######## block 1 ########
<file path="src/rtl/cordic_pkg.sv">
// Shared definitions for the cordic command sequencer: operating modes,
// sequencer state encoding and packed-command sizing.
package cordic_pkg;

  localparam int DEFAULT_WIDTH = 16;

  localparam logic MODE_ROTATE = 1'b0;
  localparam logic MODE_VECTOR = 1'b1;

  typedef enum logic [1:0] {
    S_IDLE = 2'd0,
    S_WAIT = 2'd1,
    S_HOLD = 2'd2
  } seq_state_t;

  // Packed command layout, MSB first: {mode, x, y, z}.
  localparam int CMD_W = 1 + 3 * DEFAULT_WIDTH;

  function automatic int cmd_width(input int width);
    return 1 + 3 * width;
  endfunction

endpackage

</file>
<file path="src/rtl/cmd_fifo.sv">
// Synchronous command FIFO with registered pointers and count-based
// full/empty flags; depth must be a power of two so pointers wrap naturally.
module cmd_fifo
  import cordic_pkg::*;
#(
  parameter int W     = CMD_W,
  parameter int DEPTH = 4
) (
  input  logic         clk,
  input  logic         reset,
  input  logic         push,
  input  logic [W-1:0] wr_data,
  input  logic         pop,
  output logic [W-1:0] rd_data,
  output logic         full,
  output logic         empty
);

  localparam int AW = (DEPTH > 1) ? $clog2(DEPTH) : 1;

  logic [W-1:0]  mem [DEPTH];
  logic [AW-1:0] wr_ptr;
  logic [AW-1:0] rd_ptr;
  logic [AW:0]   count;
  logic          do_push;
  logic          do_pop;

  assign do_push = push && !full;
  assign do_pop  = pop && !empty;
  assign full    = (count == (AW+1)'(DEPTH));
  assign empty   = (count == '0);
  assign rd_data = mem[rd_ptr];

  always_ff @(posedge clk or negedge reset) begin
    if (!reset) begin
      wr_ptr <= '0;
      rd_ptr <= '0;
      count  <= '0;
    end else begin
      if (do_push) wr_ptr <= wr_ptr + AW'(1);
      if (do_pop)  rd_ptr <= rd_ptr + AW'(1);
      case ({do_push, do_pop})
        2'b10:   count <= count + (AW+1)'(1);
        2'b01:   count <= count - (AW+1)'(1);
        default: count <= count;
      endcase
    end
  end

  // NOTE: storage is deliberately left out of reset; the pointers and count
  // already define which entries are valid, and resetting the array would
  // stop it mapping onto plain RAM.
  always_ff @(posedge clk) begin
    if (do_push) mem[wr_ptr] <= wr_data;
  end

endmodule

</file>
<file path="src/rtl/cordic_cmd_sequencer.sv">
// Flow-controlled front end for the iterative cordic core: queues commands,
// drives the core for a fixed latency, then offers the results downstream.
module cordic_cmd_sequencer
  import cordic_pkg::*;
#(
  parameter int WIDTH   = DEFAULT_WIDTH,
  parameter int DEPTH   = 4,
  parameter int LATENCY = 16
) (
  input  logic             clk,
  input  logic             reset,
  input  logic             in_valid,
  output logic             in_ready,
  input  logic             in_mode,
  input  logic [WIDTH-1:0] in_x,
  input  logic [WIDTH-1:0] in_y,
  input  logic [WIDTH-1:0] in_z,
  output logic             cor_mode,
  output logic [WIDTH-1:0] cor_x,
  output logic [WIDTH-1:0] cor_y,
  output logic [WIDTH-1:0] cor_z,
  input  logic [WIDTH-1:0] cor_res1,
  input  logic [WIDTH-1:0] cor_res2,
  output logic             out_valid,
  input  logic             out_ready,
  output logic             out_mode,
  output logic [WIDTH-1:0] out_res1,
  output logic [WIDTH-1:0] out_res2,
  output logic             busy
);

  localparam int CW    = cmd_width(WIDTH);
  localparam int CNT_W = $clog2(LATENCY) + 1;

  seq_state_t       state_q, state_d;
  logic [CNT_W-1:0] cnt;
  logic             fifo_full, fifo_empty;
  logic [CW-1:0]    head;
  logic             head_mode;
  logic [WIDTH-1:0] head_x, head_y, head_z;
  logic             do_pop, capture, release_out;

  assign in_ready = !fifo_full;
  assign {head_mode, head_x, head_y, head_z} = head;
  assign busy = (state_q != S_IDLE) || !fifo_empty;

  cmd_fifo #(
    .W     (CW),
    .DEPTH (DEPTH)
  ) u_fifo (
    .clk     (clk),
    .reset   (reset),
    .push    (in_valid && in_ready),
    .wr_data ({in_mode, in_x, in_y, in_z}),
    .pop     (do_pop),
    .rd_data (head),
    .full    (fifo_full),
    .empty   (fifo_empty)
  );

  // NOTE: every output of this block gets a default before the case so no
  // path leaves a signal unassigned, which would otherwise infer a latch.
  always_comb begin
    state_d     = state_q;
    do_pop      = 1'b0;
    capture     = 1'b0;
    release_out = 1'b0;
    case (state_q)
      S_IDLE: begin
        if (!fifo_empty) begin
          do_pop  = 1'b1;
          state_d = S_WAIT;
        end
      end
      S_WAIT: begin
        if (cnt == '0) begin
          capture = 1'b1;
          state_d = S_HOLD;
        end
      end
      S_HOLD: begin
        if (out_ready) begin
          release_out = 1'b1;
          do_pop      = !fifo_empty;
          state_d     = fifo_empty ? S_IDLE : S_WAIT;
        end
      end
      default: state_d = S_IDLE;
    endcase
  end

  // NOTE: non-blocking assignments here so every register samples the values
  // from before the edge, independent of statement order.
  always_ff @(posedge clk or negedge reset) begin
    if (!reset) begin
      state_q   <= S_IDLE;
      cnt       <= '0;
      cor_mode  <= MODE_ROTATE;
      cor_x     <= '0;
      cor_y     <= '0;
      cor_z     <= '0;
      out_valid <= 1'b0;
      out_mode  <= 1'b0;
      out_res1  <= '0;
      out_res2  <= '0;
    end else begin
      state_q <= state_d;
      // Core operands change only on a pop, so they stay stable through WAIT.
      if (do_pop) begin
        cor_mode <= head_mode;
        cor_x    <= head_x;
        cor_y    <= head_y;
        cor_z    <= (head_mode == MODE_VECTOR) ? '0 : head_z;
        cnt      <= CNT_W'(LATENCY - 1);
      end else if (state_q == S_WAIT && cnt != '0) begin
        cnt <= cnt - CNT_W'(1);
      end
      if (capture) begin
        out_res1  <= cor_res1;
        out_res2  <= cor_res2;
        out_mode  <= cor_mode;
        out_valid <= 1'b1;
      end else if (release_out) begin
        out_valid <= 1'b0;
      end
    end
  end

endmodule
</file>
<file path="config.mk">
export PLATFORM = sky130hd
export DESIGN_NAME = cordic_cmd_sequencer
export DESIGN_NICKNAME = d
export VERILOG_FILES = /design/src/rtl/cordic_pkg.sv /design/src/rtl/cmd_fifo.sv /design/src/rtl/cordic_cmd_sequencer.sv
export SDC_FILE = /design/constraint.sdc
export NUM_CORES = 1
export LEC_CHECK = 0
export CAP_MARGIN = 20
export CORE_UTILIZATION = 60
export CTS_BUF_LIST = sky130_fd_sc_hd__clkbuf_8
export CTS_CLUSTER_SIZE = 10
export DETAILED_ROUTE_END_ITERATION = 10
export PLACE_DENSITY = 0.87
export SYNTH_ARGS = -nofsm -noshare
export SYNTH_HDL_FRONTEND = slang
export SYNTH_SLANG_ARGS = --single-unit
</file>
<file path="constraint.sdc">
create_clock -name clk -period 5 [get_ports clk]
set_input_delay 0.5 -clock clk [delete_from_list [all_inputs] [get_ports clk]]
set_output_delay 0.5 -clock clk [all_outputs]
set_load 0.01 [all_outputs]
</file>
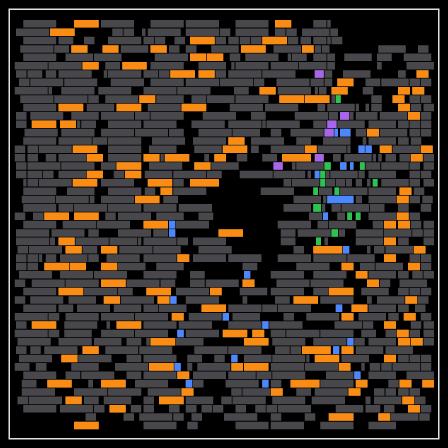
Fig. 1. Gate-type map (block 1).
color	family	cells
purple	xor and xnor cells	6
green	aoi and oai cells	13
blue	nor cells	25
orange	mux cells	132

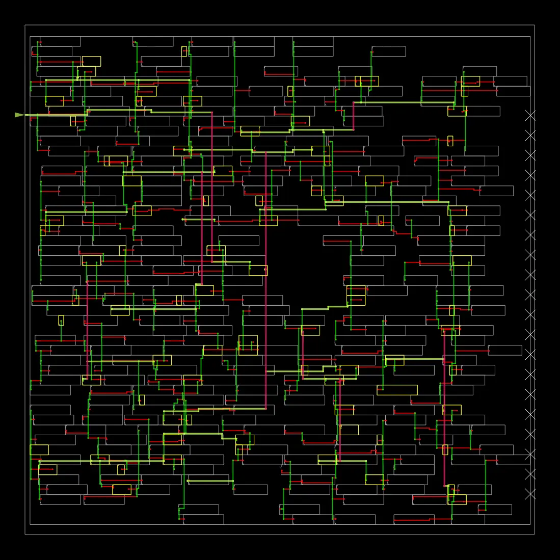
Fig. 2. Clock nets (block 1).
flop count: 293
clock-net power: 1.91 mW
TritonCTS buffer count: 45

-- per-stage QoR --
step                      hold WS [ns]  setup WS, ns
after floorplan                  0.204          2.69
after global placement           0.485          1.79
after detailed placement         0.491          1.67
after CTS                        0.468          2.19
after global routing             0.494          1.99
final                            0.485          2.20
-- logic make-up (layout without fill, tap and decap cells) --
family | after synthesis | after routing | synth area share
and+or+nand+nor | 45 | 45 | 0.0262
adders and majority gates | 8 | 8 | 0.00954
DFF | 293 | 293 | 0.737
buffers and inverters | 33 | 271 | 0.0244
xor gates and xnor gates | 6 | 6 | 0.00466
muxes | 132 | 132 | 0.192
AOI/OAI and AO/OA | 13 | 13 | 0.00621
-- layout make-up --
| class | count | area share |
|---|---|---|
| Timing Repair Buffer | 176 | 0.125 |
| Inverter | 11 | 0.00331 |
| Clock inverter | 30 | 0.0110 |
| Tap cell | 229 | 0.0205 |
| Sequential cell | 293 | 0.594 |
| Clock buffer | 54 | 0.0531 |
| Multi-Input combinational cell | 204 | 0.193 |
==> out/results.tsv <==
stage	metric	value	unit
synth	Avg Cell Area, Syn	21.3	um^2
global_route	GR met3 Demand/Resource	0.0639	
route	Initial DRC Count	236	
run_status	status	finished, violations left	
setup_path	maximum fanout along the worst path	52	
route	Final ANT Viol Nets	0	
clock_tree	CTS tree	yes	
finish	area grow syn2layout	24.0	%
run_status	failing checks	DRC	
placed_design	Placement Cell Area	0.0131	mm^2
setup_path	Critical Path Source	out_ready	
setup_path	worst-case reg-to-reg path depth	9	
final_timing	Slew Viols, Final	0	
clock_tree	CTS Buffer Depth	3	
route	Vias	5624	
synth	Dominant cell area share	0.522	
final_timing	Tcrit/Tclk final	0.561	
setup_path	CP arrival	3.26	ns
route	drt wl/cell	20.7	um
synth	syn_nets	623	
route	drt drc	20	
route	met2 wire length	10600	um
power_and_ir_drop	Logic pwr share	0.321	
synth	top cells by area	edfxtp_1, dfrtp_1, mux4_2	

######## block 2 ########
Fig. 3: block 2, gate-type map
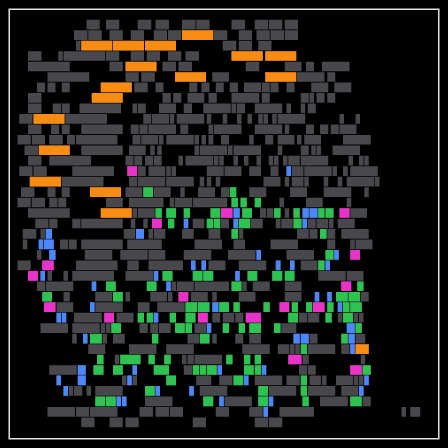
**config.mk**
```make
export PLATFORM = sky130hd
export DESIGN_NAME = dds_voice_mixer
export DESIGN_NICKNAME = d
export VERILOG_FILES = /design/src/rtl/dds_mix_pkg.sv /design/src/rtl/dds_dsm1.sv /design/src/rtl/dds_voice_mixer.sv
export SDC_FILE = /design/constraint.sdc
export NUM_CORES = 1
export LEC_CHECK = 0
export CAP_MARGIN = 5
export CORE_MARGIN = 1.5
export CORE_UTILIZATION = 40
export DETAILED_ROUTE_END_ITERATION = 6
export GPL_TIMING_DRIVEN = 0
export PLACE_DENSITY = 0.63
export SLEW_MARGIN = 20
export SYNTH_ARGS = -nofsm -noshare
export SYNTH_HDL_FRONTEND = slang
export SYNTH_SLANG_ARGS = --single-unit
```
**constraint.sdc**
```tcl
create_clock -name clk -period 16.4 [get_ports clk]
set_clock_uncertainty 0.2 [all_clocks]
set_input_delay 1.64 -clock clk [delete_from_list [all_inputs] [get_ports clk]]
set_output_delay 1.64 -clock clk [all_outputs]
set_load 0.005 [all_outputs]
```
**src/rtl/dds_mix_pkg.sv**
```systemverilog
// ---------------------------------------------------------------------------
// dds_mix_pkg
// Shared constants and types for the DDS voice mixer.
//   NVOICE    number of voices mixed per frame (one per clock)
//   VOICE_W   voice sample / mix width, offset-binary
//   GAIN_W    per-voice gain width, unsigned Q2.2
//   GAIN_FRAC fractional bits of the gain (shift applied to each product)
//   MID       offset-binary zero
//   GAIN_RST  gain value loaded by reset (0.25)
// ---------------------------------------------------------------------------
package dds_mix_pkg;

  localparam int NVOICE    = 4;
  localparam int VOICE_W   = 12;
  localparam int GAIN_W    = 4;
  localparam int GAIN_FRAC = 2;
  localparam int ACC_W     = VOICE_W + GAIN_W;

  localparam logic [VOICE_W-1:0] MID      = 12'h800;
  localparam logic [GAIN_W-1:0]  GAIN_RST = 4'd1;

  // Frame phase: phase k processes voice k.
  typedef logic [1:0] phase_t;

  // Signed product / accumulator. Four worst-case terms span
  // -30720..30704, so VOICE_W+GAIN_W bits never overflow.
  typedef logic signed [ACC_W-1:0] acc_t;

endpackage

```
**src/rtl/dds_dsm1.sv**
```systemverilog
// ---------------------------------------------------------------------------
// dds_dsm1
// First-order delta-sigma 1-bit DAC. Every cycle the low W bits of the
// accumulator are added to din; the carry out is the output bit, so the
// ones density equals din / 2^W.
// Only built when DDS_MIXER_DSM_EN is defined.
// Ports:
//   clk   system clock
//   rst   synchronous active-high reset (clears accumulator and output)
//   din   unsigned level to modulate (W bits)
//   dout  1-bit bitstream
// ---------------------------------------------------------------------------
`ifdef DDS_MIXER_DSM_EN
module dds_dsm1
  import dds_mix_pkg::*;
#(
  parameter int W = VOICE_W
) (
  input  logic         clk,
  input  logic         rst,
  input  logic [W-1:0] din,
  output logic         dout
);

  // Bit W of the accumulator holds the carry of the last addition and is
  // the registered output bit.
  logic [W:0] ds_acc_q;
  logic [W:0] ds_acc_d;

  always_comb begin
    ds_acc_d = {1'b0, ds_acc_q[W-1:0]} + {1'b0, din};
  end

  always_ff @(posedge clk) begin
    if (rst) begin
      ds_acc_q <= '0;
    end else begin
      ds_acc_q <= ds_acc_d;
    end
  end

  assign dout = ds_acc_q[W];

endmodule
`endif

```
**src/rtl/dds_voice_mixer.sv**
```systemverilog
// ---------------------------------------------------------------------------
// dds_voice_mixer
// Time-multiplexed four-voice mixer. A single multiply-accumulate handles
// one voice per clock over a 4-cycle frame; each voice is scaled by its own
// unsigned Q2.2 gain and the frame sum is saturated to W bits.
// Build option: DDS_MIXER_DSM_EN adds a first-order delta-sigma DAC on the
// registered mix; without it dac_out is tied low (ports unchanged).
// Ports:
//   clk, rst         clock, synchronous active-high reset
//   voice0..voice3   offset-binary voice samples (voice k sampled in phase k)
//   gain_we          gain write strobe
//   gain_addr        voice index of the gain write
//   gain_data        new gain (Q2.2, 4 = unity)
//   mix_out          registered saturated mix, offset-binary
//   mix_valid        one-cycle pulse, high during phase 0 after an update
//   dac_out          delta-sigma bitstream (0 when the DAC is not built)
// ---------------------------------------------------------------------------
module dds_voice_mixer
  import dds_mix_pkg::*;
#(
  parameter int W  = VOICE_W,
  parameter int GW = GAIN_W
) (
  input  logic          clk,
  input  logic          rst,
  input  logic [W-1:0]  voice0,
  input  logic [W-1:0]  voice1,
  input  logic [W-1:0]  voice2,
  input  logic [W-1:0]  voice3,
  input  logic          gain_we,
  input  logic [1:0]    gain_addr,
  input  logic [GW-1:0] gain_data,
  output logic [W-1:0]  mix_out,
  output logic          mix_valid,
  output logic          dac_out
);

  localparam acc_t SAT_HI = acc_t'((1 << (W-1)) - 1);
  localparam acc_t SAT_LO = acc_t'(-(1 << (W-1)));

  logic [W-1:0]  voice_arr [NVOICE];
  logic [GW-1:0] gain_q    [NVOICE];
  logic [GW-1:0] gain_d    [NVOICE];

  phase_t              phase_q, phase_d;
  acc_t                acc_q, acc_d;
  logic [W-1:0]        mix_q, mix_d;
  logic                mix_valid_q, mix_valid_d;

  logic [W-1:0]        voice_sel;
  logic signed [W-1:0] voice_s;
  acc_t                prod;
  acc_t                term;
  acc_t                sum;
  logic [W-1:0]        sat;

  assign voice_arr[0] = voice0;
  assign voice_arr[1] = voice1;
  assign voice_arr[2] = voice2;
  assign voice_arr[3] = voice3;

  // Gain file: the MAC reads gain_q, so a write only takes effect from the
  // cycle after the strobe.
  always_comb begin
    for (int i = 0; i < NVOICE; i++) begin
      gain_d[i] = gain_q[i];
      if (gain_we && (gain_addr == 2'(i))) begin
        gain_d[i] = gain_data;
      end
    end
  end

  always_ff @(posedge clk) begin
    for (int i = 0; i < NVOICE; i++) begin
      if (rst) begin
        gain_q[i] <= GW'(GAIN_RST);
      end else begin
        gain_q[i] <= gain_d[i];
      end
    end
  end

  always_comb begin
    voice_sel = voice_arr[phase_q];
    // Offset-binary to two's complement: flip the MSB.
    voice_s   = $signed({~voice_sel[W-1], voice_sel[W-2:0]});
    // Gain is unsigned; the leading zero keeps it positive in signed math.
    prod      = acc_t'(voice_s) * acc_t'($signed({1'b0, gain_q[phase_q]}));
    term      = prod >>> GAIN_FRAC;
    sum       = acc_q + term;

    if (sum > SAT_HI) begin
      sat = {1'b0, {(W-1){1'b1}}};
    end else if (sum < SAT_LO) begin
      sat = {1'b1, {(W-1){1'b0}}};
    end else begin
      sat = sum[W-1:0];
    end

    phase_d     = phase_q + phase_t'(1);
    acc_d       = acc_q;
    mix_d       = mix_q;
    mix_valid_d = 1'b0;

    unique case (phase_q)
      2'd0: acc_d = term;
      2'd1,
      2'd2: acc_d = sum;
      default: begin
        // Last voice: fold its term straight into the output register.
        acc_d       = '0;
        mix_d       = {~sat[W-1], sat[W-2:0]};
        mix_valid_d = 1'b1;
      end
    endcase
  end

  always_ff @(posedge clk) begin
    if (rst) begin
      phase_q     <= '0;
      acc_q       <= '0;
      mix_q       <= W'(MID);
      mix_valid_q <= 1'b0;
    end else begin
      phase_q     <= phase_d;
      acc_q       <= acc_d;
      mix_q       <= mix_d;
      mix_valid_q <= mix_valid_d;
    end
  end

  assign mix_out   = mix_q;
  assign mix_valid = mix_valid_q;

`ifdef DDS_MIXER_DSM_EN
  dds_dsm1 #(
    .W (W)
  ) u_dsm (
    .clk  (clk),
    .rst  (rst),
    .din  (mix_q),
    .dout (dac_out)
  );
`else
  assign dac_out = 1'b0;
`endif

endmodule

```
==> out/results.tsv <==
stage	metric	value	unit
run_status	status	completed	
final_timing	Hold Vio Cnt, Final	0	
power_and_ir_drop	leakage	2.44	nW
synth	Yosys cell types	55	
synth	count leader, synth	inv_1	
hold_path	Hold Path Depth	2	
clock_tree	Root Buffer	clkbuf_16	
hold_path	hold endpoint	mix_out[11]	
final_timing	post-route minimum period	8.63	ns
finish	Commonest Layout Cell	clkdlybuf4s50_1	
global_route	vias in the first global route	3835	
hold_path	Tightest Hold Check Type	reg -> reg	
floorplanning	Chip Width	111	um
placed_design	PortBufs	68	
flow_run	Max Cap Viol	0	
About Fig. 3:
color	family	cells	most used
green	aoi and oai cells	95	a21oi_1
orange	mux cells	17	mux4_2
blue	nor cells	57	nor2_1
magenta	non-inverting ao/oa cells	17	a21o_1

## stage by stage
step	instances	hold WS, ns	setup slack [ns]	util
global route	732	0.309	7.38	0.498
global placement	724	0.259	7.62	0.486
finish	732	0.283	7.77	0.498
CTS	732	0.288	7.77	0.498
floorplan	513	0.265	8.64	-
detailed placement	724	0.275	7.49	0.486
## power by group through the flow
stage	registers, mW	clock network (mW)	logic (mW)
floorplan	0.151	0	0.774
global placement	0.152	0	0.962
detailed placement	0.153	0	0.978
CTS	0.150	0.106	0.985
global route	0.152	0.110	1.10
finish	0.150	0.104	0.981
## cell families (layout without fill, tap and decap cells)
| kind of cell | Yosys count | in the layout | synth area share |
|---|---|---|---|
| buffers and inverters | 84 | 160 | 0.0702 |
| other | 1 | 1 | 0.000800 |
| AOI/OAI and AO/OA | 112 | 112 | 0.161 |
| and+or+nand+nor | 156 | 156 | 0.174 |
| DFF | 47 | 47 | 0.235 |
| adders and majority gates | 71 | 71 | 0.230 |
| muxes | 17 | 17 | 0.0790 |
| xor gates and xnor gates | 25 | 25 | 0.0502 |

######## block 3 ########
Fig. 4: block 3, where the registers sit
Other sequential cells in the stronger gray, the rest of the logic in the fainter gray.
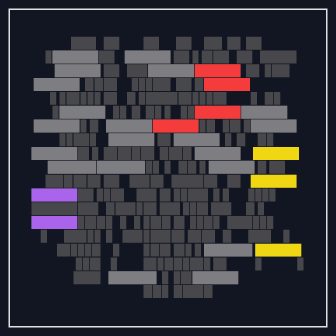
$ cat src/rtl/serial_word_receiver.sv
// serial_word_receiver
// Deserializes frames from the transmitter's serial line into a word plus the
// index of the queue it came from, and holds the result in a one-entry
// valid/ready output register. Reports parity errors, framing errors and
// output overflow as single-cycle pulses.
//
// Frame: start(0), SOURCE_WIDTH index bits LSB first, WORD_SIZE data bits
// LSB first, [even parity over index+data], stop(1).
//
// Build option: define PARITY_CHECK_EN to carry and check the parity bit.
// Without it the frame has no parity bit and parity_error is tied low.
//
// state     | meaning
// ----------+-----------------------------------------------------------
// IDLE      | line idle, waiting for rx low (start edge)
// START     | counting to mid start bit; high there means a glitch
// ID        | sampling SOURCE_WIDTH index bits
// DATA      | sampling WORD_SIZE data bits
// PARITY    | sampling the parity bit (PARITY_CHECK_EN only)
// STOP      | sampling the stop bit; deliver, drop or flag the frame
// WAIT_IDLE | after a framing error, wait for the line to return high
`timescale 1ns/1ps

module serial_word_receiver #(
    parameter int WORD_SIZE      = 4,
    parameter int SOURCE_WIDTH   = 4,
    parameter int CLOCKS_PER_BIT = 4
) (
    input  logic                    clock,
    input  logic                    reset,
    input  logic                    serial_in,
    output logic [WORD_SIZE-1:0]    data_out,
    output logic [SOURCE_WIDTH-1:0] source_out,
    output logic                    data_valid,
    input  logic                    data_ready,
    output logic                    parity_error,
    output logic                    framing_error,
    output logic                    overflow,
    output logic                    busy
);

    localparam int TICK_W    = (CLOCKS_PER_BIT > 2) ? $clog2(CLOCKS_PER_BIT) : 1;
    localparam int MAX_FIELD = (WORD_SIZE > SOURCE_WIDTH) ? WORD_SIZE : SOURCE_WIDTH;
    localparam int CNT_W     = $clog2(MAX_FIELD + 1);

    localparam logic [TICK_W-1:0] TICK_HALF = TICK_W'(CLOCKS_PER_BIT / 2 - 1);
    localparam logic [TICK_W-1:0] TICK_LAST = TICK_W'(CLOCKS_PER_BIT - 1);
    localparam logic [CNT_W-1:0]  ID_LAST   = CNT_W'(SOURCE_WIDTH - 1);
    localparam logic [CNT_W-1:0]  DATA_LAST = CNT_W'(WORD_SIZE - 1);

    typedef enum logic [2:0] {
        S_IDLE      = 3'd0,
        S_START     = 3'd1,
        S_ID        = 3'd2,
        S_DATA      = 3'd3,
`ifdef PARITY_CHECK_EN
        S_PARITY    = 3'd4,
`endif
        S_STOP      = 3'd5,
        S_WAIT_IDLE = 3'd6
    } state_t;

    state_t                  state_q, state_d;
    logic                    rx_meta_q, rx_meta_d;
    logic                    rx_sync_q, rx_sync_d;
    logic [TICK_W-1:0]       tick_q, tick_d;
    logic [CNT_W-1:0]        bit_cnt_q, bit_cnt_d;
    logic [SOURCE_WIDTH-1:0] id_sh_q, id_sh_d;
    logic [WORD_SIZE-1:0]    data_sh_q, data_sh_d;
    logic [WORD_SIZE-1:0]    data_out_q, data_out_d;
    logic [SOURCE_WIDTH-1:0] source_out_q, source_out_d;
    logic                    data_valid_q, data_valid_d;
    logic                    framing_error_q, framing_error_d;
    logic                    overflow_q, overflow_d;
`ifdef PARITY_CHECK_EN
    logic                    par_acc_q, par_acc_d;
    logic                    par_bad_q, par_bad_d;
    logic                    parity_error_q, parity_error_d;
`endif

    logic rx;
    logic sample;
    logic deliver;

    assign rx = rx_sync_q;

    // State, synchronizer, shift registers and output register.
    always_ff @(posedge clock or posedge reset) begin
        if (reset) begin
            state_q         <= S_IDLE;
            rx_meta_q       <= 1'b1;
            rx_sync_q       <= 1'b1;
            tick_q          <= '0;
            bit_cnt_q       <= '0;
            id_sh_q         <= '0;
            data_sh_q       <= '0;
            data_out_q      <= '0;
            source_out_q    <= '0;
            data_valid_q    <= 1'b0;
            framing_error_q <= 1'b0;
            overflow_q      <= 1'b0;
`ifdef PARITY_CHECK_EN
            par_acc_q       <= 1'b0;
            par_bad_q       <= 1'b0;
            parity_error_q  <= 1'b0;
`endif
        end else begin
            state_q         <= state_d;
            rx_meta_q       <= rx_meta_d;
            rx_sync_q       <= rx_sync_d;
            tick_q          <= tick_d;
            bit_cnt_q       <= bit_cnt_d;
            id_sh_q         <= id_sh_d;
            data_sh_q       <= data_sh_d;
            data_out_q      <= data_out_d;
            source_out_q    <= source_out_d;
            data_valid_q    <= data_valid_d;
            framing_error_q <= framing_error_d;
            overflow_q      <= overflow_d;
`ifdef PARITY_CHECK_EN
            par_acc_q       <= par_acc_d;
            par_bad_q       <= par_bad_d;
            parity_error_q  <= parity_error_d;
`endif
        end
    end

    // Next-state, bit sampling and output-register handshake.
    always_comb begin
        state_d         = state_q;
        rx_meta_d       = serial_in;
        rx_sync_d       = rx_meta_q;
        tick_d          = tick_q;
        bit_cnt_d       = bit_cnt_q;
        id_sh_d         = id_sh_q;
        data_sh_d       = data_sh_q;
        data_out_d      = data_out_q;
        source_out_d    = source_out_q;
        data_valid_d    = data_valid_q;
        framing_error_d = 1'b0;
        overflow_d      = 1'b0;
        deliver         = 1'b0;
`ifdef PARITY_CHECK_EN
        par_acc_d       = par_acc_q;
        par_bad_d       = par_bad_q;
        parity_error_d  = 1'b0;
`endif
        // After the start-bit restart, the last tick of each bit period is mid-bit.
        sample = (tick_q == TICK_LAST);

        case (state_q)
            S_IDLE: begin
                tick_d    = '0;
                bit_cnt_d = '0;
                if (!rx) begin
                    state_d = S_START;
                end
            end

            S_START: begin
                if (tick_q == TICK_HALF) begin
                    tick_d    = '0;
                    bit_cnt_d = '0;
                    if (rx) begin
                        state_d = S_IDLE;
                    end else begin
                        state_d = S_ID;
`ifdef PARITY_CHECK_EN
                        par_acc_d = 1'b0;
                        par_bad_d = 1'b0;
`endif
                    end
                end else begin
                    tick_d = tick_q + 1'b1;
                end
            end

            S_ID: begin
                tick_d = sample ? '0 : tick_q + 1'b1;
                if (sample) begin
                    id_sh_d = (id_sh_q >> 1) | (SOURCE_WIDTH'(rx) << (SOURCE_WIDTH - 1));
`ifdef PARITY_CHECK_EN
                    par_acc_d = par_acc_q ^ rx;
`endif
                    if (bit_cnt_q == ID_LAST) begin
                        bit_cnt_d = '0;
                        state_d   = S_DATA;
                    end else begin
                        bit_cnt_d = bit_cnt_q + 1'b1;
                    end
                end
            end

            S_DATA: begin
                tick_d = sample ? '0 : tick_q + 1'b1;
                if (sample) begin
                    data_sh_d = (data_sh_q >> 1) | (WORD_SIZE'(rx) << (WORD_SIZE - 1));
`ifdef PARITY_CHECK_EN
                    par_acc_d = par_acc_q ^ rx;
`endif
                    if (bit_cnt_q == DATA_LAST) begin
                        bit_cnt_d = '0;
`ifdef PARITY_CHECK_EN
                        state_d   = S_PARITY;
`else
                        state_d   = S_STOP;
`endif
                    end else begin
                        bit_cnt_d = bit_cnt_q + 1'b1;
                    end
                end
            end

`ifdef PARITY_CHECK_EN
            S_PARITY: begin
                tick_d = sample ? '0 : tick_q + 1'b1;
                if (sample) begin
                    // Even parity: index, data and parity bit XOR to zero.
                    par_bad_d = par_acc_q ^ rx;
                    state_d   = S_STOP;
                end
            end
`endif

            S_STOP: begin
                tick_d = sample ? '0 : tick_q + 1'b1;
                if (sample) begin
                    // A low stop bit wins over a parity failure.
                    if (!rx) begin
                        framing_error_d = 1'b1;
                        state_d         = S_WAIT_IDLE;
                    end
`ifdef PARITY_CHECK_EN
                    else if (par_bad_q) begin
                        parity_error_d = 1'b1;
                        state_d        = S_IDLE;
                    end
`endif
                    else begin
                        deliver = 1'b1;
                        state_d = S_IDLE;
                    end
                end
            end

            S_WAIT_IDLE: begin
                tick_d = '0;
                if (rx) begin
                    state_d = S_IDLE;
                end
            end

            default: begin
                state_d = S_IDLE;
            end
        endcase

        // A load may coincide with the consumer taking the held frame.
        if (deliver) begin
            if (!data_valid_q || data_ready) begin
                data_out_d   = data_sh_d;
                source_out_d = id_sh_d;
                data_valid_d = 1'b1;
            end else begin
                overflow_d = 1'b1;
            end
        end else if (data_valid_q && data_ready) begin
            data_valid_d = 1'b0;
        end
    end

    assign data_out      = data_out_q;
    assign source_out    = source_out_q;
    assign data_valid    = data_valid_q;
    assign framing_error = framing_error_q;
    assign overflow      = overflow_q;
    assign busy          = (state_q != S_IDLE);
`ifdef PARITY_CHECK_EN
    assign parity_error  = parity_error_q;
`else
    assign parity_error  = 1'b0;
`endif

endmodule
$ cat config.mk
export PLATFORM = sky130hd
export DESIGN_NAME = serial_word_receiver
export DESIGN_NICKNAME = d
export VERILOG_FILES = /design/src/rtl/serial_word_receiver.sv
export SDC_FILE = /design/constraint.sdc
export NUM_CORES = 1
export LEC_CHECK = 0
export ABC_AREA = 1
export CAP_MARGIN = 40
export CORE_MARGIN = 4
export CORE_UTILIZATION = 49
export CTS_CLUSTER_DIAMETER = 120
export CTS_CLUSTER_SIZE = 12
export DETAILED_ROUTE_END_ITERATION = 7
export GPL_TIMING_DRIVEN = 1
export PLACE_DENSITY = 0.74
export SETUP_SLACK_MARGIN = 0.1
export SLEW_MARGIN = 25
export SYNTH_ARGS = -nofsm -noshare
export SYNTH_HDL_FRONTEND = slang
export SYNTH_SLANG_ARGS = --single-unit
export TNS_END_PERCENT = 100
$ cat constraint.sdc
create_clock -name clock -period 1.5 [get_ports clock]
set_input_delay 0.3 -clock clock [delete_from_list [all_inputs] [get_ports clock]]
set_output_delay 0.3 -clock clock [all_outputs]
set_load 0.005 [all_outputs]
==> out/results.tsv <==
stage	metric	value	unit
finish	Comb gate area	729	um^2
setup_path	CP max-delay cell	dfrtp_2	
floorplanning	die area	0.00388	mm^2
synth	Seq cells post-synth	29	
power_and_ir_drop	Sw Ratio	0.437	
setup_path	WP buf/inv	3	
route	DR top layer	met4	
power_and_ir_drop	worst vdd ir	1.39	mV
final_timing	Worst Clk Skew	0.00615	ns
clock_tree	clk latency late pin	0.33	ns
finish	fin cells	255	
setup_path	worst-case reg-to-reg path depth	8	
final_timing	fmax	685	MHz
final_timing	Tcrit/Tclk final	0.973	
route	met2 wire length	1730	um
run_status	status	completed	
setup_path	Required @ worst endpoint	1.73	ns
synth	Dominant cell area share	0.468	
synth	Synth warnings	0	
synth	Post-synth EDFFs	0	
synth	top cells by area	dfrtp_1, nand2_1, o21ai_0	
route	Final ANT Viol Nets	0	
clock_tree	TritonCTS buffer count	5	
About Fig. 4:
color	signal	placed flops
yellow	bit_cnt_q	3
red	source_out	4
purple	tick_q	2
not colored	20

## repair_timing
action                                  in CTS  in global routing
resized                                     28                 23
cloned                                       1                  0
endpoints found under the setup margin      25                 21
pin swaps                                    6                 12
setup buffers                               12                  5
## cell families (layout without fill, tap and decap cells)
| kind of cell | count (synthesis) | in the layout | synth area share |
|---|---|---|---|
| compound gates | 22 | 22 | 0.0762 |
| fa+ha+maj | 4 | 4 | 0.0346 |
| buf+inv | 23 | 63 | 0.0684 |
| flops | 29 | 29 | 0.504 |
| other cells | 1 | 1 | 0.00259 |
| simple gates | 104 | 105 | 0.314 |
## flip-flops by register name (all words and copies together), names as in the netlist
register	count
id_sh_q	4
rx_meta_q	1
data_valid	1
state_q	3
rx	1
overflow	1
framing_error	1
data_sh_q	4
data_out	4
bit_cnt_q	3
source_out	4
tick_q	2
## stage by stage
step           TNS (ns)  power (mW)  area, um^2
5_1_grt          -0.258        3.75        1960
4_1_cts               0        3.16        1860
3_5_place_dp      -1.43        2.38        1650
3_3_place_gp     -0.772        2.30        1650
6_report              0        3.43        1960
2_1_floorplan         0        2.02        1450

######## block 4 ########
Fig. 5: block 4, clock nets
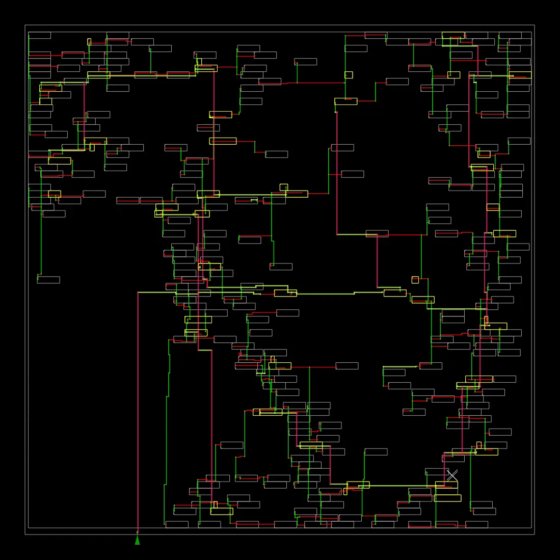
Fig. 6: block 4, where the registers sit
Other sequential cells in the stronger gray, the rest of the logic in the fainter gray.
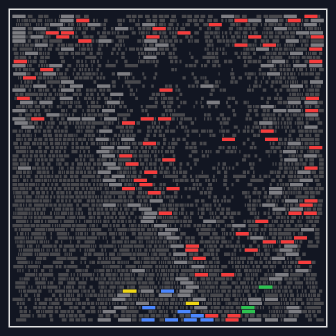
## src/rtl/tvip_axi_burst_address_generator_pkg.sv

```systemverilog
// Shared AXI types and helpers used by the burst address generator and strobe logic.
package tvip_axi_burst_address_generator_pkg;

  typedef logic [7:0] tvip_axi_burst_length;
  typedef logic [2:0] tvip_axi_burst_size;

  typedef enum logic [1:0] {
    BURST_FIXED    = 2'b00,
    BURST_INCR     = 2'b01,
    BURST_WRAP     = 2'b10,
    BURST_RESERVED = 2'b11
  } tvip_axi_burst_type;

  typedef enum logic {
    ST_IDLE   = 1'b0,
    ST_ACTIVE = 1'b1
  } tvip_axi_gen_state;

  localparam int BOUNDARY_4KB = 4096;

  function automatic logic [7:0] burst_byte_count(input tvip_axi_burst_size size);
    return 8'd1 << size;
  endfunction

  // WRAP bursts are only legal with 2, 4, 8 or 16 beats.
  function automatic logic wrap_length_legal(input tvip_axi_burst_length len);
    return (len == 8'd1) || (len == 8'd3) || (len == 8'd7) || (len == 8'd15);
  endfunction

endpackage

```

## src/rtl/tvip_axi_burst_address_generator_strobe.sv

```systemverilog
// Combinational byte-lane strobe for one beat, derived from the beat address offset and size.
module tvip_axi_strobe_generator
  import tvip_axi_burst_address_generator_pkg::*;
#(
  parameter int DATA_WIDTH = 64,
  parameter int OFFSET_W   = ((DATA_WIDTH / 8) > 1) ? $clog2(DATA_WIDTH / 8) : 1
) (
  input  logic [OFFSET_W-1:0]     offset,
  input  logic [2:0]              size,
  output logic [DATA_WIDTH/8-1:0] strobe
);

  localparam int LANE_W = DATA_WIDTH / 8;

  int bytes;
  int lo;
  int hi;

  // Lanes run from the raw offset to the end of the size-aligned container;
  // an oversize beat simply lights every lane.
  always_comb begin
    strobe = '0;
    bytes  = int'(burst_byte_count(size));
    lo     = int'(offset) % LANE_W;
    hi     = ((int'(offset) & ~(bytes - 1)) % LANE_W) + bytes - 1;
    for (int i = 0; i < LANE_W; i++) begin
      if ((bytes > LANE_W) || ((i >= lo) && (i <= hi))) begin
        strobe[i] = 1'b1;
      end
    end
  end

endmodule

```

## src/rtl/tvip_axi_burst_address_generator.sv

```systemverilog
// Expands one AXI AW/AR request into per-beat address/strobe/index/last descriptors,
// flagging illegal bursts while still producing every beat.
module tvip_axi_burst_address_generator
  import tvip_axi_burst_address_generator_pkg::*;
#(
  parameter int ADDRESS_WIDTH = 64,
  parameter int DATA_WIDTH    = 64,
  parameter int ID_WIDTH      = 8
) (
  input  logic                     aclk,
  input  logic                     areset_n,
  input  logic                     req_valid,
  output logic                     req_ready,
  input  logic [ID_WIDTH-1:0]      req_id,
  input  logic [ADDRESS_WIDTH-1:0] req_address,
  input  logic [7:0]               req_burst_length,
  input  logic [2:0]               req_burst_size,
  input  logic [1:0]               req_burst_type,
  output logic                     beat_valid,
  input  logic                     beat_ready,
  output logic [ID_WIDTH-1:0]      beat_id,
  output logic [ADDRESS_WIDTH-1:0] beat_address,
  output logic [DATA_WIDTH/8-1:0]  beat_strobe,
  output logic [7:0]               beat_index,
  output logic                     beat_last,
  output logic                     beat_error,
  output logic                     busy
);

  localparam int LANE_W   = DATA_WIDTH / 8;
  localparam int OFFSET_W = (LANE_W > 1) ? $clog2(LANE_W) : 1;

  tvip_axi_gen_state          state_q;
  tvip_axi_gen_state          state_d;
  tvip_axi_burst_length       len_q;
  tvip_axi_burst_size         size_q;
  tvip_axi_burst_type         type_q;
  tvip_axi_burst_type         req_type;
  logic [ADDRESS_WIDTH-1:0]   wrap_lower_q;
  logic [ADDRESS_WIDTH-1:0]   wrap_upper_q;

  logic                       last_hs;
  logic                       accept;
  logic                       advance;
  logic                       req_error;
  logic [ADDRESS_WIDTH-1:0]   req_bytes;
  logic [ADDRESS_WIDTH-1:0]   req_span;
  logic [ADDRESS_WIDTH-1:0]   req_lower;
  logic [11:0]                req_page_offset;
  int                         req_bytes_i;
  logic [ADDRESS_WIDTH-1:0]   cur_bytes;
  logic [ADDRESS_WIDTH-1:0]   wrap_sum;
  logic [ADDRESS_WIDTH-1:0]   next_address;
  logic [ADDRESS_WIDTH-1:0]   load_address;
  logic [2:0]                 load_size;
  logic [DATA_WIDTH/8-1:0]    load_strobe;

  assign busy       = (state_q == ST_ACTIVE);
  assign beat_valid = busy;
  assign last_hs    = beat_valid && beat_ready && beat_last;
  assign req_ready  = (state_q == ST_IDLE) || last_hs;
  assign accept     = req_valid && req_ready;
  assign advance    = beat_valid && beat_ready && !beat_last;
  assign req_type   = tvip_axi_burst_type'(req_burst_type);

  always_ff @(posedge aclk or negedge areset_n) begin
    if (!areset_n) state_q <= ST_IDLE;
    else           state_q <= state_d;
  end

  always_comb begin
    state_d = state_q;
    case (state_q)
      ST_IDLE:   if (accept) state_d = ST_ACTIVE;
      ST_ACTIVE: if (last_hs && !accept) state_d = ST_IDLE;
      default:   state_d = ST_IDLE;
    endcase
  end

  // Request decode and legality checks, evaluated on the incoming request.
  always_comb begin
    req_bytes       = ADDRESS_WIDTH'(burst_byte_count(req_burst_size));
    req_bytes_i     = int'(burst_byte_count(req_burst_size));
    req_span        = req_bytes * ADDRESS_WIDTH'({1'b0, req_burst_length} + 9'd1);
    req_lower       = req_address & ~(req_span - 1'b1);
    req_page_offset = req_address[11:0] & ~(12'(burst_byte_count(req_burst_size)) - 12'd1);
    req_error       = (req_bytes_i > LANE_W);
    case (req_type)
      BURST_FIXED:    if (req_burst_length > 8'd15) req_error = 1'b1;
      BURST_INCR: begin
        if (int'(req_page_offset) + (int'(req_burst_length) + 1) * req_bytes_i > BOUNDARY_4KB)
          req_error = 1'b1;
      end
      BURST_WRAP: begin
        if (!wrap_length_legal(req_burst_length) || ((req_address & (req_bytes - 1'b1)) != '0))
          req_error = 1'b1;
      end
      default:        req_error = 1'b1;
    endcase
  end

  // Next-beat address; reserved type is sequenced like INCR.
  always_comb begin
    cur_bytes = ADDRESS_WIDTH'(burst_byte_count(size_q));
    wrap_sum  = beat_address + cur_bytes;
    case (type_q)
      BURST_FIXED: next_address = beat_address;
      BURST_WRAP:  next_address = (wrap_sum == wrap_upper_q) ? wrap_lower_q : wrap_sum;
      default:     next_address = (beat_address & ~(cur_bytes - 1'b1)) + cur_bytes;
    endcase
    load_address = accept ? req_address : next_address;
    load_size    = accept ? req_burst_size : size_q;
  end

  tvip_axi_strobe_generator #(
    .DATA_WIDTH (DATA_WIDTH),
    .OFFSET_W   (OFFSET_W)
  ) u_strobe (
    .offset (load_address[OFFSET_W-1:0]),
    .size   (load_size),
    .strobe (load_strobe)
  );

  always_ff @(posedge aclk or negedge areset_n) begin
    if (!areset_n) begin
      beat_id      <= '0;
      beat_address <= '0;
      beat_strobe  <= '0;
      beat_index   <= '0;
      beat_last    <= 1'b0;
      beat_error   <= 1'b0;
      len_q        <= '0;
      size_q       <= '0;
      type_q       <= BURST_FIXED;
      wrap_lower_q <= '0;
      wrap_upper_q <= '0;
    end else if (accept) begin
      beat_id      <= req_id;
      beat_address <= req_address;
      beat_strobe  <= load_strobe;
      beat_index   <= 8'd0;
      beat_last    <= (req_burst_length == 8'd0);
      beat_error   <= req_error;
      len_q        <= req_burst_length;
      size_q       <= req_burst_size;
      type_q       <= req_type;
      wrap_lower_q <= req_lower;
      wrap_upper_q <= req_lower + req_span;
    end else if (advance) begin
      beat_address <= next_address;
      beat_strobe  <= load_strobe;
      beat_index   <= beat_index + 8'd1;
      beat_last    <= ((beat_index + 8'd1) == len_q);
    end
  end

endmodule

```

## config.mk

```make
export PLATFORM = sky130hd
export DESIGN_NAME = tvip_axi_burst_address_generator
export DESIGN_NICKNAME = d
export VERILOG_FILES = /design/src/rtl/tvip_axi_burst_address_generator_pkg.sv /design/src/rtl/tvip_axi_burst_address_generator_strobe.sv /design/src/rtl/tvip_axi_burst_address_generator.sv
export SDC_FILE = /design/constraint.sdc
export NUM_CORES = 1
export LEC_CHECK = 0
export CORE_UTILIZATION = 55
export DETAILED_ROUTE_END_ITERATION = 6
export MAX_ROUTING_LAYER = met4
export PLACE_DENSITY = 0.82
export REMOVE_ABC_BUFFERS = 1
export SYNTH_ARGS = -nofsm -noshare
export SYNTH_HDL_FRONTEND = slang
export SYNTH_HIERARCHICAL = 1
export SYNTH_SLANG_ARGS = --single-unit
```

## constraint.sdc

```tcl
create_clock -name aclk -period 8 [get_ports aclk]
set_input_delay 0.8 -clock aclk [delete_from_list [all_inputs] [get_ports aclk]]
set_output_delay 0.8 -clock aclk [all_outputs]
set_load 0.01 [all_outputs]
```

==> out/results.tsv <==
stage	metric	value	unit
synth	top cells by area	dfrtp_1, nand2_1, fa_1	
final_timing	final setup fails	0	
finish	final std cell area, no fill	0.0295	mm^2
final_timing	Tcrit/Tclk final	0.976	
finish	register area	0.00581	mm^2
placed_design	PortBufs	181	
route	Final ANT Viol Nets	0	
synth	Cells after Synth	3047	
hold_path	Tightest Hold Check Type	in -> async	
clock_tree	post_cts resized	0	
synth	Avg Cell Area, Syn	7.78	um^2
floorplanning	Placement Rows	75	
route	met2 wire length	45600	um
final_timing	fmax	128	MHz
finish	final-layout fill cell count	3311	
route	drt drc	2	
setup_path	crit-path max cell delay	0.58	ns
global_route	vias in the first global route	26400	
placed_design	Setup Slack @ Placement	-0.464	ns
synth	Post-synth EDFFs	0	
route	Via density	6.90	
run_status	failing checks	DRC	
finish	fin cells	3998	
setup_path	Critical Path Source	req_burst_length[1]	
finish	nets	3681	
setup_path	Critical R2R Launch	size_q[0]	
run_status	status	finished, violations left	
setup_path	R2R setup slack	0.23	ns
final_timing	RSZ-0062 raised after global routing	true	
## Picture notes: Fig. 5
clk latency late pin: 0.62 ns
clkbuf count: 38
clock-net power: 1.41 mW

## Picture notes: Fig. 6
color	signal	placed flops
green	size_q	3
blue	beat_index	8
yellow	type_q	2
red	beat_address	64
not colored	155

## path summary, 6_finish.rpt
check | end | depth (start not counted)
worst min register to register | beat_id[4] | 2
min in group aclk | beat_id[4] | 2
worst max-delay path | wrap_upper_q[61] | 33
worst min-delay path | beat_strobe[4] | 1
worst max register to register | beat_strobe[2] | 31
max in group asynchronous | wrap_upper_q[46] | 2
## state kept, by name (all words and copies together), names as in the netlist, 2 cells and up
signal        count
wrap_upper_q     64
beat_index        8
size_q            3
beat_id           8
wrap_lower_q     64
beat_strobe       8
type_q            2
beat_address     64
len_q             8
## placed cells by master (no fill, tap or decap), types with 57 or more instances in the layout
cell type / netlist / final
nand4_1: 87 / 87
ha_1: 88 / 86
nor3_1: 58 / 57
o22ai_1: 63 / 63
nor2_1: 260 / 259
xor2_1: 128 / 125
nand2_1: 432 / 430
xnor2_1: 144 / 142
fa_1: 76 / 75
a21oi_1: 94 / 93
dfrtp_1: 232 / 230
buf_4: 4 / 377
clkdlybuf4s50_1: 0 / 177
nand3_1: 114 / 111
inv_1: 193 / 193
o21ai_0: 167 / 162
## power breakdown
group          switching, mW  internal [mW]
Combinational           3.68           2.57
Sequential             0.886           1.72
Clock                  0.586          0.820

######## block 5 ########
Fig. 7: block 5, clock nets
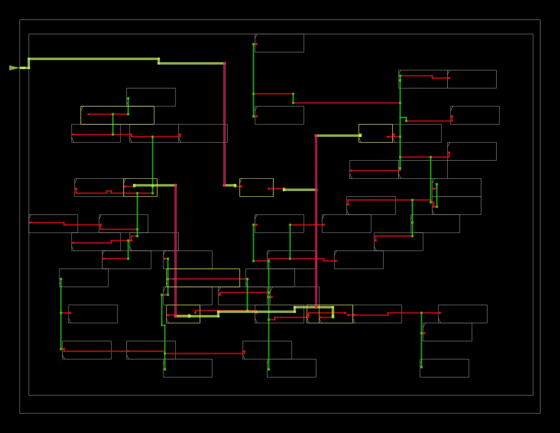
--- config.mk ---
export PLATFORM = sky130hd
export DESIGN_NAME = mbist_march_ctrl_flat
export DESIGN_NICKNAME = d
export VERILOG_FILES = /design/src/rtl/mbist_pkg.sv /design/src/rtl/mbist_march_ctrl_if.sv /design/src/rtl/mbist_addr_gen.sv /design/src/rtl/mbist_march_ctrl.sv /design/src/flat_wrapper.sv
export SDC_FILE = /design/constraint.sdc
export NUM_CORES = 1
export LEC_CHECK = 0
export CAP_MARGIN = 5
export CORE_ASPECT_RATIO = 0.75
export CORE_UTILIZATION = 51
export CTS_CLUSTER_DIAMETER = 80
export CTS_CLUSTER_SIZE = 28
export DETAILED_ROUTE_END_ITERATION = 10
export GPL_TIMING_DRIVEN = 1
export PLACE_DENSITY_LB_ADDON = 0.3
export SYNTH_ARGS = -nofsm -noshare
export SYNTH_HDL_FRONTEND = slang
export SYNTH_SLANG_ARGS = --single-unit
--- constraint.sdc ---
create_clock -name clk -period 6.06 [get_ports clk]
set_input_delay 1.818 -clock clk [delete_from_list [all_inputs] [get_ports clk]]
set_output_delay 1.818 -clock clk [all_outputs]
set_load 0.01 [all_outputs]
--- src/rtl/mbist_pkg.sv ---
// Shared types and March C- element tables for the memory BIST controller.
package mbist_pkg;

    localparam int unsigned NumElems = 6;

    typedef logic [2:0] elem_t;

    localparam elem_t M0 = 3'd0;
    localparam elem_t M1 = 3'd1;
    localparam elem_t M2 = 3'd2;
    localparam elem_t M3 = 3'd3;
    localparam elem_t M4 = 3'd4;
    localparam elem_t M5 = 3'd5;

    typedef enum logic [1:0] {StIdle, StRun, StDone} state_e;
    typedef enum logic {OpR, OpW} op_e;

    // One bit per element, bit index = element number.
    localparam logic [NumElems-1:0] ElemDown  = 6'b011000;
    localparam logic [NumElems-1:0] ElemTwoOp = 6'b011110;
    localparam logic [NumElems-1:0] ElemHasRd = 6'b111110;
    localparam logic [NumElems-1:0] ElemRdBg1 = 6'b010100;
    localparam logic [NumElems-1:0] ElemWrBg1 = 6'b001010;

    localparam logic [7:0] Bg0Default = 8'h00;
    localparam logic [7:0] Bg1Default = 8'hFF;

    function automatic logic elem_bit(logic [NumElems-1:0] tbl, elem_t e);
        return (e <= M5) ? tbl[e] : 1'b0;
    endfunction

    function automatic op_e first_op(elem_t e);
        return elem_bit(ElemHasRd, e) ? OpR : OpW;
    endfunction

endpackage

--- src/rtl/mbist_march_ctrl_if.sv ---
// Control, status and RAM-port bundle between the BIST controller and its surroundings.
interface mbist_march_ctrl_if #(
    parameter int unsigned ADDR_W = 6,
    parameter int unsigned DATA_W = 8
);
    logic              start;
    logic              busy;
    logic              done;
    logic              fail;
    logic [ADDR_W-1:0] fail_addr;
    logic [2:0]        fail_elem;
    logic [DATA_W-1:0] fail_exp;
    logic [DATA_W-1:0] fail_act;
    logic [7:0]        fail_count;
    logic [ADDR_W-1:0] ram_addr;
    logic [DATA_W-1:0] ram_data_in;
    logic              ram_write_en;
    logic [DATA_W-1:0] ram_data_out;

    modport master (
        input  start, ram_data_out,
        output busy, done, fail, fail_addr, fail_elem, fail_exp, fail_act, fail_count,
        output ram_addr, ram_data_in, ram_write_en
    );

    modport slave (
        output start, ram_data_out,
        input  busy, done, fail, fail_addr, fail_elem, fail_exp, fail_act, fail_count,
        input  ram_addr, ram_data_in, ram_write_en
    );
endinterface

--- src/rtl/mbist_addr_gen.sv ---
// Loadable up/down address counter; flags the final address of the current sweep.
module mbist_addr_gen #(
    parameter int unsigned ADDR_W = 6,
    parameter int unsigned DEPTH  = 32
) (
    input  logic              clk,
    input  logic              rst,
    input  logic              i_load,
    input  logic              i_dir,
    input  logic              i_step,
    output logic [ADDR_W-1:0] o_addr,
    output logic              o_last
);
    localparam logic [ADDR_W-1:0] AddrMax = ADDR_W'(DEPTH - 1);
    localparam logic [ADDR_W-1:0] AddrOne = ADDR_W'(1);

    logic [ADDR_W-1:0] r_addr;
    logic              r_down;

    always_ff @(posedge clk) begin
        if (rst) begin
            r_addr <= '0;
            r_down <= 1'b0;
        end else if (i_load) begin
            r_down <= i_dir;
            r_addr <= i_dir ? AddrMax : '0;
        end else if (i_step) begin
            r_addr <= r_down ? (r_addr - AddrOne) : (r_addr + AddrOne);
        end
    end

    assign o_addr = r_addr;
    assign o_last = r_down ? (r_addr == '0) : (r_addr == AddrMax);
endmodule

--- src/rtl/mbist_march_ctrl.sv ---
// March C- BIST controller: sequences RAM ops, checks reads, records the first failure.
module mbist_march_ctrl
    import mbist_pkg::*;
#(
    parameter int unsigned       ADDR_W = 6,
    parameter int unsigned       DATA_W = 8,
    parameter int unsigned       DEPTH  = 32,
    parameter logic [DATA_W-1:0] BG0    = DATA_W'(Bg0Default),
    parameter logic [DATA_W-1:0] BG1    = DATA_W'(Bg1Default)
) (
    input logic                clk,
    input logic                rst,
    mbist_march_ctrl_if.master io_bist
);
    state_e            r_state, w_state_nxt;
    elem_t             r_elem, w_elem_nxt, w_elem_inc;
    op_e               r_op, w_op_nxt;
    logic              r_ram_we, w_ram_we_nxt;
    logic [DATA_W-1:0] r_ram_wdata, w_ram_wdata_nxt;

    logic              w_load, w_dir, w_step, w_last;
    logic [ADDR_W-1:0] w_addr;
    logic [DATA_W-1:0] w_rd_exp;
    logic              w_start_ok, w_miscmp;

    logic              r_fail;
    logic [ADDR_W-1:0] r_fail_addr;
    elem_t             r_fail_elem;
    logic [DATA_W-1:0] r_fail_exp, r_fail_act;
    logic [7:0]        r_fail_count;

    mbist_addr_gen #(
        .ADDR_W(ADDR_W),
        .DEPTH (DEPTH)
    ) u_addr_gen (
        .clk   (clk),
        .rst   (rst),
        .i_load(w_load),
        .i_dir (w_dir),
        .i_step(w_step),
        .o_addr(w_addr),
        .o_last(w_last)
    );

    assign w_elem_inc = r_elem + 3'd1;
    assign w_start_ok = io_bist.start && (r_state != StRun);
    assign w_rd_exp   = elem_bit(ElemRdBg1, r_elem) ? BG1 : BG0;
    assign w_miscmp   = (r_state == StRun) && (r_op == OpR) && (io_bist.ram_data_out != w_rd_exp);

    always_ff @(posedge clk) begin
        if (rst) begin
            r_state     <= StIdle;
            r_elem      <= M0;
            r_op        <= OpW;
            r_ram_we    <= 1'b0;
            r_ram_wdata <= '0;
        end else begin
            r_state     <= w_state_nxt;
            r_elem      <= w_elem_nxt;
            r_op        <= w_op_nxt;
            r_ram_we    <= w_ram_we_nxt;
            r_ram_wdata <= w_ram_wdata_nxt;
        end
    end

    always_comb begin
        w_state_nxt = r_state;
        w_elem_nxt  = r_elem;
        w_op_nxt    = r_op;
        w_load      = 1'b0;
        w_dir       = 1'b0;
        w_step      = 1'b0;
        unique case (r_state)
            StIdle, StDone: begin
                if (io_bist.start) begin
                    w_state_nxt = StRun;
                    w_elem_nxt  = M0;
                    w_op_nxt    = first_op(M0);
                    w_load      = 1'b1;
                    w_dir       = elem_bit(ElemDown, M0);
                end
            end
            StRun: begin
                // Read half of a read/write pair: stay on this address for the write.
                if ((r_op == OpR) && elem_bit(ElemTwoOp, r_elem)) begin
                    w_op_nxt = OpW;
                end else if (!w_last) begin
                    w_step   = 1'b1;
                    w_op_nxt = first_op(r_elem);
                end else if (r_elem == M5) begin
                    w_state_nxt = StDone;
                    w_load      = 1'b1;
                end else begin
                    w_elem_nxt = w_elem_inc;
                    w_op_nxt   = first_op(w_elem_inc);
                    w_load     = 1'b1;
                    w_dir      = elem_bit(ElemDown, w_elem_inc);
                end
            end
            default: w_state_nxt = StIdle;
        endcase
    end

    always_comb begin
        w_ram_we_nxt    = (w_state_nxt == StRun) && (w_op_nxt == OpW);
        w_ram_wdata_nxt = '0;
        if (w_ram_we_nxt) begin
            w_ram_wdata_nxt = elem_bit(ElemWrBg1, w_elem_nxt) ? BG1 : BG0;
        end
        io_bist.busy         = (r_state == StRun);
        io_bist.done         = (r_state == StDone);
        io_bist.ram_addr     = w_addr;
        io_bist.ram_write_en = r_ram_we;
        io_bist.ram_data_in  = r_ram_wdata;
    end

    always_ff @(posedge clk) begin
        if (rst || w_start_ok) begin
            r_fail       <= 1'b0;
            r_fail_addr  <= '0;
            r_fail_elem  <= M0;
            r_fail_exp   <= '0;
            r_fail_act   <= '0;
            r_fail_count <= '0;
        end else if (w_miscmp) begin
            if (r_fail_count != 8'hFF) begin
                r_fail_count <= r_fail_count + 8'd1;
            end
            if (!r_fail) begin
                r_fail      <= 1'b1;
                r_fail_addr <= w_addr;
                r_fail_elem <= r_elem;
                r_fail_exp  <= w_rd_exp;
                r_fail_act  <= io_bist.ram_data_out;
            end
        end
    end

    assign io_bist.fail       = r_fail;
    assign io_bist.fail_addr  = r_fail_addr;
    assign io_bist.fail_elem  = r_fail_elem;
    assign io_bist.fail_exp   = r_fail_exp;
    assign io_bist.fail_act   = r_fail_act;
    assign io_bist.fail_count = r_fail_count;
endmodule

--- src/flat_wrapper.sv ---
// flat-port wrapper written by rule: the top's interface ports become plain ports
module mbist_march_ctrl_flat import mbist_pkg::*;
#(
    parameter int unsigned       ADDR_W = 6,
    parameter int unsigned       DATA_W = 8,
    parameter int unsigned       DEPTH  = 32,
    parameter logic [DATA_W-1:0] BG0    = DATA_W'(Bg0Default),
    parameter logic [DATA_W-1:0] BG1    = DATA_W'(Bg1Default)
)
  (clk, rst, io_bist_start, io_bist_ram_data_out, io_bist_busy, io_bist_done, io_bist_fail, io_bist_fail_addr, io_bist_fail_elem, io_bist_fail_exp, io_bist_fail_act, io_bist_fail_count, io_bist_ram_addr, io_bist_ram_data_in, io_bist_ram_write_en);
  mbist_march_ctrl_if #(.ADDR_W(ADDR_W), .DATA_W(DATA_W)) io_bist_i ();
  input logic clk;
  input logic rst;
  input wire logic [$bits(io_bist_i.start)-1:0] io_bist_start;
  input wire logic [$bits(io_bist_i.ram_data_out)-1:0] io_bist_ram_data_out;
  output wire logic [$bits(io_bist_i.busy)-1:0] io_bist_busy;
  output wire logic [$bits(io_bist_i.done)-1:0] io_bist_done;
  output wire logic [$bits(io_bist_i.fail)-1:0] io_bist_fail;
  output wire logic [$bits(io_bist_i.fail_addr)-1:0] io_bist_fail_addr;
  output wire logic [$bits(io_bist_i.fail_elem)-1:0] io_bist_fail_elem;
  output wire logic [$bits(io_bist_i.fail_exp)-1:0] io_bist_fail_exp;
  output wire logic [$bits(io_bist_i.fail_act)-1:0] io_bist_fail_act;
  output wire logic [$bits(io_bist_i.fail_count)-1:0] io_bist_fail_count;
  output wire logic [$bits(io_bist_i.ram_addr)-1:0] io_bist_ram_addr;
  output wire logic [$bits(io_bist_i.ram_data_in)-1:0] io_bist_ram_data_in;
  output wire logic [$bits(io_bist_i.ram_write_en)-1:0] io_bist_ram_write_en;
  assign io_bist_i.start = io_bist_start;
  assign io_bist_i.ram_data_out = io_bist_ram_data_out;
  assign io_bist_busy = io_bist_i.busy;
  assign io_bist_done = io_bist_i.done;
  assign io_bist_fail = io_bist_i.fail;
  assign io_bist_fail_addr = io_bist_i.fail_addr;
  assign io_bist_fail_elem = io_bist_i.fail_elem;
  assign io_bist_fail_exp = io_bist_i.fail_exp;
  assign io_bist_fail_act = io_bist_i.fail_act;
  assign io_bist_fail_count = io_bist_i.fail_count;
  assign io_bist_ram_addr = io_bist_i.ram_addr;
  assign io_bist_ram_data_in = io_bist_i.ram_data_in;
  assign io_bist_ram_write_en = io_bist_i.ram_write_en;
  mbist_march_ctrl #(.ADDR_W(ADDR_W), .DATA_W(DATA_W), .DEPTH(DEPTH), .BG0(BG0), .BG1(BG1)) u_core (.clk(clk), .rst(rst), .io_bist(io_bist_i));
endmodule
==> out/results.tsv <==
stage	metric	value	unit
run_status	status	completed	
final_timing	Least-Margin Pin Slew	1.08	ns
finish	nets	312	
synth	Avg Cell Area, Syn	9.14	um^2
floorplanning	die height	59.3	um
power_and_ir_drop	Logic power comb	0.0344	mW
global_route	GR Util met1	0.290	
power_and_ir_drop	Sw Ratio	0.212	
setup_path	Required @ worst endpoint	6.22	ns
clock_tree	post_cts resized	0	
setup_path	kind of critical path	in -> reg	
power_and_ir_drop	sequential logic power	0.300	mW
clock_tree	Clock transition at path regs	0.09	ns
placed_design	DP Wirelength	3380	um
synth	commonest cells in the netlist	dfxtp_1, nor2_1, mux2i_1, buf_4, a21oi_1	
setup_path	crit path capture	u_core.io_bist.fail_elem[2]	
route	DR pass1 iterations	4	
power_and_ir_drop	Power Total	0.604	mW
setup_path	crit-path max cell delay	0.77	ns
global_route	grt peak-use layer	met2	
floorplanning	core box area	0.00413	mm^2
final_timing	final setup margin	2.27	ns
route	Initial DRC Count	113	
placed_design	PortBufs	61	
power_and_ir_drop	Seq pwr share	0.497	
synth	aoi share	0.112	
synth	synthesized cell area	0.00223	mm^2
About Fig. 7:
TritonCTS buffer count: 5
Worst Clk Skew: 0.0116 ns

[flip-flops by register name, summed over array words and instances (netlist names), 2 cells and up, named ones only]
register	cells
u_core.u_addr_gen.o_addr	6
u_core.r_state	2
u_core.io_bist.fail_act	8
u_core.r_elem	3
u_core.io_bist.fail_elem	3
u_core.io_bist.fail_count	8
u_core.io_bist.fail_addr	6
[area by class of cell]
type | instances | area, um^2
Clock buffer | 5 | 68.8
Clock inverter | 3 | 65.1
Fill cell | 331 | 1200
Inverter | 10 | 37.5
Multi-Input combinational cell | 168 | 1160
Sequential cell | 45 | 901
Tap cell | 55 | 68.8
Timing Repair Buffer | 63 | 626
[worst reg2reg max path, cell delays in order, from the launching register on]
cell      delay (ns)
dfxtp_1         0.48
a21boi_1        0.15
nor3b_1         0.20
nor4b_2         0.80
buf_4           0.37
mux2i_1         0.22
nor2_1          0.06
[cells in the final DEF, fill, tap and decap left out, drive strengths merged, types with 3 or more instances in the layout]
cell type	count
ha	7
nor3	6
xnor2	5
inv	10
a22oi	4
clkbuf	5
xor2	5
o21ai	5
mux2i	22
nand2	11
dfxtp	45
and2	4
clkdlybuf4s50	61
nand3	9
or3	3
nor2	37
a21oi	14
nand4	4

######## block 6 ########
Fig. 8: block 6, clock nets
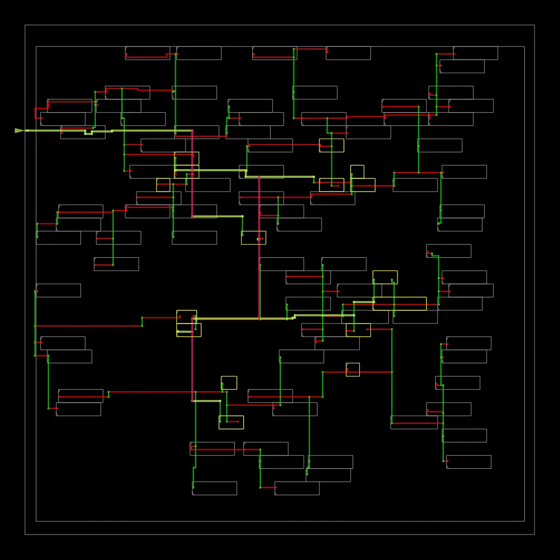
Fig. 9: block 6, close-up of the layout
Window x 1 to 51, y 54 to 104 um. Cells in gray, sequential cells in the stronger gray; small squares are vias.
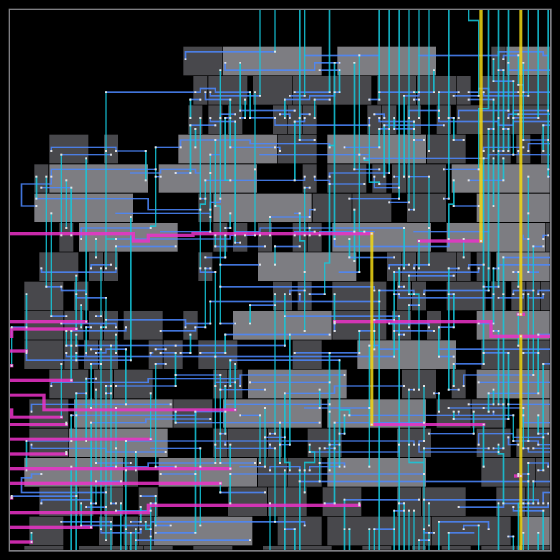
Fig. 10: block 6, PDN straps and rails
Pins as bars on the die edge.
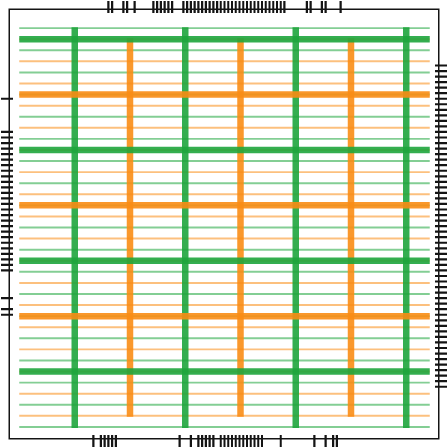
### config.mk
export PLATFORM = sky130hd
export DESIGN_NAME = id_stage
export DESIGN_NICKNAME = d
export VERILOG_FILES = /design/src/rtl/id_pkg.sv /design/src/rtl/id_imm_gen.sv /design/src/rtl/id_stage.sv
export SDC_FILE = /design/constraint.sdc
export NUM_CORES = 1
export LEC_CHECK = 0
export ABC_CLOCK_PERIOD_IN_PS = 1770
export CORE_MARGIN = 2
export CORE_UTILIZATION = 39
export CTS_CLUSTER_SIZE = 40
export DETAILED_ROUTE_END_ITERATION = 7
export PLACE_DENSITY = 0.81
export SLEW_MARGIN = 15
export SYNTH_ARGS = -nofsm -noshare
export SYNTH_HDL_FRONTEND = slang
export SYNTH_SLANG_ARGS = --single-unit
### constraint.sdc
create_clock -name clk -period 1.77 [get_ports clk]
set_input_delay 0.2655 -clock clk [delete_from_list [all_inputs] [get_ports clk]]
set_output_delay 0.2655 -clock clk [all_outputs]
set_load 0.01 [all_outputs]
### src/rtl/id_pkg.sv
// Shared ID-stage definitions: RV32I opcodes, ALU operation codes (also consumed by EX),
// immediate formats and the decode-register FSM states.
package id_pkg;

    localparam logic [6:0] OP_RTYPE  = 7'b0110011;
    localparam logic [6:0] OP_IMM    = 7'b0010011;
    localparam logic [6:0] OP_LOAD   = 7'b0000011;
    localparam logic [6:0] OP_STORE  = 7'b0100011;
    localparam logic [6:0] OP_BRANCH = 7'b1100011;
    localparam logic [6:0] OP_JALR   = 7'b1100111;
    localparam logic [6:0] OP_JAL    = 7'b1101111;

    localparam logic [4:0] ALU_NOP   = 5'b00000;
    localparam logic [4:0] ALU_AND   = 5'b00100;
    localparam logic [4:0] ALU_OR    = 5'b00101;
    localparam logic [4:0] ALU_XOR   = 5'b00110;
    localparam logic [4:0] ALU_SLL   = 5'b01000;
    localparam logic [4:0] ALU_SRL   = 5'b01001;
    localparam logic [4:0] ALU_ADDI  = 5'b01100;
    localparam logic [4:0] ALU_ADD   = 5'b01101;
    localparam logic [4:0] ALU_SUB   = 5'b01110;
    localparam logic [4:0] ALU_BEQ   = 5'b10001;
    localparam logic [4:0] ALU_ADDR  = 5'b10100;
    localparam logic [4:0] ALU_STORE = 5'b10101;

    typedef enum logic [2:0] {
        IMM_NONE,
        IMM_I,
        IMM_S,
        IMM_B,
        IMM_J
    } imm_type_e;

    typedef enum logic [1:0] {
        ST_EMPTY,
        ST_FULL,
        ST_TRAP,
        ST_HALT
    } state_e;

endpackage

### src/rtl/id_imm_gen.sv
// Combinational immediate generator: selects and sign-extends the I/S/B/J immediate.
// Zero latency; no handshake (pure function of instruction and format).
module id_imm_gen
    import id_pkg::*;
#(
    parameter int XLEN = 32
) (
    input  logic [31:7]     instr_i,
    input  logic [2:0]      imm_type_i,
    output logic [XLEN-1:0] imm_o
);

    always_comb begin
        imm_o = '0;
        case (imm_type_i)
            IMM_I:   imm_o = {{(XLEN-11){instr_i[31]}}, instr_i[30:20]};
            IMM_S:   imm_o = {{(XLEN-11){instr_i[31]}}, instr_i[30:25], instr_i[11:7]};
            // B and J immediates encode halfword offsets, so bit 0 is always zero
            IMM_B:   imm_o = {{(XLEN-12){instr_i[31]}}, instr_i[7], instr_i[30:25],
                              instr_i[11:8], 1'b0};
            IMM_J:   imm_o = {{(XLEN-20){instr_i[31]}}, instr_i[19:12], instr_i[20],
                              instr_i[30:21], 1'b0};
            default: imm_o = '0;
        endcase
    end

endmodule

### src/rtl/id_stage.sv
// ID/EX register: decodes RV32I subset into EX controls; illegal op traps then halts until flush.
// Latency 1 cycle; in_ready is combinational, output held while out_valid && !out_ready.
// Optional ID_INSTR_CNT_EN adds instr_cnt, counting every out_valid && out_ready handshake.
module id_stage
    import id_pkg::*;
#(
    parameter int XLEN = 32
) (
    input  logic            clk,
    input  logic            rst,
    input  logic            in_valid,
    output logic            in_ready,
    input  logic [31:0]     Instr_i,
    input  logic [XLEN-1:0] PC_i,
    input  logic            flush,
    output logic            out_valid,
    input  logic            out_ready,
    output logic [4:0]      ALUop_o,
    output logic            ALUSrc1,
    output logic            ALUSrc2,
    output logic [XLEN-1:0] Imm,
    output logic [4:0]      rs1_o,
    output logic [4:0]      rs2_o,
    output logic [4:0]      rd_o,
    output logic            RegWrite_o,
    output logic            MemRead_o,
    output logic            MemWrite_o,
    output logic            Branch_o,
    output logic            Jump_o,
    output logic [XLEN-1:0] PC_o,
`ifdef ID_INSTR_CNT_EN
    output logic [31:0]     instr_cnt,
`endif
    output logic            illegal_o
);

    state_e          state_q, state_d;
    logic            capture;

    logic [4:0]      dec_alu_op;
    logic            dec_src1, dec_src2;
    imm_type_e       dec_imm_type;
    logic            dec_rw, dec_mr, dec_mw, dec_br, dec_jp, dec_illegal;
    logic [XLEN-1:0] dec_imm;
    logic [4:0]      dec_rd;

    logic [4:0]      alu_op_q, rs1_q, rs2_q, rd_q;
    logic            src1_q, src2_q, rw_q, mr_q, mw_q, br_q, jp_q, illegal_q;
    logic [XLEN-1:0] imm_q, pc_q;

    wire  [6:0]      opcode = Instr_i[6:0];
    wire  [2:0]      funct3 = Instr_i[14:12];
    wire  [6:0]      funct7 = Instr_i[31:25];

    always_comb begin
        dec_alu_op   = ALU_NOP;
        dec_src1     = 1'b0;
        dec_src2     = 1'b0;
        dec_imm_type = IMM_NONE;
        dec_rw       = 1'b0;
        dec_mr       = 1'b0;
        dec_mw       = 1'b0;
        dec_br       = 1'b0;
        dec_jp       = 1'b0;
        dec_illegal  = 1'b1;
        case (opcode)
            OP_RTYPE: begin
                if (funct7 == 7'b0000000) begin
                    dec_illegal = 1'b0;
                    case (funct3)
                        3'b000:  dec_alu_op = ALU_ADD;
                        3'b001:  dec_alu_op = ALU_SLL;
                        3'b100:  dec_alu_op = ALU_XOR;
                        3'b101:  dec_alu_op = ALU_SRL;
                        3'b110:  dec_alu_op = ALU_OR;
                        3'b111:  dec_alu_op = ALU_AND;
                        default: dec_illegal = 1'b1;
                    endcase
                end else if (funct7 == 7'b0100000 && funct3 == 3'b000) begin
                    dec_illegal = 1'b0;
                    dec_alu_op  = ALU_SUB;
                end
                dec_rw = !dec_illegal;
            end
            OP_IMM: if (funct3 == 3'b000) begin
                dec_illegal = 1'b0; dec_alu_op = ALU_ADDI; dec_src2 = 1'b1;
                dec_imm_type = IMM_I; dec_rw = 1'b1;
            end
            OP_LOAD: if (funct3 == 3'b010) begin
                dec_illegal = 1'b0; dec_alu_op = ALU_ADDR; dec_src2 = 1'b1;
                dec_imm_type = IMM_I; dec_rw = 1'b1; dec_mr = 1'b1;
            end
            OP_STORE: if (funct3 == 3'b010) begin
                dec_illegal = 1'b0; dec_alu_op = ALU_STORE; dec_src2 = 1'b1;
                dec_imm_type = IMM_S; dec_mw = 1'b1;
            end
            OP_BRANCH: if (funct3 == 3'b000) begin
                dec_illegal = 1'b0; dec_alu_op = ALU_BEQ; dec_src1 = 1'b1; dec_src2 = 1'b1;
                dec_imm_type = IMM_B; dec_br = 1'b1;
            end
            OP_JALR: if (funct3 == 3'b000) begin
                dec_illegal = 1'b0; dec_alu_op = ALU_ADDR; dec_src2 = 1'b1;
                dec_imm_type = IMM_I; dec_rw = 1'b1; dec_jp = 1'b1;
            end
            OP_JAL: begin
                dec_illegal = 1'b0; dec_alu_op = ALU_ADDR; dec_src1 = 1'b1; dec_src2 = 1'b1;
                dec_imm_type = IMM_J; dec_rw = 1'b1; dec_jp = 1'b1;
            end
            default: ;
        endcase
    end

    // rd is meaningless without a writeback, so it is zeroed to keep hazard logic simple
    assign dec_rd = dec_rw ? Instr_i[11:7] : 5'd0;

    id_imm_gen #(.XLEN(XLEN)) u_imm_gen (
        .instr_i    (Instr_i[31:7]),
        .imm_type_i (dec_imm_type),
        .imm_o      (dec_imm)
    );

    always_ff @(posedge clk or negedge rst) begin
        if (!rst) state_q <= ST_EMPTY;
        else      state_q <= state_d;
    end

    // in_ready is gated by rst so every output reads 0 while reset is held
    always_comb begin
        in_ready  = rst && !flush &&
                    (state_q == ST_EMPTY || (state_q == ST_FULL && out_ready));
        out_valid = (state_q == ST_FULL) || (state_q == ST_TRAP);
        capture   = in_valid && in_ready;
        state_d   = state_q;
        if (flush) begin
            state_d = ST_EMPTY;
        end else begin
            case (state_q)
                ST_EMPTY: if (capture) state_d = dec_illegal ? ST_TRAP : ST_FULL;
                ST_FULL:  if (capture)        state_d = dec_illegal ? ST_TRAP : ST_FULL;
                          else if (out_ready) state_d = ST_EMPTY;
                ST_TRAP:  if (out_ready) state_d = ST_HALT;
                ST_HALT:  state_d = ST_HALT;
                default:  state_d = ST_EMPTY;
            endcase
        end
    end

    always_ff @(posedge clk or negedge rst) begin
        if (!rst) begin
            alu_op_q  <= '0;
            src1_q    <= 1'b0;
            src2_q    <= 1'b0;
            imm_q     <= '0;
            rs1_q     <= '0;
            rs2_q     <= '0;
            rd_q      <= '0;
            rw_q      <= 1'b0;
            mr_q      <= 1'b0;
            mw_q      <= 1'b0;
            br_q      <= 1'b0;
            jp_q      <= 1'b0;
            pc_q      <= '0;
            illegal_q <= 1'b0;
        end else if (flush) begin
            // control clears so a discarded op cannot act; datapath fields just hold
            alu_op_q  <= '0;
            src1_q    <= 1'b0;
            src2_q    <= 1'b0;
            rw_q      <= 1'b0;
            mr_q      <= 1'b0;
            mw_q      <= 1'b0;
            br_q      <= 1'b0;
            jp_q      <= 1'b0;
            illegal_q <= 1'b0;
        end else if (capture) begin
            alu_op_q  <= dec_alu_op;
            src1_q    <= dec_src1;
            src2_q    <= dec_src2;
            imm_q     <= dec_imm;
            rs1_q     <= Instr_i[19:15];
            rs2_q     <= Instr_i[24:20];
            rd_q      <= dec_rd;
            rw_q      <= dec_rw;
            mr_q      <= dec_mr;
            mw_q      <= dec_mw;
            br_q      <= dec_br;
            jp_q      <= dec_jp;
            pc_q      <= PC_i;
            illegal_q <= dec_illegal;
        end
    end

    assign ALUop_o    = alu_op_q;
    assign ALUSrc1    = src1_q;
    assign ALUSrc2    = src2_q;
    assign Imm        = imm_q;
    assign rs1_o      = rs1_q;
    assign rs2_o      = rs2_q;
    assign rd_o       = rd_q;
    assign RegWrite_o = rw_q;
    assign MemRead_o  = mr_q;
    assign MemWrite_o = mw_q;
    assign Branch_o   = br_q;
    assign Jump_o     = jp_q;
    assign PC_o       = pc_q;
    assign illegal_o  = illegal_q;

`ifdef ID_INSTR_CNT_EN
    logic [31:0] cnt_q;

    always_ff @(posedge clk or negedge rst) begin
        if (!rst)                        cnt_q <= '0;
        else if (out_valid && out_ready) cnt_q <= cnt_q + 32'd1;
    end

    assign instr_cnt = cnt_q;
`endif

endmodule

==> out/results.tsv <==
stage	metric	value	unit
run_status	status	completed	
power_and_ir_drop	clock-net power	1.46	mW
power_and_ir_drop	Sw Ratio	0.328	
setup_path	delay-heaviest family, CP	simple AND/OR/NAND/NOR gates	
final_timing	Tcrit/Tclk final	0.969	
finish	clkbuf count	10	
synth	Adder Share, Synth	0.0157	
finish	final-layout fill cell count	792	
route	drt wl/cell	15.8	um
final_timing	post-route minimum period	1.72	ns
synth	Simple Share, Synth	0.240	
synth	aoi share	0.166	
placed_design	DP Wirelength	9190	um
finish	flop count	83	
finish	sequential share of cell area	0.319	
power_and_ir_drop	pwr dens	1090	mW/mm^2
floorplanning	io pins	163	
finish	non-clk buf share	0.339	
finish	fin cells	765	
synth	Cells after Synth	412	
hold_path	Tightest Hold Check Type	in -> reg	
clock_tree	post-CTS setup buffers	3	
final_timing	Least-Margin Pin Slew	0.670	ns
setup_path	startpoint types	input port	
power_and_ir_drop	P_sw	2.33	mW
## Picture notes: Fig. 8
clk latency late pin: 0.36 ns
TritonCTS buffer count: 9
CTS sink count: 83

## Picture notes: Fig. 9
color	layer
cyan	metal 2
magenta	metal 3
blue	metal 1
yellow	metal 4
netlist names of flops here include	Imm (10), PC_o (7), rs1_o (5)
sequential cells in the window	28
most frequent	nand2_1 (53), clkdlybuf4s50_1 (39), dfrtp_1 (28)
cells with their middle in the window	157

## Picture notes: Fig. 10
color	net
green	VSS
orange	VDD
met5 straps	7
met4 straps	7
signal pins	163
rows	36
met1 rails	37

==> kinds of logic (layout without fill, tap and decap cells) <==
| group | after synthesis | in the layout |
|---|---|---|
| AND-OR/OR-AND | 81 | 81 |
| XOR/XNOR | 1 | 1 |
| buffers and inverters | 37 | 257 |
| AND/OR/NAND/NOR | 204 | 204 |
| adder cells (fa/ha/maj) | 5 | 5 |
| flip-flops | 83 | 83 |
| multiplexers | 1 | 1 |
==> flip-flops by register name, summed over array words and instances (netlist names), 2 cells and up <==
register and cells:
state_q 2, ALUop_o 5, rs2_o 5, rd_o 5, PC_o 32, Imm 21, rs1_o 5
==> metal layers <==
| layer | vias to the layer above | wire (um) | GRT usage | part of all wire |
|---|---|---|---|---|
| met5 | - | 0 | 0 | 0 |
| met4 | 0 | 231 | 0.0657 | 0.019 |
| met3 | 20 | 681 | 0.0530 | 0.057 |
| met2 | 133 | 5960 | 0.378 | 0.49 |
| met1 | 1837 | 5180 | 0.279 | 0.43 |
| li1 | 1822 | - | - | - |
==> tightest hold or removal path, stage by stage <==
cell and delay [ns]:
clkdlybuf4s50_1 0.40, nand2_1 0.06, nand2_1 0.04

######## block 7 ########
Fig. 11: block 7, PDN straps and rails
Pins as bars on the die edge.
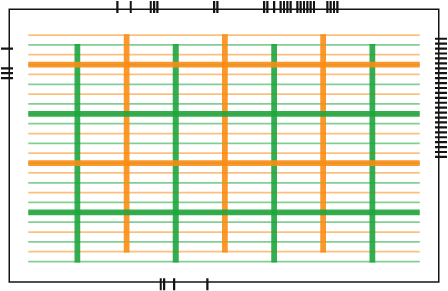
Fig. 12: block 7, placed cells, one color a class
Scale bar: 20 um. Fill, decap, tap and diode cells in gray.
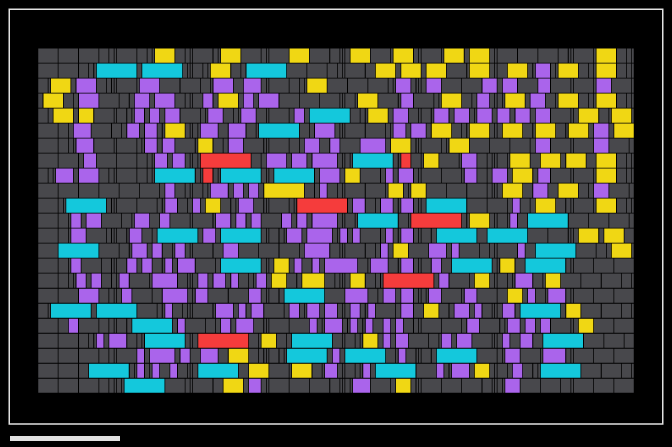
--- config.mk ---
export PLATFORM = sky130hd
export DESIGN_NAME = varredura_matriz_leds
export DESIGN_NICKNAME = d
export VERILOG_FILES = /design/src/rtl/pacote_batalha_naval.sv /design/src/rtl/contador_modulo.sv /design/src/rtl/varredura_matriz_leds.sv
export SDC_FILE = /design/constraint.sdc
export NUM_CORES = 1
export LEC_CHECK = 0
export CELL_PAD_IN_SITES_DETAIL_PLACEMENT = 1
export CELL_PAD_IN_SITES_GLOBAL_PLACEMENT = 1
export CORE_ASPECT_RATIO = 0.6
export CORE_MARGIN = 5
export CORE_UTILIZATION = 30
export CTS_CLUSTER_DIAMETER = 40
export DETAILED_ROUTE_END_ITERATION = 6
export PLACE_DENSITY_LB_ADDON = 0.1
export SLEW_MARGIN = 30
export SYNTH_ARGS = -nofsm -noshare
export SYNTH_HDL_FRONTEND = slang
export SYNTH_SLANG_ARGS = --single-unit
--- constraint.sdc ---
create_clock -name clock -period 2.45 [get_ports clock]
set_clock_uncertainty 0.05 [all_clocks]
set_input_delay 0.735 -clock clock [delete_from_list [all_inputs] [get_ports clock]]
set_output_delay 0.735 -clock clock [all_outputs]
set_load 0.05 [all_outputs]
--- src/rtl/pacote_batalha_naval.sv ---
`default_nettype none
// ============================================================================
//  Module      : pacote_batalha_naval (package)
//  Description : Board dimensions and active-low idle patterns shared by the
//                attack manager and the LED matrix scanner.
//  Revision    : 1.0 - initial release
// ============================================================================
package pacote_batalha_naval;

    localparam int N_COLUNAS = 5;
    localparam int N_LINHAS  = 7;

    localparam logic [N_COLUNAS-1:0] COLUNAS_OFF = '1;
    localparam logic [N_LINHAS-1:0]  LINHAS_OFF  = '1;

    // Active-low one-hot column select for a column index.
    function automatic logic [N_COLUNAS-1:0] seleciona_coluna(input logic [2:0] indice);
        return ~(N_COLUNAS'(1) << indice);
    endfunction

endpackage
`default_nettype wire

--- src/rtl/contador_modulo.sv ---
`default_nettype none
// ============================================================================
//  Module      : contador_modulo
//  Description : Modulo-N up counter with synchronous clear and a gated
//                terminal-count output (fim is high only while counting).
//  Revision    : 1.0 - initial release
// ============================================================================
module contador_modulo #(
    parameter  int MODULO  = 2,
    localparam int LARGURA = (MODULO > 1) ? $clog2(MODULO) : 1
) (
    input  logic               clock,
    input  logic               reset,
    input  logic               limpa,
    input  logic               habilita,
    output logic [LARGURA-1:0] valor,
    output logic               fim
);

    localparam logic [LARGURA-1:0] c_ULTIMO = LARGURA'(MODULO - 1);

    logic w_no_ultimo;

    assign w_no_ultimo = (valor == c_ULTIMO);
    assign fim         = habilita && w_no_ultimo;

    always_ff @(posedge clock) begin
        if (reset || limpa) begin
            valor <= '0;
        end else if (habilita) begin
            valor <= w_no_ultimo ? '0 : valor + LARGURA'(1);
        end
    end

endmodule
`default_nettype wire

--- src/rtl/varredura_matriz_leds.sv ---
`default_nettype none
// ============================================================================
//  Module      : varredura_matriz_leds
//  Description : Multiplexed 5x7 LED matrix scanner with per-slot blanking and
//                a blinking cursor overlay at the player's aim coordinate.
//  Revision    : 1.0 - initial release
// ============================================================================
module varredura_matriz_leds
    import pacote_batalha_naval::*;
#(
    parameter int DIV_COLUNA    = 50000,
    parameter int BLANK         = 8,
    parameter int QUADROS_PISCA = 25
) (
    input  logic                 clock,
    input  logic                 reset,
    input  logic                 enable,
    input  logic [N_LINHAS-1:0]  matriz0,
    input  logic [N_LINHAS-1:0]  matriz1,
    input  logic [N_LINHAS-1:0]  matriz2,
    input  logic [N_LINHAS-1:0]  matriz3,
    input  logic [N_LINHAS-1:0]  matriz4,
    input  logic [2:0]           coordColuna,
    input  logic [2:0]           coordLinha,
    output logic [N_COLUNAS-1:0] colunas,
    output logic [N_LINHAS-1:0]  linhas,
    output logic                 fim_quadro
);

    localparam int c_LARG_PRESC  = (DIV_COLUNA > 1) ? $clog2(DIV_COLUNA) : 1;
    localparam int c_LARG_COL    = $clog2(N_COLUNAS);
    localparam int c_LARG_QUADRO = (QUADROS_PISCA > 1) ? $clog2(QUADROS_PISCA) : 1;

    localparam logic [c_LARG_PRESC-1:0] c_BLANK = c_LARG_PRESC'(BLANK);

    logic                      w_limpa;
    logic [c_LARG_PRESC-1:0]   w_presc;
    logic                      w_fim_presc;
    logic [c_LARG_COL-1:0]     w_coluna;
    logic                      w_fim_quadro;
    logic [c_LARG_QUADRO-1:0]  w_unused_quadro;
    logic                      w_vira_fase;
    logic                      w_cursor_aqui;
    logic [N_LINHAS-1:0]       w_pixel;
    logic                      r_fase;

    // Counters hold the slot position about to be displayed; the output
    // registers load that position's pattern on the same edge they advance.
    assign w_limpa = ~enable;

    contador_modulo #(.MODULO(DIV_COLUNA)) u_prescaler (
        .clock    (clock),
        .reset    (reset),
        .limpa    (w_limpa),
        .habilita (enable),
        .valor    (w_presc),
        .fim      (w_fim_presc)
    );

    contador_modulo #(.MODULO(N_COLUNAS)) u_coluna (
        .clock    (clock),
        .reset    (reset),
        .limpa    (w_limpa),
        .habilita (w_fim_presc),
        .valor    (w_coluna),
        .fim      (w_fim_quadro)
    );

    contador_modulo #(.MODULO(QUADROS_PISCA)) u_quadros (
        .clock    (clock),
        .reset    (reset),
        .limpa    (w_limpa),
        .habilita (w_fim_quadro),
        .valor    (w_unused_quadro),
        .fim      (w_vira_fase)
    );

    always_ff @(posedge clock) begin
        if (reset || !enable) begin
            r_fase <= 1'b0;
        end else if (w_vira_fase) begin
            r_fase <= ~r_fase;
        end
    end

    assign w_cursor_aqui = (coordColuna == w_coluna) && (coordLinha < 3'(N_LINHAS));

    // Phase 0 inverts the cursor cell so both hit and unhit cells visibly flash.
    always_comb begin
        w_pixel = matriz0;
        case (w_coluna)
            3'd1:    w_pixel = matriz1;
            3'd2:    w_pixel = matriz2;
            3'd3:    w_pixel = matriz3;
            3'd4:    w_pixel = matriz4;
            default: w_pixel = matriz0;
        endcase
        if (w_cursor_aqui && !r_fase) begin
            w_pixel = w_pixel ^ (N_LINHAS'(1) << coordLinha);
        end
    end

    always_ff @(posedge clock) begin
        if (reset || !enable) begin
            colunas    <= COLUNAS_OFF;
            linhas     <= LINHAS_OFF;
            fim_quadro <= 1'b0;
        end else begin
            colunas    <= seleciona_coluna(w_coluna);
            linhas     <= (w_presc < c_BLANK) ? LINHAS_OFF : ~w_pixel;
            fim_quadro <= w_fim_quadro;
        end
    end

endmodule
`default_nettype wire

==> out/results.tsv <==
stage	metric	value	unit
final_timing	Slew Viols, Final	0	
synth	Yosys cell types	38	
synth	Seq cells post-synth	38	
finish	Commonest Layout Cell	clkdlybuf4s50_1	
global_route	GR met3 Demand/Resource	0.0390	
synth	count leader, synth	dfxtp_1	
synth	Dominant cell area share	0.361	
run_status	status	completed	
synth	Post-synth EDFFs	0	
finish	Top class by area	combinational gates	
clock_tree	Root Buffer	clkbuf_16	
synth	Avg Cell Area, Syn	8.46	um^2
floorplanning	Chip Width	118	um
finish	#MultiIn Comb	189	
finish	most numerous logic cells after layout	clkdlybuf4s50_1, dfxtp_1, buf_4	
synth	Cells after Synth	249	
finish	fin cells	408	
final_timing	Tcrit/Tclk final	0.963	
global_route	grt ovf	0	
About Fig. 11:
color	net
orange	VDD
green	VSS
signal pins	57
met4 straps	7
met1 rails	24

About Fig. 12:
color	class	cells	share of their area
cyan	sequential cells	38	26%
yellow	remaining buffers and delay cells	80	26%
red	clock drivers and dummy loads	7	4.6%
purple	combinational and other logic	196	44%

-- what timing repair did --
action | CTS | global route
hold buffers | 0 | 0
gates resized | 0 | 2
endpoints found under the setup margin | 0 | 6
-- logic make-up after synthesis --
| kind of cell | after synthesis | share of synthesized area |
|---|---|---|
| buf+inv | 22 | 0.0404 |
| compound gates | 56 | 0.169 |
| flops | 38 | 0.361 |
| xor+xnor | 13 | 0.0540 |
| fa+ha+maj | 8 | 0.0475 |
| simple gates | 105 | 0.295 |
| mux | 7 | 0.0333 |
-- critical path: cells and delay by family (launching register included) --
family | cells | cell delay (ns)
and+or+nand+nor | 3 | 1.61
DFF | 1 | 0.31
buffers and inverters | 1 | 0.17
AOI/OAI and AO/OA | 1 | 0.15
-- power by group through the flow --
| stage | logic (mW) | clock network (mW) | registers (mW) |
|---|---|---|---|
| finish | 0.130 | 0.614 | 0.622 |
| global route | 0.140 | 0.660 | 0.622 |
| CTS | 0.130 | 0.629 | 0.622 |
| detailed placement | 0.129 | 0 | 0.636 |
| global placement | 0.128 | 0 | 0.636 |
| floorplan | 0.0336 | 0 | 0.639 |

######## block 8 ########
==> src/rtl/mult_div_unit.sv <==
// mult_div_unit: iterative MULT/MULTU/DIV/DIVU unit for the execute stage.
// Produces the architectural HI/LO registers and holds busy high while an
// operation is in flight so upstream latches can be frozen.
//
// Ports:
//   CLK            rising-edge clock
//   nRST           synchronous active-low reset
//   start, op      request (sampled in IDLE); op 00 MULT 01 MULTU 10 DIV 11 DIVU
//   rs_val, rt_val multiplicand/dividend, multiplier/divisor
//   flush          abort in-flight operation; blocks acceptance in IDLE
//   wr_hi, wr_lo   MTHI/MTLO strobes (IDLE and start=0 only), data on wdat
//   hi_o, lo_o     HI/LO registers
//   busy           state != IDLE
//   done           one-cycle pulse when HI/LO have just been updated
//
// Optional build macro: MULT_DIV_EARLY_OUT_EN
//   When defined, a multiply finishes as soon as the remaining multiplier
//   bits are all zero; the accumulator is realigned so the result matches a
//   full-length run. Divide latency is unaffected.
//
// Handshake: start is a level request looked at only while busy=0; once
// accepted the caller must hold its inputs off until done (or flush).
module mult_div_unit #(
    parameter int WIDTH = 32,
    parameter int CNT_W = 6
) (
    input  logic             CLK,
    input  logic             nRST,
    input  logic             start,
    input  logic [1:0]       op,
    input  logic [WIDTH-1:0] rs_val,
    input  logic [WIDTH-1:0] rt_val,
    input  logic             flush,
    input  logic             wr_hi,
    input  logic             wr_lo,
    input  logic [WIDTH-1:0] wdat,
    output logic [WIDTH-1:0] hi_o,
    output logic [WIDTH-1:0] lo_o,
    output logic             busy,
    output logic             done
);

    typedef enum logic [1:0] {S_IDLE, S_RUN, S_DONE} state_t;

    state_t             r_state;
    logic [1:0]         r_op;
    logic [WIDTH-1:0]   r_a;     // |multiplicand|, or |dividend| shifted out MSB-first
    logic [WIDTH-1:0]   r_b;     // |multiplier| shifted right, or |divisor|
    logic               r_sa;    // rs sign (signed ops only)
    logic               r_sb;    // rt sign (signed ops only)
    logic [2*WIDTH-1:0] r_acc;   // mul: product; div: {remainder, quotient}
    logic [CNT_W-1:0]   r_cnt;
    logic [WIDTH-1:0]   r_hi;
    logic [WIDTH-1:0]   r_lo;
    logic               r_busy;
    logic               r_done;

    // Operand conditioning at acceptance
    logic               w_signed;
    logic               w_rs_neg;
    logic               w_rt_neg;
    logic [WIDTH-1:0]   w_rs_abs;
    logic [WIDTH-1:0]   w_rt_abs;

    assign w_signed = ~op[0];
    assign w_rs_neg = w_signed & rs_val[WIDTH-1];
    assign w_rt_neg = w_signed & rt_val[WIDTH-1];
    assign w_rs_abs = w_rs_neg ? (~rs_val + 1'b1) : rs_val;
    assign w_rt_abs = w_rt_neg ? (~rt_val + 1'b1) : rt_val;

    // One iteration of each algorithm
    logic [WIDTH:0]     w_sum;
    logic [2*WIDTH-1:0] w_mul_acc;
    logic [WIDTH-1:0]   w_mul_b;
    logic [WIDTH:0]     w_trial;
    logic               w_ge;
    logic [WIDTH-1:0]   w_rem_nxt;
    logic [2*WIDTH-1:0] w_div_acc;
    logic [2*WIDTH-1:0] w_acc_nxt;
    logic               w_last;
    logic               w_finish;
    logic [2*WIDTH-1:0] w_mag;
    logic [2*WIDTH-1:0] w_prod;
    logic [WIDTH-1:0]   w_quo;
    logic [WIDTH-1:0]   w_rem;
    logic [WIDTH-1:0]   w_res_hi;
    logic [WIDTH-1:0]   w_res_lo;

    always_comb begin
        // Shift-add: the add can carry out of the upper half, so keep WIDTH+1 bits
        w_sum     = {1'b0, r_acc[2*WIDTH-1:WIDTH]} + (r_b[0] ? {1'b0, r_a} : '0);
        w_mul_acc = {w_sum, r_acc[WIDTH-1:1]};
        w_mul_b   = r_b >> 1;

        // Restoring divide: remainder < divisor, so the difference always fits WIDTH bits
        w_trial   = {r_acc[2*WIDTH-1:WIDTH], r_a[WIDTH-1]};
        w_ge      = (w_trial >= {1'b0, r_b});
        w_rem_nxt = w_ge ? (w_trial[WIDTH-1:0] - r_b) : w_trial[WIDTH-1:0];
        w_div_acc = {w_rem_nxt, r_acc[WIDTH-2:0], w_ge};

        w_acc_nxt = r_op[1] ? w_div_acc : w_mul_acc;
        w_last    = (r_cnt == CNT_W'(WIDTH - 1));
`ifdef MULT_DIV_EARLY_OUT_EN
        w_finish  = w_last | (~r_op[1] & (w_mul_b == '0));
        // Skipped iterations would only have shifted the product right
        w_mag     = w_acc_nxt >> (CNT_W'(WIDTH - 1) - r_cnt);
`else
        w_finish  = w_last;
        w_mag     = w_acc_nxt;
`endif
        w_prod    = (r_sa ^ r_sb) ? (~w_mag + 1'b1) : w_mag;
        w_quo     = (r_sa ^ r_sb) ? (~w_mag[WIDTH-1:0] + 1'b1) : w_mag[WIDTH-1:0];
        w_rem     = r_sa ? (~w_mag[2*WIDTH-1:WIDTH] + 1'b1) : w_mag[2*WIDTH-1:WIDTH];
        w_res_hi  = r_op[1] ? w_rem : w_prod[2*WIDTH-1:WIDTH];
        w_res_lo  = r_op[1] ? w_quo : w_prod[WIDTH-1:0];
    end

    always_ff @(posedge CLK) begin
        if (!nRST) begin
            r_state <= S_IDLE;
            r_op    <= '0;
            r_a     <= '0;
            r_b     <= '0;
            r_sa    <= 1'b0;
            r_sb    <= 1'b0;
            r_acc   <= '0;
            r_cnt   <= '0;
            r_hi    <= '0;
            r_lo    <= '0;
            r_busy  <= 1'b0;
            r_done  <= 1'b0;
        end else begin
            case (r_state)
                S_IDLE: begin
                    r_done <= 1'b0;
                    if (start && !flush) begin
                        r_op   <= op;
                        r_a    <= w_rs_abs;
                        r_b    <= w_rt_abs;
                        r_sa   <= w_rs_neg;
                        r_sb   <= w_rt_neg;
                        r_acc  <= '0;
                        r_cnt  <= '0;
                        r_busy <= 1'b1;
                        if (op[1] && (rt_val == '0)) begin
                            // Divide by zero: fixed result, no iterations
                            r_hi    <= rs_val;
                            r_lo    <= '1;
                            r_done  <= 1'b1;
                            r_state <= S_DONE;
                        end else begin
                            r_state <= S_RUN;
                        end
                    end else if (!start) begin
                        if (wr_hi) r_hi <= wdat;
                        if (wr_lo) r_lo <= wdat;
                    end
                end
                S_RUN: begin
                    if (flush) begin
                        r_state <= S_IDLE;
                        r_busy  <= 1'b0;
                    end else begin
                        r_acc <= w_acc_nxt;
                        r_cnt <= r_cnt + 1'b1;
                        if (r_op[1]) r_a <= r_a << 1;
                        else         r_b <= w_mul_b;
                        if (w_finish) begin
                            r_hi    <= w_res_hi;
                            r_lo    <= w_res_lo;
                            r_done  <= 1'b1;
                            r_state <= S_DONE;
                        end
                    end
                end
                S_DONE: begin
                    r_state <= S_IDLE;
                    r_busy  <= 1'b0;
                    r_done  <= 1'b0;
                end
                default: begin
                    r_state <= S_IDLE;
                    r_busy  <= 1'b0;
                    r_done  <= 1'b0;
                end
            endcase
        end
    end

    assign hi_o = r_hi;
    assign lo_o = r_lo;
    assign busy = r_busy;
    assign done = r_done;

endmodule

==> config.mk <==
export PLATFORM = sky130hd
export DESIGN_NAME = mult_div_unit
export DESIGN_NICKNAME = d
export VERILOG_FILES = /design/src/rtl/mult_div_unit.sv
export SDC_FILE = /design/constraint.sdc
export NUM_CORES = 1
export LEC_CHECK = 0
export CELL_PAD_IN_SITES_DETAIL_PLACEMENT = 1
export CELL_PAD_IN_SITES_GLOBAL_PLACEMENT = 1
export CORE_MARGIN = 5
export CORE_UTILIZATION = 30
export CTS_BUF_LIST = sky130_fd_sc_hd__clkbuf_16
export CTS_CLUSTER_SIZE = 10
export DETAILED_ROUTE_END_ITERATION = 10
export PLACE_DENSITY_LB_ADDON = 0.1
export SLEW_MARGIN = 0
export SYNTH_ARGS = -nofsm -noshare
export SYNTH_HDL_FRONTEND = slang
export SYNTH_SLANG_ARGS = --single-unit
==> constraint.sdc <==
create_clock -name CLK -period 8.8 [get_ports CLK]
set_clock_uncertainty 0.05 [all_clocks]
set_input_delay 1.76 -clock CLK [delete_from_list [all_inputs] [get_ports CLK]]
set_output_delay 1.76 -clock CLK [all_outputs]
set_load 0.05 [all_outputs]
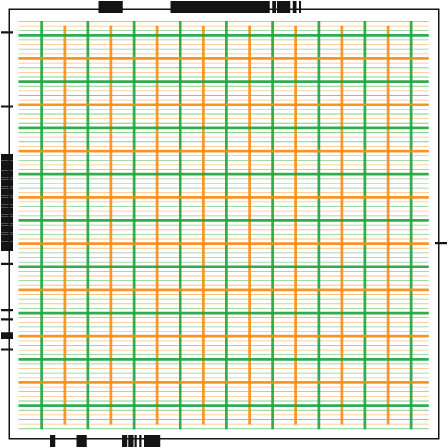
Fig. 13. PDN straps and rails (block 8).
Pins as bars on the die edge.
color	net
orange	VDD
green	VSS
signal pins	170
met5 straps	17
met1 rails	89
rows	88

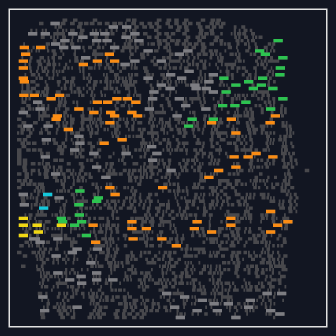
Fig. 14. Where the registers sit (block 8).
Other sequential cells in the stronger gray, the rest of the logic in the fainter gray.
color	signal	placed flops
cyan	r_state	2
yellow	r_cnt	6
green	r_a	32
orange	r_acc	64
not colored	101

## critical path, stage by stage (launching register included)
cell      delay, ns
dfxtp_1        0.50
ha_1           0.47
a21oi_1        0.36
o21ai_1        0.27
and2_4         0.26
o311ai_4       0.75
a31oi_1        0.19
buf_4          0.22
inv_1          0.08
ha_1           0.18
nor3b_1        0.25
o221ai_1       0.26
nor4_1         0.32
buf_4          0.21
a31oi_1        0.23
nor2b_1        0.39
nor2_1         0.08
inv_1          0.13
nand4_1        0.22
nor4bb_1       0.37
nand4_1        0.12
and3_1         0.24
a22o_1         0.24
## state kept, by name, summed over array words and instances, names as in the netlist
signal and cells:
r_acc 64, r_cnt 6, r_op 1, lo_o 32
r_sa 1, hi_o 32, r_a 32, done 1
r_state 2, r_sb 1, busy 1, r_b 32
## synth_stat cells, drive strengths merged (64+ instances only)
cell,instances
o21ai,113
nand2,197
a21oi,269
nor3,66
inv,71
nor2,318
a211oi,75
dfxtp,205
clkbuf,111
xnor2,74
mux2i,64
xor2,65
ha,70
## per-layer routing
metal | GRT usage | vias to the layer above
met2 | 0.373 | 423
li1 | - | 8909
met3 | 0.0259 | 102
met5 | 0 | -
met1 | 0.336 | 9147
met4 | 0.0722 | 0
==> out/results.tsv <==
stage	metric	value	unit
run_status	status	completed	
route	drt drc	0	
finish	clkbuf count	29	
final_timing	Tcrit/Tclk final	0.741	
route	drt wl/cell	24.3	um
synth	Post-synth EDFFs	0	
finish	area grow syn2layout	17.6	%
finish	nets	2629	
clock_tree	CTS tree	yes	
floorplanning	Tapcells	765	
setup_path	maximum fanout along the worst path	12	
route	met2 wire length	35200	um
finish	most numerous logic cells after layout	nor2_1, a21oi_1, dfxtp_1	
setup_path	Critical R2R Launch	r_acc[39]	
finish	n_diodes	1	
synth	Dominant cell area share	0.235	
setup_path	startpoint types	register	
synth	Synth warnings	0	
route	Final ANT Viol Nets	0	

######## block 9 ########
Fig. 15: block 9, where the registers sit
Other sequential cells in the stronger gray, the rest of the logic in the fainter gray.
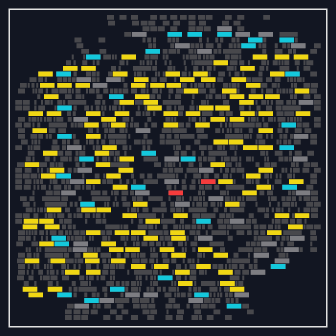
Fig. 16: block 9, clock nets
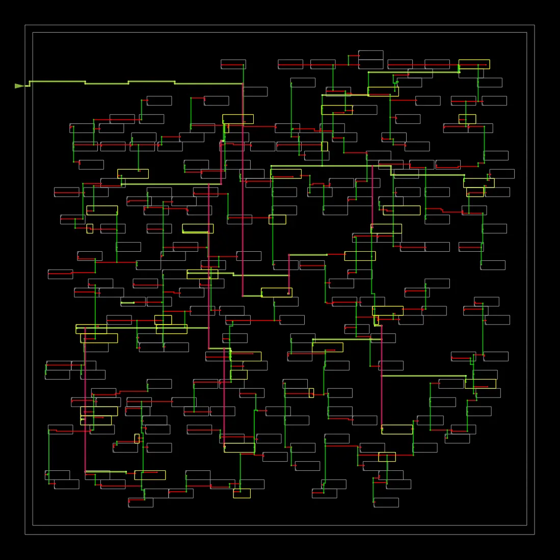
Fig. 17: block 9, PDN straps and rails
Pins as bars on the die edge.
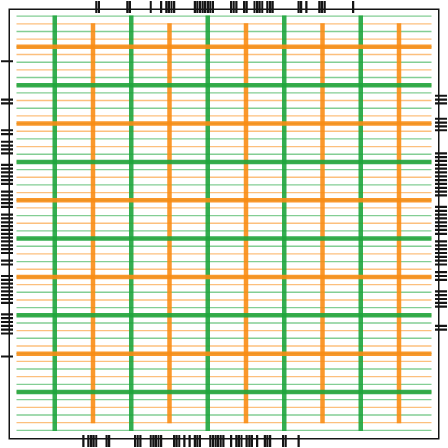
<file path="config.mk">
export PLATFORM = sky130hd
export DESIGN_NAME = axis_downsizer_ext_flat
export DESIGN_NICKNAME = d
export VERILOG_FILES = /design/src/rtl/axis_downsizer_ext_if.sv /design/src/rtl/axis_downsizer_ext.sv /design/src/flat_wrapper.sv
export SDC_FILE = /design/constraint.sdc
export NUM_CORES = 1
export LEC_CHECK = 0
export CAP_MARGIN = 5
export CORE_MARGIN = 2
export CORE_UTILIZATION = 45
export DETAILED_ROUTE_END_ITERATION = 8
export GPL_ROUTABILITY_DRIVEN = 0
export PLACE_DENSITY = 0.7
export RECOVER_POWER = 100
export SYNTH_ARGS = -nofsm -noshare
export SYNTH_HDL_FRONTEND = slang
export SYNTH_SLANG_ARGS = --single-unit
</file>
<file path="constraint.sdc">
create_clock -name aclk -period 2.1 [get_ports aclk]
set_input_delay 0.42 -clock aclk [delete_from_list [all_inputs] [get_ports aclk]]
set_output_delay 0.42 -clock aclk [all_outputs]
set_load 0.02 [all_outputs]
</file>
<file path="src/rtl/axis_downsizer_ext_if.sv">
// AXI4-Stream bundle (data, last, valid, ready) shared by the wide input side
// and the narrow output side of the downsizer.
interface axis_downsizer_ext_if #(
  parameter int W = 32
);
  logic [W-1:0] tdata;
  logic         tlast;
  logic         tvalid;
  logic         tready;

  modport master (output tdata, output tlast, output tvalid, input tready);
  modport slave  (input tdata, input tlast, input tvalid, output tready);
endinterface

</file>
<file path="src/rtl/axis_downsizer_ext.sv">
// Splits each wide AXI4-Stream beat into N = min(cfg_words, RATIO-1) + 1 narrow
// words, LSB- or MSB-first, with tlast on the final word and a 2-entry skid output.
module axis_downsizer_ext #(
  parameter int  S_AXIS_TDATA_WIDTH = 128,
  parameter int  M_AXIS_TDATA_WIDTH = 32,
  localparam int RATIO              = S_AXIS_TDATA_WIDTH / M_AXIS_TDATA_WIDTH,
  localparam int CNTR_WIDTH         = $clog2(RATIO)
) (
  input  logic                  aclk,
  input  logic                  aresetn,
  input  logic [CNTR_WIDTH-1:0] cfg_words,
  input  logic                  cfg_order,
  output logic                  sts_busy,
  axis_downsizer_ext_if.slave   s_axis,
  axis_downsizer_ext_if.master  m_axis
);

  typedef enum logic {IDLE = 1'b0, EMIT = 1'b1} state_t;

  state_t                        state_q, state_d;
  logic [CNTR_WIDTH-1:0]         cnt_q, cnt_d;
  logic [CNTR_WIDTH-1:0]         nlast_q, nlast_d;
  logic                          order_q, order_d;
  logic                          tlast_q, tlast_d;
  logic [S_AXIS_TDATA_WIDTH-1:0] data_q, data_d;
  logic                          rdy_en_q;
  logic                          out_valid_q, out_valid_d;
  logic                          out_last_q, out_last_d;
  logic [M_AXIS_TDATA_WIDTH-1:0] out_data_q, out_data_d;
  logic                          sk_valid_q, sk_valid_d;
  logic                          sk_last_q, sk_last_d;
  logic [M_AXIS_TDATA_WIDTH-1:0] sk_data_q, sk_data_d;

  logic                          stage_rdy_s;
  logic                          accept_s;
  logic [CNTR_WIDTH-1:0]         cfg_last_s;
  logic                          push_s;
  logic                          push_last_s;
  logic [M_AXIS_TDATA_WIDTH-1:0] push_data_s;

  function automatic logic [M_AXIS_TDATA_WIDTH-1:0] pick_word(
    input logic [S_AXIS_TDATA_WIDTH-1:0] beat,
    input logic [CNTR_WIDTH-1:0]         idx
  );
    pick_word = beat[int'(idx)*M_AXIS_TDATA_WIDTH +: M_AXIS_TDATA_WIDTH];
  endfunction

  // The skid register being empty is the only thing the upstream waits on, so
  // s_axis_tready never sees m_axis_tready combinationally.
  assign stage_rdy_s   = rdy_en_q & ~sk_valid_q;
  assign s_axis.tready = stage_rdy_s & (state_q == IDLE);
  assign accept_s      = s_axis.tvalid & s_axis.tready;

  assign m_axis.tvalid = out_valid_q;
  assign m_axis.tdata  = out_data_q;
  assign m_axis.tlast  = out_last_q;
  assign sts_busy      = (state_q == EMIT);

  // Word sequencer: word 0 leaves on the acceptance cycle, the rest from the holding register.
  always_comb begin
    state_d     = state_q;
    cnt_d       = cnt_q;
    nlast_d     = nlast_q;
    order_d     = order_q;
    tlast_d     = tlast_q;
    data_d      = data_q;
    push_s      = 1'b0;
    push_last_s = 1'b0;
    push_data_s = '0;
    if (int'(cfg_words) > RATIO - 1) begin
      cfg_last_s = CNTR_WIDTH'(RATIO - 1);
    end else begin
      cfg_last_s = cfg_words;
    end
    case (state_q)
      IDLE: begin
        if (accept_s) begin
          data_d      = s_axis.tdata;
          tlast_d     = s_axis.tlast;
          order_d     = cfg_order;
          nlast_d     = cfg_last_s;
          push_s      = 1'b1;
          push_data_s = pick_word(s_axis.tdata, cfg_order ? cfg_last_s : '0);
          push_last_s = s_axis.tlast & (cfg_last_s == '0);
          if (cfg_last_s != '0) begin
            state_d = EMIT;
            cnt_d   = CNTR_WIDTH'(1);
          end else begin
            state_d = IDLE;
            cnt_d   = '0;
          end
        end else begin
          state_d = IDLE;
        end
      end
      EMIT: begin
        if (stage_rdy_s) begin
          push_s      = 1'b1;
          push_data_s = pick_word(data_q, order_q ? (nlast_q - cnt_q) : cnt_q);
          push_last_s = tlast_q & (cnt_q == nlast_q);
          if (cnt_q == nlast_q) begin
            state_d = IDLE;
            cnt_d   = '0;
          end else begin
            cnt_d = cnt_q + CNTR_WIDTH'(1);
          end
        end else begin
          state_d = EMIT;
        end
      end
      default: begin
        state_d = IDLE;
        cnt_d   = '0;
      end
    endcase
  end

  // Output register plus one skid entry; a push only happens while the skid is empty.
  always_comb begin
    out_valid_d = out_valid_q;
    out_last_d  = out_last_q;
    out_data_d  = out_data_q;
    sk_valid_d  = sk_valid_q;
    sk_last_d   = sk_last_q;
    sk_data_d   = sk_data_q;
    if (!out_valid_q || m_axis.tready) begin
      if (sk_valid_q) begin
        out_valid_d = 1'b1;
        out_last_d  = sk_last_q;
        out_data_d  = sk_data_q;
        sk_valid_d  = 1'b0;
      end else if (push_s) begin
        out_valid_d = 1'b1;
        out_last_d  = push_last_s;
        out_data_d  = push_data_s;
      end else begin
        out_valid_d = 1'b0;
      end
    end else begin
      if (push_s) begin
        sk_valid_d = 1'b1;
        sk_last_d  = push_last_s;
        sk_data_d  = push_data_s;
      end else begin
        sk_valid_d = sk_valid_q;
      end
    end
  end

  // State registers; rdy_en_q keeps s_axis_tready low until one cycle after reset release.
  always_ff @(posedge aclk) begin
    if (!aresetn) begin
      state_q     <= IDLE;
      cnt_q       <= '0;
      nlast_q     <= '0;
      order_q     <= 1'b0;
      tlast_q     <= 1'b0;
      data_q      <= '0;
      rdy_en_q    <= 1'b0;
      out_valid_q <= 1'b0;
      out_last_q  <= 1'b0;
      out_data_q  <= '0;
      sk_valid_q  <= 1'b0;
      sk_last_q   <= 1'b0;
      sk_data_q   <= '0;
    end else begin
      state_q     <= state_d;
      cnt_q       <= cnt_d;
      nlast_q     <= nlast_d;
      order_q     <= order_d;
      tlast_q     <= tlast_d;
      data_q      <= data_d;
      rdy_en_q    <= 1'b1;
      out_valid_q <= out_valid_d;
      out_last_q  <= out_last_d;
      out_data_q  <= out_data_d;
      sk_valid_q  <= sk_valid_d;
      sk_last_q   <= sk_last_d;
      sk_data_q   <= sk_data_d;
    end
  end

endmodule

</file>
<file path="src/flat_wrapper.sv">
// flat-port wrapper written by rule: the top's interface ports become plain ports
module axis_downsizer_ext_flat 
#(
  parameter int  S_AXIS_TDATA_WIDTH = 128,
  parameter int  M_AXIS_TDATA_WIDTH = 32,
  localparam int RATIO              = S_AXIS_TDATA_WIDTH / M_AXIS_TDATA_WIDTH,
  localparam int CNTR_WIDTH         = $clog2(RATIO)
)
  (aclk, aresetn, cfg_words, cfg_order, sts_busy, s_axis_tdata, s_axis_tlast, s_axis_tvalid, s_axis_tready, m_axis_tdata, m_axis_tlast, m_axis_tvalid, m_axis_tready);
  axis_downsizer_ext_if #(.W(128)) s_axis_i ();
  axis_downsizer_ext_if #(.W(32)) m_axis_i ();
  input  logic aclk;
  input  logic aresetn;
  input  logic [CNTR_WIDTH-1:0] cfg_words;
  input  logic cfg_order;
  output logic sts_busy;
  input wire logic [$bits(s_axis_i.tdata)-1:0] s_axis_tdata;
  input wire logic [$bits(s_axis_i.tlast)-1:0] s_axis_tlast;
  input wire logic [$bits(s_axis_i.tvalid)-1:0] s_axis_tvalid;
  output wire logic [$bits(s_axis_i.tready)-1:0] s_axis_tready;
  output wire logic [$bits(m_axis_i.tdata)-1:0] m_axis_tdata;
  output wire logic [$bits(m_axis_i.tlast)-1:0] m_axis_tlast;
  output wire logic [$bits(m_axis_i.tvalid)-1:0] m_axis_tvalid;
  input wire logic [$bits(m_axis_i.tready)-1:0] m_axis_tready;
  assign s_axis_i.tdata = s_axis_tdata;
  assign s_axis_i.tlast = s_axis_tlast;
  assign s_axis_i.tvalid = s_axis_tvalid;
  assign s_axis_tready = s_axis_i.tready;
  assign m_axis_tdata = m_axis_i.tdata;
  assign m_axis_tlast = m_axis_i.tlast;
  assign m_axis_tvalid = m_axis_i.tvalid;
  assign m_axis_i.tready = m_axis_tready;
  axis_downsizer_ext #(.S_AXIS_TDATA_WIDTH(S_AXIS_TDATA_WIDTH), .M_AXIS_TDATA_WIDTH(M_AXIS_TDATA_WIDTH)) u_core (.aclk(aclk), .aresetn(aresetn), .cfg_words(cfg_words), .cfg_order(cfg_order), .sts_busy(sts_busy), .s_axis(s_axis_i), .m_axis(m_axis_i));
endmodule
</file>
==> out/results.tsv <==
stage	metric	value	unit
route	drt drc	0	
global_route	largest net degree at the start of global routing	57	
clock_tree	CTS tree	yes	
global_route	grt peak-use layer	met2	
route	Final ANT Viol Nets	0	
synth	yosys stat area	0.00983	mm^2
placed_design	Setup Slack @ Placement	-0.301	ns
power_and_ir_drop	Int Pwr	7.41	mW
final_timing	Setup TNS	0	ns
setup_path	CP max-delay cell	clkdlybuf4s50_1	
final_timing	Max-slew headroom	0.0743	
power_and_ir_drop	pwr dens	768	mW/mm^2
setup_path	WP buf/inv	4	
setup_path	Critical R2R Launch	u_core.nlast_q[0]	
clock_tree	CTS Buffer Depth	3	
power_and_ir_drop	clock power share	0.421	
synth	post-synthesis sequential area ratio	0.415	
clock_tree	Clock transition at path regs	0.06	ns
final_timing	final setup margin	0.0953	ns
setup_path	Required @ worst endpoint	2.52	ns
run_status	status	completed	
setup_path	Worst setup EP type	register	
setup_path	startpoint types	input port	
global_route	initial antenna violation count	0	
synth	top cells by area	dfxtp_1, nand2_1, a21boi_0	
About Fig. 15:
color	signal	placed flops
red	u_core.cnt_q	2
yellow	u_core.data_q	128
cyan	u_core.sk_data_q	32
not colored	42

About Fig. 16:
flop count: 204
CTS sink count: 204
clkbuf count: 34
TritonCTS buffer count: 23

About Fig. 17:
color	net
orange	VDD
green	VSS
rows	54
met5 straps	10
met4 straps	10
met1 rails	55

-- final cells by class --
type	instances	area, um^2
fill	1966	8660
inverter	2	7.51
timing repair buffer	231	2380
sequential	204	4090
clock inverter	5	100
tap	280	350
clock buffer	34	687
multi-input combinational	894	5350
-- sequential cells by signal, indices dropped and copies added (netlist names), 2 cells and up --
register / flops
u_core.data_q: 128
u_core.m_axis.tdata: 32
u_core.sk_data_q: 32
u_core.cnt_q: 2
u_core.nlast_q: 2
-- path summary, 6_finish.rpt --
kind / slack (ns) / cells after the start / end
worst min register to register: 0.46 / 2 / u_core.data_q[109]
worst min-delay path: 0.46 / 2 / u_core.data_q[109]
worst max register to register: 0.11 / 8 / u_core.sk_data_q[9]
worst max-delay path: 0.1 / 7 / u_core.sk_data_q[31]
-- cells in the final DEF, fill, tap and decap left out, drive strengths merged, types with 2 or more instances in the layout --
cell,instances
a221oi,32
buf,57
a31oi,64
clkinv,2
bufinv,3
nor2b,2
o211ai,32
nand2,338
mux2,32
a21boi,136
a21oi,34
inv,2
a211o,32
o21ai,70
and2,4
nand3b,2
nor2,3
xnor2,2
clkbuf,40
and3,33
nand3,32
nand2b,2
dlygate4sd3,33
dfxtp,204
clkdlybuf4s50,134
mux2i,32

######## block 10 ########
Fig. 18: block 10, PDN straps and rails
Pins as bars on the die edge.
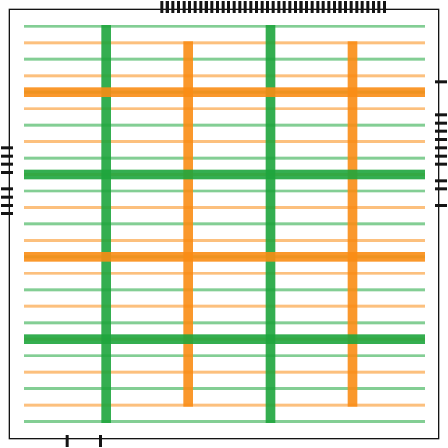
## src/rtl/uart_tx_arbiter.sv

```systemverilog
// Round-robin, packet-granular arbiter sharing one uart_tx serializer among four byte requesters.
// A grant is held until a REQ_LAST byte completes or the owner stalls for HoldTimeout cycles.
module uart_tx_arbiter #(
   parameter int unsigned HoldTimeout = 2500
) (
   input  logic        ser_clk_i,
   input  logic        rst_ni,
   input  logic [3:0]  req_valid_i,
   input  logic [31:0] req_byte_i,
   input  logic [3:0]  req_last_i,
   output logic [3:0]  req_ready_o,
   output logic        tx_dv_o,
   output logic [7:0]  tx_byte_o,
   input  logic        tx_done_i,
   output logic [3:0]  grant_o,
   output logic        busy_o,
   output logic        drop_o
);

   typedef enum logic [1:0] {
      StIdle = 2'd0,
      StSend = 2'd1,
      StWait = 2'd2
   } state_e;

   localparam logic [15:0] StallLimit = 16'(HoldTimeout - 1);

   state_e      state_q, state_d;
   logic [3:0]  grant_q, grant_d;
   logic [1:0]  owner_q, owner_d;
   logic [1:0]  ptr_q, ptr_d;
   logic [15:0] stall_q, stall_d;
   logic        last_q, last_d;
   logic        tx_dv_q, tx_dv_d;
   logic [7:0]  tx_byte_q, tx_byte_d;
   logic        busy_q, busy_d;
   logic        drop_q, drop_d;

   logic        pick_found;
   logic [1:0]  pick_idx;
   logic [1:0]  cand;
   logic        transfer;
   logic [7:0]  owner_byte;

   // First valid requester scanning upward from the round-robin pointer.
   always_comb begin
      pick_found = 1'b0;
      pick_idx   = ptr_q;
      cand       = ptr_q;
      for (int k = 0; k < 4; k++) begin
         cand = ptr_q + 2'(k);
         if (!pick_found && req_valid_i[cand]) begin
            pick_found = 1'b1;
            pick_idx   = cand;
         end
      end
   end

   assign transfer   = (state_q == StSend) && req_valid_i[owner_q];
   assign owner_byte = req_byte_i[{owner_q, 3'b000} +: 8];

   always_comb begin
      state_d   = state_q;
      grant_d   = grant_q;
      owner_d   = owner_q;
      ptr_d     = ptr_q;
      stall_d   = stall_q;
      last_d    = last_q;
      tx_dv_d   = 1'b0;
      tx_byte_d = tx_byte_q;
      drop_d    = 1'b0;

      case (state_q)
         StIdle: begin
            grant_d = 4'b0000;
            if (pick_found) begin
               grant_d = 4'b0001 << pick_idx;
               owner_d = pick_idx;
               stall_d = 16'd0;
               state_d = StSend;
            end
         end
         StSend: begin
            if (transfer) begin
               tx_byte_d = owner_byte;
               tx_dv_d   = 1'b1;
               last_d    = req_last_i[owner_q];
               stall_d   = 16'd0;
               state_d   = StWait;
            end else if (stall_q == StallLimit) begin
               // No transfer here already implies the owner's valid is low.
               drop_d  = 1'b1;
               ptr_d   = owner_q + 2'd1;
               grant_d = 4'b0000;
               stall_d = 16'd0;
               state_d = StIdle;
            end else if (stall_q != 16'hffff) begin
               stall_d = stall_q + 16'd1;
            end
         end
         StWait: begin
            if (tx_done_i) begin
               if (last_q) begin
                  ptr_d   = owner_q + 2'd1;
                  grant_d = 4'b0000;
                  state_d = StIdle;
               end else begin
                  state_d = StSend;
               end
            end
         end
         default: begin
            grant_d = 4'b0000;
            state_d = StIdle;
         end
      endcase

      busy_d = (state_d != StIdle);
   end

   always_ff @(posedge ser_clk_i or negedge rst_ni) begin
      if (!rst_ni) begin
         state_q   <= StIdle;
         grant_q   <= 4'b0000;
         owner_q   <= 2'd0;
         ptr_q     <= 2'd0;
         stall_q   <= 16'd0;
         last_q    <= 1'b0;
         tx_dv_q   <= 1'b0;
         tx_byte_q <= 8'h00;
         busy_q    <= 1'b0;
         drop_q    <= 1'b0;
      end else begin
         state_q   <= state_d;
         grant_q   <= grant_d;
         owner_q   <= owner_d;
         ptr_q     <= ptr_d;
         stall_q   <= stall_d;
         last_q    <= last_d;
         tx_dv_q   <= tx_dv_d;
         tx_byte_q <= tx_byte_d;
         busy_q    <= busy_d;
         drop_q    <= drop_d;
      end
   end

   assign req_ready_o = (state_q == StSend) ? grant_q : 4'b0000;
   assign tx_dv_o     = tx_dv_q;
   assign tx_byte_o   = tx_byte_q;
   assign grant_o     = grant_q;
   assign busy_o      = busy_q;
   assign drop_o      = drop_q;

endmodule

```

## config.mk

```make
export PLATFORM = sky130hd
export DESIGN_NAME = uart_tx_arbiter
export DESIGN_NICKNAME = d
export VERILOG_FILES = /design/src/rtl/uart_tx_arbiter.sv
export SDC_FILE = /design/constraint.sdc
export NUM_CORES = 1
export LEC_CHECK = 0
export CAP_MARGIN = 10
export CORE_MARGIN = 2
export CORE_UTILIZATION = 52
export CTS_CLUSTER_DIAMETER = 40
export CTS_CLUSTER_SIZE = 8
export DETAILED_ROUTE_END_ITERATION = 8
export PLACE_DENSITY = 0.9
export SLEW_MARGIN = 25
export SYNTH_ARGS = -nofsm -noshare
export SYNTH_HDL_FRONTEND = slang
export SYNTH_SLANG_ARGS = --single-unit
```

## constraint.sdc

```tcl
create_clock -name ser_clk_i -period 4.4 [get_ports ser_clk_i]
set_input_delay 0.88 -clock ser_clk_i [delete_from_list [all_inputs] [get_ports ser_clk_i]]
set_output_delay 0.88 -clock ser_clk_i [all_outputs]
set_load 0.005 [all_outputs]
```

==> out/results.tsv <==
stage	metric	value	unit
hold_path	HP Start	tx_byte_o[1]	
final_timing	Least-Margin Pin Slew	0.822	ns
clock_tree	TritonCTS buffer count	5	
route	Initial DRC Count	110	
power_and_ir_drop	worst vdd ir	0.400	mV
setup_path	cell count along the critical path	6	
route	routed wl met3	359	um
run_status	status	completed	
placed_design	Setup Slack @ Placement	1.36	ns
route	DR pass1 iterations	4	
hold_path	Hold Path Depth	1	
synth	Post-synth EDFFs	0	
finish	Non-clock inverters	5	
setup_path	CP max-delay cell	nor2_1	
finish	fin cells	332	
synth	yosys stat area	0.00231	mm^2
hold_path	hold endpoint	tx_byte_o[1]	
global_route	GR Util met1	0.312	
final_timing	final setup fails	0	
finish	non-clk buf share	0.200	
hold_path	Tightest Hold Check Type	reg -> reg	
finish	Top class by area	combinational gates	
clock_tree	CTS Buffer Depth	2	
finish	#MultiIn Comb	168	
setup_path	crit-path cells	clkdlybuf4s50_1, mux2i_1, a22oi_4, nor2_1, o21ai_0, a31oi_1	
power_and_ir_drop	leakage	1.23	nW
## Picture notes: Fig. 18
color	net
green	VSS
orange	VDD
met1 rails	25
met4 straps	4
signal pins	62
met5 straps	4

## worst reg2reg max path, stage by stage, from the launching register on
cell and delay (ns):
dfrtp_1 0.75, mux2i_1 0.39, a22oi_4 0.18, nor2_1 0.68, o21ai_0 0.19, a31oi_1 0.22
## cell usage in the layout, fill, tap and decap left out, types with 2 or more instances in the layout
cell,count
o21ai_0,18
o221a_2,2
nand2_1,17
nor2_1,12
a211oi_1,3
a41oi_1,2
nor2b_1,2
mux2i_1,8
inv_1,5
mux4_2,9
a31oi_1,4
nor4_2,2
a21o_1,3
o2bb2ai_1,2
nand4_1,6
nor3_1,4
a21oi_1,9
or3_1,4
nand2b_1,5
o22a_1,2
clkbuf_8,6
and2_1,5
and3_1,4
nand3_1,9
or2_2,2
clkdlybuf4s50_1,60
dfrtp_1,38
o31ai_1,2
mux2_2,10
## state kept, by name, indices dropped and copies added, names as in the netlist
signal	cells
busy_o	1
tx_dv_o	1
stall_q	16
last_q	1
tx_byte_o	8
ptr_q	2
owner_q	2
drop_o	1
grant_o	4
state_q	2
## power by group
group          switching [mW]  internal (mW)
clock network           0.132          0.126
registers               0.128          0.450
logic                   0.304          0.411
total                   0.564          0.988

######## block 11 ########
**src/rtl/dma_read_req_arbiter.sv**
```systemverilog
// dma_read_req_arbiter
// Shares one DMA read request port among P_REQUESTERS read paths. Paths are
// granted round-robin, and each grant takes the lowest free PCIe read tag from
// a pool of P_TAGS. A tag stays outstanding until its last completion beat arrives.
// Optional feature: define DRA_TIMEOUT_EN to reclaim a tag that has been
// outstanding for P_TIMEOUT cycles. That build adds the timeout_err and
// timeout_tag ports.
module dma_read_req_arbiter #(
    parameter int P_REQUESTERS = 2,
    parameter int P_TAGS       = 8,
    parameter int P_TIMEOUT    = 4096
) (
    input  logic                        i_clk,
    input  logic                        i_rst,
    input  logic [P_REQUESTERS-1:0]     req_valid,
    input  logic [32*P_REQUESTERS-1:0]  req_addr,
    input  logic [10*P_REQUESTERS-1:0]  req_len,
    output logic [P_REQUESTERS-1:0]     req_ready,
    output logic [7:0]                  req_tag,
    output logic [31:0]                 dma_read_addr,
    output logic [9:0]                  dma_read_len,
    output logic [7:0]                  dma_read_tag,
    output logic                        dma_read_valid,
    input  logic                        dma_read_done,
    input  logic                        cpl_valid,
    input  logic [7:0]                  cpl_tag,
    input  logic                        cpl_last,
    output logic [$clog2(P_TAGS):0]     tags_free,
    output logic                        busy,
    output logic                        err_spurious_cpl
`ifdef DRA_TIMEOUT_EN
    ,
    output logic                        timeout_err,
    output logic [7:0]                  timeout_tag
`endif
);

    localparam int PTR_W    = (P_REQUESTERS > 1) ? $clog2(P_REQUESTERS) : 1;
    localparam int TF_W     = $clog2(P_TAGS) + 1;
    localparam int LAST_REQ = P_REQUESTERS - 1;
    localparam logic [PTR_W:0]   NREQ     = P_REQUESTERS[PTR_W:0];
    localparam logic [PTR_W-1:0] LAST_PTR = LAST_REQ[PTR_W-1:0];
    localparam logic [TF_W-1:0]  TAGS_CNT = P_TAGS[TF_W-1:0];

    typedef enum logic {
        ST_IDLE,
        ST_ISSUE
    } state_t;

    state_t                    state_q, state_d;
    logic [PTR_W-1:0]          rr_ptr_q, rr_ptr_d;
    logic [P_TAGS-1:0]         outstanding_q, outstanding_d;
    logic [P_REQUESTERS-1:0]   req_ready_q, req_ready_d;
    logic [7:0]                req_tag_q, req_tag_d;
    logic [31:0]               rd_addr_q, rd_addr_d;
    logic [9:0]                rd_len_q, rd_len_d;
    logic [7:0]                rd_tag_q, rd_tag_d;
    logic                      rd_valid_q, rd_valid_d;
    logic [TF_W-1:0]           tags_free_q, tags_free_d;
    logic                      err_q, err_d;

    logic [P_REQUESTERS-1:0]   rot_valid;
    logic                      grant_found;
    logic [PTR_W-1:0]          grant_off;
    logic [PTR_W:0]            win_sum;
    logic [PTR_W-1:0]          grant_idx;
    logic                      free_found;
    logic [7:0]                free_idx;
    logic                      grant;
    logic [P_TAGS-1:0]         alloc_mask;
    logic [P_TAGS-1:0]         cpl_sel;
    logic [P_TAGS-1:0]         cpl_mask;
    logic                      cpl_hit;
    logic [P_TAGS-1:0]         tmo_mask;
    logic [TF_W-1:0]           used_cnt;

    // Round-robin winner: rotate req_valid so the pointer sits at bit 0, take
    // the lowest set bit, then rotate the offset back into a path index.
    always_comb begin
        // NOTE: every combinational output gets a default first, so no path leaves it unassigned (no latch).
        grant_found = 1'b0;
        grant_off   = '0;
        rot_valid   = P_REQUESTERS'({req_valid, req_valid} >> rr_ptr_q);
        for (int i = P_REQUESTERS - 1; i >= 0; i--) begin
            if (rot_valid[i]) begin
                grant_found = 1'b1;
                grant_off   = PTR_W'(i);
            end
        end
        win_sum   = {1'b0, rr_ptr_q} + {1'b0, grant_off};
        grant_idx = (win_sum >= NREQ) ? PTR_W'(win_sum - NREQ) : PTR_W'(win_sum);
    end

    // Lowest-index free tag, searched in the registered bitmap only.
    always_comb begin
        free_found = 1'b0;
        free_idx   = '0;
        for (int t = P_TAGS - 1; t >= 0; t--) begin
            if (!outstanding_q[t]) begin
                free_found = 1'b1;
                free_idx   = 8'(t);
            end
        end
    end

    // Completion decode. A tag >= P_TAGS shifts out of the mask and falls
    // through as spurious.
    always_comb begin
        cpl_sel  = P_TAGS'(1) << cpl_tag;
        cpl_hit  = cpl_valid && cpl_last && (|(cpl_sel & outstanding_q));
        cpl_mask = cpl_hit ? cpl_sel : '0;
        err_d    = err_q | (cpl_valid && cpl_last && !cpl_hit);
    end

    assign grant = (state_q == ST_IDLE) && grant_found && free_found;

    // FSM next state: grant in IDLE, then hold the issued request until it is accepted.
    always_comb begin
        state_d     = state_q;
        rr_ptr_d    = rr_ptr_q;
        req_ready_d = '0;
        req_tag_d   = req_tag_q;
        rd_addr_d   = rd_addr_q;
        rd_len_d    = rd_len_q;
        rd_tag_d    = rd_tag_q;
        rd_valid_d  = rd_valid_q;
        alloc_mask  = '0;
        case (state_q)
            ST_IDLE: begin
                if (grant) begin
                    req_ready_d = P_REQUESTERS'(1) << grant_idx;
                    req_tag_d   = free_idx;
                    rd_addr_d   = req_addr[32*grant_idx +: 32];
                    rd_len_d    = req_len[10*grant_idx +: 10];
                    rd_tag_d    = free_idx;
                    rd_valid_d  = 1'b1;
                    alloc_mask  = P_TAGS'(1) << free_idx;
                    rr_ptr_d    = (grant_idx == LAST_PTR) ? '0 : grant_idx + 1'b1;
                    state_d     = ST_ISSUE;
                end
            end
            ST_ISSUE: begin
                if (dma_read_done) begin
                    rd_valid_d = 1'b0;
                    state_d    = ST_IDLE;
                end
            end
            default: state_d = ST_IDLE;
        endcase
    end

    // Bitmap update and free count. Allocation and free can land on the same
    // edge, and they never target the same tag.
    always_comb begin
        outstanding_d = (outstanding_q | alloc_mask) & ~cpl_mask & ~tmo_mask;
        used_cnt      = '0;
        for (int t = 0; t < P_TAGS; t++) begin
            used_cnt = used_cnt + TF_W'(outstanding_d[t]);
        end
        tags_free_d = TAGS_CNT - used_cnt;
    end

    // State and output registers; reset drops every outstanding tag at once.
    always_ff @(posedge i_clk or posedge i_rst) begin
        if (i_rst) begin
            state_q       <= ST_IDLE;
            rr_ptr_q      <= '0;
            outstanding_q <= '0;
            req_ready_q   <= '0;
            req_tag_q     <= '0;
            rd_addr_q     <= '0;
            rd_len_q      <= '0;
            rd_tag_q      <= '0;
            rd_valid_q    <= 1'b0;
            tags_free_q   <= TAGS_CNT;
            err_q         <= 1'b0;
        end else begin
            // NOTE: non-blocking assignments so every register samples pre-edge values.
            state_q       <= state_d;
            rr_ptr_q      <= rr_ptr_d;
            outstanding_q <= outstanding_d;
            req_ready_q   <= req_ready_d;
            req_tag_q     <= req_tag_d;
            rd_addr_q     <= rd_addr_d;
            rd_len_q      <= rd_len_d;
            rd_tag_q      <= rd_tag_d;
            rd_valid_q    <= rd_valid_d;
            tags_free_q   <= tags_free_d;
            err_q         <= err_d;
        end
    end

`ifdef DRA_TIMEOUT_EN
    localparam int CNT_W    = $clog2(P_TIMEOUT) + 1;
    localparam int TMO_LAST = P_TIMEOUT - 1;
    localparam logic [CNT_W-1:0] CNT_LIMIT = TMO_LAST[CNT_W-1:0];

    logic [CNT_W-1:0] tmo_cnt_q [P_TAGS];
    logic             tmo_found;
    logic [7:0]       tmo_idx;
    logic             tmo_err_q;
    logic [7:0]       tmo_tag_q;

    // Lowest expired tag. A completion freeing the same tag on this edge takes precedence.
    always_comb begin
        tmo_found = 1'b0;
        tmo_idx   = '0;
        for (int t = P_TAGS - 1; t >= 0; t--) begin
            if (outstanding_q[t] && (tmo_cnt_q[t] == CNT_LIMIT) && !cpl_mask[t]) begin
                tmo_found = 1'b1;
                tmo_idx   = 8'(t);
            end
        end
        tmo_mask = tmo_found ? (P_TAGS'(1) << tmo_idx) : '0;
    end

    // Per-tag age counters. They saturate at the limit, so tags that expire
    // together are released one per cycle.
    always_ff @(posedge i_clk or posedge i_rst) begin
        if (i_rst) begin
            // NOTE: the counter array is reset explicitly because a stale count would reclaim a fresh tag early.
            for (int t = 0; t < P_TAGS; t++) begin
                tmo_cnt_q[t] <= '0;
            end
            tmo_err_q <= 1'b0;
            tmo_tag_q <= '0;
        end else begin
            for (int t = 0; t < P_TAGS; t++) begin
                if (alloc_mask[t]) begin
                    tmo_cnt_q[t] <= '0;
                end else if (outstanding_q[t] && (tmo_cnt_q[t] != CNT_LIMIT)) begin
                    tmo_cnt_q[t] <= tmo_cnt_q[t] + 1'b1;
                end
            end
            tmo_err_q <= tmo_found;
            if (tmo_found) begin
                tmo_tag_q <= tmo_idx;
            end
        end
    end

    assign timeout_err = tmo_err_q;
    assign timeout_tag = tmo_tag_q;
`else
    assign tmo_mask = '0;
`endif

    assign req_ready        = req_ready_q;
    assign req_tag          = req_tag_q;
    assign dma_read_addr    = rd_addr_q;
    assign dma_read_len     = rd_len_q;
    assign dma_read_tag     = rd_tag_q;
    assign dma_read_valid   = rd_valid_q;
    assign tags_free        = tags_free_q;
    assign busy             = (state_q != ST_IDLE) || (|outstanding_q);
    assign err_spurious_cpl = err_q;

endmodule

```
**config.mk**
```make
export PLATFORM = sky130hd
export DESIGN_NAME = dma_read_req_arbiter
export DESIGN_NICKNAME = d
export VERILOG_FILES = /design/src/rtl/dma_read_req_arbiter.sv
export SDC_FILE = /design/constraint.sdc
export NUM_CORES = 1
export LEC_CHECK = 0
export CAP_MARGIN = 20
export CORE_MARGIN = 2
export CORE_UTILIZATION = 43
export DETAILED_ROUTE_END_ITERATION = 10
export PLACE_DENSITY = 0.95
export SLEW_MARGIN = 5
export SYNTH_ARGS = -nofsm -noshare
export SYNTH_HDL_FRONTEND = slang
export SYNTH_SLANG_ARGS = --single-unit
```
**constraint.sdc**
```tcl
create_clock -name i_clk -period 6 [get_ports i_clk]
set_clock_uncertainty 0.05 [all_clocks]
set_input_delay 0.6 -clock i_clk [delete_from_list [all_inputs] [get_ports i_clk]]
set_output_delay 0.6 -clock i_clk [all_outputs]
set_load 0.02 [all_outputs]
```
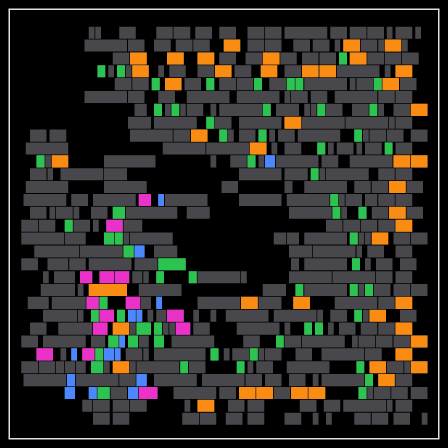
Fig. 19. Gate-type map (block 11).
color	family	cells	most used
orange	mux cells	45	mux2i_1
blue	nor cells	15	nor2_1
green	aoi and oai cells	61	o21ai_0
magenta	non-inverting ao/oa cells	14	a31o_2

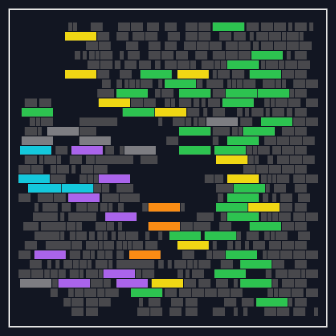
Fig. 20. Where the registers sit (block 11).
Other sequential cells in the stronger gray, the rest of the logic in the fainter gray.
color	signal	placed flops
green	dma_read_addr	32
purple	outstanding_q	8
orange	dma_read_tag	3
cyan	tags_free	4
yellow	dma_read_len	10
not colored	6

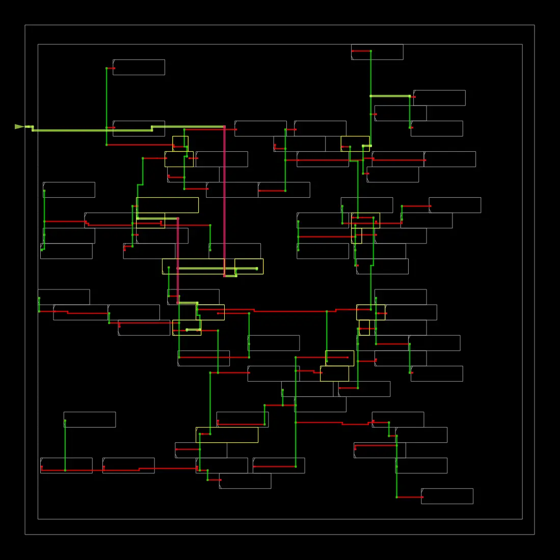
Fig. 21. Clock nets (block 11).
clk latency late pin: 0.33 ns
clkbuf count: 10
CTS sink count: 63
TritonCTS buffer count: 9

==> worst min path at each step <==
stage | from | to | cells after the start
final | dma_read_addr[30] | dma_read_addr[30] | 2
after CTS | dma_read_addr[31] | dma_read_addr[31] | 2
after global placement | err_spurious_cpl | err_spurious_cpl | 1
after global routing | dma_read_addr[13] | dma_read_addr[13] | 2
after detailed placement | dma_read_len[3] | dma_read_len[3] | 2
after floorplan | rr_ptr_q | rr_ptr_q | 1
==> cells in the final DEF (no fill, tap or decap), types with 2 or more instances in the layout <==
cell and instances:
nor2_1 6, nor4_1 2, clkbuf_8 10, buf_4 3
nand4_1 3, a31oi_1 3, o211ai_1 2, bufinv_16 3
o21ai_0 46, clkinv_2 2, a21o_1 2, clkdlybuf4s50_1 155
nand2_1 53, fa_1 4, o21a_1 2, ha_1 4
nor3_1 3, and2_1 2, conb_1 10, inv_1 9
mux2i_1 44, o22a_1 2, nor2b_1 4, o22ai_1 2
a21oi_1 5, dfrtp_1 62, a31o_2 3
==> metal layers <==
| layer | GRT usage | vias up |
|---|---|---|
| li1 | - | 1358 |
| met1 | 0.237 | 1311 |
| met2 | 0.384 | 141 |
| met3 | 0.0718 | 15 |
| met4 | 0.0718 | 0 |
| met5 | 0 | - |
==> out/results.tsv <==
stage	metric	value	unit
run_status	status	completed	
setup_path	crit path capture	tags_free[2]	
synth	synthesized cell area	0.00322	mm^2
floorplanning	Chip Width	90.5	um
setup_path	R2R setup slack	2.30	ns
final_timing	Tcrit/Tclk final	0.713	
setup_path	Required @ worst endpoint	6.16	ns
synth	count leader, synth	dfrtp_1	
setup_path	most frequent CP cell	fa_1	
power_and_ir_drop	Sw Ratio	0.369	
route	Final ANT Viol Nets	0	
power_and_ir_drop	leakage	2.27	nW
finish	area grow syn2layout	55.5	%
power_and_ir_drop	clock-net power	0.445	mW
power_and_ir_drop	clock power share	0.207	
finish	Top class by area	sequential cells	
synth	Adder Share, Synth	0.0436	

######## block 12 ########
File: config.mk
export PLATFORM = sky130hd
export DESIGN_NAME = spi_acl_responder
export DESIGN_NICKNAME = d
export VERILOG_FILES = /design/src/rtl/spi_acl_pkg.sv /design/src/rtl/acl_sample_fifo.sv /design/src/rtl/spi_acl_responder.sv
export SDC_FILE = /design/constraint.sdc
export NUM_CORES = 1
export LEC_CHECK = 0
export CAP_MARGIN = 20
export CORE_ASPECT_RATIO = 0.6
export CORE_MARGIN = 5
export CORE_UTILIZATION = 35
export DETAILED_ROUTE_END_ITERATION = 10
export SLEW_MARGIN = 20
export SYNTH_ARGS = -nofsm -noshare
export SYNTH_HDL_FRONTEND = slang
export SYNTH_SLANG_ARGS = --single-unit
export TNS_END_PERCENT = 1
File: constraint.sdc
create_clock -name CLK -period 3.1 [get_ports CLK]
set_input_delay 0.31 -clock CLK [delete_from_list [all_inputs] [get_ports CLK]]
set_output_delay 0.31 -clock CLK [all_outputs]
set_load 0.02 [all_outputs]
File: src/rtl/spi_acl_pkg.sv
// rtl/spi_acl_pkg.sv - shared opcodes, register addresses and state encoding for the ACL2 SPI link
package spi_acl_pkg;

   localparam logic [7:0] OP_WRITE     = 8'h0A;
   localparam logic [7:0] OP_READ      = 8'h0B;
   localparam logic [7:0] OP_FIFO      = 8'h0D;

   localparam logic [7:0] ADDR_DEVID   = 8'h00;
   localparam logic [7:0] ADDR_X       = 8'h08;
   localparam logic [7:0] ADDR_Y       = 8'h09;
   localparam logic [7:0] ADDR_Z       = 8'h0A;
   localparam logic [7:0] ADDR_SCRATCH = 8'h20;

   typedef enum logic [2:0] {
      ST_IDLE,
      ST_CMD,
      ST_ADDR,
      ST_WR_DATA,
      ST_RD_DATA,
      ST_FIFO_DATA,
      ST_IGNORE
   } acl_state_e;

   function automatic logic is_read_state(input acl_state_e s);
      return (s == ST_RD_DATA) || (s == ST_FIFO_DATA);
   endfunction

endpackage

File: src/rtl/acl_sample_fifo.sv
// rtl/acl_sample_fifo.sv - byte-wide synchronous sample FIFO with show-ahead read data
module acl_sample_fifo #(
   parameter int FIFO_DEPTH = 16
) (
   input  logic                          clk,
   input  logic                          rst_n,
   input  logic                          push,
   input  logic [7:0]                    push_data,
   input  logic                          pop,
   output logic [7:0]                    pop_data,
   output logic [$clog2(FIFO_DEPTH):0]   count,
   output logic                          full,
   output logic                          empty
);

   localparam int AW = $clog2(FIFO_DEPTH);
   localparam int CW = AW + 1;

   logic [7:0]    mem_q [FIFO_DEPTH];
   logic [AW-1:0] wr_ptr_q, wr_ptr_d;
   logic [AW-1:0] rd_ptr_q, rd_ptr_d;
   logic [CW-1:0] count_q, count_d;
   logic          push_ok;
   logic          pop_ok;

   // A pop in the same cycle frees a slot, so a push at full still lands.
   always_comb begin
      pop_ok   = pop && (count_q != '0);
      push_ok  = push && ((count_q != CW'(FIFO_DEPTH)) || pop_ok);
      wr_ptr_d = wr_ptr_q;
      rd_ptr_d = rd_ptr_q;
      count_d  = count_q;
      if (push_ok) wr_ptr_d = wr_ptr_q + AW'(1);
      if (pop_ok)  rd_ptr_d = rd_ptr_q + AW'(1);
      if (push_ok && !pop_ok)      count_d = count_q + CW'(1);
      else if (pop_ok && !push_ok) count_d = count_q - CW'(1);
   end

   always_ff @(posedge clk or negedge rst_n) begin
      if (!rst_n) begin
         wr_ptr_q <= '0;
         rd_ptr_q <= '0;
         count_q  <= '0;
      end else begin
         wr_ptr_q <= wr_ptr_d;
         rd_ptr_q <= rd_ptr_d;
         count_q  <= count_d;
      end
   end

   always_ff @(posedge clk) begin
      if (push_ok) mem_q[wr_ptr_q] <= push_data;
   end

   assign pop_data = mem_q[rd_ptr_q];
   assign count    = count_q;
   assign full     = (count_q == CW'(FIFO_DEPTH));
   assign empty    = (count_q == '0);

endmodule

File: src/rtl/spi_acl_responder.sv
// rtl/spi_acl_responder.sv - SPI mode-0 ACL2 accelerometer emulator: register map, scratch RAM and sample FIFO
module spi_acl_responder
   import spi_acl_pkg::*;
#(
   parameter int         FIFO_DEPTH = 16,
   parameter int         NUM_RW     = 32,
   parameter logic [7:0] DEVID_VAL  = 8'hAD
) (
   input  logic                          CLK,
   input  logic                          RESET_N,
   input  logic                          SCLK,
   input  logic                          CS,
   input  logic                          MOSI,
   output logic                          MISO,
   output logic                          MISO_OE,
   input  logic [7:0]                    X_DATA,
   input  logic [7:0]                    Y_DATA,
   input  logic [7:0]                    Z_DATA,
   input  logic                          FIFO_WR_EN,
   input  logic [7:0]                    FIFO_WR_DATA,
   output logic [$clog2(FIFO_DEPTH):0]   FIFO_COUNT,
   output logic                          FIFO_OVERFLOW,
   output logic                          BUSY
);

   localparam int SW = (NUM_RW > 1) ? $clog2(NUM_RW) : 1;

   // pipe bit 0 = metastable stage, bit 1 = synchronised, bit 2 = previous synchronised
   logic [2:0]  sclk_pipe_q, sclk_pipe_d;
   logic [2:0]  cs_pipe_q, cs_pipe_d;
   logic [1:0]  mosi_pipe_q, mosi_pipe_d;

   acl_state_e  state_q, state_d;
   logic [2:0]  bit_cnt_q, bit_cnt_d;
   logic [7:0]  shift_q, shift_d;
   logic [7:0]  ptr_q, ptr_d;
   logic        is_read_q, is_read_d;
   logic        load_pend_q, load_pend_d;
   logic [7:0]  out_q, out_d;
   logic [7:0]  snap_x_q, snap_x_d;
   logic [7:0]  snap_y_q, snap_y_d;
   logic [7:0]  snap_z_q, snap_z_d;
   logic [7:0]  scratch_q [NUM_RW];
   logic [7:0]  scratch_d [NUM_RW];
   logic        ovf_q, ovf_d;

   logic        sclk_rise, sclk_fall, cs_rise, cs_fall;
   logic [7:0]  rx_byte;
   logic        byte_done;
   logic [7:0]  scr_off;
   logic        scr_hit;
   logic [SW-1:0] scr_idx;
   logic [7:0]  reg_rdata;
   logic        fifo_pop;
   logic [7:0]  fifo_rdata;
   logic        fifo_full;
   logic        fifo_empty;

   always_comb begin
      sclk_pipe_d = {sclk_pipe_q[1], sclk_pipe_q[0], SCLK};
      cs_pipe_d   = {cs_pipe_q[1], cs_pipe_q[0], CS};
      mosi_pipe_d = {mosi_pipe_q[0], MOSI};
   end

   assign sclk_rise = sclk_pipe_q[1] & ~sclk_pipe_q[2];
   assign sclk_fall = ~sclk_pipe_q[1] & sclk_pipe_q[2];
   assign cs_rise   = cs_pipe_q[1] & ~cs_pipe_q[2];
   assign cs_fall   = ~cs_pipe_q[1] & cs_pipe_q[2];

   assign scr_off = ptr_q - ADDR_SCRATCH;
   assign scr_hit = (ptr_q >= ADDR_SCRATCH) && (32'(scr_off) < 32'(NUM_RW));
   assign scr_idx = scr_off[SW-1:0];

   always_comb begin
      reg_rdata = 8'h00;
      if (ptr_q == ADDR_DEVID)   reg_rdata = DEVID_VAL;
      else if (ptr_q == ADDR_X)  reg_rdata = snap_x_q;
      else if (ptr_q == ADDR_Y)  reg_rdata = snap_y_q;
      else if (ptr_q == ADDR_Z)  reg_rdata = snap_z_q;
      else if (scr_hit)          reg_rdata = scratch_q[scr_idx];
   end

   always_comb begin
      state_d     = state_q;
      bit_cnt_d   = bit_cnt_q;
      shift_d     = shift_q;
      ptr_d       = ptr_q;
      is_read_d   = is_read_q;
      load_pend_d = load_pend_q;
      out_d       = out_q;
      snap_x_d    = snap_x_q;
      snap_y_d    = snap_y_q;
      snap_z_d    = snap_z_q;
      scratch_d   = scratch_q;
      fifo_pop    = 1'b0;
      rx_byte     = {shift_q[6:0], mosi_pipe_q[1]};
      byte_done   = sclk_rise && (bit_cnt_q == 3'd7);

      if (cs_rise) begin
         state_d     = ST_IDLE;
         bit_cnt_d   = '0;
         load_pend_d = 1'b0;
         out_d       = '0;
      end else begin
         if ((state_q != ST_IDLE) && (state_q != ST_IGNORE) && sclk_rise) begin
            shift_d   = rx_byte;
            bit_cnt_d = bit_cnt_q + 3'd1;
         end
         case (state_q)
            ST_IDLE: begin
               if (cs_fall) begin
                  state_d     = ST_CMD;
                  bit_cnt_d   = '0;
                  load_pend_d = 1'b0;
                  out_d       = '0;
                  snap_x_d    = X_DATA;
                  snap_y_d    = Y_DATA;
                  snap_z_d    = Z_DATA;
               end
            end
            ST_CMD: begin
               if (byte_done) begin
                  case (rx_byte)
                     OP_WRITE: begin state_d = ST_ADDR; is_read_d = 1'b0; end
                     OP_READ:  begin state_d = ST_ADDR; is_read_d = 1'b1; end
                     OP_FIFO:  begin state_d = ST_FIFO_DATA; load_pend_d = 1'b1; end
                     default:  state_d = ST_IGNORE;
                  endcase
               end
            end
            ST_ADDR: begin
               if (byte_done) begin
                  ptr_d       = rx_byte;
                  state_d     = is_read_q ? ST_RD_DATA : ST_WR_DATA;
                  load_pend_d = is_read_q;
               end
            end
            ST_WR_DATA: begin
               if (byte_done) begin
                  if (scr_hit) scratch_d[scr_idx] = rx_byte;
                  ptr_d = ptr_q + 8'd1;
               end
            end
            ST_RD_DATA, ST_FIFO_DATA: begin
               if (byte_done) load_pend_d = 1'b1;
               // MISO only moves on SCLK falls so the controller's rising-edge sample stays clean.
               if (sclk_fall) begin
                  if (load_pend_q) begin
                     load_pend_d = 1'b0;
                     if (state_q == ST_RD_DATA) begin
                        out_d = reg_rdata;
                        ptr_d = ptr_q + 8'd1;
                     end else if (!fifo_empty) begin
                        out_d    = fifo_rdata;
                        fifo_pop = 1'b1;
                     end else begin
                        out_d = 8'h00;
                     end
                  end else begin
                     out_d = {out_q[6:0], 1'b0};
                  end
               end
            end
            default: ;
         endcase
      end
   end

   always_comb begin
      ovf_d = ovf_q | (FIFO_WR_EN && fifo_full && !fifo_pop);
   end

   always_ff @(posedge CLK or negedge RESET_N) begin
      if (!RESET_N) begin
         sclk_pipe_q <= '0;
         cs_pipe_q   <= '1;
         mosi_pipe_q <= '0;
         state_q     <= ST_IDLE;
         bit_cnt_q   <= '0;
         shift_q     <= '0;
         ptr_q       <= '0;
         is_read_q   <= 1'b0;
         load_pend_q <= 1'b0;
         out_q       <= '0;
         snap_x_q    <= '0;
         snap_y_q    <= '0;
         snap_z_q    <= '0;
         ovf_q       <= 1'b0;
         for (int i = 0; i < NUM_RW; i++) scratch_q[i] <= '0;
      end else begin
         sclk_pipe_q <= sclk_pipe_d;
         cs_pipe_q   <= cs_pipe_d;
         mosi_pipe_q <= mosi_pipe_d;
         state_q     <= state_d;
         bit_cnt_q   <= bit_cnt_d;
         shift_q     <= shift_d;
         ptr_q       <= ptr_d;
         is_read_q   <= is_read_d;
         load_pend_q <= load_pend_d;
         out_q       <= out_d;
         snap_x_q    <= snap_x_d;
         snap_y_q    <= snap_y_d;
         snap_z_q    <= snap_z_d;
         ovf_q       <= ovf_d;
         scratch_q   <= scratch_d;
      end
   end

   acl_sample_fifo #(
      .FIFO_DEPTH (FIFO_DEPTH)
   ) u_fifo (
      .clk       (CLK),
      .rst_n     (RESET_N),
      .push      (FIFO_WR_EN),
      .push_data (FIFO_WR_DATA),
      .pop       (fifo_pop),
      .pop_data  (fifo_rdata),
      .count     (FIFO_COUNT),
      .full      (fifo_full),
      .empty     (fifo_empty)
   );

   assign MISO_OE       = is_read_state(state_q) && !cs_pipe_q[1];
   assign MISO          = MISO_OE & out_q[7];
   assign BUSY          = ~cs_pipe_q[1];
   assign FIFO_OVERFLOW = ovf_q;

endmodule

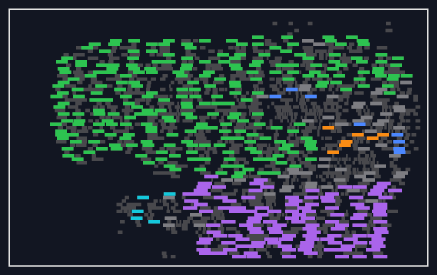
Fig. 22. Where the registers sit (block 12).
Other sequential cells in the stronger gray, the rest of the logic in the fainter gray.
color	signal	placed flops
cyan	u_fifo.count	5
purple	u_fifo.mem_q	128
orange	shift_q	7
blue	snap_x_q	8
green	scratch_q	256
not colored	57

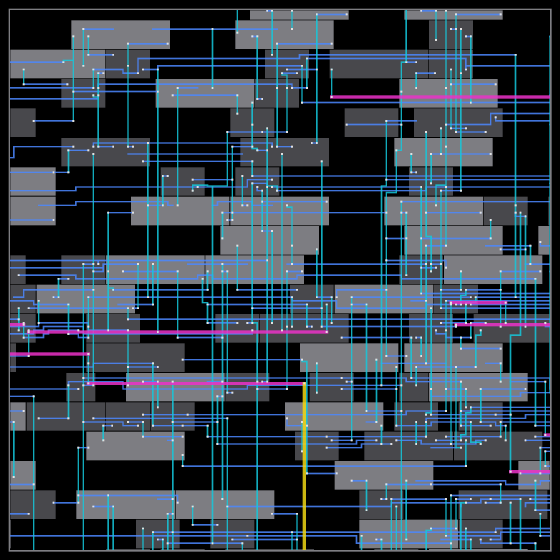
Fig. 23. Close-up of the layout (block 12).
Window x 56 to 106, y 125 to 175 um. Cells in gray, sequential cells in the stronger gray; small squares are vias.
color	layer
blue	metal 1
cyan	metal 2
yellow	metal 4
magenta	metal 3
cells with their middle in the window	70
netlist names of flops here include	scratch_q (26)
sequential cells in the window	26
most frequent	mux2_2 (29), dfrtp_1 (26), mux4_2 (8)

==> out/results.tsv <==
stage	metric	value	unit
run_status	status	completed	
setup_path	crit-path max cell delay	0.66	ns
synth	yosys stat area	0.0210	mm^2
floorplanning	io pins	47	
synth	Post-synth ARST share	0.722	
route	DR pass1 iterations	5	
floorplanning	Tapcells	781	
clock_tree	cts hold-fix bufs	1	
final_timing	Least-Margin Pin Slew	0.882	ns
finish	Clock buf/inv share	0.0658	
clock_tree	clk latency late pin	0.57	ns
finish	Non-clock inverters	19	
floorplanning	die height	200	um
final_timing	final setup fails	0	
finish	fraction of area in multi-input gates	0.342	
finish	Commonest Layout Cell	dfrtp_1	
synth	Yosys top cell by area	dfrtp_1	
synth	Seq cells post-synth	461	
finish	fin cells	2293	
clock_tree	post_cts resized	0	
synth	Yosys cell types	73	
synth	top cells by area	dfrtp_1, edfxtp_1, mux2_2	
power_and_ir_drop	pwr dens	739	mW/mm^2
clock_tree	CTS tree	yes	
clock_tree	CTS Buffer Depth	3	
final_timing	Hold Vio Cnt, Final	0	
setup_path	maximum fanout along the worst path	5	
floorplanning	die area	0.0650	mm^2
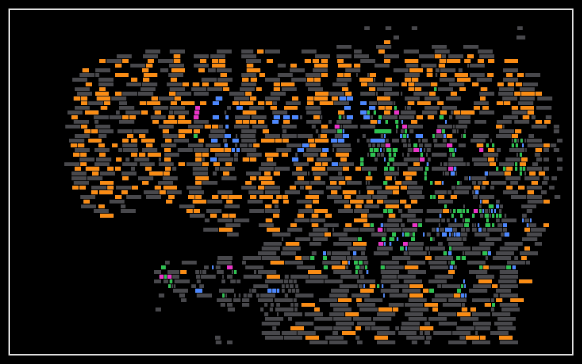
Fig. 24. Gate-type map (block 12).
color	family	cells	most used
blue	nor cells	102	nor2_1
magenta	non-inverting ao/oa cells	21	a22o_1
green	aoi and oai cells	118	a21oi_1
orange	mux cells	423	mux2_2

## final timing paths
| kind | start | endpoint | slack, ns | depth (start not counted) |
|---|---|---|---|---|
| max | u_fifo.count[2] | u_fifo.count[4] | 0.11 | 11 |
| min | MOSI | mosi_pipe_q[0] | 0.19 | 1 |
| min reg2reg | mosi_pipe_q[0] | mosi_pipe_q[1] | 0.35 | 0 |
| max in group asynchronous | RESET_N | scratch_q[217] | 1.79 | 3 |
| min in group asynchronous | RESET_N | scratch_q[114] | 0.31 | 2 |
| max reg2reg | u_fifo.count[2] | u_fifo.count[4] | 0.11 | 11 |
## cell families after synthesis
family,share of synthesized area
AOI/OAI and AO/OA,0.0441
DFF,0.581
adders and majority gates,0.0111
xor gates and xnor gates,0.00585
and+or+nand+nor,0.0616
buffers and inverters,0.0215
muxes,0.275
## per-layer routing
metal / part of all wire / routed length (um)
met4: 0.018 / 995
met3: 0.085 / 4600
met5: 0 / 0
met2: 0.39 / 21400
met1: 0.50 / 27200
## power by group
part / switching, mW / total (mW) / internal (mW)
clock network: 2.48 / 5.93 / 3.45
logic: 2.98 / 4.91 / 1.93
registers: 0.460 / 7.25 / 6.79
total: 5.92 / 18.1 / 12.2

######## block 13 ########
Fig. 25: block 13, clock nets
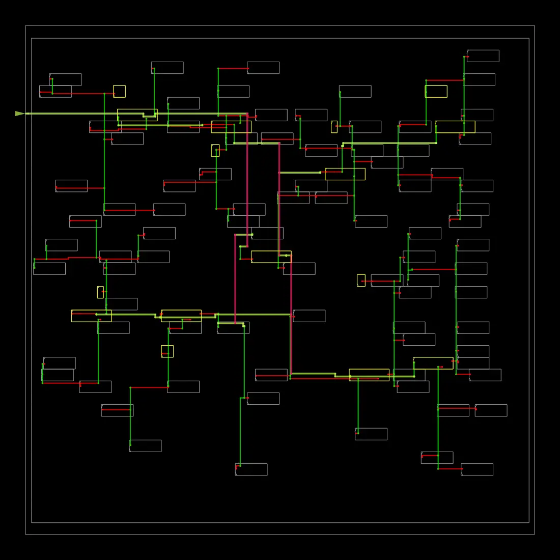
Fig. 26: block 13, gate-type map
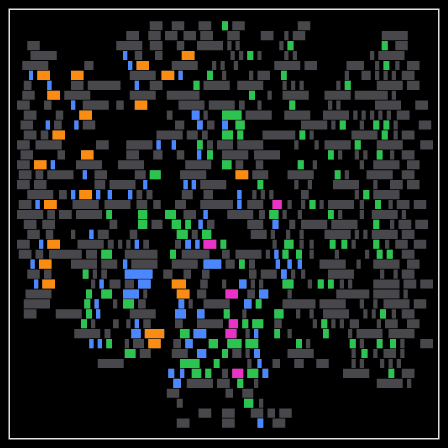
**config.mk**
```make
export PLATFORM = sky130hd
export DESIGN_NAME = gemac_wb_init_master
export DESIGN_NICKNAME = d
export VERILOG_FILES = /design/src/rtl/gemac_regs_pkg.sv /design/src/rtl/wb_master_port.sv /design/src/rtl/gemac_wb_init_master.sv
export SDC_FILE = /design/constraint.sdc
export NUM_CORES = 1
export LEC_CHECK = 0
export CAP_MARGIN = 20
export CELL_PAD_IN_SITES_DETAIL_PLACEMENT = 1
export CELL_PAD_IN_SITES_GLOBAL_PLACEMENT = 2
export CORE_UTILIZATION = 31
export CTS_CLUSTER_SIZE = 14
export DETAILED_ROUTE_END_ITERATION = 7
export HOLD_SLACK_MARGIN = 0.02
export PLACE_DENSITY = 0.93
export SLEW_MARGIN = 30
export SYNTH_ARGS = -nofsm -noshare
export SYNTH_HDL_FRONTEND = slang
export SYNTH_HIERARCHICAL = 1
export SYNTH_SLANG_ARGS = --single-unit
```
**constraint.sdc**
```tcl
create_clock -name wb_clk -period 3.84 [get_ports wb_clk]
set_input_delay 0.576 -clock wb_clk [delete_from_list [all_inputs] [get_ports wb_clk]]
set_output_delay 0.576 -clock wb_clk [all_outputs]
set_load 0.05 [all_outputs]
```
**src/rtl/gemac_regs_pkg.sv**
```systemverilog
// Shared GEMAC register map, MII command/status bit positions and the
// bring-up sequencer state type.
package gemac_regs_pkg;

    // Register indices; the byte address on the bus is index << 2.
    localparam logic [3:0] REG_MISC     = 4'd0;
    localparam logic [3:0] REG_UCAST_H  = 4'd1;
    localparam logic [3:0] REG_UCAST_L  = 4'd2;
    localparam logic [3:0] REG_MIIMODER = 4'd5;
    localparam logic [3:0] REG_MIIADDR  = 4'd6;
    localparam logic [3:0] REG_MIICMD   = 4'd8;
    localparam logic [3:0] REG_MIISTAT  = 4'd9;
    localparam logic [3:0] REG_MIIRX    = 4'd10;

    // MIICOMMAND bits
    localparam int CMD_WCTRL = 2;
    localparam int CMD_RSTAT = 1;
    localparam int CMD_SCAN  = 0;

    // MIISTATUS bits
    localparam int STAT_NVALID   = 2;
    localparam int STAT_BUSY     = 1;
    localparam int STAT_LINKFAIL = 0;

    // Sequencer states; S_WRITE is qualified by a separate table index.
    typedef enum logic [2:0] {
        S_IDLE   = 3'd0,
        S_WRITE  = 3'd1,
        S_POLL_A = 3'd2,
        S_POLL_B = 3'd3,
        S_FETCH  = 3'd4,
        S_DONE   = 3'd5,
        S_ERR    = 3'd6
    } state_t;

    function automatic logic [7:0] reg_adr(input logic [3:0] idx);
        return {2'b00, idx, 2'b00};
    endfunction

endpackage

```
**src/rtl/wb_master_port.sv**
```systemverilog
// Single-access Wishbone engine: launches one access per request, drops the
// strobe at the ack edge (so there is always an idle cycle before the next
// access) and aborts the access when the ack watchdog expires.
module wb_master_port #(
    parameter logic [3:0] ACK_TIMEOUT = 4'd15
) (
    input  logic        i_clk,
    input  logic        i_rst,
    input  logic        i_req,
    input  logic        i_we,
    input  logic [7:0]  i_adr,
    input  logic [31:0] i_dat,
    output logic        o_cyc,
    output logic        o_stb,
    output logic        o_we,
    output logic [7:0]  o_adr,
    output logic [31:0] o_dat,
    input  logic        i_ack,
    input  logic [31:0] i_rdat,
    output logic        o_ack,
    output logic        o_timeout,
    output logic [31:0] o_rdat
);

    logic        r_cyc;
    logic        r_we;
    logic [7:0]  r_adr;
    logic [31:0] r_dat;
    logic [3:0]  r_wd;

    // Ack only counts while our own cycle is open; read data is gated by it.
    assign o_ack     = r_cyc & i_ack;
    assign o_timeout = r_cyc & ~i_ack & (r_wd == ACK_TIMEOUT);
    assign o_rdat    = o_ack ? i_rdat : 32'h0;

    assign o_cyc = r_cyc;
    assign o_stb = r_cyc;
    assign o_we  = r_we;
    assign o_adr = r_adr;
    assign o_dat = r_dat;

    // Access register: address/data/we are loaded only at launch, so they
    // stay stable for the whole cycle; the watchdog restarts at each launch.
    always_ff @(posedge i_clk) begin
        if (i_rst) begin
            r_cyc <= 1'b0;
            r_we  <= 1'b0;
            r_adr <= 8'h0;
            r_dat <= 32'h0;
            r_wd  <= 4'h0;
        end else if (r_cyc) begin
            if (o_ack || o_timeout) begin
                r_cyc <= 1'b0;
            end else begin
                r_wd <= r_wd + 4'd1;
            end
        end else if (i_req) begin
            r_cyc <= 1'b1;
            r_we  <= i_we;
            r_adr <= i_adr;
            r_dat <= i_dat;
            r_wd  <= 4'h0;
        end
    end

endmodule

```
**src/rtl/gemac_wb_init_master.sv**
```systemverilog
// GEMAC bring-up initiator: writes MAC settings, station address, MDC
// divider and PHY address, runs one MDIO read and returns the PHY data.
module gemac_wb_init_master
    import gemac_regs_pkg::*;
#(
    parameter logic [6:0]  MISC_SETTINGS = 7'b0111101,
    parameter logic [47:0] UCAST_ADDR    = 48'hA0B0_C0D0_E0F0,
    parameter logic [7:0]  MII_DIVIDER   = 8'd20,
    parameter logic        NO_PRE        = 1'b0,
    parameter logic [4:0]  PHY_ADDR      = 5'd0,
    parameter logic [4:0]  PHY_REG       = 5'd1,
    parameter logic [15:0] POLL_LIMIT    = 16'd4096,
    parameter logic [3:0]  ACK_TIMEOUT   = 4'd15
) (
    input  logic        wb_clk,
    input  logic        wb_rst,
    input  logic        start,
    output logic        wb_cyc,
    output logic        wb_stb,
    output logic        wb_we,
    output logic [7:0]  wb_adr,
    output logic [31:0] wb_dat_o,
    input  logic [31:0] wb_dat_i,
    input  logic        wb_ack,
    output logic        busy,
    output logic        done,
    output logic        err,
    output logic [15:0] phy_data,
    output logic        link_up,
    output state_t      dbg_state
);

    state_t      r_state, w_next;
    logic [2:0]  r_idx, w_idx_next;
    logic [15:0] r_cnt, w_cnt_next;
    logic [15:0] r_phy;
    logic        r_link;

    logic        w_req, w_req_we, w_cap;
    logic [7:0]  w_req_adr;
    logic [31:0] w_req_dat;
    logic        w_ack, w_timeout;
    logic [31:0] w_rdat;
    logic        w_unused_rdat;

    assign w_unused_rdat = ^w_rdat[31:16];

    function automatic logic [7:0] wr_adr(input logic [2:0] i);
        case (i)
            3'd0:    return reg_adr(REG_MISC);
            3'd1:    return reg_adr(REG_UCAST_H);
            3'd2:    return reg_adr(REG_UCAST_L);
            3'd3:    return reg_adr(REG_MIIMODER);
            3'd4:    return reg_adr(REG_MIIADDR);
            default: return reg_adr(REG_MIICMD);
        endcase
    endfunction

    function automatic logic [31:0] wr_dat(input logic [2:0] i);
        case (i)
            3'd0:    return {25'b0, MISC_SETTINGS};
            3'd1:    return {16'b0, UCAST_ADDR[47:32]};
            3'd2:    return UCAST_ADDR[31:0];
            3'd3:    return {23'b0, NO_PRE, MII_DIVIDER};
            3'd4:    return {19'b0, PHY_REG, 3'b0, PHY_ADDR};
            default: return 32'h1 << CMD_RSTAT;
        endcase
    endfunction

    wb_master_port #(.ACK_TIMEOUT(ACK_TIMEOUT)) u_port (
        .i_clk     (wb_clk),
        .i_rst     (wb_rst),
        .i_req     (w_req),
        .i_we      (w_req_we),
        .i_adr     (w_req_adr),
        .i_dat     (w_req_dat),
        .o_cyc     (wb_cyc),
        .o_stb     (wb_stb),
        .o_we      (wb_we),
        .o_adr     (wb_adr),
        .o_dat     (wb_dat_o),
        .i_ack     (wb_ack),
        .i_rdat    (wb_dat_i),
        .o_ack     (w_ack),
        .o_timeout (w_timeout),
        .o_rdat    (w_rdat)
    );

    assign busy      = (r_state != S_IDLE) && (r_state != S_DONE) && (r_state != S_ERR);
    assign done      = (r_state == S_DONE);
    assign err       = (r_state == S_ERR);
    assign phy_data  = r_phy;
    assign link_up   = r_link;
    assign dbg_state = r_state;

    // Sequencer state, write index, poll counter and PHY result registers.
    always_ff @(posedge wb_clk) begin
        if (wb_rst) begin
            r_state <= S_IDLE;
            r_idx   <= 3'd0;
            r_cnt   <= 16'd0;
            r_phy   <= 16'h0;
            r_link  <= 1'b0;
        end else begin
            r_state <= w_next;
            r_idx   <= w_idx_next;
            r_cnt   <= w_cnt_next;
            if (w_cap) begin
                r_phy  <= w_rdat[15:0];
                r_link <= w_rdat[2];
            end
        end
    end

    // Next state and access request; an access state re-requests whenever
    // the engine is idle, which yields exactly one idle cycle per access.
    always_comb begin
        w_next     = r_state;
        w_idx_next = r_idx;
        w_cnt_next = r_cnt;
        w_cap      = 1'b0;
        w_req      = 1'b0;
        w_req_we   = 1'b0;
        w_req_adr  = 8'h0;
        w_req_dat  = 32'h0;
        case (r_state)
            S_WRITE: begin
                w_req     = ~wb_cyc;
                w_req_we  = 1'b1;
                w_req_adr = wr_adr(r_idx);
                w_req_dat = wr_dat(r_idx);
                if (w_timeout) begin
                    w_next = S_ERR;
                end else if (w_ack) begin
                    if (r_idx == 3'd5) begin
                        w_next = S_POLL_A;
                    end else begin
                        w_idx_next = r_idx + 3'd1;
                    end
                end
            end
            S_POLL_A, S_POLL_B: begin
                w_req     = ~wb_cyc;
                w_req_adr = reg_adr(REG_MIISTAT);
                if (w_timeout) begin
                    w_next = S_ERR;
                end else if (w_ack) begin
                    w_cnt_next = r_cnt + 16'd1;
                    if (r_state == S_POLL_B && !w_rdat[STAT_BUSY]) begin
                        w_next = S_FETCH;
                    end else if ({1'b0, r_cnt} + 17'd1 >= {1'b0, POLL_LIMIT}) begin
                        w_next = S_ERR;
                    end else if (r_state == S_POLL_A && w_rdat[STAT_BUSY]) begin
                        w_next = S_POLL_B;
                    end
                end
            end
            S_FETCH: begin
                w_req     = ~wb_cyc;
                w_req_adr = reg_adr(REG_MIIRX);
                if (w_timeout) begin
                    w_next = S_ERR;
                end else if (w_ack) begin
                    w_cap  = 1'b1;
                    w_next = S_DONE;
                end
            end
            default: begin
                // IDLE, DONE, ERR: a start launches the first write at once.
                if (start) begin
                    w_next     = S_WRITE;
                    w_idx_next = 3'd0;
                    w_cnt_next = 16'd0;
                    w_req      = 1'b1;
                    w_req_we   = 1'b1;
                    w_req_adr  = wr_adr(3'd0);
                    w_req_dat  = wr_dat(3'd0);
                end
            end
        endcase
    end

endmodule
```
==> out/results.tsv <==
stage	metric	value	unit
setup_path	R2R setup slack	1.13	ns
synth	Synth warnings	6	
final_timing	Worst Clk Skew	0.00592	ns
run_status	status	completed	
setup_path	crit-path max cell delay	0.82	ns
clock_tree	cts hold-fix bufs	0	
floorplanning	die height	117	um
floorplanning	core box area	0.0128	mm^2
global_route	largest net degree at the start of global routing	46	
setup_path	kind of critical path	reg -> out	
power_and_ir_drop	leakage	2.11	nW
power_and_ir_drop	pwr dens	686	mW/mm^2
synth	synthesized cell area	0.00411	mm^2
setup_path	worst-case reg-to-reg path depth	6	
clock_tree	post_cts resized	0	
finish	final core occ	0.422	
route	Via density	4.96	
setup_path	startpoint types	register	
final_timing	fmax	336	MHz
hold_path	Hold Path Depth	2	
power_and_ir_drop	worst vdd ir	0.370	mV
clock_tree	H-tree depth	3	
setup_path	CP max-delay cell	clkdlybuf4s50_1	
route	Final ANT Viol Nets	0	
finish	Clock buf/inv share	0.0504	
finish	area grow syn2layout	31.0	%
## Picture notes: Fig. 25
TritonCTS buffer count: 9
clk latency late pin: 0.34 ns

## Picture notes: Fig. 26
color	family	cells
magenta	non-inverting ao/oa cells	6
orange	mux cells	21
blue	nor cells	71
green	aoi and oai cells	95

## layout by cell type (no fill, tap or decap), drive strengths merged, types with 6 or more instances in the layout
master,instances
nor2,46
xor2,7
and3,20
nand3,15
inv,8
dfxtp,84
buf,9
nand2b,6
nand2,108
o21ai,9
clkbuf,12
conb,19
a21oi,59
mux2i,19
nor3,11
ha,7
clkdlybuf4s50,84
## worst min-delay path by stage
stage,slack [ns],to
5_1_grt,0.48,u_port/o_dat[25]
6_report,0.45,u_port/o_dat[31]
4_1_cts,0.46,u_port/o_dat[31]
3_3_place_gp,0.44,u_port/o_dat[29]
3_5_place_dp,0.45,u_port/o_dat[31]
2_1_floorplan,0.49,r_cnt[11]
## state kept, by name, summed over array words and instances, names as in the netlist
name	cells
u_port/o_cyc	1
u_port/o_dat	32
r_idx	3
u_port/r_wd	4
u_port/o_adr	8
phy_data	16
dbg_state	3
u_port/o_we	1
r_cnt	16
## layer usage
metal  share of wire  wire length (um)
met1            0.43              4710
met2            0.51              5640
met3           0.048               523
met4           0.011               120
met5               0                 0
## where the power goes
part           internal [mW]  switching [mW]  total, mW
registers               1.02           0.126       1.14
logic                  0.552            1.21       1.76
clock network          0.454           0.343      0.797
total                   2.02            1.68       3.70

######## block 14 ########
Fig. 27: block 14, PDN straps and rails
Pins as bars on the die edge.
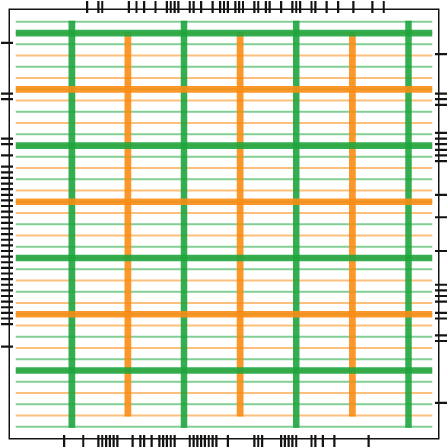
Fig. 28: block 14, clock nets
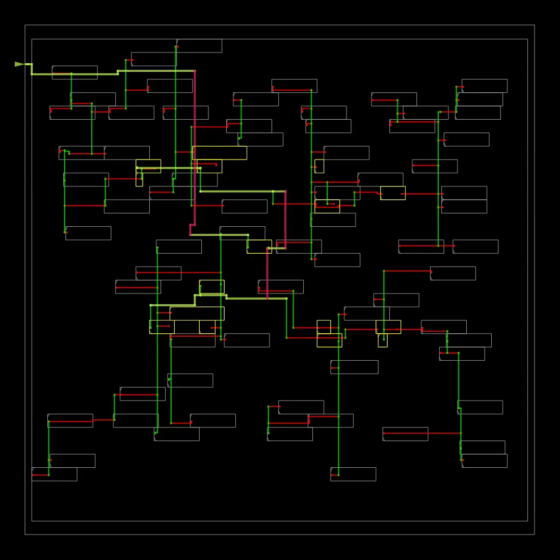
--- src/rtl/mem_arbiter_if.sv ---
// Request/response bundle between two requesters (core "c_", loader "l_"),
// the arbiter and a single-port data memory.
//   slave  : arbiter side (takes requests and mem_rdata, drives grants, read data, memory controls, busy)
//   master : environment side (drives requests and mem_rdata, observes the rest)
interface mem_arbiter_if #(
    parameter int unsigned ADDR_W = 8,
    parameter int unsigned DATA_W = 16
);
    logic              c_req;
    logic              c_we;
    logic [ADDR_W-1:0] c_addr;
    logic [DATA_W-1:0] c_wdata;
    logic              c_gnt;
    logic              c_rvalid;
    logic [DATA_W-1:0] c_rdata;

    logic              l_req;
    logic              l_we;
    logic [ADDR_W-1:0] l_addr;
    logic [DATA_W-1:0] l_wdata;
    logic              l_gnt;
    logic              l_rvalid;
    logic [DATA_W-1:0] l_rdata;

    logic              mem_en;
    logic              mem_we;
    logic [ADDR_W-1:0] mem_addr;
    logic [DATA_W-1:0] mem_wdata;
    logic [DATA_W-1:0] mem_rdata;

    logic              busy;

    modport slave (
        input  c_req, c_we, c_addr, c_wdata,
        input  l_req, l_we, l_addr, l_wdata,
        input  mem_rdata,
        output c_gnt, c_rvalid, c_rdata,
        output l_gnt, l_rvalid, l_rdata,
        output mem_en, mem_we, mem_addr, mem_wdata,
        output busy
    );

    modport master (
        output c_req, c_we, c_addr, c_wdata,
        output l_req, l_we, l_addr, l_wdata,
        output mem_rdata,
        input  c_gnt, c_rvalid, c_rdata,
        input  l_gnt, l_rvalid, l_rdata,
        input  mem_en, mem_we, mem_addr, mem_wdata,
        input  busy
    );
endinterface

--- src/rtl/mem_arbiter.sv ---
// Round-robin arbiter giving a core and a loader shared access to one
// data memory with a fixed read latency of MEM_LAT cycles (1..3).
// Ports:
//   clock : rising-edge clock
//   reset : asynchronous, active-low reset
//   bus   : mem_arbiter_if.slave -- requests, grants, read data, memory port, busy
// One access is in flight at a time: IDLE arbitrates, ISSUE drives the
// memory for one cycle, WAIT counts down the read latency. All outputs are
// registered.
module mem_arbiter #(
    parameter int unsigned ADDR_W  = 8,
    parameter int unsigned DATA_W  = 16,
    parameter int unsigned MEM_LAT = 1
) (
    input  logic          clock,
    input  logic          reset,
    mem_arbiter_if.slave  bus
);

    localparam int unsigned CNT_W = 2;

    typedef enum logic [1:0] {
        IDLE  = 2'd0,
        ISSUE = 2'd1,
        WAIT  = 2'd2
    } state_t;

    state_t             state;
    logic [CNT_W-1:0]   cnt;
    logic               last_l;    // 1 = loader won the last arbitration
    logic               lat_l;     // latched requester id (1 = loader)
    logic               lat_we;    // latched access direction

    logic               pick_l;
    logic               win_we;
    logic [ADDR_W-1:0]  win_addr;
    logic [DATA_W-1:0]  win_wdata;

    // Winner select: a lone request wins; on a tie the previous loser wins.
    always_comb begin
        pick_l    = 1'b0;
        win_we    = bus.c_we;
        win_addr  = bus.c_addr;
        win_wdata = bus.c_wdata;
        pick_l    = bus.l_req && (!bus.c_req || !last_l);
        if (pick_l) begin
            win_we    = bus.l_we;
            win_addr  = bus.l_addr;
            win_wdata = bus.l_wdata;
        end
    end

    // Control FSM with registered outputs; pulses default low every cycle.
    always_ff @(posedge clock or negedge reset) begin
        if (!reset) begin
            state         <= IDLE;
            cnt           <= '0;
            last_l        <= 1'b1;
            lat_l         <= 1'b0;
            lat_we        <= 1'b0;
            bus.c_gnt     <= 1'b0;
            bus.l_gnt     <= 1'b0;
            bus.c_rvalid  <= 1'b0;
            bus.l_rvalid  <= 1'b0;
            bus.c_rdata   <= '0;
            bus.l_rdata   <= '0;
            bus.mem_en    <= 1'b0;
            bus.mem_we    <= 1'b0;
            bus.mem_addr  <= '0;
            bus.mem_wdata <= '0;
            bus.busy      <= 1'b0;
        end else begin
            bus.c_gnt    <= 1'b0;
            bus.l_gnt    <= 1'b0;
            bus.c_rvalid <= 1'b0;
            bus.l_rvalid <= 1'b0;
            bus.mem_en   <= 1'b0;
            bus.mem_we   <= 1'b0;

            unique case (state)
                IDLE: begin
                    if (bus.c_req || bus.l_req) begin
                        state         <= ISSUE;
                        last_l        <= pick_l;
                        lat_l         <= pick_l;
                        lat_we        <= win_we;
                        bus.mem_addr  <= win_addr;
                        bus.mem_wdata <= win_wdata;
                        bus.mem_en    <= 1'b1;
                        bus.mem_we    <= win_we;
                        bus.c_gnt     <= !pick_l;
                        bus.l_gnt     <= pick_l;
                        bus.busy      <= 1'b1;
                    end else begin
                        bus.busy      <= 1'b0;
                    end
                end

                ISSUE: begin
                    if (lat_we) begin
                        state    <= IDLE;
                        bus.busy <= 1'b0;
                    end else begin
                        state    <= WAIT;
                        cnt      <= CNT_W'(MEM_LAT);
                    end
                end

                WAIT: begin
                    cnt <= cnt - CNT_W'(1);
                    // mem_rdata is valid in the cycle the counter reads 1.
                    if (cnt == CNT_W'(1)) begin
                        if (lat_l) begin
                            bus.l_rdata  <= bus.mem_rdata;
                            bus.l_rvalid <= 1'b1;
                        end else begin
                            bus.c_rdata  <= bus.mem_rdata;
                            bus.c_rvalid <= 1'b1;
                        end
                        state    <= IDLE;
                        bus.busy <= 1'b0;
                    end
                end

                default: begin
                    state    <= IDLE;
                    bus.busy <= 1'b0;
                end
            endcase
        end
    end

endmodule

--- src/flat_wrapper.sv ---
// flat-port wrapper written by rule: the top's interface ports become plain ports
module mem_arbiter_flat 
#(
    parameter int unsigned ADDR_W  = 8,
    parameter int unsigned DATA_W  = 16,
    parameter int unsigned MEM_LAT = 1
)
  (clock, reset, bus_c_req, bus_c_we, bus_c_addr, bus_c_wdata, bus_l_req, bus_l_we, bus_l_addr, bus_l_wdata, bus_mem_rdata, bus_c_gnt, bus_c_rvalid, bus_c_rdata, bus_l_gnt, bus_l_rvalid, bus_l_rdata, bus_mem_en, bus_mem_we, bus_mem_addr, bus_mem_wdata, bus_busy);
  mem_arbiter_if #(.ADDR_W(ADDR_W), .DATA_W(DATA_W)) bus_i ();
  input  logic clock;
  input  logic reset;
  input wire logic [$bits(bus_i.c_req)-1:0] bus_c_req;
  input wire logic [$bits(bus_i.c_we)-1:0] bus_c_we;
  input wire logic [$bits(bus_i.c_addr)-1:0] bus_c_addr;
  input wire logic [$bits(bus_i.c_wdata)-1:0] bus_c_wdata;
  input wire logic [$bits(bus_i.l_req)-1:0] bus_l_req;
  input wire logic [$bits(bus_i.l_we)-1:0] bus_l_we;
  input wire logic [$bits(bus_i.l_addr)-1:0] bus_l_addr;
  input wire logic [$bits(bus_i.l_wdata)-1:0] bus_l_wdata;
  input wire logic [$bits(bus_i.mem_rdata)-1:0] bus_mem_rdata;
  output wire logic [$bits(bus_i.c_gnt)-1:0] bus_c_gnt;
  output wire logic [$bits(bus_i.c_rvalid)-1:0] bus_c_rvalid;
  output wire logic [$bits(bus_i.c_rdata)-1:0] bus_c_rdata;
  output wire logic [$bits(bus_i.l_gnt)-1:0] bus_l_gnt;
  output wire logic [$bits(bus_i.l_rvalid)-1:0] bus_l_rvalid;
  output wire logic [$bits(bus_i.l_rdata)-1:0] bus_l_rdata;
  output wire logic [$bits(bus_i.mem_en)-1:0] bus_mem_en;
  output wire logic [$bits(bus_i.mem_we)-1:0] bus_mem_we;
  output wire logic [$bits(bus_i.mem_addr)-1:0] bus_mem_addr;
  output wire logic [$bits(bus_i.mem_wdata)-1:0] bus_mem_wdata;
  output wire logic [$bits(bus_i.busy)-1:0] bus_busy;
  assign bus_i.c_req = bus_c_req;
  assign bus_i.c_we = bus_c_we;
  assign bus_i.c_addr = bus_c_addr;
  assign bus_i.c_wdata = bus_c_wdata;
  assign bus_i.l_req = bus_l_req;
  assign bus_i.l_we = bus_l_we;
  assign bus_i.l_addr = bus_l_addr;
  assign bus_i.l_wdata = bus_l_wdata;
  assign bus_i.mem_rdata = bus_mem_rdata;
  assign bus_c_gnt = bus_i.c_gnt;
  assign bus_c_rvalid = bus_i.c_rvalid;
  assign bus_c_rdata = bus_i.c_rdata;
  assign bus_l_gnt = bus_i.l_gnt;
  assign bus_l_rvalid = bus_i.l_rvalid;
  assign bus_l_rdata = bus_i.l_rdata;
  assign bus_mem_en = bus_i.mem_en;
  assign bus_mem_we = bus_i.mem_we;
  assign bus_mem_addr = bus_i.mem_addr;
  assign bus_mem_wdata = bus_i.mem_wdata;
  assign bus_busy = bus_i.busy;
  mem_arbiter #(.ADDR_W(ADDR_W), .DATA_W(DATA_W), .MEM_LAT(MEM_LAT)) u_core (.clock(clock), .reset(reset), .bus(bus_i));
endmodule
--- config.mk ---
export PLATFORM = sky130hd
export DESIGN_NAME = mem_arbiter_flat
export DESIGN_NICKNAME = d
export VERILOG_FILES = /design/src/rtl/mem_arbiter_if.sv /design/src/rtl/mem_arbiter.sv /design/src/flat_wrapper.sv
export SDC_FILE = /design/constraint.sdc
export NUM_CORES = 1
export LEC_CHECK = 0
export ABC_AREA = 1
export CAP_MARGIN = 20
export CELL_PAD_IN_SITES_DETAIL_PLACEMENT = 0
export CELL_PAD_IN_SITES_GLOBAL_PLACEMENT = 1
export CORE_UTILIZATION = 29
export DETAILED_ROUTE_END_ITERATION = 6
export GPL_ROUTABILITY_DRIVEN = 0
export PLACE_DENSITY_LB_ADDON = 0.1
export SKIP_CTS_REPAIR_TIMING = 1
export SYNTH_ARGS = -nofsm -noshare
export SYNTH_HDL_FRONTEND = slang
export SYNTH_SLANG_ARGS = --single-unit
--- constraint.sdc ---
create_clock -name clock -period 1.7 [get_ports clock]
set_input_delay 0.255 -clock clock [delete_from_list [all_inputs] [get_ports clock]]
set_output_delay 0.255 -clock clock [all_outputs]
set_load 0.02 [all_outputs]
==> out/results.tsv <==
stage	metric	value	unit
final_timing	Slew Viols, Final	0	
final_timing	RSZ-0062 raised after global routing	false	
synth	Synth warnings	0	
synth	yosys stat area	0.00299	mm^2
synth	Seq cells post-synth	70	
synth	yosys xor share	0	
finish	nets	565	
setup_path	CP arrival	1.33	ns
route	met2 wire length	3840	um
setup_path	Required @ worst endpoint	1.44	ns
power_and_ir_drop	Sw Ratio	0.385	
synth	dominant register cell	dfrtp_1	
setup_path	crit-path cells	clkdlybuf4s50_1	
synth	aoi share	0.0586	
final_timing	Worst Clk Skew	0.00580	ns
placed_design	DP Wirelength	5680	um
setup_path	CP max-delay cell	clkdlybuf4s50_1	
synth	Post-synth EDFFs	0	
route	routed wl met3	488	um
finish	area grow syn2layout	57.6	%
global_route	total track usage	0.160	
flow_run	Tool Warnings	26	
global_route	first-pass GRT wire length	13800	um
power_and_ir_drop	worst vdd ir	0.794	mV
route	Initial DRC Count	89	
global_route	GR Layer Usage met2	0.263	
run_status	status	completed	
clock_tree	TritonCTS buffer count	9	
route	Final ANT Viol Nets	0	
global_route	GR Util met1	0.203	
About Fig. 27:
color	net
green	VSS
orange	VDD
rows	36
signal pins	133
met5 straps	7
met4 straps	7

About Fig. 28:
clkbuf count: 10
clk latency late pin: 0.34 ns
flop count: 70
CTS sink count: 70
clock-net power: 1.44 mW

==> per-stage QoR <==
step	hold slack [ns]	total power [mW]	cells	cell area (um^2)
final	0.374	8.43	632	4710
after detailed placement	0.205	7.09	615	4490
after floorplan	-0.0406	5.01	357	2990
after global routing	0.405	9.08	632	4710
after CTS	-0.167	8.59	631	4700
after global placement	0.201	7.04	615	4490
==> worst paths after layout <==
path / from / to / cells after the start
max: u_core.bus.c_rdata[5] / bus_c_rdata[5] / 1
min: reset / u_core.bus.mem_wdata[15] / 2
max reg2reg: u_core.cnt[0] / u_core.bus.l_rdata[13] / 4
min reg2reg: u_core.last_l / u_core.last_l / 2
max in group asynchronous: reset / u_core.last_l / 3
min in group clock: u_core.last_l / u_core.last_l / 2
==> worst register-to-register path: stages (launching register included) <==
cell and delay (ns):
dfrtp_1 0.39, ha_1 0.23, nand4_1 0.10, buf_4 0.30, o21ai_0 0.16
==> layout make-up <==
cell class	instances	area (um^2)
fillers	978	5150
flip-flops and latches	70	1750
repair buffers	144	1450
multi-input cells	241	1020
well taps	133	166
clock buffers	10	128
inverters	28	105
clock inverters	6	86.3

######## block 15 ########
Fig. 29: block 15, where the registers sit
Other sequential cells in the stronger gray, the rest of the logic in the fainter gray.
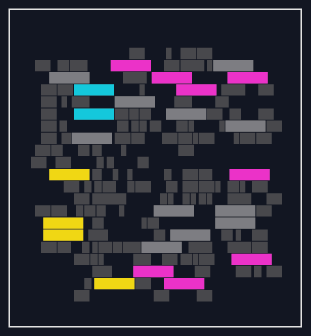
Fig. 30: block 15, gate-type map
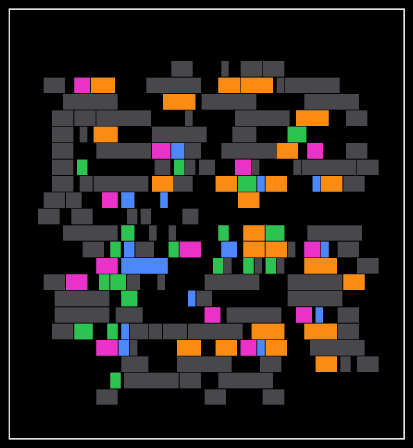
Fig. 31: block 15, PDN straps and rails
Pins as bars on the die edge.
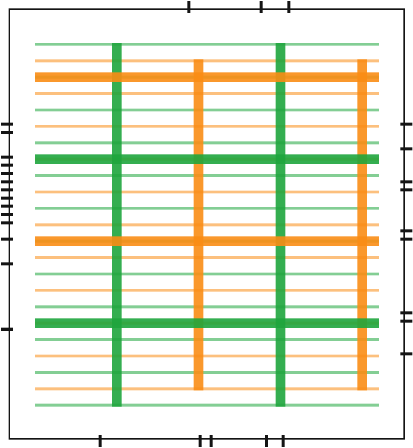
<file path="src/rtl/seq_shift_unit.sv">
`default_nettype none
// ============================================================================
// Module      : seq_shift_unit
// Description : Multi-cycle shifter for the CPU datapath. Supports logical
//               left, logical right, arithmetic right and rotate right. It
//               shifts by up to STEP bits per clock. Operands are latched on
//               accept. The control unit stalls on busy and consumes the
//               one-cycle done pulse.
// Revision    : 1.0 - initial release
// ============================================================================
module seq_shift_unit #(
  parameter int WIDTH = 8,  // data width, power of 2, >= 2
  parameter int AMT_W = 8,  // width of the amount port
  parameter int STEP  = 1   // bits shifted per cycle, power of 2, 1..WIDTH
) (
  input  logic             clk,
  input  logic             rst_n,
  input  logic             start,
  input  logic [WIDTH-1:0] value,
  input  logic [AMT_W-1:0] amount,
  input  logic [1:0]       mode,
  output logic             busy,
  output logic             done,
  output logic [WIDTH-1:0] result
);

  // Remaining-count width must be able to hold WIDTH itself (SLL/SRL/SRA saturate there)
  localparam int c_cnt_w = $clog2(WIDTH + 1);

  localparam logic [c_cnt_w-1:0] c_step  = c_cnt_w'(STEP);
  localparam logic [c_cnt_w-1:0] c_width = c_cnt_w'(WIDTH);

  localparam logic [1:0] c_mode_sll = 2'b00;
  localparam logic [1:0] c_mode_srl = 2'b01;
  localparam logic [1:0] c_mode_sra = 2'b10;
  localparam logic [1:0] c_mode_ror = 2'b11;

  typedef enum logic [0:0] {
    S_IDLE  = 1'b0,
    S_SHIFT = 1'b1
  } state_t;

  state_t             r_state;
  logic [WIDTH-1:0]   r_work;
  logic [c_cnt_w-1:0] r_rem;
  logic [1:0]         r_mode;
  logic               r_busy;
  logic               r_done;
  logic [WIDTH-1:0]   r_result;

  logic [31:0]        w_amt_ext;
  logic [c_cnt_w-1:0] w_eff;
  logic [c_cnt_w-1:0] w_k;
  logic [c_cnt_w-1:0] w_rem_nxt;
  logic [2*WIDTH-1:0] w_rot;
  logic [WIDTH-1:0]   w_shifted;

  // Effective amount: rotate wraps modulo WIDTH, the other modes saturate at WIDTH
  always_comb begin
    w_amt_ext = 32'(amount);
    if (mode == c_mode_ror) begin
      w_eff = c_cnt_w'(w_amt_ext & 32'(WIDTH - 1));
    end else if (w_amt_ext >= 32'(WIDTH)) begin
      w_eff = c_width;
    end else begin
      w_eff = c_cnt_w'(w_amt_ext);
    end
  end

  // One shift step of min(STEP, remaining) bits on the working register
  always_comb begin
    w_k       = (r_rem > c_step) ? c_step : r_rem;
    w_rem_nxt = r_rem - w_k;
    // Rotate never sees k == WIDTH because its effective amount is below WIDTH
    w_rot     = {r_work, r_work} >> w_k;
    case (r_mode)
      c_mode_sll: w_shifted = r_work << w_k;
      c_mode_srl: w_shifted = r_work >> w_k;
      // MSB of the working register always still holds the original sign bit
      c_mode_sra: w_shifted = $signed(r_work) >>> w_k;
      default:    w_shifted = w_rot[WIDTH-1:0];
    endcase
  end

  // Control FSM: accept in IDLE, step in SHIFT, publish result on the last step
  always_ff @(posedge clk or negedge rst_n) begin
    if (!rst_n) begin
      r_state  <= S_IDLE;
      r_work   <= '0;
      r_rem    <= '0;
      r_mode   <= c_mode_sll;
      r_busy   <= 1'b0;
      r_done   <= 1'b0;
      r_result <= '0;
    end else begin
      r_done <= 1'b0;
      case (r_state)
        S_IDLE: begin
          // The done cycle is also an IDLE cycle, so back-to-back starts are accepted
          if (start) begin
            r_work  <= value;
            r_mode  <= mode;
            r_rem   <= w_eff;
            r_busy  <= 1'b1;
            r_state <= S_SHIFT;
          end
        end
        S_SHIFT: begin
          r_work <= w_shifted;
          r_rem  <= w_rem_nxt;
          // A zero effective amount completes here too, giving one no-op cycle
          if (w_rem_nxt == '0) begin
            r_result <= w_shifted;
            r_done   <= 1'b1;
            r_busy   <= 1'b0;
            r_state  <= S_IDLE;
          end
        end
        default: begin
          r_state <= S_IDLE;
          r_busy  <= 1'b0;
        end
      endcase
    end
  end

  assign busy   = r_busy;
  assign done   = r_done;
  assign result = r_result;

endmodule
`default_nettype wire

</file>
<file path="config.mk">
export PLATFORM = sky130hd
export DESIGN_NAME = seq_shift_unit
export DESIGN_NICKNAME = d
export VERILOG_FILES = /design/src/rtl/seq_shift_unit.sv
export SDC_FILE = /design/constraint.sdc
export NUM_CORES = 1
export LEC_CHECK = 0
export CAP_MARGIN = 30
export CELL_PAD_IN_SITES_DETAIL_PLACEMENT = 0
export CELL_PAD_IN_SITES_GLOBAL_PLACEMENT = 1
export CORE_ASPECT_RATIO = 1.1
export CORE_MARGIN = 4
export CORE_UTILIZATION = 38
export DETAILED_ROUTE_END_ITERATION = 10
export GPL_TIMING_DRIVEN = 0
export HOLD_SLACK_MARGIN = 0.12
export PLACE_DENSITY = 0.77
export SLEW_MARGIN = 20
export SYNTH_ARGS = -nofsm -noshare
export SYNTH_HDL_FRONTEND = slang
export SYNTH_SLANG_ARGS = --single-unit
</file>
<file path="constraint.sdc">
create_clock -name clk -period 3 [get_ports clk]
set_clock_uncertainty 0.2 [all_clocks]
set_input_delay 0.3 -clock clk [delete_from_list [all_inputs] [get_ports clk]]
set_output_delay 0.3 -clock clk [all_outputs]
set_load 0.02 [all_outputs]
</file>
==> out/results.tsv <==
stage	metric	value	unit
clock_tree	cts hold-fix bufs	1	
final_timing	Tcrit/Tclk final	0.795	
global_route	GR Util met1	0.174	
flow_run	Max Cap Viol	0	
run_status	status	completed	
global_route	grt ovf	0	
flow_run	Tool Warnings	27	
clock_tree	clk latency late pin	0.31	ns
finish	Top class by area	combinational gates	
final_timing	Slew Viols, Final	0	
finish	Non-clk bufs	37	
power_and_ir_drop	leakage	0.825	nW
finish	fraction of area in multi-input gates	0.393	
finish	most numerous logic cells after layout	clkdlybuf4s50_1, dfrtp_1, mux2i_1	
finish	layout cells sized above 1	0.159	
route	Via density	5.09	
final_timing	Hold Vio Cnt, Final	0	
finish	clkbuf count	4	
global_route	total track usage	0.135	
clock_tree	CTS sink count	25	
hold_path	Tightest Hold Check Type	in -> async	
placed_design	Placement Cell Area	0.00173	mm^2
finish	Non-clock inverters	3	
final_timing	final setup margin	0.616	ns
Notes on Fig. 29 above:
color	signal	placed flops
magenta	result	8
yellow	r_rem	4
cyan	r_mode	2
not colored	11

Notes on Fig. 30 above:
color	family	cells	most used
magenta	non-inverting ao/oa cells	13	a21o_1
green	aoi and oai cells	18	o21ai_0
blue	nor cells	14	nor2_1
orange	mux cells	23	mux2i_1

Notes on Fig. 31 above:
color	net
orange	VDD
green	VSS
met4 straps	4
signal pins	31
met1 rails	23
rows	22

[cells in the mapped netlist, drive strengths merged (2+ instances only)]
| library cell | instances |
|---|---|
| a221o | 2 |
| ha | 2 |
| a21o | 7 |
| inv | 3 |
| nor2 | 9 |
| a21oi | 3 |
| mux2i | 14 |
| clkbuf | 2 |
| o21ai | 11 |
| mux2 | 9 |
| buf | 4 |
| nand2 | 8 |
| o21a | 2 |
| nor3 | 2 |
| dfrtp | 25 |
[per-layer routing]
metal / vias up / part of all wire
met5: - / 0
li1: 509 / -
met4: 0 / 0.0097
met2: 27 / 0.49
met3: 4 / 0.046
met1: 503 / 0.45
[sequential cells by signal, indices dropped and copies added (netlist names)]
name and cells:
busy 1, done 1, r_mode 2, r_rem 4
r_state 1, r_work 8, result 8
[where the power goes]
| group | internal, mW | switching [mW] | total (mW) | leakage, nW |
|---|---|---|---|---|
| logic | 0.455 | 0.384 | 0.839 | 0.494 |
| registers | 0.477 | 0.137 | 0.614 | 0.316 |
| clock network | 0.0519 | 0.0959 | 0.148 | 0.0150 |
[cells by family after synthesis]
family,synth area share
compound gates,0.161
xor+xnor,0.00639
fa+ha+maj,0.0183
buf+inv,0.0374
flops,0.457
mux,0.193
simple gates,0.128

######## block 16 ########
Fig. 32: block 16, PDN straps and rails
Pins as bars on the die edge.
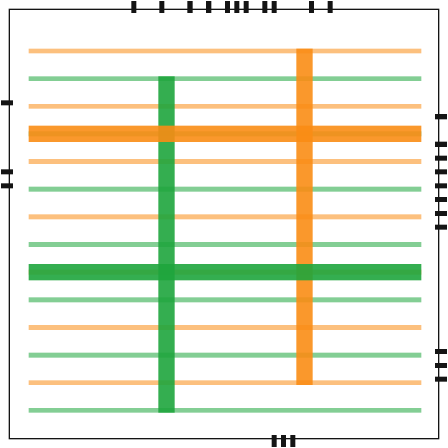
Fig. 33: block 16, gate-type map
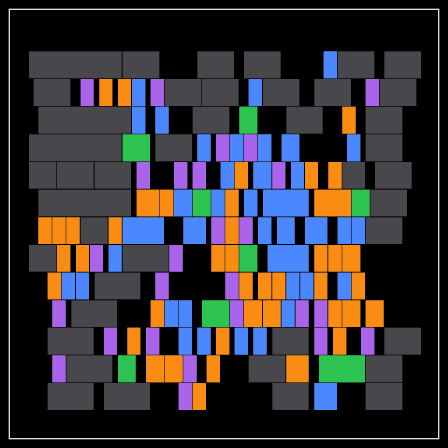
Fig. 34: block 16, clock nets
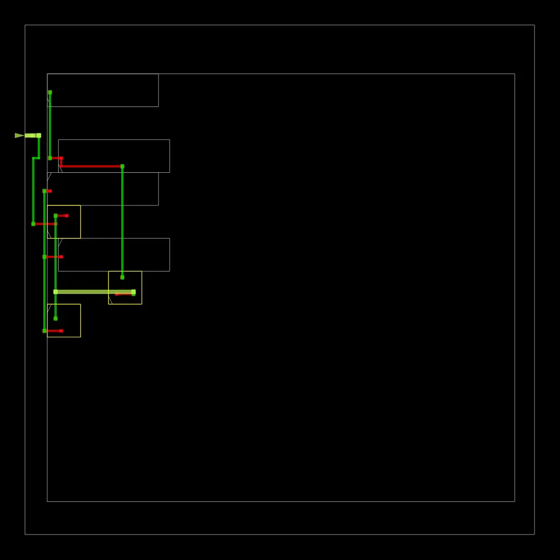
[src/rtl/control_sequencer.sv]
// Microcoded control unit: fetch/execute step counter producing one 16-bit
// control word per clock, with conditional jumps, early termination and sticky halt.
module control_sequencer #(
    parameter int OPCODE_WIDTH = 4,
    parameter int STEP_LAST    = 4
) (
    input  logic                    i_CLOCK,
    input  logic                    i_CLEAR,
    input  logic [OPCODE_WIDTH-1:0] i_OPCODE,
    input  logic                    i_FLAG_CARRY,
    input  logic                    i_FLAG_ZERO,
    output logic [15:0]             o_CONTROL,
    output logic [2:0]              o_STEP,
    output logic                    o_HALTED
);

    localparam logic [15:0] C_HLT      = 16'h0001;
    localparam logic [15:0] C_MAR_RB   = 16'h0002;
    localparam logic [15:0] C_RAM_RB   = 16'h0004;
    localparam logic [15:0] C_RAM_WB   = 16'h0008;
    localparam logic [15:0] C_IR_WB    = 16'h0010;
    localparam logic [15:0] C_IR_RB    = 16'h0020;
    localparam logic [15:0] C_A_RB     = 16'h0040;
    localparam logic [15:0] C_A_WB     = 16'h0080;
    localparam logic [15:0] C_ALU_WB   = 16'h0100;
    localparam logic [15:0] C_ALU_SUB  = 16'h0200;
    localparam logic [15:0] C_B_RB     = 16'h0400;
    localparam logic [15:0] C_OUT_RB   = 16'h0800;
    localparam logic [15:0] C_PC_INC   = 16'h1000;
    localparam logic [15:0] C_PC_WB    = 16'h2000;
    localparam logic [15:0] C_PC_LOAD  = 16'h4000;
    localparam logic [15:0] C_FLAGS_RB = 16'h8000;

    localparam logic [OPCODE_WIDTH-1:0] OP_LDA = OPCODE_WIDTH'(1);
    localparam logic [OPCODE_WIDTH-1:0] OP_ADD = OPCODE_WIDTH'(2);
    localparam logic [OPCODE_WIDTH-1:0] OP_SUB = OPCODE_WIDTH'(3);
    localparam logic [OPCODE_WIDTH-1:0] OP_STA = OPCODE_WIDTH'(4);
    localparam logic [OPCODE_WIDTH-1:0] OP_LDI = OPCODE_WIDTH'(5);
    localparam logic [OPCODE_WIDTH-1:0] OP_JMP = OPCODE_WIDTH'(6);
    localparam logic [OPCODE_WIDTH-1:0] OP_JC  = OPCODE_WIDTH'(7);
    localparam logic [OPCODE_WIDTH-1:0] OP_JZ  = OPCODE_WIDTH'(8);
    localparam logic [OPCODE_WIDTH-1:0] OP_OUT = OPCODE_WIDTH'(14);
    localparam logic [OPCODE_WIDTH-1:0] OP_HLT = OPCODE_WIDTH'(15);

    function automatic logic [15:0] ucode(input logic [2:0] step,
                                          input logic [OPCODE_WIDTH-1:0] op,
                                          input logic carry,
                                          input logic zero);
        logic [15:0] w;
        w = '0;
        if (step == 3'd0) begin
            w = C_PC_WB | C_MAR_RB;
        end else if (step == 3'd1) begin
            w = C_RAM_WB | C_IR_RB | C_PC_INC;
        end else begin
            case (op)
                OP_LDA: begin
                    if (step == 3'd2) w = C_IR_WB | C_MAR_RB;
                    else if (step == 3'd3) w = C_RAM_WB | C_A_RB;
                end
                OP_ADD, OP_SUB: begin
                    if (step == 3'd2) w = C_IR_WB | C_MAR_RB;
                    else if (step == 3'd3) w = C_RAM_WB | C_B_RB;
                    else if (step == 3'd4)
                        w = C_ALU_WB | C_A_RB | C_FLAGS_RB | ((op == OP_SUB) ? C_ALU_SUB : 16'h0000);
                end
                OP_STA: begin
                    if (step == 3'd2) w = C_IR_WB | C_MAR_RB;
                    else if (step == 3'd3) w = C_A_WB | C_RAM_RB;
                end
                OP_LDI: if (step == 3'd2) w = C_IR_WB | C_A_RB;
                OP_JMP: if (step == 3'd2) w = C_IR_WB | C_PC_LOAD;
                OP_JC:  if (step == 3'd2 && carry) w = C_IR_WB | C_PC_LOAD;
                OP_JZ:  if (step == 3'd2 && zero) w = C_IR_WB | C_PC_LOAD;
                OP_OUT: if (step == 3'd2) w = C_A_WB | C_OUT_RB;
                OP_HLT: if (step == 3'd2) w = C_HLT;
                default: w = '0;
            endcase
        end
        return w;
    endfunction

    logic [2:0]  step_q, step_d, step_plus;
    logic        halted_q, halted_d;
    logic [15:0] word_cur, word_nxt;

    assign step_plus = step_q + 3'd1;
    assign word_cur  = ucode(step_q, i_OPCODE, i_FLAG_CARRY, i_FLAG_ZERO);
    assign word_nxt  = ucode(step_plus, i_OPCODE, i_FLAG_CARRY, i_FLAG_ZERO);

    always_ff @(posedge i_CLOCK or posedge i_CLEAR) begin
        if (i_CLEAR) begin
            step_q   <= 3'd0;
            halted_q <= 1'b0;
        end else begin
            step_q   <= step_d;
            halted_q <= halted_d;
        end
    end

    // An execute step whose successor word is empty ends the instruction early.
    always_comb begin
        step_d   = step_q;
        halted_d = halted_q;
        if (!halted_q) begin
            if (step_q < 3'd2) begin
                step_d = step_plus;
            end else if (word_cur[0]) begin
                halted_d = 1'b1;
                step_d   = 3'd0;
            end else if (step_q == 3'(STEP_LAST) || word_nxt == 16'h0000) begin
                step_d = 3'd0;
            end else begin
                step_d = step_plus;
            end
        end
    end

    always_comb begin
        o_CONTROL = (i_CLEAR || halted_q) ? 16'h0000 : word_cur;
        o_STEP    = step_q;
        o_HALTED  = halted_q;
    end

endmodule

[config.mk]
export PLATFORM = sky130hd
export DESIGN_NAME = control_sequencer
export DESIGN_NICKNAME = d
export VERILOG_FILES = /design/src/rtl/control_sequencer.sv
export SDC_FILE = /design/constraint.sdc
export NUM_CORES = 1
export LEC_CHECK = 0
export ABC_AREA = 1
export CAP_MARGIN = 10
export CORE_MARGIN = 1.5
export CORE_UTILIZATION = 48
export CTS_BUF_LIST = sky130_fd_sc_hd__clkbuf_2 sky130_fd_sc_hd__clkbuf_4 sky130_fd_sc_hd__clkbuf_8
export DETAILED_ROUTE_END_ITERATION = 10
export PLACE_DENSITY_LB_ADDON = 0.05
export SLEW_MARGIN = 40
export SYNTH_ARGS = -nofsm -noshare
export SYNTH_HDL_FRONTEND = slang
export SYNTH_SLANG_ARGS = --single-unit
[constraint.sdc]
create_clock -name i_CLOCK -period 4.4 [get_ports i_CLOCK]
set_input_delay 0.44 -clock i_CLOCK [delete_from_list [all_inputs] [get_ports i_CLOCK]]
set_output_delay 0.44 -clock i_CLOCK [all_outputs]
set_load 0.03 [all_outputs]
==> out/results.tsv <==
stage	metric	value	unit
run_status	status	completed	
power_and_ir_drop	worst vdd ir	0.370	mV
setup_path	WP buf/inv	3	
flow_run	Tool Warnings	31	
floorplanning	io pins	28	
setup_path	crit path capture	o_CONTROL[7]	
final_timing	hold_ws	0.425	ns
final_timing	Setup TNS	0	ns
final_timing	Max-slew headroom	0.784	
setup_path	CP max-delay cell	clkdlybuf4s50_1	
clock_tree	cts hold-fix bufs	0	
final_timing	final setup margin	1.41	ns
setup_path	CP arrival	2.55	ns
clock_tree	CTS tree	yes	
floorplanning	die height	42.1	um
route	Total Wirelength	1810	um
clock_tree	CTS Buffer Depth	2	
About Fig. 32:
color	net
green	VSS
orange	VDD
rows	13
met1 rails	14

About Fig. 33:
color	family	cells	most used
blue	nor cells	39	nor2_1
purple	inv cells	26	inv_1
green	aoi and oai cells	8	a21oi_1
orange	nand cells	42	nand2_1

About Fig. 34:
clk latency late pin: 0.23 ns
flop count: 4
CTS sink count: 4
Worst Clk Skew: 0.00247 ns
clkbuf count: 3

[cell usage after synthesis]
library cell / n / share of area
a21oi_1: 4 / 0.027
buf_4: 2 / 0.020
buf_2: 3 / 0.020
nor2_2: 2 / 0.017
nand4_1: 1 / 0.0085
o21ai_0: 1 / 0.0068
inv_1: 23 / 0.12
nand3_1: 7 / 0.048
nor3_1: 4 / 0.027
nor3b_2: 1 / 0.017
nor2_1: 29 / 0.15
o211ai_2: 1 / 0.017
nor4_1: 1 / 0.0085
dfrtp_1: 4 / 0.14
inv_2: 3 / 0.015
nand2_1: 32 / 0.16
ha_1: 7 / 0.12
nand2_2: 1 / 0.0085
or2_1: 1 / 0.0085
o211ai_1: 1 / 0.010
o21bai_1: 1 / 0.010
nand3_2: 1 / 0.014
nor2_4: 2 / 0.031
[kinds of logic after synthesis]
kind of cell / count (synthesis) / share of synthesized area
AND/OR/NAND/NOR: 82 / 0.499
AND-OR/OR-AND: 8 / 0.0715
buffers and inverters: 31 / 0.174
flip-flops: 4 / 0.136
adder cells (fa/ha/maj): 7 / 0.119

######## block 17 ########
Fig. 35: block 17, gate-type map
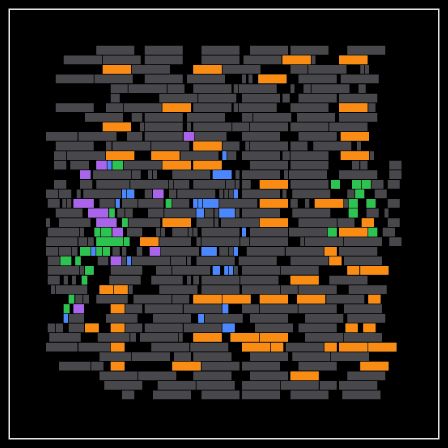
Fig. 36: block 17, close-up of the layout
Window x 5 to 55, y 66 to 116 um. Cells in gray, sequential cells in the stronger gray; small squares are vias.
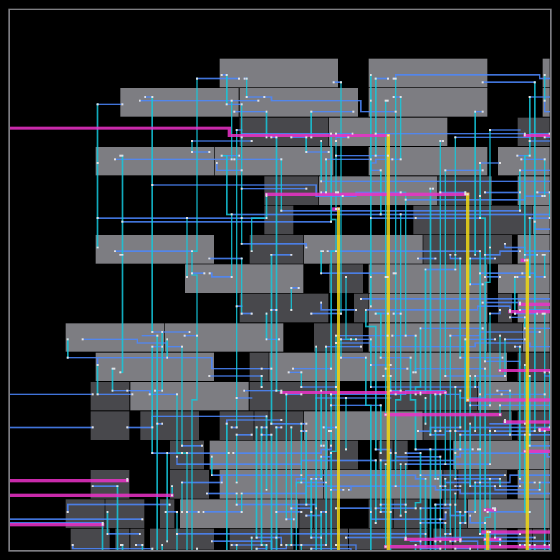
**src/rtl/router_port_rx.sv**
```systemverilog
// Serial-to-byte receiver for one router output port: reassembles LSB-first bits
// into bytes and queues them in a show-ahead FIFO with an end-of-packet flag.
module router_port_rx #(
  parameter int DEPTH = 16
) (
  input  logic                     clock,
  input  logic                     reset_n,
  input  logic                     dout,
  input  logic                     frameo_n,
  input  logic                     valido_n,
  output logic [7:0]               m_data,
  output logic                     m_last,
  output logic                     m_valid,
  input  logic                     m_ready,
  output logic [$clog2(DEPTH):0]   level,
  output logic                     err_align,
  output logic                     ovf
);

  localparam int AW = $clog2(DEPTH);
  localparam logic [AW:0] FULL_LEVEL = DEPTH[AW:0];

  typedef enum logic {IDLE, ACTIVE} state_t;

  state_t      r_state;
  state_t      w_stateNext;
  // Holds sr[7:1] only; sr[0] would be shifted out before it is ever used.
  logic [6:0]  r_sr;
  logic [2:0]  r_bitCnt;
  logic        r_errAlign;
  logic        r_ovf;
  logic [AW:0] r_wrPtr;
  logic [AW:0] r_rdPtr;
  logic [8:0]  r_mem [DEPTH];

  logic        w_capture;
  logic        w_frameEnd;
  logic        w_byteDone;
  logic [2:0]  w_cntNext;
  logic [7:0]  w_byte;
  logic [AW:0] w_level;
  logic        w_empty;
  logic        w_full;
  logic        w_pop;
  logic        w_push;

  assign w_capture  = !valido_n && (r_state == ACTIVE || !frameo_n);
  assign w_frameEnd = (r_state == ACTIVE) && frameo_n;
  assign w_cntNext  = r_bitCnt + {2'b00, w_capture};
  assign w_byteDone = w_capture && (r_bitCnt == 3'd7);
  assign w_byte     = {dout, r_sr};

  assign w_level = r_wrPtr - r_rdPtr;
  assign w_empty = (r_wrPtr == r_rdPtr);
  assign w_full  = (w_level == FULL_LEVEL);
  assign w_pop   = !w_empty && m_ready;
  assign w_push  = w_byteDone && (!w_full || w_pop);

  always_comb begin
    w_stateNext = r_state;
    case (r_state)
      IDLE:    if (!frameo_n) w_stateNext = ACTIVE;
      ACTIVE:  if (frameo_n)  w_stateNext = IDLE;
      default: w_stateNext = IDLE;
    endcase
  end

  always_ff @(posedge clock or negedge reset_n) begin
    if (!reset_n) begin
      r_state    <= IDLE;
      r_sr       <= '0;
      r_bitCnt   <= '0;
      r_errAlign <= 1'b0;
      r_ovf      <= 1'b0;
      r_wrPtr    <= '0;
      r_rdPtr    <= '0;
    end else begin
      r_state <= w_stateNext;
      if (w_capture) r_sr <= w_byte[7:1];
      // A frame ending mid-byte throws away the partial byte and flags it.
      if (w_frameEnd) r_bitCnt <= '0;
      else            r_bitCnt <= w_cntNext;
      r_errAlign <= w_frameEnd && (w_cntNext != 3'd0);
      if (w_byteDone && !w_push) r_ovf <= 1'b1;
      if (w_push) r_wrPtr <= r_wrPtr + 1'b1;
      if (w_pop)  r_rdPtr <= r_rdPtr + 1'b1;
    end
  end

  always_ff @(posedge clock) begin
    if (w_push) r_mem[r_wrPtr[AW-1:0]] <= {frameo_n, w_byte};
  end

  assign m_valid           = !w_empty;
  assign {m_last, m_data}  = m_valid ? r_mem[r_rdPtr[AW-1:0]] : 9'd0;
  assign level             = w_level;
  assign err_align         = r_errAlign;
  assign ovf               = r_ovf;

endmodule

```
**config.mk**
```make
export PLATFORM = sky130hd
export DESIGN_NAME = router_port_rx
export DESIGN_NICKNAME = d
export VERILOG_FILES = /design/src/rtl/router_port_rx.sv
export SDC_FILE = /design/constraint.sdc
export NUM_CORES = 1
export LEC_CHECK = 0
export CAP_MARGIN = 30
export CORE_MARGIN = 10
export CORE_UTILIZATION = 67
export CTS_BUF_LIST = sky130_fd_sc_hd__clkbuf_8
export DETAILED_ROUTE_END_ITERATION = 8
export PLACE_DENSITY_LB_ADDON = 0.3
export SETUP_SLACK_MARGIN = 0.4
export SYNTH_ARGS = -nofsm -noshare
export SYNTH_HDL_FRONTEND = slang
export SYNTH_SLANG_ARGS = --single-unit
```
**constraint.sdc**
```tcl
create_clock -name clock -period 9.2 [get_ports clock]
set_clock_uncertainty 0.1 [all_clocks]
set_input_delay 1.84 -clock clock [delete_from_list [all_inputs] [get_ports clock]]
set_output_delay 1.84 -clock clock [all_outputs]
set_load 0.02 [all_outputs]
```
==> out/results.tsv <==
stage	metric	value	unit
run_status	status	completed	
setup_path	worst-case reg-to-reg path depth	7	
global_route	largest net degree at the start of global routing	40	
power_and_ir_drop	Int Pwr	1.62	mW
route	Via density	6.49	
floorplanning	Chip Width	122	um
finish	fin cells	565	
route	wl on met1	5520	um
synth	Post-synth EDFFs	144	
route	routed wl met3	1290	um
flow_run	Max Cap Viol	0	
finish	area grow syn2layout	12.6	%
clock_tree	TritonCTS buffer count	17	
global_route	GR met3 Demand/Resource	0.0648	
global_route	grt ovf	0	
clock_tree	post_cts resized	0	
synth	Mux area share	0.144	
final_timing	final setup fails	0	
setup_path	RR Endpoint	r_mem[3][7]	
synth	Post-synth ARST share	0.138	
setup_path	Required @ worst endpoint	7.26	ns
placed_design	DP Wirelength	8750	um
finish	final-layout fill cell count	569	
setup_path	kind of critical path	reg -> out	
global_route	grt peak-use layer	met2	
route	Final ANT Viol Nets	0	
hold_path	HP Start	r_state	
hold_path	Tightest Hold Check Type	reg -> reg	
## Picture notes: Fig. 35
color	family	cells	most used
purple	xor and xnor cells	11	xnor2_1
green	aoi and oai cells	26	a211oi_1
blue	nor cells	24	nor2_1
orange	mux cells	53	mux4_2

## Picture notes: Fig. 36
color	layer
blue	metal 1
magenta	metal 3
yellow	metal 4
cyan	metal 2
netlist names of flops here include	r_mem (28), r_rdPtr (2)
sequential cells in the window	30
most frequent	edfxtp_1 (28), clkdlybuf4s50_1 (7), mux4_2 (6)
cells with their middle in the window	81

==> power by group through the flow <==
stage,Sequential (mW),Clock [mW],Combinational (mW)
after floorplan,0.966,0,0.564
after global placement,1.02,0,0.786
after CTS,1.01,0.608,0.810
after global routing,1.02,0.639,0.860
final,1.01,0.604,0.802
after detailed placement,1.03,0,0.801
==> synthesized netlist by cell type (4+ instances only) <==
master and number:
nor2_1 14, clkbuf_1 7, and3_1 9, a21oi_1 6, a211oi_1 10, nand3_1 4
mux2_2 7, dfrtp_1 23, nand4_1 4, mux4_2 36, mux2i_1 9, edfxtp_1 144
ha_1 11, inv_1 16, nand2_1 32, xnor2_1 7
==> cells by family after synthesis <==
family                     count (synthesis)
buffers and inverters                     32
muxes                                     53
xor gates and xnor gates                  11
AOI/OAI and AO/OA                         26
DFF                                      167
adders and majority gates                 12
and+or+nand+nor                           81
==> layout make-up <==
class,instances,area (um^2),area share
inverter,17,63.8,0.00820
sequential,167,4900,0.630
timing repair buffer,30,285,0.0366
multi-input combinational,183,1900,0.244
clock buffer,17,234,0.0301
tap,136,170,0.0219
clock inverter,15,234,0.0301

######## block 18 ########
Fig. 37: block 18, close-up of the layout
Window x 32 to 82, y 146 to 196 um. Cells in gray, sequential cells in the stronger gray; small squares are vias.
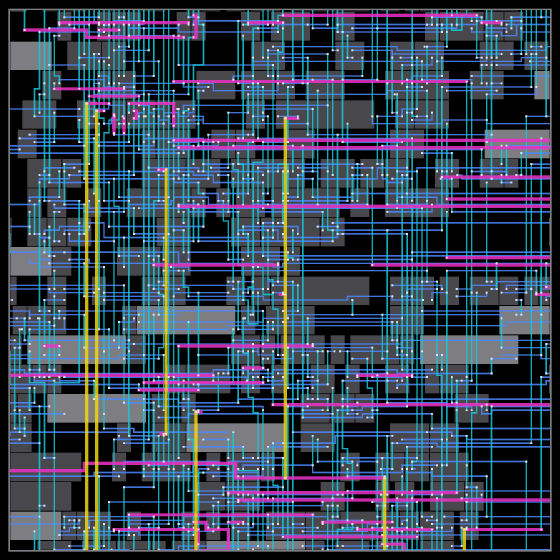
File: src/rtl/muldiv_unit_pkg.sv
// Shared definitions for the iterative RV32M multiply/divide unit:
// funct3 encodings, FSM state encoding and operand-signedness helpers.
package muldiv_unit_pkg;

    localparam int MDU_XLEN = 32;

    typedef enum logic [2:0] {
        MDU_MUL    = 3'b000,
        MDU_MULH   = 3'b001,
        MDU_MULHSU = 3'b010,
        MDU_MULHU  = 3'b011,
        MDU_DIV    = 3'b100,
        MDU_DIVU   = 3'b101,
        MDU_REM    = 3'b110,
        MDU_REMU   = 3'b111
    } mdu_op_e;

    typedef enum logic [1:0] {
        ST_IDLE = 2'b00,
        ST_CALC = 2'b01,
        ST_DONE = 2'b10
    } mdu_state_e;

    function automatic logic op_a_signed(input logic [2:0] op);
        return (op == MDU_MUL) || (op == MDU_MULH) || (op == MDU_MULHSU) ||
               (op == MDU_DIV) || (op == MDU_REM);
    endfunction

    function automatic logic op_b_signed(input logic [2:0] op);
        return (op == MDU_MUL) || (op == MDU_MULH) ||
               (op == MDU_DIV) || (op == MDU_REM);
    endfunction

endpackage

File: src/rtl/muldiv_unit_if.sv
// Request/response bundle between the execute stage and the multiply/divide unit.
interface muldiv_unit_if #(
    parameter int XLEN = 32
);
    logic            start;
    logic [2:0]      op;
    logic [XLEN-1:0] a;
    logic [XLEN-1:0] b;
    logic [4:0]      rd_in;
    logic            flush;
    logic            busy;
    logic            done;
    logic [XLEN-1:0] result;
    logic [4:0]      rd_out;

    modport master (
        output start, op, a, b, rd_in, flush,
        input  busy, done, result, rd_out
    );

    modport slave (
        input  start, op, a, b, rd_in, flush,
        output busy, done, result, rd_out
    );
endinterface

File: src/rtl/muldiv_unit_signfix.sv
// Operand magnitude extraction and result-sign flags for the current funct3.
module muldiv_unit_signfix
    import muldiv_unit_pkg::*;
#(
    parameter int XLEN = MDU_XLEN
) (
    input  logic [2:0]      i_op,
    input  logic [XLEN-1:0] i_a,
    input  logic [XLEN-1:0] i_b,
    output logic [XLEN-1:0] o_mag_a,
    output logic [XLEN-1:0] o_mag_b,
    output logic            o_neg_res,
    output logic            o_neg_rem
);
    logic w_a_neg;
    logic w_b_neg;

    assign w_a_neg = op_a_signed(i_op) & i_a[XLEN-1];
    assign w_b_neg = op_b_signed(i_op) & i_b[XLEN-1];

    // Negation wraps, so the most negative value maps onto itself as an unsigned magnitude.
    assign o_mag_a   = w_a_neg ? (~i_a + 1'b1) : i_a;
    assign o_mag_b   = w_b_neg ? (~i_b + 1'b1) : i_b;
    assign o_neg_res = w_a_neg ^ w_b_neg;
    assign o_neg_rem = w_a_neg;
endmodule

File: src/rtl/muldiv_unit.sv
// Iterative RV32M multiply/divide unit: shift-add multiply and restoring divide
// sharing one hi/lo register pair, one bit per cycle, start/busy/done handshake.
module muldiv_unit
    import muldiv_unit_pkg::*;
#(
    parameter int XLEN   = MDU_XLEN,
    parameter int CYCLES = MDU_XLEN
) (
    input logic         clk,
    input logic         rst,
    muldiv_unit_if.slave bus
);
    localparam int                CNT_W    = $clog2(CYCLES + 1);
    localparam logic [CNT_W-1:0]  CNT_LAST = CNT_W'(CYCLES - 1);

    mdu_state_e      r_state;
    logic [2:0]      r_op;
    logic [4:0]      r_rd_cap;
    logic [4:0]      r_rd_out;
    logic [XLEN-1:0] r_hi;
    logic [XLEN-1:0] r_lo;
    logic [XLEN-1:0] r_opnd;
    logic            r_neg_res;
    logic            r_neg_rem;
    logic [CNT_W-1:0] r_cnt;
    logic            r_busy;
    logic            r_done;
    logic [XLEN-1:0] r_result;

    logic [XLEN-1:0]   w_mag_a;
    logic [XLEN-1:0]   w_mag_b;
    logic              w_neg_res;
    logic              w_neg_rem;
    logic              w_div0;
    logic              w_ovf;
    logic              w_special;
    logic [XLEN-1:0]   w_spec_result;
    logic [XLEN:0]     w_sum;
    logic [XLEN:0]     w_shifted;
    logic [XLEN:0]     w_diff;
    logic              w_borrow;
    logic [XLEN-1:0]   w_hi_n;
    logic [XLEN-1:0]   w_lo_n;
    logic [2*XLEN-1:0] w_prod_fix;
    logic [XLEN-1:0]   w_quo_fix;
    logic [XLEN-1:0]   w_rem_fix;
    logic [XLEN-1:0]   w_final;

    muldiv_unit_signfix #(.XLEN(XLEN)) u_signfix (
        .i_op      (bus.op),
        .i_a       (bus.a),
        .i_b       (bus.b),
        .o_mag_a   (w_mag_a),
        .o_mag_b   (w_mag_b),
        .o_neg_res (w_neg_res),
        .o_neg_rem (w_neg_rem)
    );

    assign w_div0    = bus.op[2] && (bus.b == '0);
    assign w_ovf     = ((bus.op == MDU_DIV) || (bus.op == MDU_REM)) &&
                       (bus.a == {1'b1, {(XLEN-1){1'b0}}}) && (&bus.b);
    assign w_special = w_div0 || w_ovf;

    always_comb begin
        w_spec_result = '0;
        if (w_div0)
            w_spec_result = bus.op[1] ? bus.a : '1;
        else if (w_ovf)
            w_spec_result = bus.op[1] ? '0 : bus.a;
    end

    // Multiply: hi accumulates the multiplicand when the multiplier LSB (in lo) is set,
    // then {carry, hi, lo} shifts right by one.
    assign w_sum = {1'b0, r_hi} + (r_lo[0] ? {1'b0, r_opnd} : '0);

    // Divide: the 33-bit difference is negative exactly when the shifted remainder
    // is smaller than the divisor, so its MSB serves as the borrow.
    assign w_shifted = {r_hi, r_lo[XLEN-1]};
    assign w_diff    = w_shifted - {1'b0, r_opnd};
    assign w_borrow  = w_diff[XLEN];

    always_comb begin
        w_hi_n = w_sum[XLEN:1];
        w_lo_n = {w_sum[0], r_lo[XLEN-1:1]};
        if (r_op[2]) begin
            w_hi_n = w_borrow ? w_shifted[XLEN-1:0] : w_diff[XLEN-1:0];
            w_lo_n = {r_lo[XLEN-2:0], ~w_borrow};
        end
    end

    assign w_prod_fix = r_neg_res ? (~{w_hi_n, w_lo_n} + 1'b1) : {w_hi_n, w_lo_n};
    assign w_quo_fix  = r_neg_res ? (~w_lo_n + 1'b1) : w_lo_n;
    assign w_rem_fix  = r_neg_rem ? (~w_hi_n + 1'b1) : w_hi_n;

    always_comb begin
        w_final = '0;
        case (r_op)
            MDU_MUL:                          w_final = w_prod_fix[XLEN-1:0];
            MDU_MULH, MDU_MULHSU, MDU_MULHU:  w_final = w_prod_fix[2*XLEN-1:XLEN];
            MDU_DIV, MDU_DIVU:                w_final = w_quo_fix;
            MDU_REM, MDU_REMU:                w_final = w_rem_fix;
            default:                          w_final = '0;
        endcase
    end

    always_ff @(posedge clk or posedge rst) begin
        if (rst) begin
            r_state   <= ST_IDLE;
            r_op      <= '0;
            r_rd_cap  <= '0;
            r_rd_out  <= '0;
            r_hi      <= '0;
            r_lo      <= '0;
            r_opnd    <= '0;
            r_neg_res <= 1'b0;
            r_neg_rem <= 1'b0;
            r_cnt     <= '0;
            r_busy    <= 1'b0;
            r_done    <= 1'b0;
            r_result  <= '0;
        end else if (bus.flush) begin
            r_state <= ST_IDLE;
            r_busy  <= 1'b0;
            r_done  <= 1'b0;
        end else begin
            r_done <= 1'b0;
            case (r_state)
                ST_IDLE: begin
                    if (bus.start) begin
                        r_op      <= bus.op;
                        r_rd_cap  <= bus.rd_in;
                        r_hi      <= '0;
                        r_lo      <= w_mag_a;
                        r_opnd    <= w_mag_b;
                        r_neg_res <= w_neg_res;
                        r_neg_rem <= w_neg_rem;
                        r_cnt     <= '0;
                        r_busy    <= 1'b1;
                        if (w_special) begin
                            r_state  <= ST_DONE;
                            r_done   <= 1'b1;
                            r_result <= w_spec_result;
                            r_rd_out <= bus.rd_in;
                        end else begin
                            r_state <= ST_CALC;
                        end
                    end
                end
                ST_CALC: begin
                    r_hi  <= w_hi_n;
                    r_lo  <= w_lo_n;
                    r_cnt <= r_cnt + 1'b1;
                    // Last iteration and sign fix-up land on the same edge.
                    if (r_cnt == CNT_LAST) begin
                        r_state  <= ST_DONE;
                        r_done   <= 1'b1;
                        r_result <= w_final;
                        r_rd_out <= r_rd_cap;
                    end
                end
                ST_DONE: begin
                    r_state <= ST_IDLE;
                    r_busy  <= 1'b0;
                end
                default: begin
                    r_state <= ST_IDLE;
                    r_busy  <= 1'b0;
                end
            endcase
        end
    end

    assign bus.busy   = r_busy;
    assign bus.done   = r_done;
    assign bus.result = r_result;
    assign bus.rd_out = r_rd_out;
endmodule

File: src/flat_wrapper.sv
// flat-port wrapper written by rule: the top's interface ports become plain ports
module muldiv_unit_flat import muldiv_unit_pkg::*;
#(
    parameter int XLEN   = MDU_XLEN,
    parameter int CYCLES = MDU_XLEN
)
  (clk, rst, bus_start, bus_op, bus_a, bus_b, bus_rd_in, bus_flush, bus_busy, bus_done, bus_result, bus_rd_out);
  muldiv_unit_if #(.XLEN(XLEN)) bus_i ();
  input logic clk;
  input logic rst;
  input wire logic [$bits(bus_i.start)-1:0] bus_start;
  input wire logic [$bits(bus_i.op)-1:0] bus_op;
  input wire logic [$bits(bus_i.a)-1:0] bus_a;
  input wire logic [$bits(bus_i.b)-1:0] bus_b;
  input wire logic [$bits(bus_i.rd_in)-1:0] bus_rd_in;
  input wire logic [$bits(bus_i.flush)-1:0] bus_flush;
  output wire logic [$bits(bus_i.busy)-1:0] bus_busy;
  output wire logic [$bits(bus_i.done)-1:0] bus_done;
  output wire logic [$bits(bus_i.result)-1:0] bus_result;
  output wire logic [$bits(bus_i.rd_out)-1:0] bus_rd_out;
  assign bus_i.start = bus_start;
  assign bus_i.op = bus_op;
  assign bus_i.a = bus_a;
  assign bus_i.b = bus_b;
  assign bus_i.rd_in = bus_rd_in;
  assign bus_i.flush = bus_flush;
  assign bus_busy = bus_i.busy;
  assign bus_done = bus_i.done;
  assign bus_result = bus_i.result;
  assign bus_rd_out = bus_i.rd_out;
  muldiv_unit #(.XLEN(XLEN), .CYCLES(CYCLES)) u_core (.clk(clk), .rst(rst), .bus(bus_i));
endmodule
File: config.mk
export PLATFORM = sky130hd
export DESIGN_NAME = muldiv_unit_flat
export DESIGN_NICKNAME = d
export VERILOG_FILES = /design/src/rtl/muldiv_unit_pkg.sv /design/src/rtl/muldiv_unit_if.sv /design/src/rtl/muldiv_unit_signfix.sv /design/src/rtl/muldiv_unit.sv /design/src/flat_wrapper.sv
export SDC_FILE = /design/constraint.sdc
export NUM_CORES = 1
export LEC_CHECK = 0
export CAP_MARGIN = 40
export CORE_AREA = 10 10 216 218
export DETAILED_ROUTE_END_ITERATION = 10
export DIE_AREA = 0 0 226 228
export PLACE_DENSITY = 0.58
export SETUP_SLACK_MARGIN = 0.2
export SYNTH_ARGS = -nofsm -noshare
export SYNTH_HDL_FRONTEND = slang
export SYNTH_SLANG_ARGS = --single-unit
File: constraint.sdc
create_clock -name clk -period 16.01 [get_ports clk]
set_clock_uncertainty 0.2 [all_clocks]
set_input_delay 1.601 -clock clk [delete_from_list [all_inputs] [get_ports clk]]
set_output_delay 1.601 -clock clk [all_outputs]
set_load 0.02 [all_outputs]
==> out/results.tsv <==
stage	metric	value	unit
setup_path	Worst setup EP type	register	
finish	clkbuf count	21	
finish	register area	0.00383	mm^2
run_status	status	completed	
clock_tree	CTS tree	yes	
clock_tree	H-tree depth	4	
synth	Yosys cell types	97	
synth	commonest cells in the netlist	nand2_1, nor2_1, o21ai_0, a21oi_1, dfrtp_1	
floorplanning	die area	0.0515	mm^2
finish	most numerous logic cells after layout	nand2_1, nor2_1, o21ai_0	
power_and_ir_drop	P_sw	1.52	mW
finish	flop count	153	
final_timing	Least-Margin Pin Slew	0.918	ns
synth	Post-synth EDFFs	0	
floorplanning	die height	228	um
floorplanning	Tapcells	546	
placed_design	PortBufs	114	
final_timing	hold_ws	0.278	ns
synth	yosys xor share	0.0938	
floorplanning	FP Util	0.382	
synth	Dominant cell area share	0.236	
route	Initial DRC Count	1939	
power_and_ir_drop	Sw Ratio	0.537	
finish	non-clk buf share	0.0790	
power_and_ir_drop	worst vdd ir	0.109	mV
Notes on Fig. 37 above:
color	layer
cyan	metal 2
blue	metal 1
yellow	metal 4
magenta	metal 3
sequential cells in the window	8
cells with their middle in the window	183
most frequent	nor2_1 (31), o21ai_0 (15), a21oi_1 (14)
netlist names of flops here include	u_core.r_lo (6), u_core.bus.result (2)

-- sequential cells by signal (all words and copies together), names as in the netlist --
register           count
u_core.r_neg_res       1
u_core.r_state         2
u_core.r_lo           32
u_core.bus.busy        1
u_core.r_op            3
u_core.bus.done        1
u_core.bus.rd_out      5
u_core.bus.result     32
u_core.r_cnt           6
u_core.r_rd_cap        5
u_core.r_hi           32
u_core.r_opnd         32
u_core.r_neg_rem       1
-- worst paths after layout --
check / slack, ns / end / startpoint
max in group asynchronous: 13.40 / u_core.bus.result[13] / rst
max reg2reg: 9.03 / u_core.bus.result[18] / u_core.r_hi[25]
min in group asynchronous: 1.23 / u_core.r_opnd[10] / rst
min reg2reg: 0.28 / u_core.r_rd_cap[0] / u_core.r_rd_cap[0]
min: 0.28 / u_core.r_rd_cap[0] / u_core.r_rd_cap[0]
max: 9.03 / u_core.bus.result[18] / u_core.r_hi[25]
-- layer usage --
metal / GRT usage / share of wire
met2: 0.423 / 0.45
met3: 0.0527 / 0.078
met4: 0.0838 / 0.027
met5: 0 / 0
met1: 0.379 / 0.45

######## block 19 ########
<file path="config.mk">
export PLATFORM = sky130hd
export DESIGN_NAME = dds_wave_gen
export DESIGN_NICKNAME = d
export VERILOG_FILES = /design/src/rtl/dds_wave_gen.sv
export SDC_FILE = /design/constraint.sdc
export NUM_CORES = 1
export LEC_CHECK = 0
export ABC_AREA = 1
export CELL_PAD_IN_SITES_DETAIL_PLACEMENT = 0
export CELL_PAD_IN_SITES_GLOBAL_PLACEMENT = 2
export CORE_ASPECT_RATIO = 0.9
export CORE_MARGIN = 2
export CORE_UTILIZATION = 39
export CTS_CLUSTER_DIAMETER = 80
export CTS_CLUSTER_SIZE = 8
export DETAILED_ROUTE_END_ITERATION = 7
export DONT_BUFFER_PORTS = 1
export PLACE_DENSITY_LB_ADDON = 0.15
export RECOVER_POWER = 100
export SLEW_MARGIN = 25
export SYNTH_ARGS = -nofsm -noshare
export SYNTH_HDL_FRONTEND = slang
export SYNTH_SLANG_ARGS = --single-unit
</file>
<file path="constraint.sdc">
create_clock -name clk -period 9.8 [get_ports clk]
set_input_delay 2.94 -clock clk [delete_from_list [all_inputs] [get_ports clk]]
set_output_delay 2.94 -clock clk [all_outputs]
set_load 0.01 [all_outputs]
</file>
<file path="src/rtl/dds_wave_gen.sv">
// Direct digital synthesis waveform generator: phase accumulator, truncated phase
// with offset, four wave shapes, midscale attenuation, shadowed configuration.
module dds_wave_gen #(
  parameter int ACC_W   = 24,
  parameter int FREQ_W  = 12,
  parameter int PHASE_W = 8,
  parameter int OUT_W   = 8
) (
  input  logic               clk,
  input  logic               rst,
  input  logic               en,
  input  logic [1:0]         wave_selector,
  input  logic [FREQ_W-1:0]  freq_ctl,
  input  logic [PHASE_W-1:0] phase_off,
  input  logic [1:0]         amp_shift,
  input  logic               cfg_load,
  output logic               cfg_pending,
  output logic [OUT_W-1:0]   output_wave,
  output logic               sync_out
);
  localparam int SW = 2*PHASE_W + OUT_W;
  localparam logic [OUT_W-1:0] MID   = {1'b1, {(OUT_W-1){1'b0}}};
  localparam logic [OUT_W-1:0] MIDM1 = {1'b0, {(OUT_W-1){1'b1}}};
  localparam logic [OUT_W-1:0] FS    = {OUT_W{1'b1}};
  localparam logic [SW-1:0] H_SW     = {{(SW-PHASE_W){1'b0}}, 1'b1, {(PHASE_W-1){1'b0}}};
  localparam logic [SW-1:0] MIDM1_SW = {{(SW-OUT_W+1){1'b0}}, {(OUT_W-1){1'b1}}};

  typedef struct packed {
    logic [1:0]         sel;
    logic [FREQ_W-1:0]  freq;
    logic [PHASE_W-1:0] off;
    logic [1:0]         amp;
  } cfg_t;

  cfg_t act, shd, cfg_in;
  assign cfg_in = '{sel: wave_selector, freq: freq_ctl, off: phase_off, amp: amp_shift};

  logic [ACC_W-1:0]   acc;
  logic [ACC_W:0]     sum;
  logic [PHASE_W-1:0] ph;
  // wrp_pipe[0]: acc holds the first value after a wrap; [1]: ph was taken from it
  logic [1:0]         wrp_pipe;
  logic               commit;

  assign sum = {1'b0, acc} + {{(ACC_W-FREQ_W+1){1'b0}}, act.freq};
  // Committing while acc sits on its first post-wrap value lines the new sel up
  // with the first sample of the new cycle.
  assign commit = cfg_pending && ((en && wrp_pipe[0]) || (act.freq == '0));

  logic [PHASE_W-2:0] x;
  logic               msb;
  logic [PHASE_W-1:0] tri_v;
  logic [OUT_W-1:0]   saw_a, tri_a;
  assign x     = ph[PHASE_W-2:0];
  assign msb   = ph[PHASE_W-1];
  assign tri_v = {(msb ? ~x : x), 1'b0};

  generate
    if (OUT_W > PHASE_W) begin : g_zfill
      assign saw_a = {ph,    {(OUT_W-PHASE_W){1'b0}}};
      assign tri_a = {tri_v, {(OUT_W-PHASE_W){1'b0}}};
    end else begin : g_trunc
      assign saw_a = ph[PHASE_W-1 -: OUT_W];
      assign tri_a = tri_v[PHASE_W-1 -: OUT_W];
    end
  endgenerate

  logic [SW-1:0]         xe, q, s_full;
  logic [OUT_W-1:0]      sin_v, samp;
  logic signed [OUT_W:0] d, d_sh;
  logic [OUT_W:0]        atten;

  always_comb begin
    xe     = {{(SW-PHASE_W+1){1'b0}}, x};
    q      = xe * (H_SW - xe);
    // peak q is H^2/4 = 2^(2*PHASE_W-4), so s peaks at MID-1
    s_full = (q * MIDM1_SW) >> (2*PHASE_W-4);
    sin_v  = msb ? (MIDM1 - s_full[OUT_W-1:0]) : (MID + s_full[OUT_W-1:0]);
    samp   = sin_v;
    case (act.sel)
      2'd1:    samp = msb ? '0 : FS;
      2'd2:    samp = tri_a;
      2'd3:    samp = saw_a;
      default: samp = sin_v;
    endcase
    d     = $signed({1'b0, samp}) - $signed({1'b0, MID});
    d_sh  = d >>> act.amp;
    atten = {1'b0, MID} + d_sh;
  end

  logic unused_bits;
  assign unused_bits = ^{s_full[SW-1:OUT_W], atten[OUT_W]};

  always_ff @(posedge clk) begin
    if (rst) begin
      act         <= '0;
      shd         <= '0;
      cfg_pending <= 1'b0;
      acc         <= '0;
      ph          <= '0;
      wrp_pipe    <= '0;
      output_wave <= MID;
      sync_out    <= 1'b0;
    end else begin
      if (commit) act <= shd;
      if (cfg_load) begin
        shd         <= cfg_in;
        cfg_pending <= 1'b1;
      end else if (commit) begin
        cfg_pending <= 1'b0;
      end
      if (en) begin
        acc         <= sum[ACC_W-1:0];
        ph          <= acc[ACC_W-1 -: PHASE_W] + act.off;
        wrp_pipe    <= {wrp_pipe[0], sum[ACC_W]};
        output_wave <= atten[OUT_W-1:0];
      end
      sync_out <= en & wrp_pipe[1];
    end
  end
endmodule
</file>
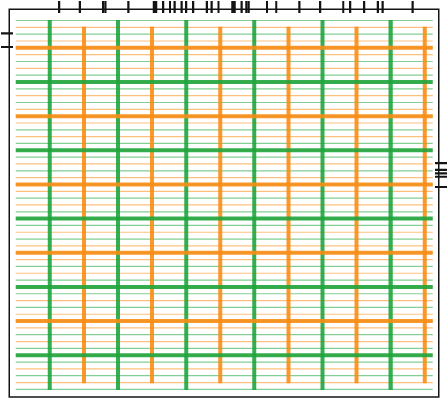
Fig. 38. PDN straps and rails (block 19).
Pins as bars on the die edge.
color	net
orange	VDD
green	VSS
met1 rails	55
signal pins	38

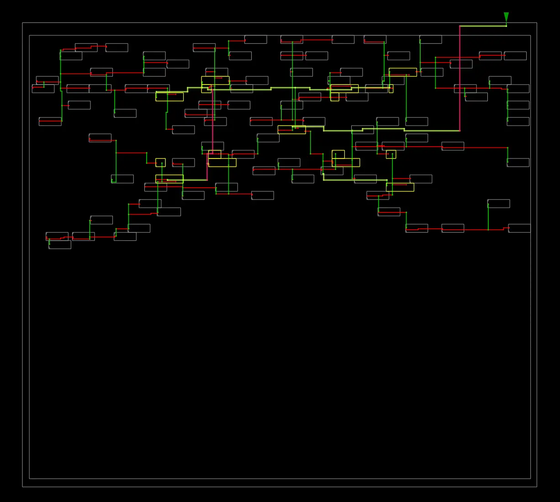
Fig. 39. Clock nets (block 19).
clk latency late pin: 0.35 ns
clkbuf count: 10
Worst Clk Skew: 0.0129 ns

==> out/results.tsv <==
stage	metric	value	unit
finish	#MultiIn Comb	922	
finish	Non-clock inverters	267	
floorplanning	Chip Width	170	um
synth	Avg Cell Area, Syn	7.46	um^2
route	drt wl/cell	13.8	um
final_timing	Slew Viols, Final	61	
setup_path	maximum fanout along the worst path	7	
placed_design	Placement Cell Area	0.0101	mm^2
flow_run	Max Cap Viol	1	
finish	non-clk buf share	0.00611	
floorplanning	Placement Rows	54	
global_route	first-pass GRT wire length	38700	um
finish	Comb gate area	0.00683	mm^2
clock_tree	CTS Buffer Depth	2	
final_timing	fmax	110	MHz
global_route	total track usage	0.182	
synth	yosys stat area	0.00972	mm^2
run_status	failing checks	capacitance limit, slew limit	
final_timing	Max-slew headroom	-0.391	
finish	n_diodes	0	
finish	final core occ	0.428	
run_status	status	finished, violations left	
logic make-up (layout without fill, tap and decap cells):
logic type / count (synthesis) / after routing / synth area share
AND/OR/NAND/NOR: 466 / 466 / 0.215
other: 1 / 8 / 0.000386
XOR/XNOR: 51 / 51 / 0.0467
buffers and inverters: 297 / 292 / 0.115
flip-flops: 92 / 92 / 0.189
AND-OR/OR-AND: 204 / 204 / 0.117
adder cells (fa/ha/maj): 193 / 193 / 0.316
worst max-delay path, delay by kind of cell (launching register included):
kind            cells  cell delay (ns)
compound gates      9             1.16
simple gates       11             1.43
fa+ha+maj          10             4.68
xor+xnor            3             0.97
buf+inv             6             0.32
flops               1             0.39
repair_timing:
| action | 4_1_cts | 5_1_grt |
|---|---|---|
| resized | 0 | 5 |
| setup endpoints to repair | 0 | 6 |
| hold buffers | 0 | 0 |
flip-flops by register name (all words and copies together) (netlist names):
signal,cells
wrp_pipe,2
shd,24
ph,8
output_wave,8
sync_out,1
cfg_pending,1
act,24
acc,24

######## block 20 ########
Fig. 40: block 20, PDN straps and rails
Pins as bars on the die edge.
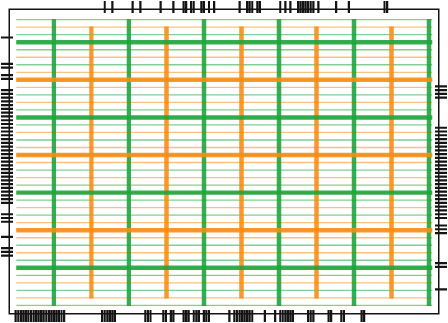
**src/rtl/lsu_rmw_ctrl_if.sv**
```systemverilog
// -----------------------------------------------------------------------------
// lsu_rmw_ctrl_if
// Bundle of the request/response handshake and the data-memory port used by
// lsu_rmw_ctrl.
//   req_*  : load/store request from the pipeline (valid/ready handshake)
//   resp_* : one-cycle registered response pulse back to the pipeline
//   mem_*  : word-wide DMEM port (combinational read on mem_addr, write on clk)
// Modports:
//   slave  : the load/store controller itself
//   master : the environment (pipeline + DMEM) around the controller
// -----------------------------------------------------------------------------
interface lsu_rmw_ctrl_if #(
  parameter int MEM_ADDR_W = 10
) ();
  logic                  req_valid;
  logic                  req_ready;
  logic                  req_we;
  logic [2:0]            req_funct3;
  logic [31:0]           req_addr;
  logic [31:0]           req_wdata;

  logic                  resp_valid;
  logic [31:0]           resp_rdata;
  logic                  resp_err;

  logic                  mem_we;
  logic [MEM_ADDR_W-1:0] mem_addr;
  logic [31:0]           mem_wdata;
  logic [31:0]           mem_rdata;

  modport slave (
    input  req_valid, req_we, req_funct3, req_addr, req_wdata, mem_rdata,
    output req_ready, resp_valid, resp_rdata, resp_err,
           mem_we, mem_addr, mem_wdata
  );

  modport master (
    output req_valid, req_we, req_funct3, req_addr, req_wdata, mem_rdata,
    input  req_ready, resp_valid, resp_rdata, resp_err,
           mem_we, mem_addr, mem_wdata
  );
endinterface

```
**src/rtl/lsu_rmw_ctrl.sv**
```systemverilog
// -----------------------------------------------------------------------------
// lsu_rmw_ctrl
// RV32I load/store controller in front of a word-only DMEM. Loads and SW take
// one cycle; SB/SH are done as read (acceptance cycle) then full-word write of
// the merged word (MERGE cycle). Responses are registered one cycle after the
// last memory cycle of the request.
// Ports:
//   clk  : clock, rising edge
//   rst  : asynchronous active-high reset
//   bus  : lsu_rmw_ctrl_if.slave (request, response and DMEM port)
// Build option:
//   LSU_MISALIGN_TRAP_EN : when defined, misaligned LH/LHU/SH/LW/SW are
//   rejected with resp_err; when undefined the low address bits are forced to
//   natural alignment and the access proceeds.
// -----------------------------------------------------------------------------
module lsu_rmw_ctrl #(
  parameter int MEM_ADDR_W = 10,
  parameter int DATA_W     = 32
) (
  input  logic           clk,
  input  logic           rst,
  lsu_rmw_ctrl_if.slave  bus
);

  typedef enum logic [0:0] {
    ST_IDLE  = 1'b0,
    ST_MERGE = 1'b1
  } state_e;

  // Pick the addressed byte/half out of a word and extend it per funct3.
  function automatic logic [DATA_W-1:0] load_extend(
    input logic [DATA_W-1:0] word,
    input logic [2:0]        f3,
    input logic [1:0]        off
  );
    logic [7:0]  b;
    logic [15:0] h;
    b = word[{off, 3'b000} +: 8];
    h = off[1] ? word[31:16] : word[15:0];
    case (f3)
      3'd0:    load_extend = {{24{b[7]}}, b};
      3'd1:    load_extend = {{16{h[15]}}, h};
      3'd2:    load_extend = word;
      3'd4:    load_extend = {24'd0, b};
      3'd5:    load_extend = {16'd0, h};
      default: load_extend = 32'd0;
    endcase
  endfunction

  // Replace the target byte/half lane of the old word with store data.
  function automatic logic [DATA_W-1:0] merge_store(
    input logic [DATA_W-1:0] word,
    input logic [DATA_W-1:0] wdata,
    input logic [2:0]        f3,
    input logic [1:0]        off
  );
    logic [DATA_W-1:0] r;
    r = word;
    case (f3)
      3'd0: r[{off, 3'b000} +: 8] = wdata[7:0];
      3'd1: begin
        if (off[1]) begin
          r[31:16] = wdata[15:0];
        end else begin
          r[15:0] = wdata[15:0];
        end
      end
      default: r = word;
    endcase
    merge_store = r;
  endfunction

  state_e                state_q, state_d;
  logic [DATA_W-1:0]     merge_word_q, merge_word_d;
  logic [MEM_ADDR_W-1:0] merge_addr_q, merge_addr_d;
  logic                  resp_valid_q, resp_valid_d;
  logic [DATA_W-1:0]     resp_rdata_q, resp_rdata_d;
  logic                  resp_err_q, resp_err_d;

  logic                  accept_s;
  logic                  f3_legal_s;
  logic                  misalign_s;
  logic                  err_s;
  logic                  sub_store_s;
  logic [1:0]            size_s;
  logic [1:0]            off_s;
  logic [MEM_ADDR_W-1:0] word_addr_s;

  assign word_addr_s = bus.req_addr[MEM_ADDR_W+1:2];
  assign size_s      = bus.req_funct3[1:0];

  // Request decode: legality, alignment and the effective lane offset.
  always_comb begin
    accept_s   = bus.req_valid && (state_q == ST_IDLE);
    if (bus.req_we) begin
      f3_legal_s = (bus.req_funct3 <= 3'd2);
    end else begin
      f3_legal_s = (bus.req_funct3 == 3'd0) || (bus.req_funct3 == 3'd1) ||
                   (bus.req_funct3 == 3'd2) || (bus.req_funct3 == 3'd4) ||
                   (bus.req_funct3 == 3'd5);
    end
    misalign_s = ((size_s == 2'd1) && bus.req_addr[0]) ||
                 ((size_s == 2'd2) && (bus.req_addr[1:0] != 2'b00));
`ifdef LSU_MISALIGN_TRAP_EN
    err_s = !f3_legal_s || misalign_s;
`else
    err_s = !f3_legal_s;
`endif
    // Halves and words ignore the address bits below their natural alignment.
    case (size_s)
      2'd0:    off_s = bus.req_addr[1:0];
      2'd1:    off_s = {bus.req_addr[1], 1'b0};
      default: off_s = 2'b00;
    endcase
    sub_store_s = bus.req_we && !err_s && (size_s != 2'd2);
  end

  // Next-state, DMEM port and response computation.
  always_comb begin
    state_d       = state_q;
    merge_word_d  = merge_word_q;
    merge_addr_d  = merge_addr_q;
    resp_valid_d  = 1'b0;
    resp_rdata_d  = {DATA_W{1'b0}};
    resp_err_d    = 1'b0;
    bus.mem_we    = 1'b0;
    bus.mem_addr  = {MEM_ADDR_W{1'b0}};
    bus.mem_wdata = {DATA_W{1'b0}};
    bus.req_ready = (state_q == ST_IDLE);
    case (state_q)
      ST_IDLE: begin
        if (accept_s) begin
          bus.mem_addr = word_addr_s;
          resp_err_d   = err_s;
          if (err_s) begin
            resp_valid_d = 1'b1;
          end else if (!bus.req_we) begin
            resp_valid_d = 1'b1;
            resp_rdata_d = load_extend(bus.mem_rdata, bus.req_funct3, off_s);
          end else if (sub_store_s) begin
            // Read cycle: the merged word is captured, the write follows.
            merge_word_d = merge_store(bus.mem_rdata, bus.req_wdata,
                                       bus.req_funct3, off_s);
            merge_addr_d = word_addr_s;
            state_d      = ST_MERGE;
          end else begin
            bus.mem_we    = 1'b1;
            bus.mem_wdata = bus.req_wdata;
            resp_valid_d  = 1'b1;
          end
        end else begin
          state_d = ST_IDLE;
        end
      end
      ST_MERGE: begin
        bus.mem_we    = 1'b1;
        bus.mem_addr  = merge_addr_q;
        bus.mem_wdata = merge_word_q;
        resp_valid_d  = 1'b1;
        state_d       = ST_IDLE;
      end
      default: begin
        state_d = ST_IDLE;
      end
    endcase
  end

  // State and response registers.
  always_ff @(posedge clk or posedge rst) begin
    if (rst) begin
      state_q      <= ST_IDLE;
      merge_word_q <= {DATA_W{1'b0}};
      merge_addr_q <= {MEM_ADDR_W{1'b0}};
      resp_valid_q <= 1'b0;
      resp_rdata_q <= {DATA_W{1'b0}};
      resp_err_q   <= 1'b0;
    end else begin
      state_q      <= state_d;
      merge_word_q <= merge_word_d;
      merge_addr_q <= merge_addr_d;
      resp_valid_q <= resp_valid_d;
      resp_rdata_q <= resp_rdata_d;
      resp_err_q   <= resp_err_d;
    end
  end

  assign bus.resp_valid = resp_valid_q;
  assign bus.resp_rdata = resp_rdata_q;
  assign bus.resp_err   = resp_err_q;

endmodule

```
**src/flat_wrapper.sv**
```systemverilog
// flat-port wrapper written by rule: the top's interface ports become plain ports
module lsu_rmw_ctrl_flat 
#(
  parameter int MEM_ADDR_W = 10,
  parameter int DATA_W     = 32
)
  (clk, rst, bus_req_valid, bus_req_we, bus_req_funct3, bus_req_addr, bus_req_wdata, bus_mem_rdata, bus_req_ready, bus_resp_valid, bus_resp_rdata, bus_resp_err, bus_mem_we, bus_mem_addr, bus_mem_wdata);
  lsu_rmw_ctrl_if #(.MEM_ADDR_W(MEM_ADDR_W)) bus_i ();
  input  logic clk;
  input  logic rst;
  input wire logic [$bits(bus_i.req_valid)-1:0] bus_req_valid;
  input wire logic [$bits(bus_i.req_we)-1:0] bus_req_we;
  input wire logic [$bits(bus_i.req_funct3)-1:0] bus_req_funct3;
  input wire logic [$bits(bus_i.req_addr)-1:0] bus_req_addr;
  input wire logic [$bits(bus_i.req_wdata)-1:0] bus_req_wdata;
  input wire logic [$bits(bus_i.mem_rdata)-1:0] bus_mem_rdata;
  output wire logic [$bits(bus_i.req_ready)-1:0] bus_req_ready;
  output wire logic [$bits(bus_i.resp_valid)-1:0] bus_resp_valid;
  output wire logic [$bits(bus_i.resp_rdata)-1:0] bus_resp_rdata;
  output wire logic [$bits(bus_i.resp_err)-1:0] bus_resp_err;
  output wire logic [$bits(bus_i.mem_we)-1:0] bus_mem_we;
  output wire logic [$bits(bus_i.mem_addr)-1:0] bus_mem_addr;
  output wire logic [$bits(bus_i.mem_wdata)-1:0] bus_mem_wdata;
  assign bus_i.req_valid = bus_req_valid;
  assign bus_i.req_we = bus_req_we;
  assign bus_i.req_funct3 = bus_req_funct3;
  assign bus_i.req_addr = bus_req_addr;
  assign bus_i.req_wdata = bus_req_wdata;
  assign bus_i.mem_rdata = bus_mem_rdata;
  assign bus_req_ready = bus_i.req_ready;
  assign bus_resp_valid = bus_i.resp_valid;
  assign bus_resp_rdata = bus_i.resp_rdata;
  assign bus_resp_err = bus_i.resp_err;
  assign bus_mem_we = bus_i.mem_we;
  assign bus_mem_addr = bus_i.mem_addr;
  assign bus_mem_wdata = bus_i.mem_wdata;
  lsu_rmw_ctrl #(.MEM_ADDR_W(MEM_ADDR_W), .DATA_W(DATA_W)) u_core (.clk(clk), .rst(rst), .bus(bus_i));
endmodule
```
**config.mk**
```make
export PLATFORM = sky130hd
export DESIGN_NAME = lsu_rmw_ctrl_flat
export DESIGN_NICKNAME = d
export VERILOG_FILES = /design/src/rtl/lsu_rmw_ctrl_if.sv /design/src/rtl/lsu_rmw_ctrl.sv /design/src/flat_wrapper.sv
export SDC_FILE = /design/constraint.sdc
export NUM_CORES = 1
export LEC_CHECK = 0
export ABC_AREA = 0
export CORE_ASPECT_RATIO = 0.7
export CORE_MARGIN = 2
export CORE_UTILIZATION = 31
export CTS_BUF_LIST = sky130_fd_sc_hd__clkbuf_4 sky130_fd_sc_hd__clkbuf_8
export CTS_CLUSTER_SIZE = 25
export DETAILED_ROUTE_END_ITERATION = 10
export GPL_TIMING_DRIVEN = 1
export PLACE_DENSITY_LB_ADDON = 0.08
export SLEW_MARGIN = 10
export SYNTH_ARGS = -nofsm -noshare
export SYNTH_HDL_FRONTEND = slang
export SYNTH_SLANG_ARGS = --single-unit
export TNS_END_PERCENT = 100
```
**constraint.sdc**
```tcl
create_clock -name clk -period 3.3 [get_ports clk]
set_clock_uncertainty 0.1 [all_clocks]
set_input_delay 0.66 -clock clk [delete_from_list [all_inputs] [get_ports clk]]
set_output_delay 0.66 -clock clk [all_outputs]
set_load 0.01 [all_outputs]
```
==> out/results.tsv <==
stage	metric	value	unit
synth	Post-synth EDFFs	0	
finish	Comb gate area	0.00273	mm^2
run_status	status	completed	
synth	Cells after Synth	546	
floorplanning	Placement Rows	38	
finish	layout cells sized above 1	0.133	
synth	Adder Share, Synth	0.00760	
final_timing	final setup margin	0.158	ns
final_timing	Least-Margin Pin Slew	0.591	ns
final_timing	final setup fails	0	
hold_path	Tightest Hold Check Type	reg -> reg	
global_route	grt peak-use layer	met1	
placed_design	Placement Cell Area	0.00677	mm^2
setup_path	CP arrival	2.38	ns
clock_tree	CTS sink count	77	
finish	register area	0.00193	mm^2
clock_tree	clk latency late pin	0.37	ns
finish	Non-clk bufs	189	
synth	Mux area share	0.0923	
clock_tree	Clock transition at path regs	0.09	ns
setup_path	Critical Path Source	bus_req_funct3[1]	
setup_path	startpoint types	input port	
finish	flop count	77	
About Fig. 40:
color	net
green	VSS
orange	VDD
met1 rails	39
rows	38
signal pins	181
met5 straps	7

-- where the power goes --
group	total [mW]	switching (mW)	internal, mW
sequential	1.06	0.0459	1.02
combinational	0.541	0.284	0.257
clock	0.843	0.405	0.438
-- registers in the layout, indices dropped and copies added (netlist names) --
name and count:
u_core.bus.resp_err 1, u_core.merge_addr_q 10, u_core.bus.resp_valid 1, u_core.state_q 1, u_core.bus.resp_rdata 32, u_core.merge_word_q 32
-- how the worst max path moves through the flow --
stage,to,slack [ns],cells after the start
2_1_floorplan,u_core.bus.resp_err,0.57,1
4_1_cts,bus_mem_we,0.07,6
6_report,bus_mem_wdata[13],0.16,7
3_3_place_gp,bus_mem_wdata[0],-0.14,7
5_1_grt,bus_mem_wdata[14],0.09,7
3_5_place_dp,bus_mem_wdata[0],-0.15,7
-- layout by cell type, fill, tap and decap left out, types with 17 or more instances in the layout --
cell	instances
clkdlybuf4s50_1	126
buf_4	25
dlygate4sd2_1	32
dfrtp_1	77
nand3_2	17
nor2b_1	26
nor3_1	32
mux2i_1	41
o21ai_0	29
a22o_1	35
a21oi_1	65
nand2_1	89
o21ai_1	21

######## block 21 ########
==> config.mk <==
export PLATFORM = sky130hd
export DESIGN_NAME = des_fp_out
export DESIGN_NICKNAME = d
export VERILOG_FILES = /design/src/rtl/des_fp_out.sv
export SDC_FILE = /design/constraint.sdc
export NUM_CORES = 1
export LEC_CHECK = 0
export CAP_MARGIN = 20
export CORE_MARGIN = 3
export CORE_UTILIZATION = 40
export CTS_BUF_LIST = sky130_fd_sc_hd__clkbuf_8 sky130_fd_sc_hd__clkbuf_16
export CTS_CLUSTER_SIZE = 10
export DETAILED_ROUTE_END_ITERATION = 8
export GPL_TIMING_DRIVEN = 1
export HOLD_SLACK_MARGIN = 0.15
export PLACE_DENSITY_LB_ADDON = 0.2
export SYNTH_ARGS = -nofsm -noshare
export SYNTH_HDL_FRONTEND = slang
export SYNTH_SLANG_ARGS = --single-unit
==> constraint.sdc <==
create_clock -name clk -period 1.5 [get_ports clk]
set_input_delay 0.3 -clock clk [delete_from_list [all_inputs] [get_ports clk]]
set_output_delay 0.3 -clock clk [all_outputs]
set_load 0.01 [all_outputs]
==> src/rtl/des_fp_out.sv <==
// DES output stage: forms the pre-output from the 16th-round halves, applies FP (IP^-1),
// and delivers blocks through a 2-entry in-order buffer with a completed-block counter.
module des_fp_out #(
  parameter bit SWAP_EN = 1'b1,
  parameter int TAG_W   = 4
) (
  input  logic             clk,
  input  logic             rst_n,
  input  logic             in_valid,
  output logic             in_ready,
  input  logic [31:0]      in_l,
  input  logic [31:0]      in_r,
  input  logic [TAG_W-1:0] in_tag,
  output logic             out_valid,
  input  logic             out_ready,
  output logic [63:0]      out_data,
  output logic [TAG_W-1:0] out_tag,
  output logic [15:0]      blk_cnt
);

  logic [63:0] pre;
  logic [63:0] fp;

  assign pre = SWAP_EN ? {in_r, in_l} : {in_l, in_r};

  // FP rows alternate between two arithmetic columns: even columns 40,48,56,64 and odd
  // columns 8,16,24,32, each decreasing by one per row. DES bit n sits at index 64-n.
  generate
    for (genvar gi = 0; gi < 64; gi++) begin : g_fp
      localparam int ROW = gi / 8;
      localparam int COL = gi % 8;
      localparam int SRC = ((COL % 2) == 0) ? (40 + 4 * COL - ROW) : (4 * COL + 4 - ROW);
      assign fp[63-gi] = pre[64-SRC];
    end
  endgenerate

  logic [63:0]      data_mem [2];
  logic [TAG_W-1:0] tag_mem  [2];
  logic             wr_ptr;
  logic             rd_ptr;
  logic [1:0]       cnt;
  logic [1:0]       cnt_next;
  logic             push;
  logic             pop;

  assign push      = in_valid & in_ready;
  assign out_valid = (cnt != 2'd0);
  assign pop       = out_valid & out_ready;
  assign out_data  = data_mem[rd_ptr];
  assign out_tag   = tag_mem[rd_ptr];

  always_comb begin
    cnt_next = cnt;
    if (push && !pop)
      cnt_next = cnt + 2'd1;
    else if (pop && !push)
      cnt_next = cnt - 2'd1;
  end

  always_ff @(posedge clk or negedge rst_n) begin
    if (!rst_n) begin
      data_mem[0] <= '0;
      data_mem[1] <= '0;
      tag_mem[0]  <= '0;
      tag_mem[1]  <= '0;
      wr_ptr      <= 1'b0;
      rd_ptr      <= 1'b0;
      cnt         <= 2'd0;
      in_ready    <= 1'b0;
      blk_cnt     <= 16'd0;
    end else begin
      if (push) begin
        data_mem[wr_ptr] <= fp;
        tag_mem[wr_ptr]  <= in_tag;
        wr_ptr           <= ~wr_ptr;
      end
      if (pop) begin
        rd_ptr  <= ~rd_ptr;
        blk_cnt <= blk_cnt + 16'd1;
      end
      cnt      <= cnt_next;
      // Registered ready keeps out_ready off any combinational path to the input side.
      in_ready <= (cnt_next != 2'd2);
    end
  end

endmodule

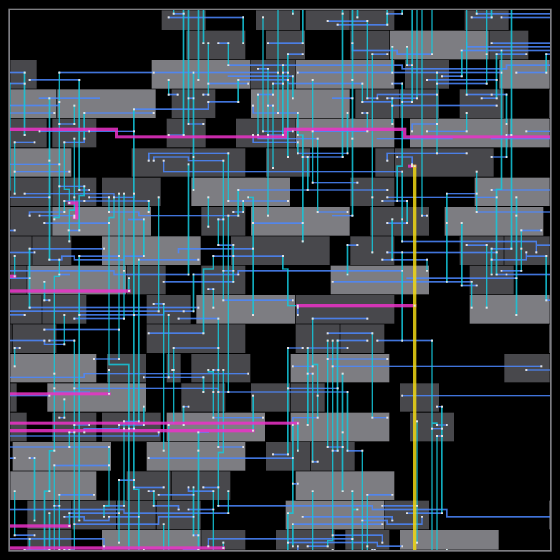
Fig. 41. Close-up of the layout (block 21).
Window x 9 to 59, y 77 to 127 um. Cells in gray, sequential cells in the stronger gray; small squares are vias.
color	layer
yellow	metal 4
magenta	metal 3
blue	metal 1
cyan	metal 2
most frequent	mux2_2 (34), dfrtp_1 (31)
cells with their middle in the window	102
sequential cells in the window	31
netlist names of flops here include	data_mem (25), tag_mem (6)

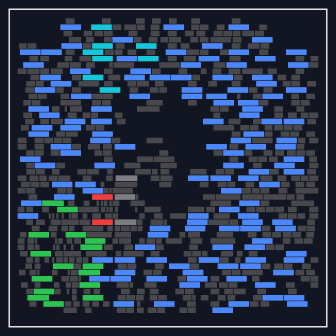
Fig. 42. Where the registers sit (block 21).
Other sequential cells in the stronger gray, the rest of the logic in the fainter gray.
color	signal	placed flops
blue	data_mem	128
green	blk_cnt	16
cyan	tag_mem	8
red	cnt	2

## timing repair
action | CTS | global route
setup endpoints to repair | 96 | 81
hold endpoints to repair | 157 | 0
hold buffers | 1 | 0
gates resized | 365 | 42
cloned | 5 | 1
pin swaps | 1 | 5
setup buffers | 11 | 10
## worst max-delay path: cells and delay by family (launching register included)
family	cells	cell delay, ns
flip-flops	1	0.43
buffers and inverters	4	0.51
multiplexers	1	0.31
## synth_stat cells
cell type,n
nor2b_1,1
buf_6,3
nor2_1,4
or2_2,1
inv_1,4
buf_1,1
nand2_2,1
nand4_1,6
and3_1,2
o22ai_1,1
a21oi_1,1
xor2_1,6
nand4b_1,1
clkbuf_1,2
dfrtp_1,157
nand2b_1,1
mux2_2,195
nor4_1,1
nand4_2,1
mux2_4,9
nor3_1,7
nand2_1,14
xnor2_1,12
ha_1,2
nand3_1,2
buf_2,18
or2_1,1
## path summary, 6_finish.rpt
check	start	cells past startpoint	endpoint
max	rd_ptr	5	out_data[15]
min	rst_n	2	data_mem[95]
max reg2reg	blk_cnt[9]	5	blk_cnt[15]
min reg2reg	blk_cnt[15]	1	blk_cnt[15]
max in group asynchronous	rst_n	3	rd_ptr
min in group clk	blk_cnt[15]	1	blk_cnt[15]
==> out/results.tsv <==
stage	metric	value	unit
final_timing	final setup fails	69	
flow_run	Max Cap Viol	0	
floorplanning	FP Util	0.410	
route	Vias	4393	
run_status	status	finished, violations left	
power_and_ir_drop	Logic pwr share	0.506	
run_status	failing checks	setup timing	
global_route	grt ovf	0	
clock_tree	TritonCTS buffer count	17	
floorplanning	Tapcells	220	
synth	Seq cells post-synth	157	
finish	max FFs per register	128	
global_route	GR Layer Usage met2	0.272	
finish	final-layout fill cell count	1269	
route	drt drc	0	
final_timing	Tcrit/Tclk final	1.32	
final_timing	Max-slew headroom	0.786	
synth	Yosys top cell by area	dfrtp_1	
finish	Top Registers	data_mem x128, blk_cnt x16, tag_mem x8	
clock_tree	CTS tree	yes	
final_timing	final setup margin	-0.475	ns
finish	clkbuf count	19	
setup_path	Required @ worst endpoint	1.20	ns
finish	most flop-heavy register	data_mem	
placed_design	Setup Slack @ Placement	-0.328	ns


## Gallery

Where the registers sit.
Other sequential cells in the stronger gray, the rest of the logic in the fainter gray.
panel A
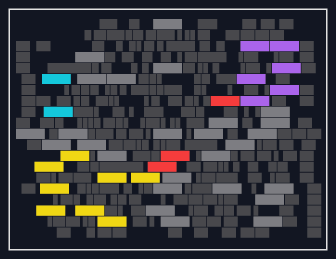
panel B
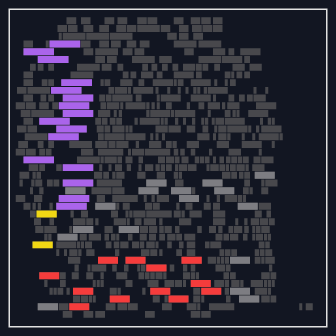
panel C
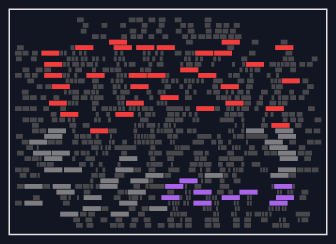
panel D
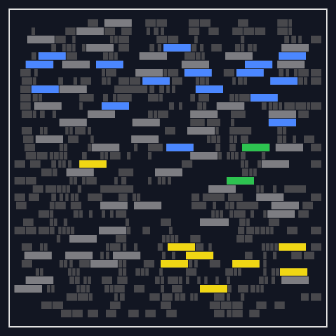
panel E
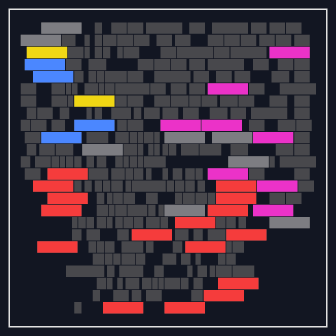
panel F
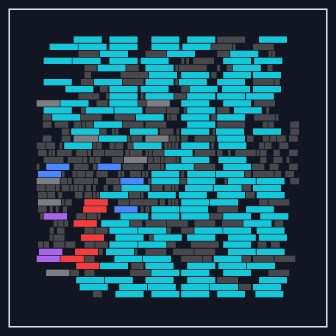
- panel C = block 20
- panel B = block 2
- panel A = block 5
- panel F = block 17
- panel D = block 14
- panel E = block 10
Of these, most sequential cells: panel F

Key to panel D:
color	signal	placed flops
blue	u_core.bus.c_rdata	16
green	u_core.state	2
yellow	u_core.bus.mem_addr	8


==> notes/layouts.md <==
Pictures saved along the way, in no particular order.

PDN straps and rails.
Pins as bars on the die edge.
image #1
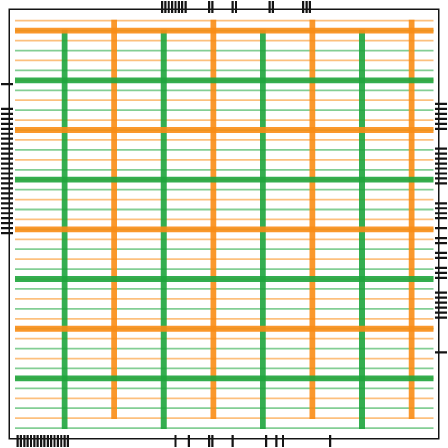
image #2
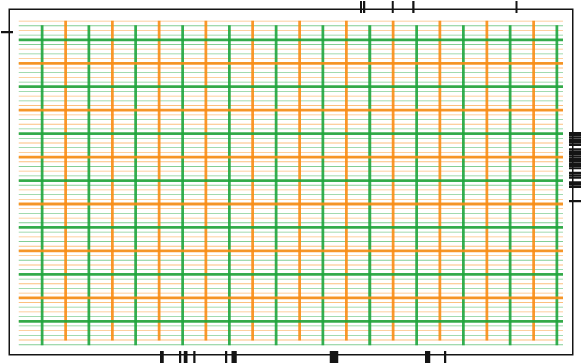
image #3
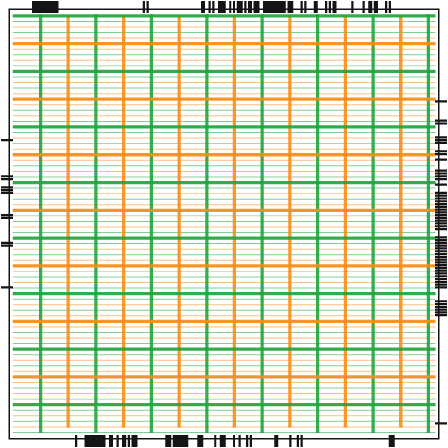
image #4
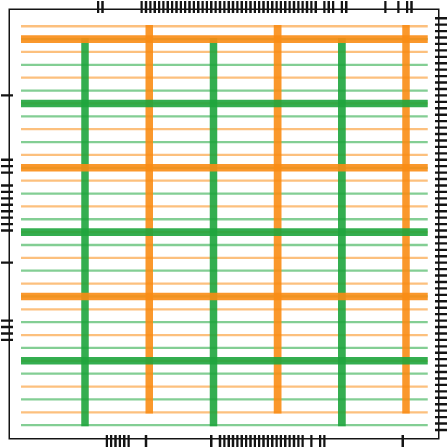
image #5
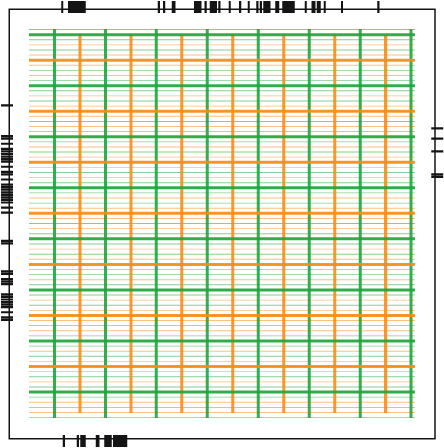
image #6
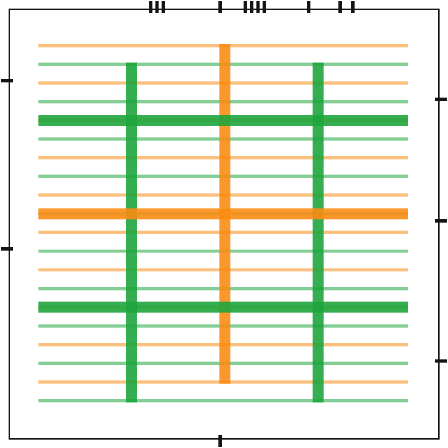
For block 3, see image #6.
For block 12, see image #2.
For block 11, see image #4.
For block 18, see image #5.
For block 4, see image #3.
For block 13, see image #1.
Of these, fewest pins: image #6
Of these, smallest die: image #6

No activity file was given, so power comes from the tool's default toggle rates.
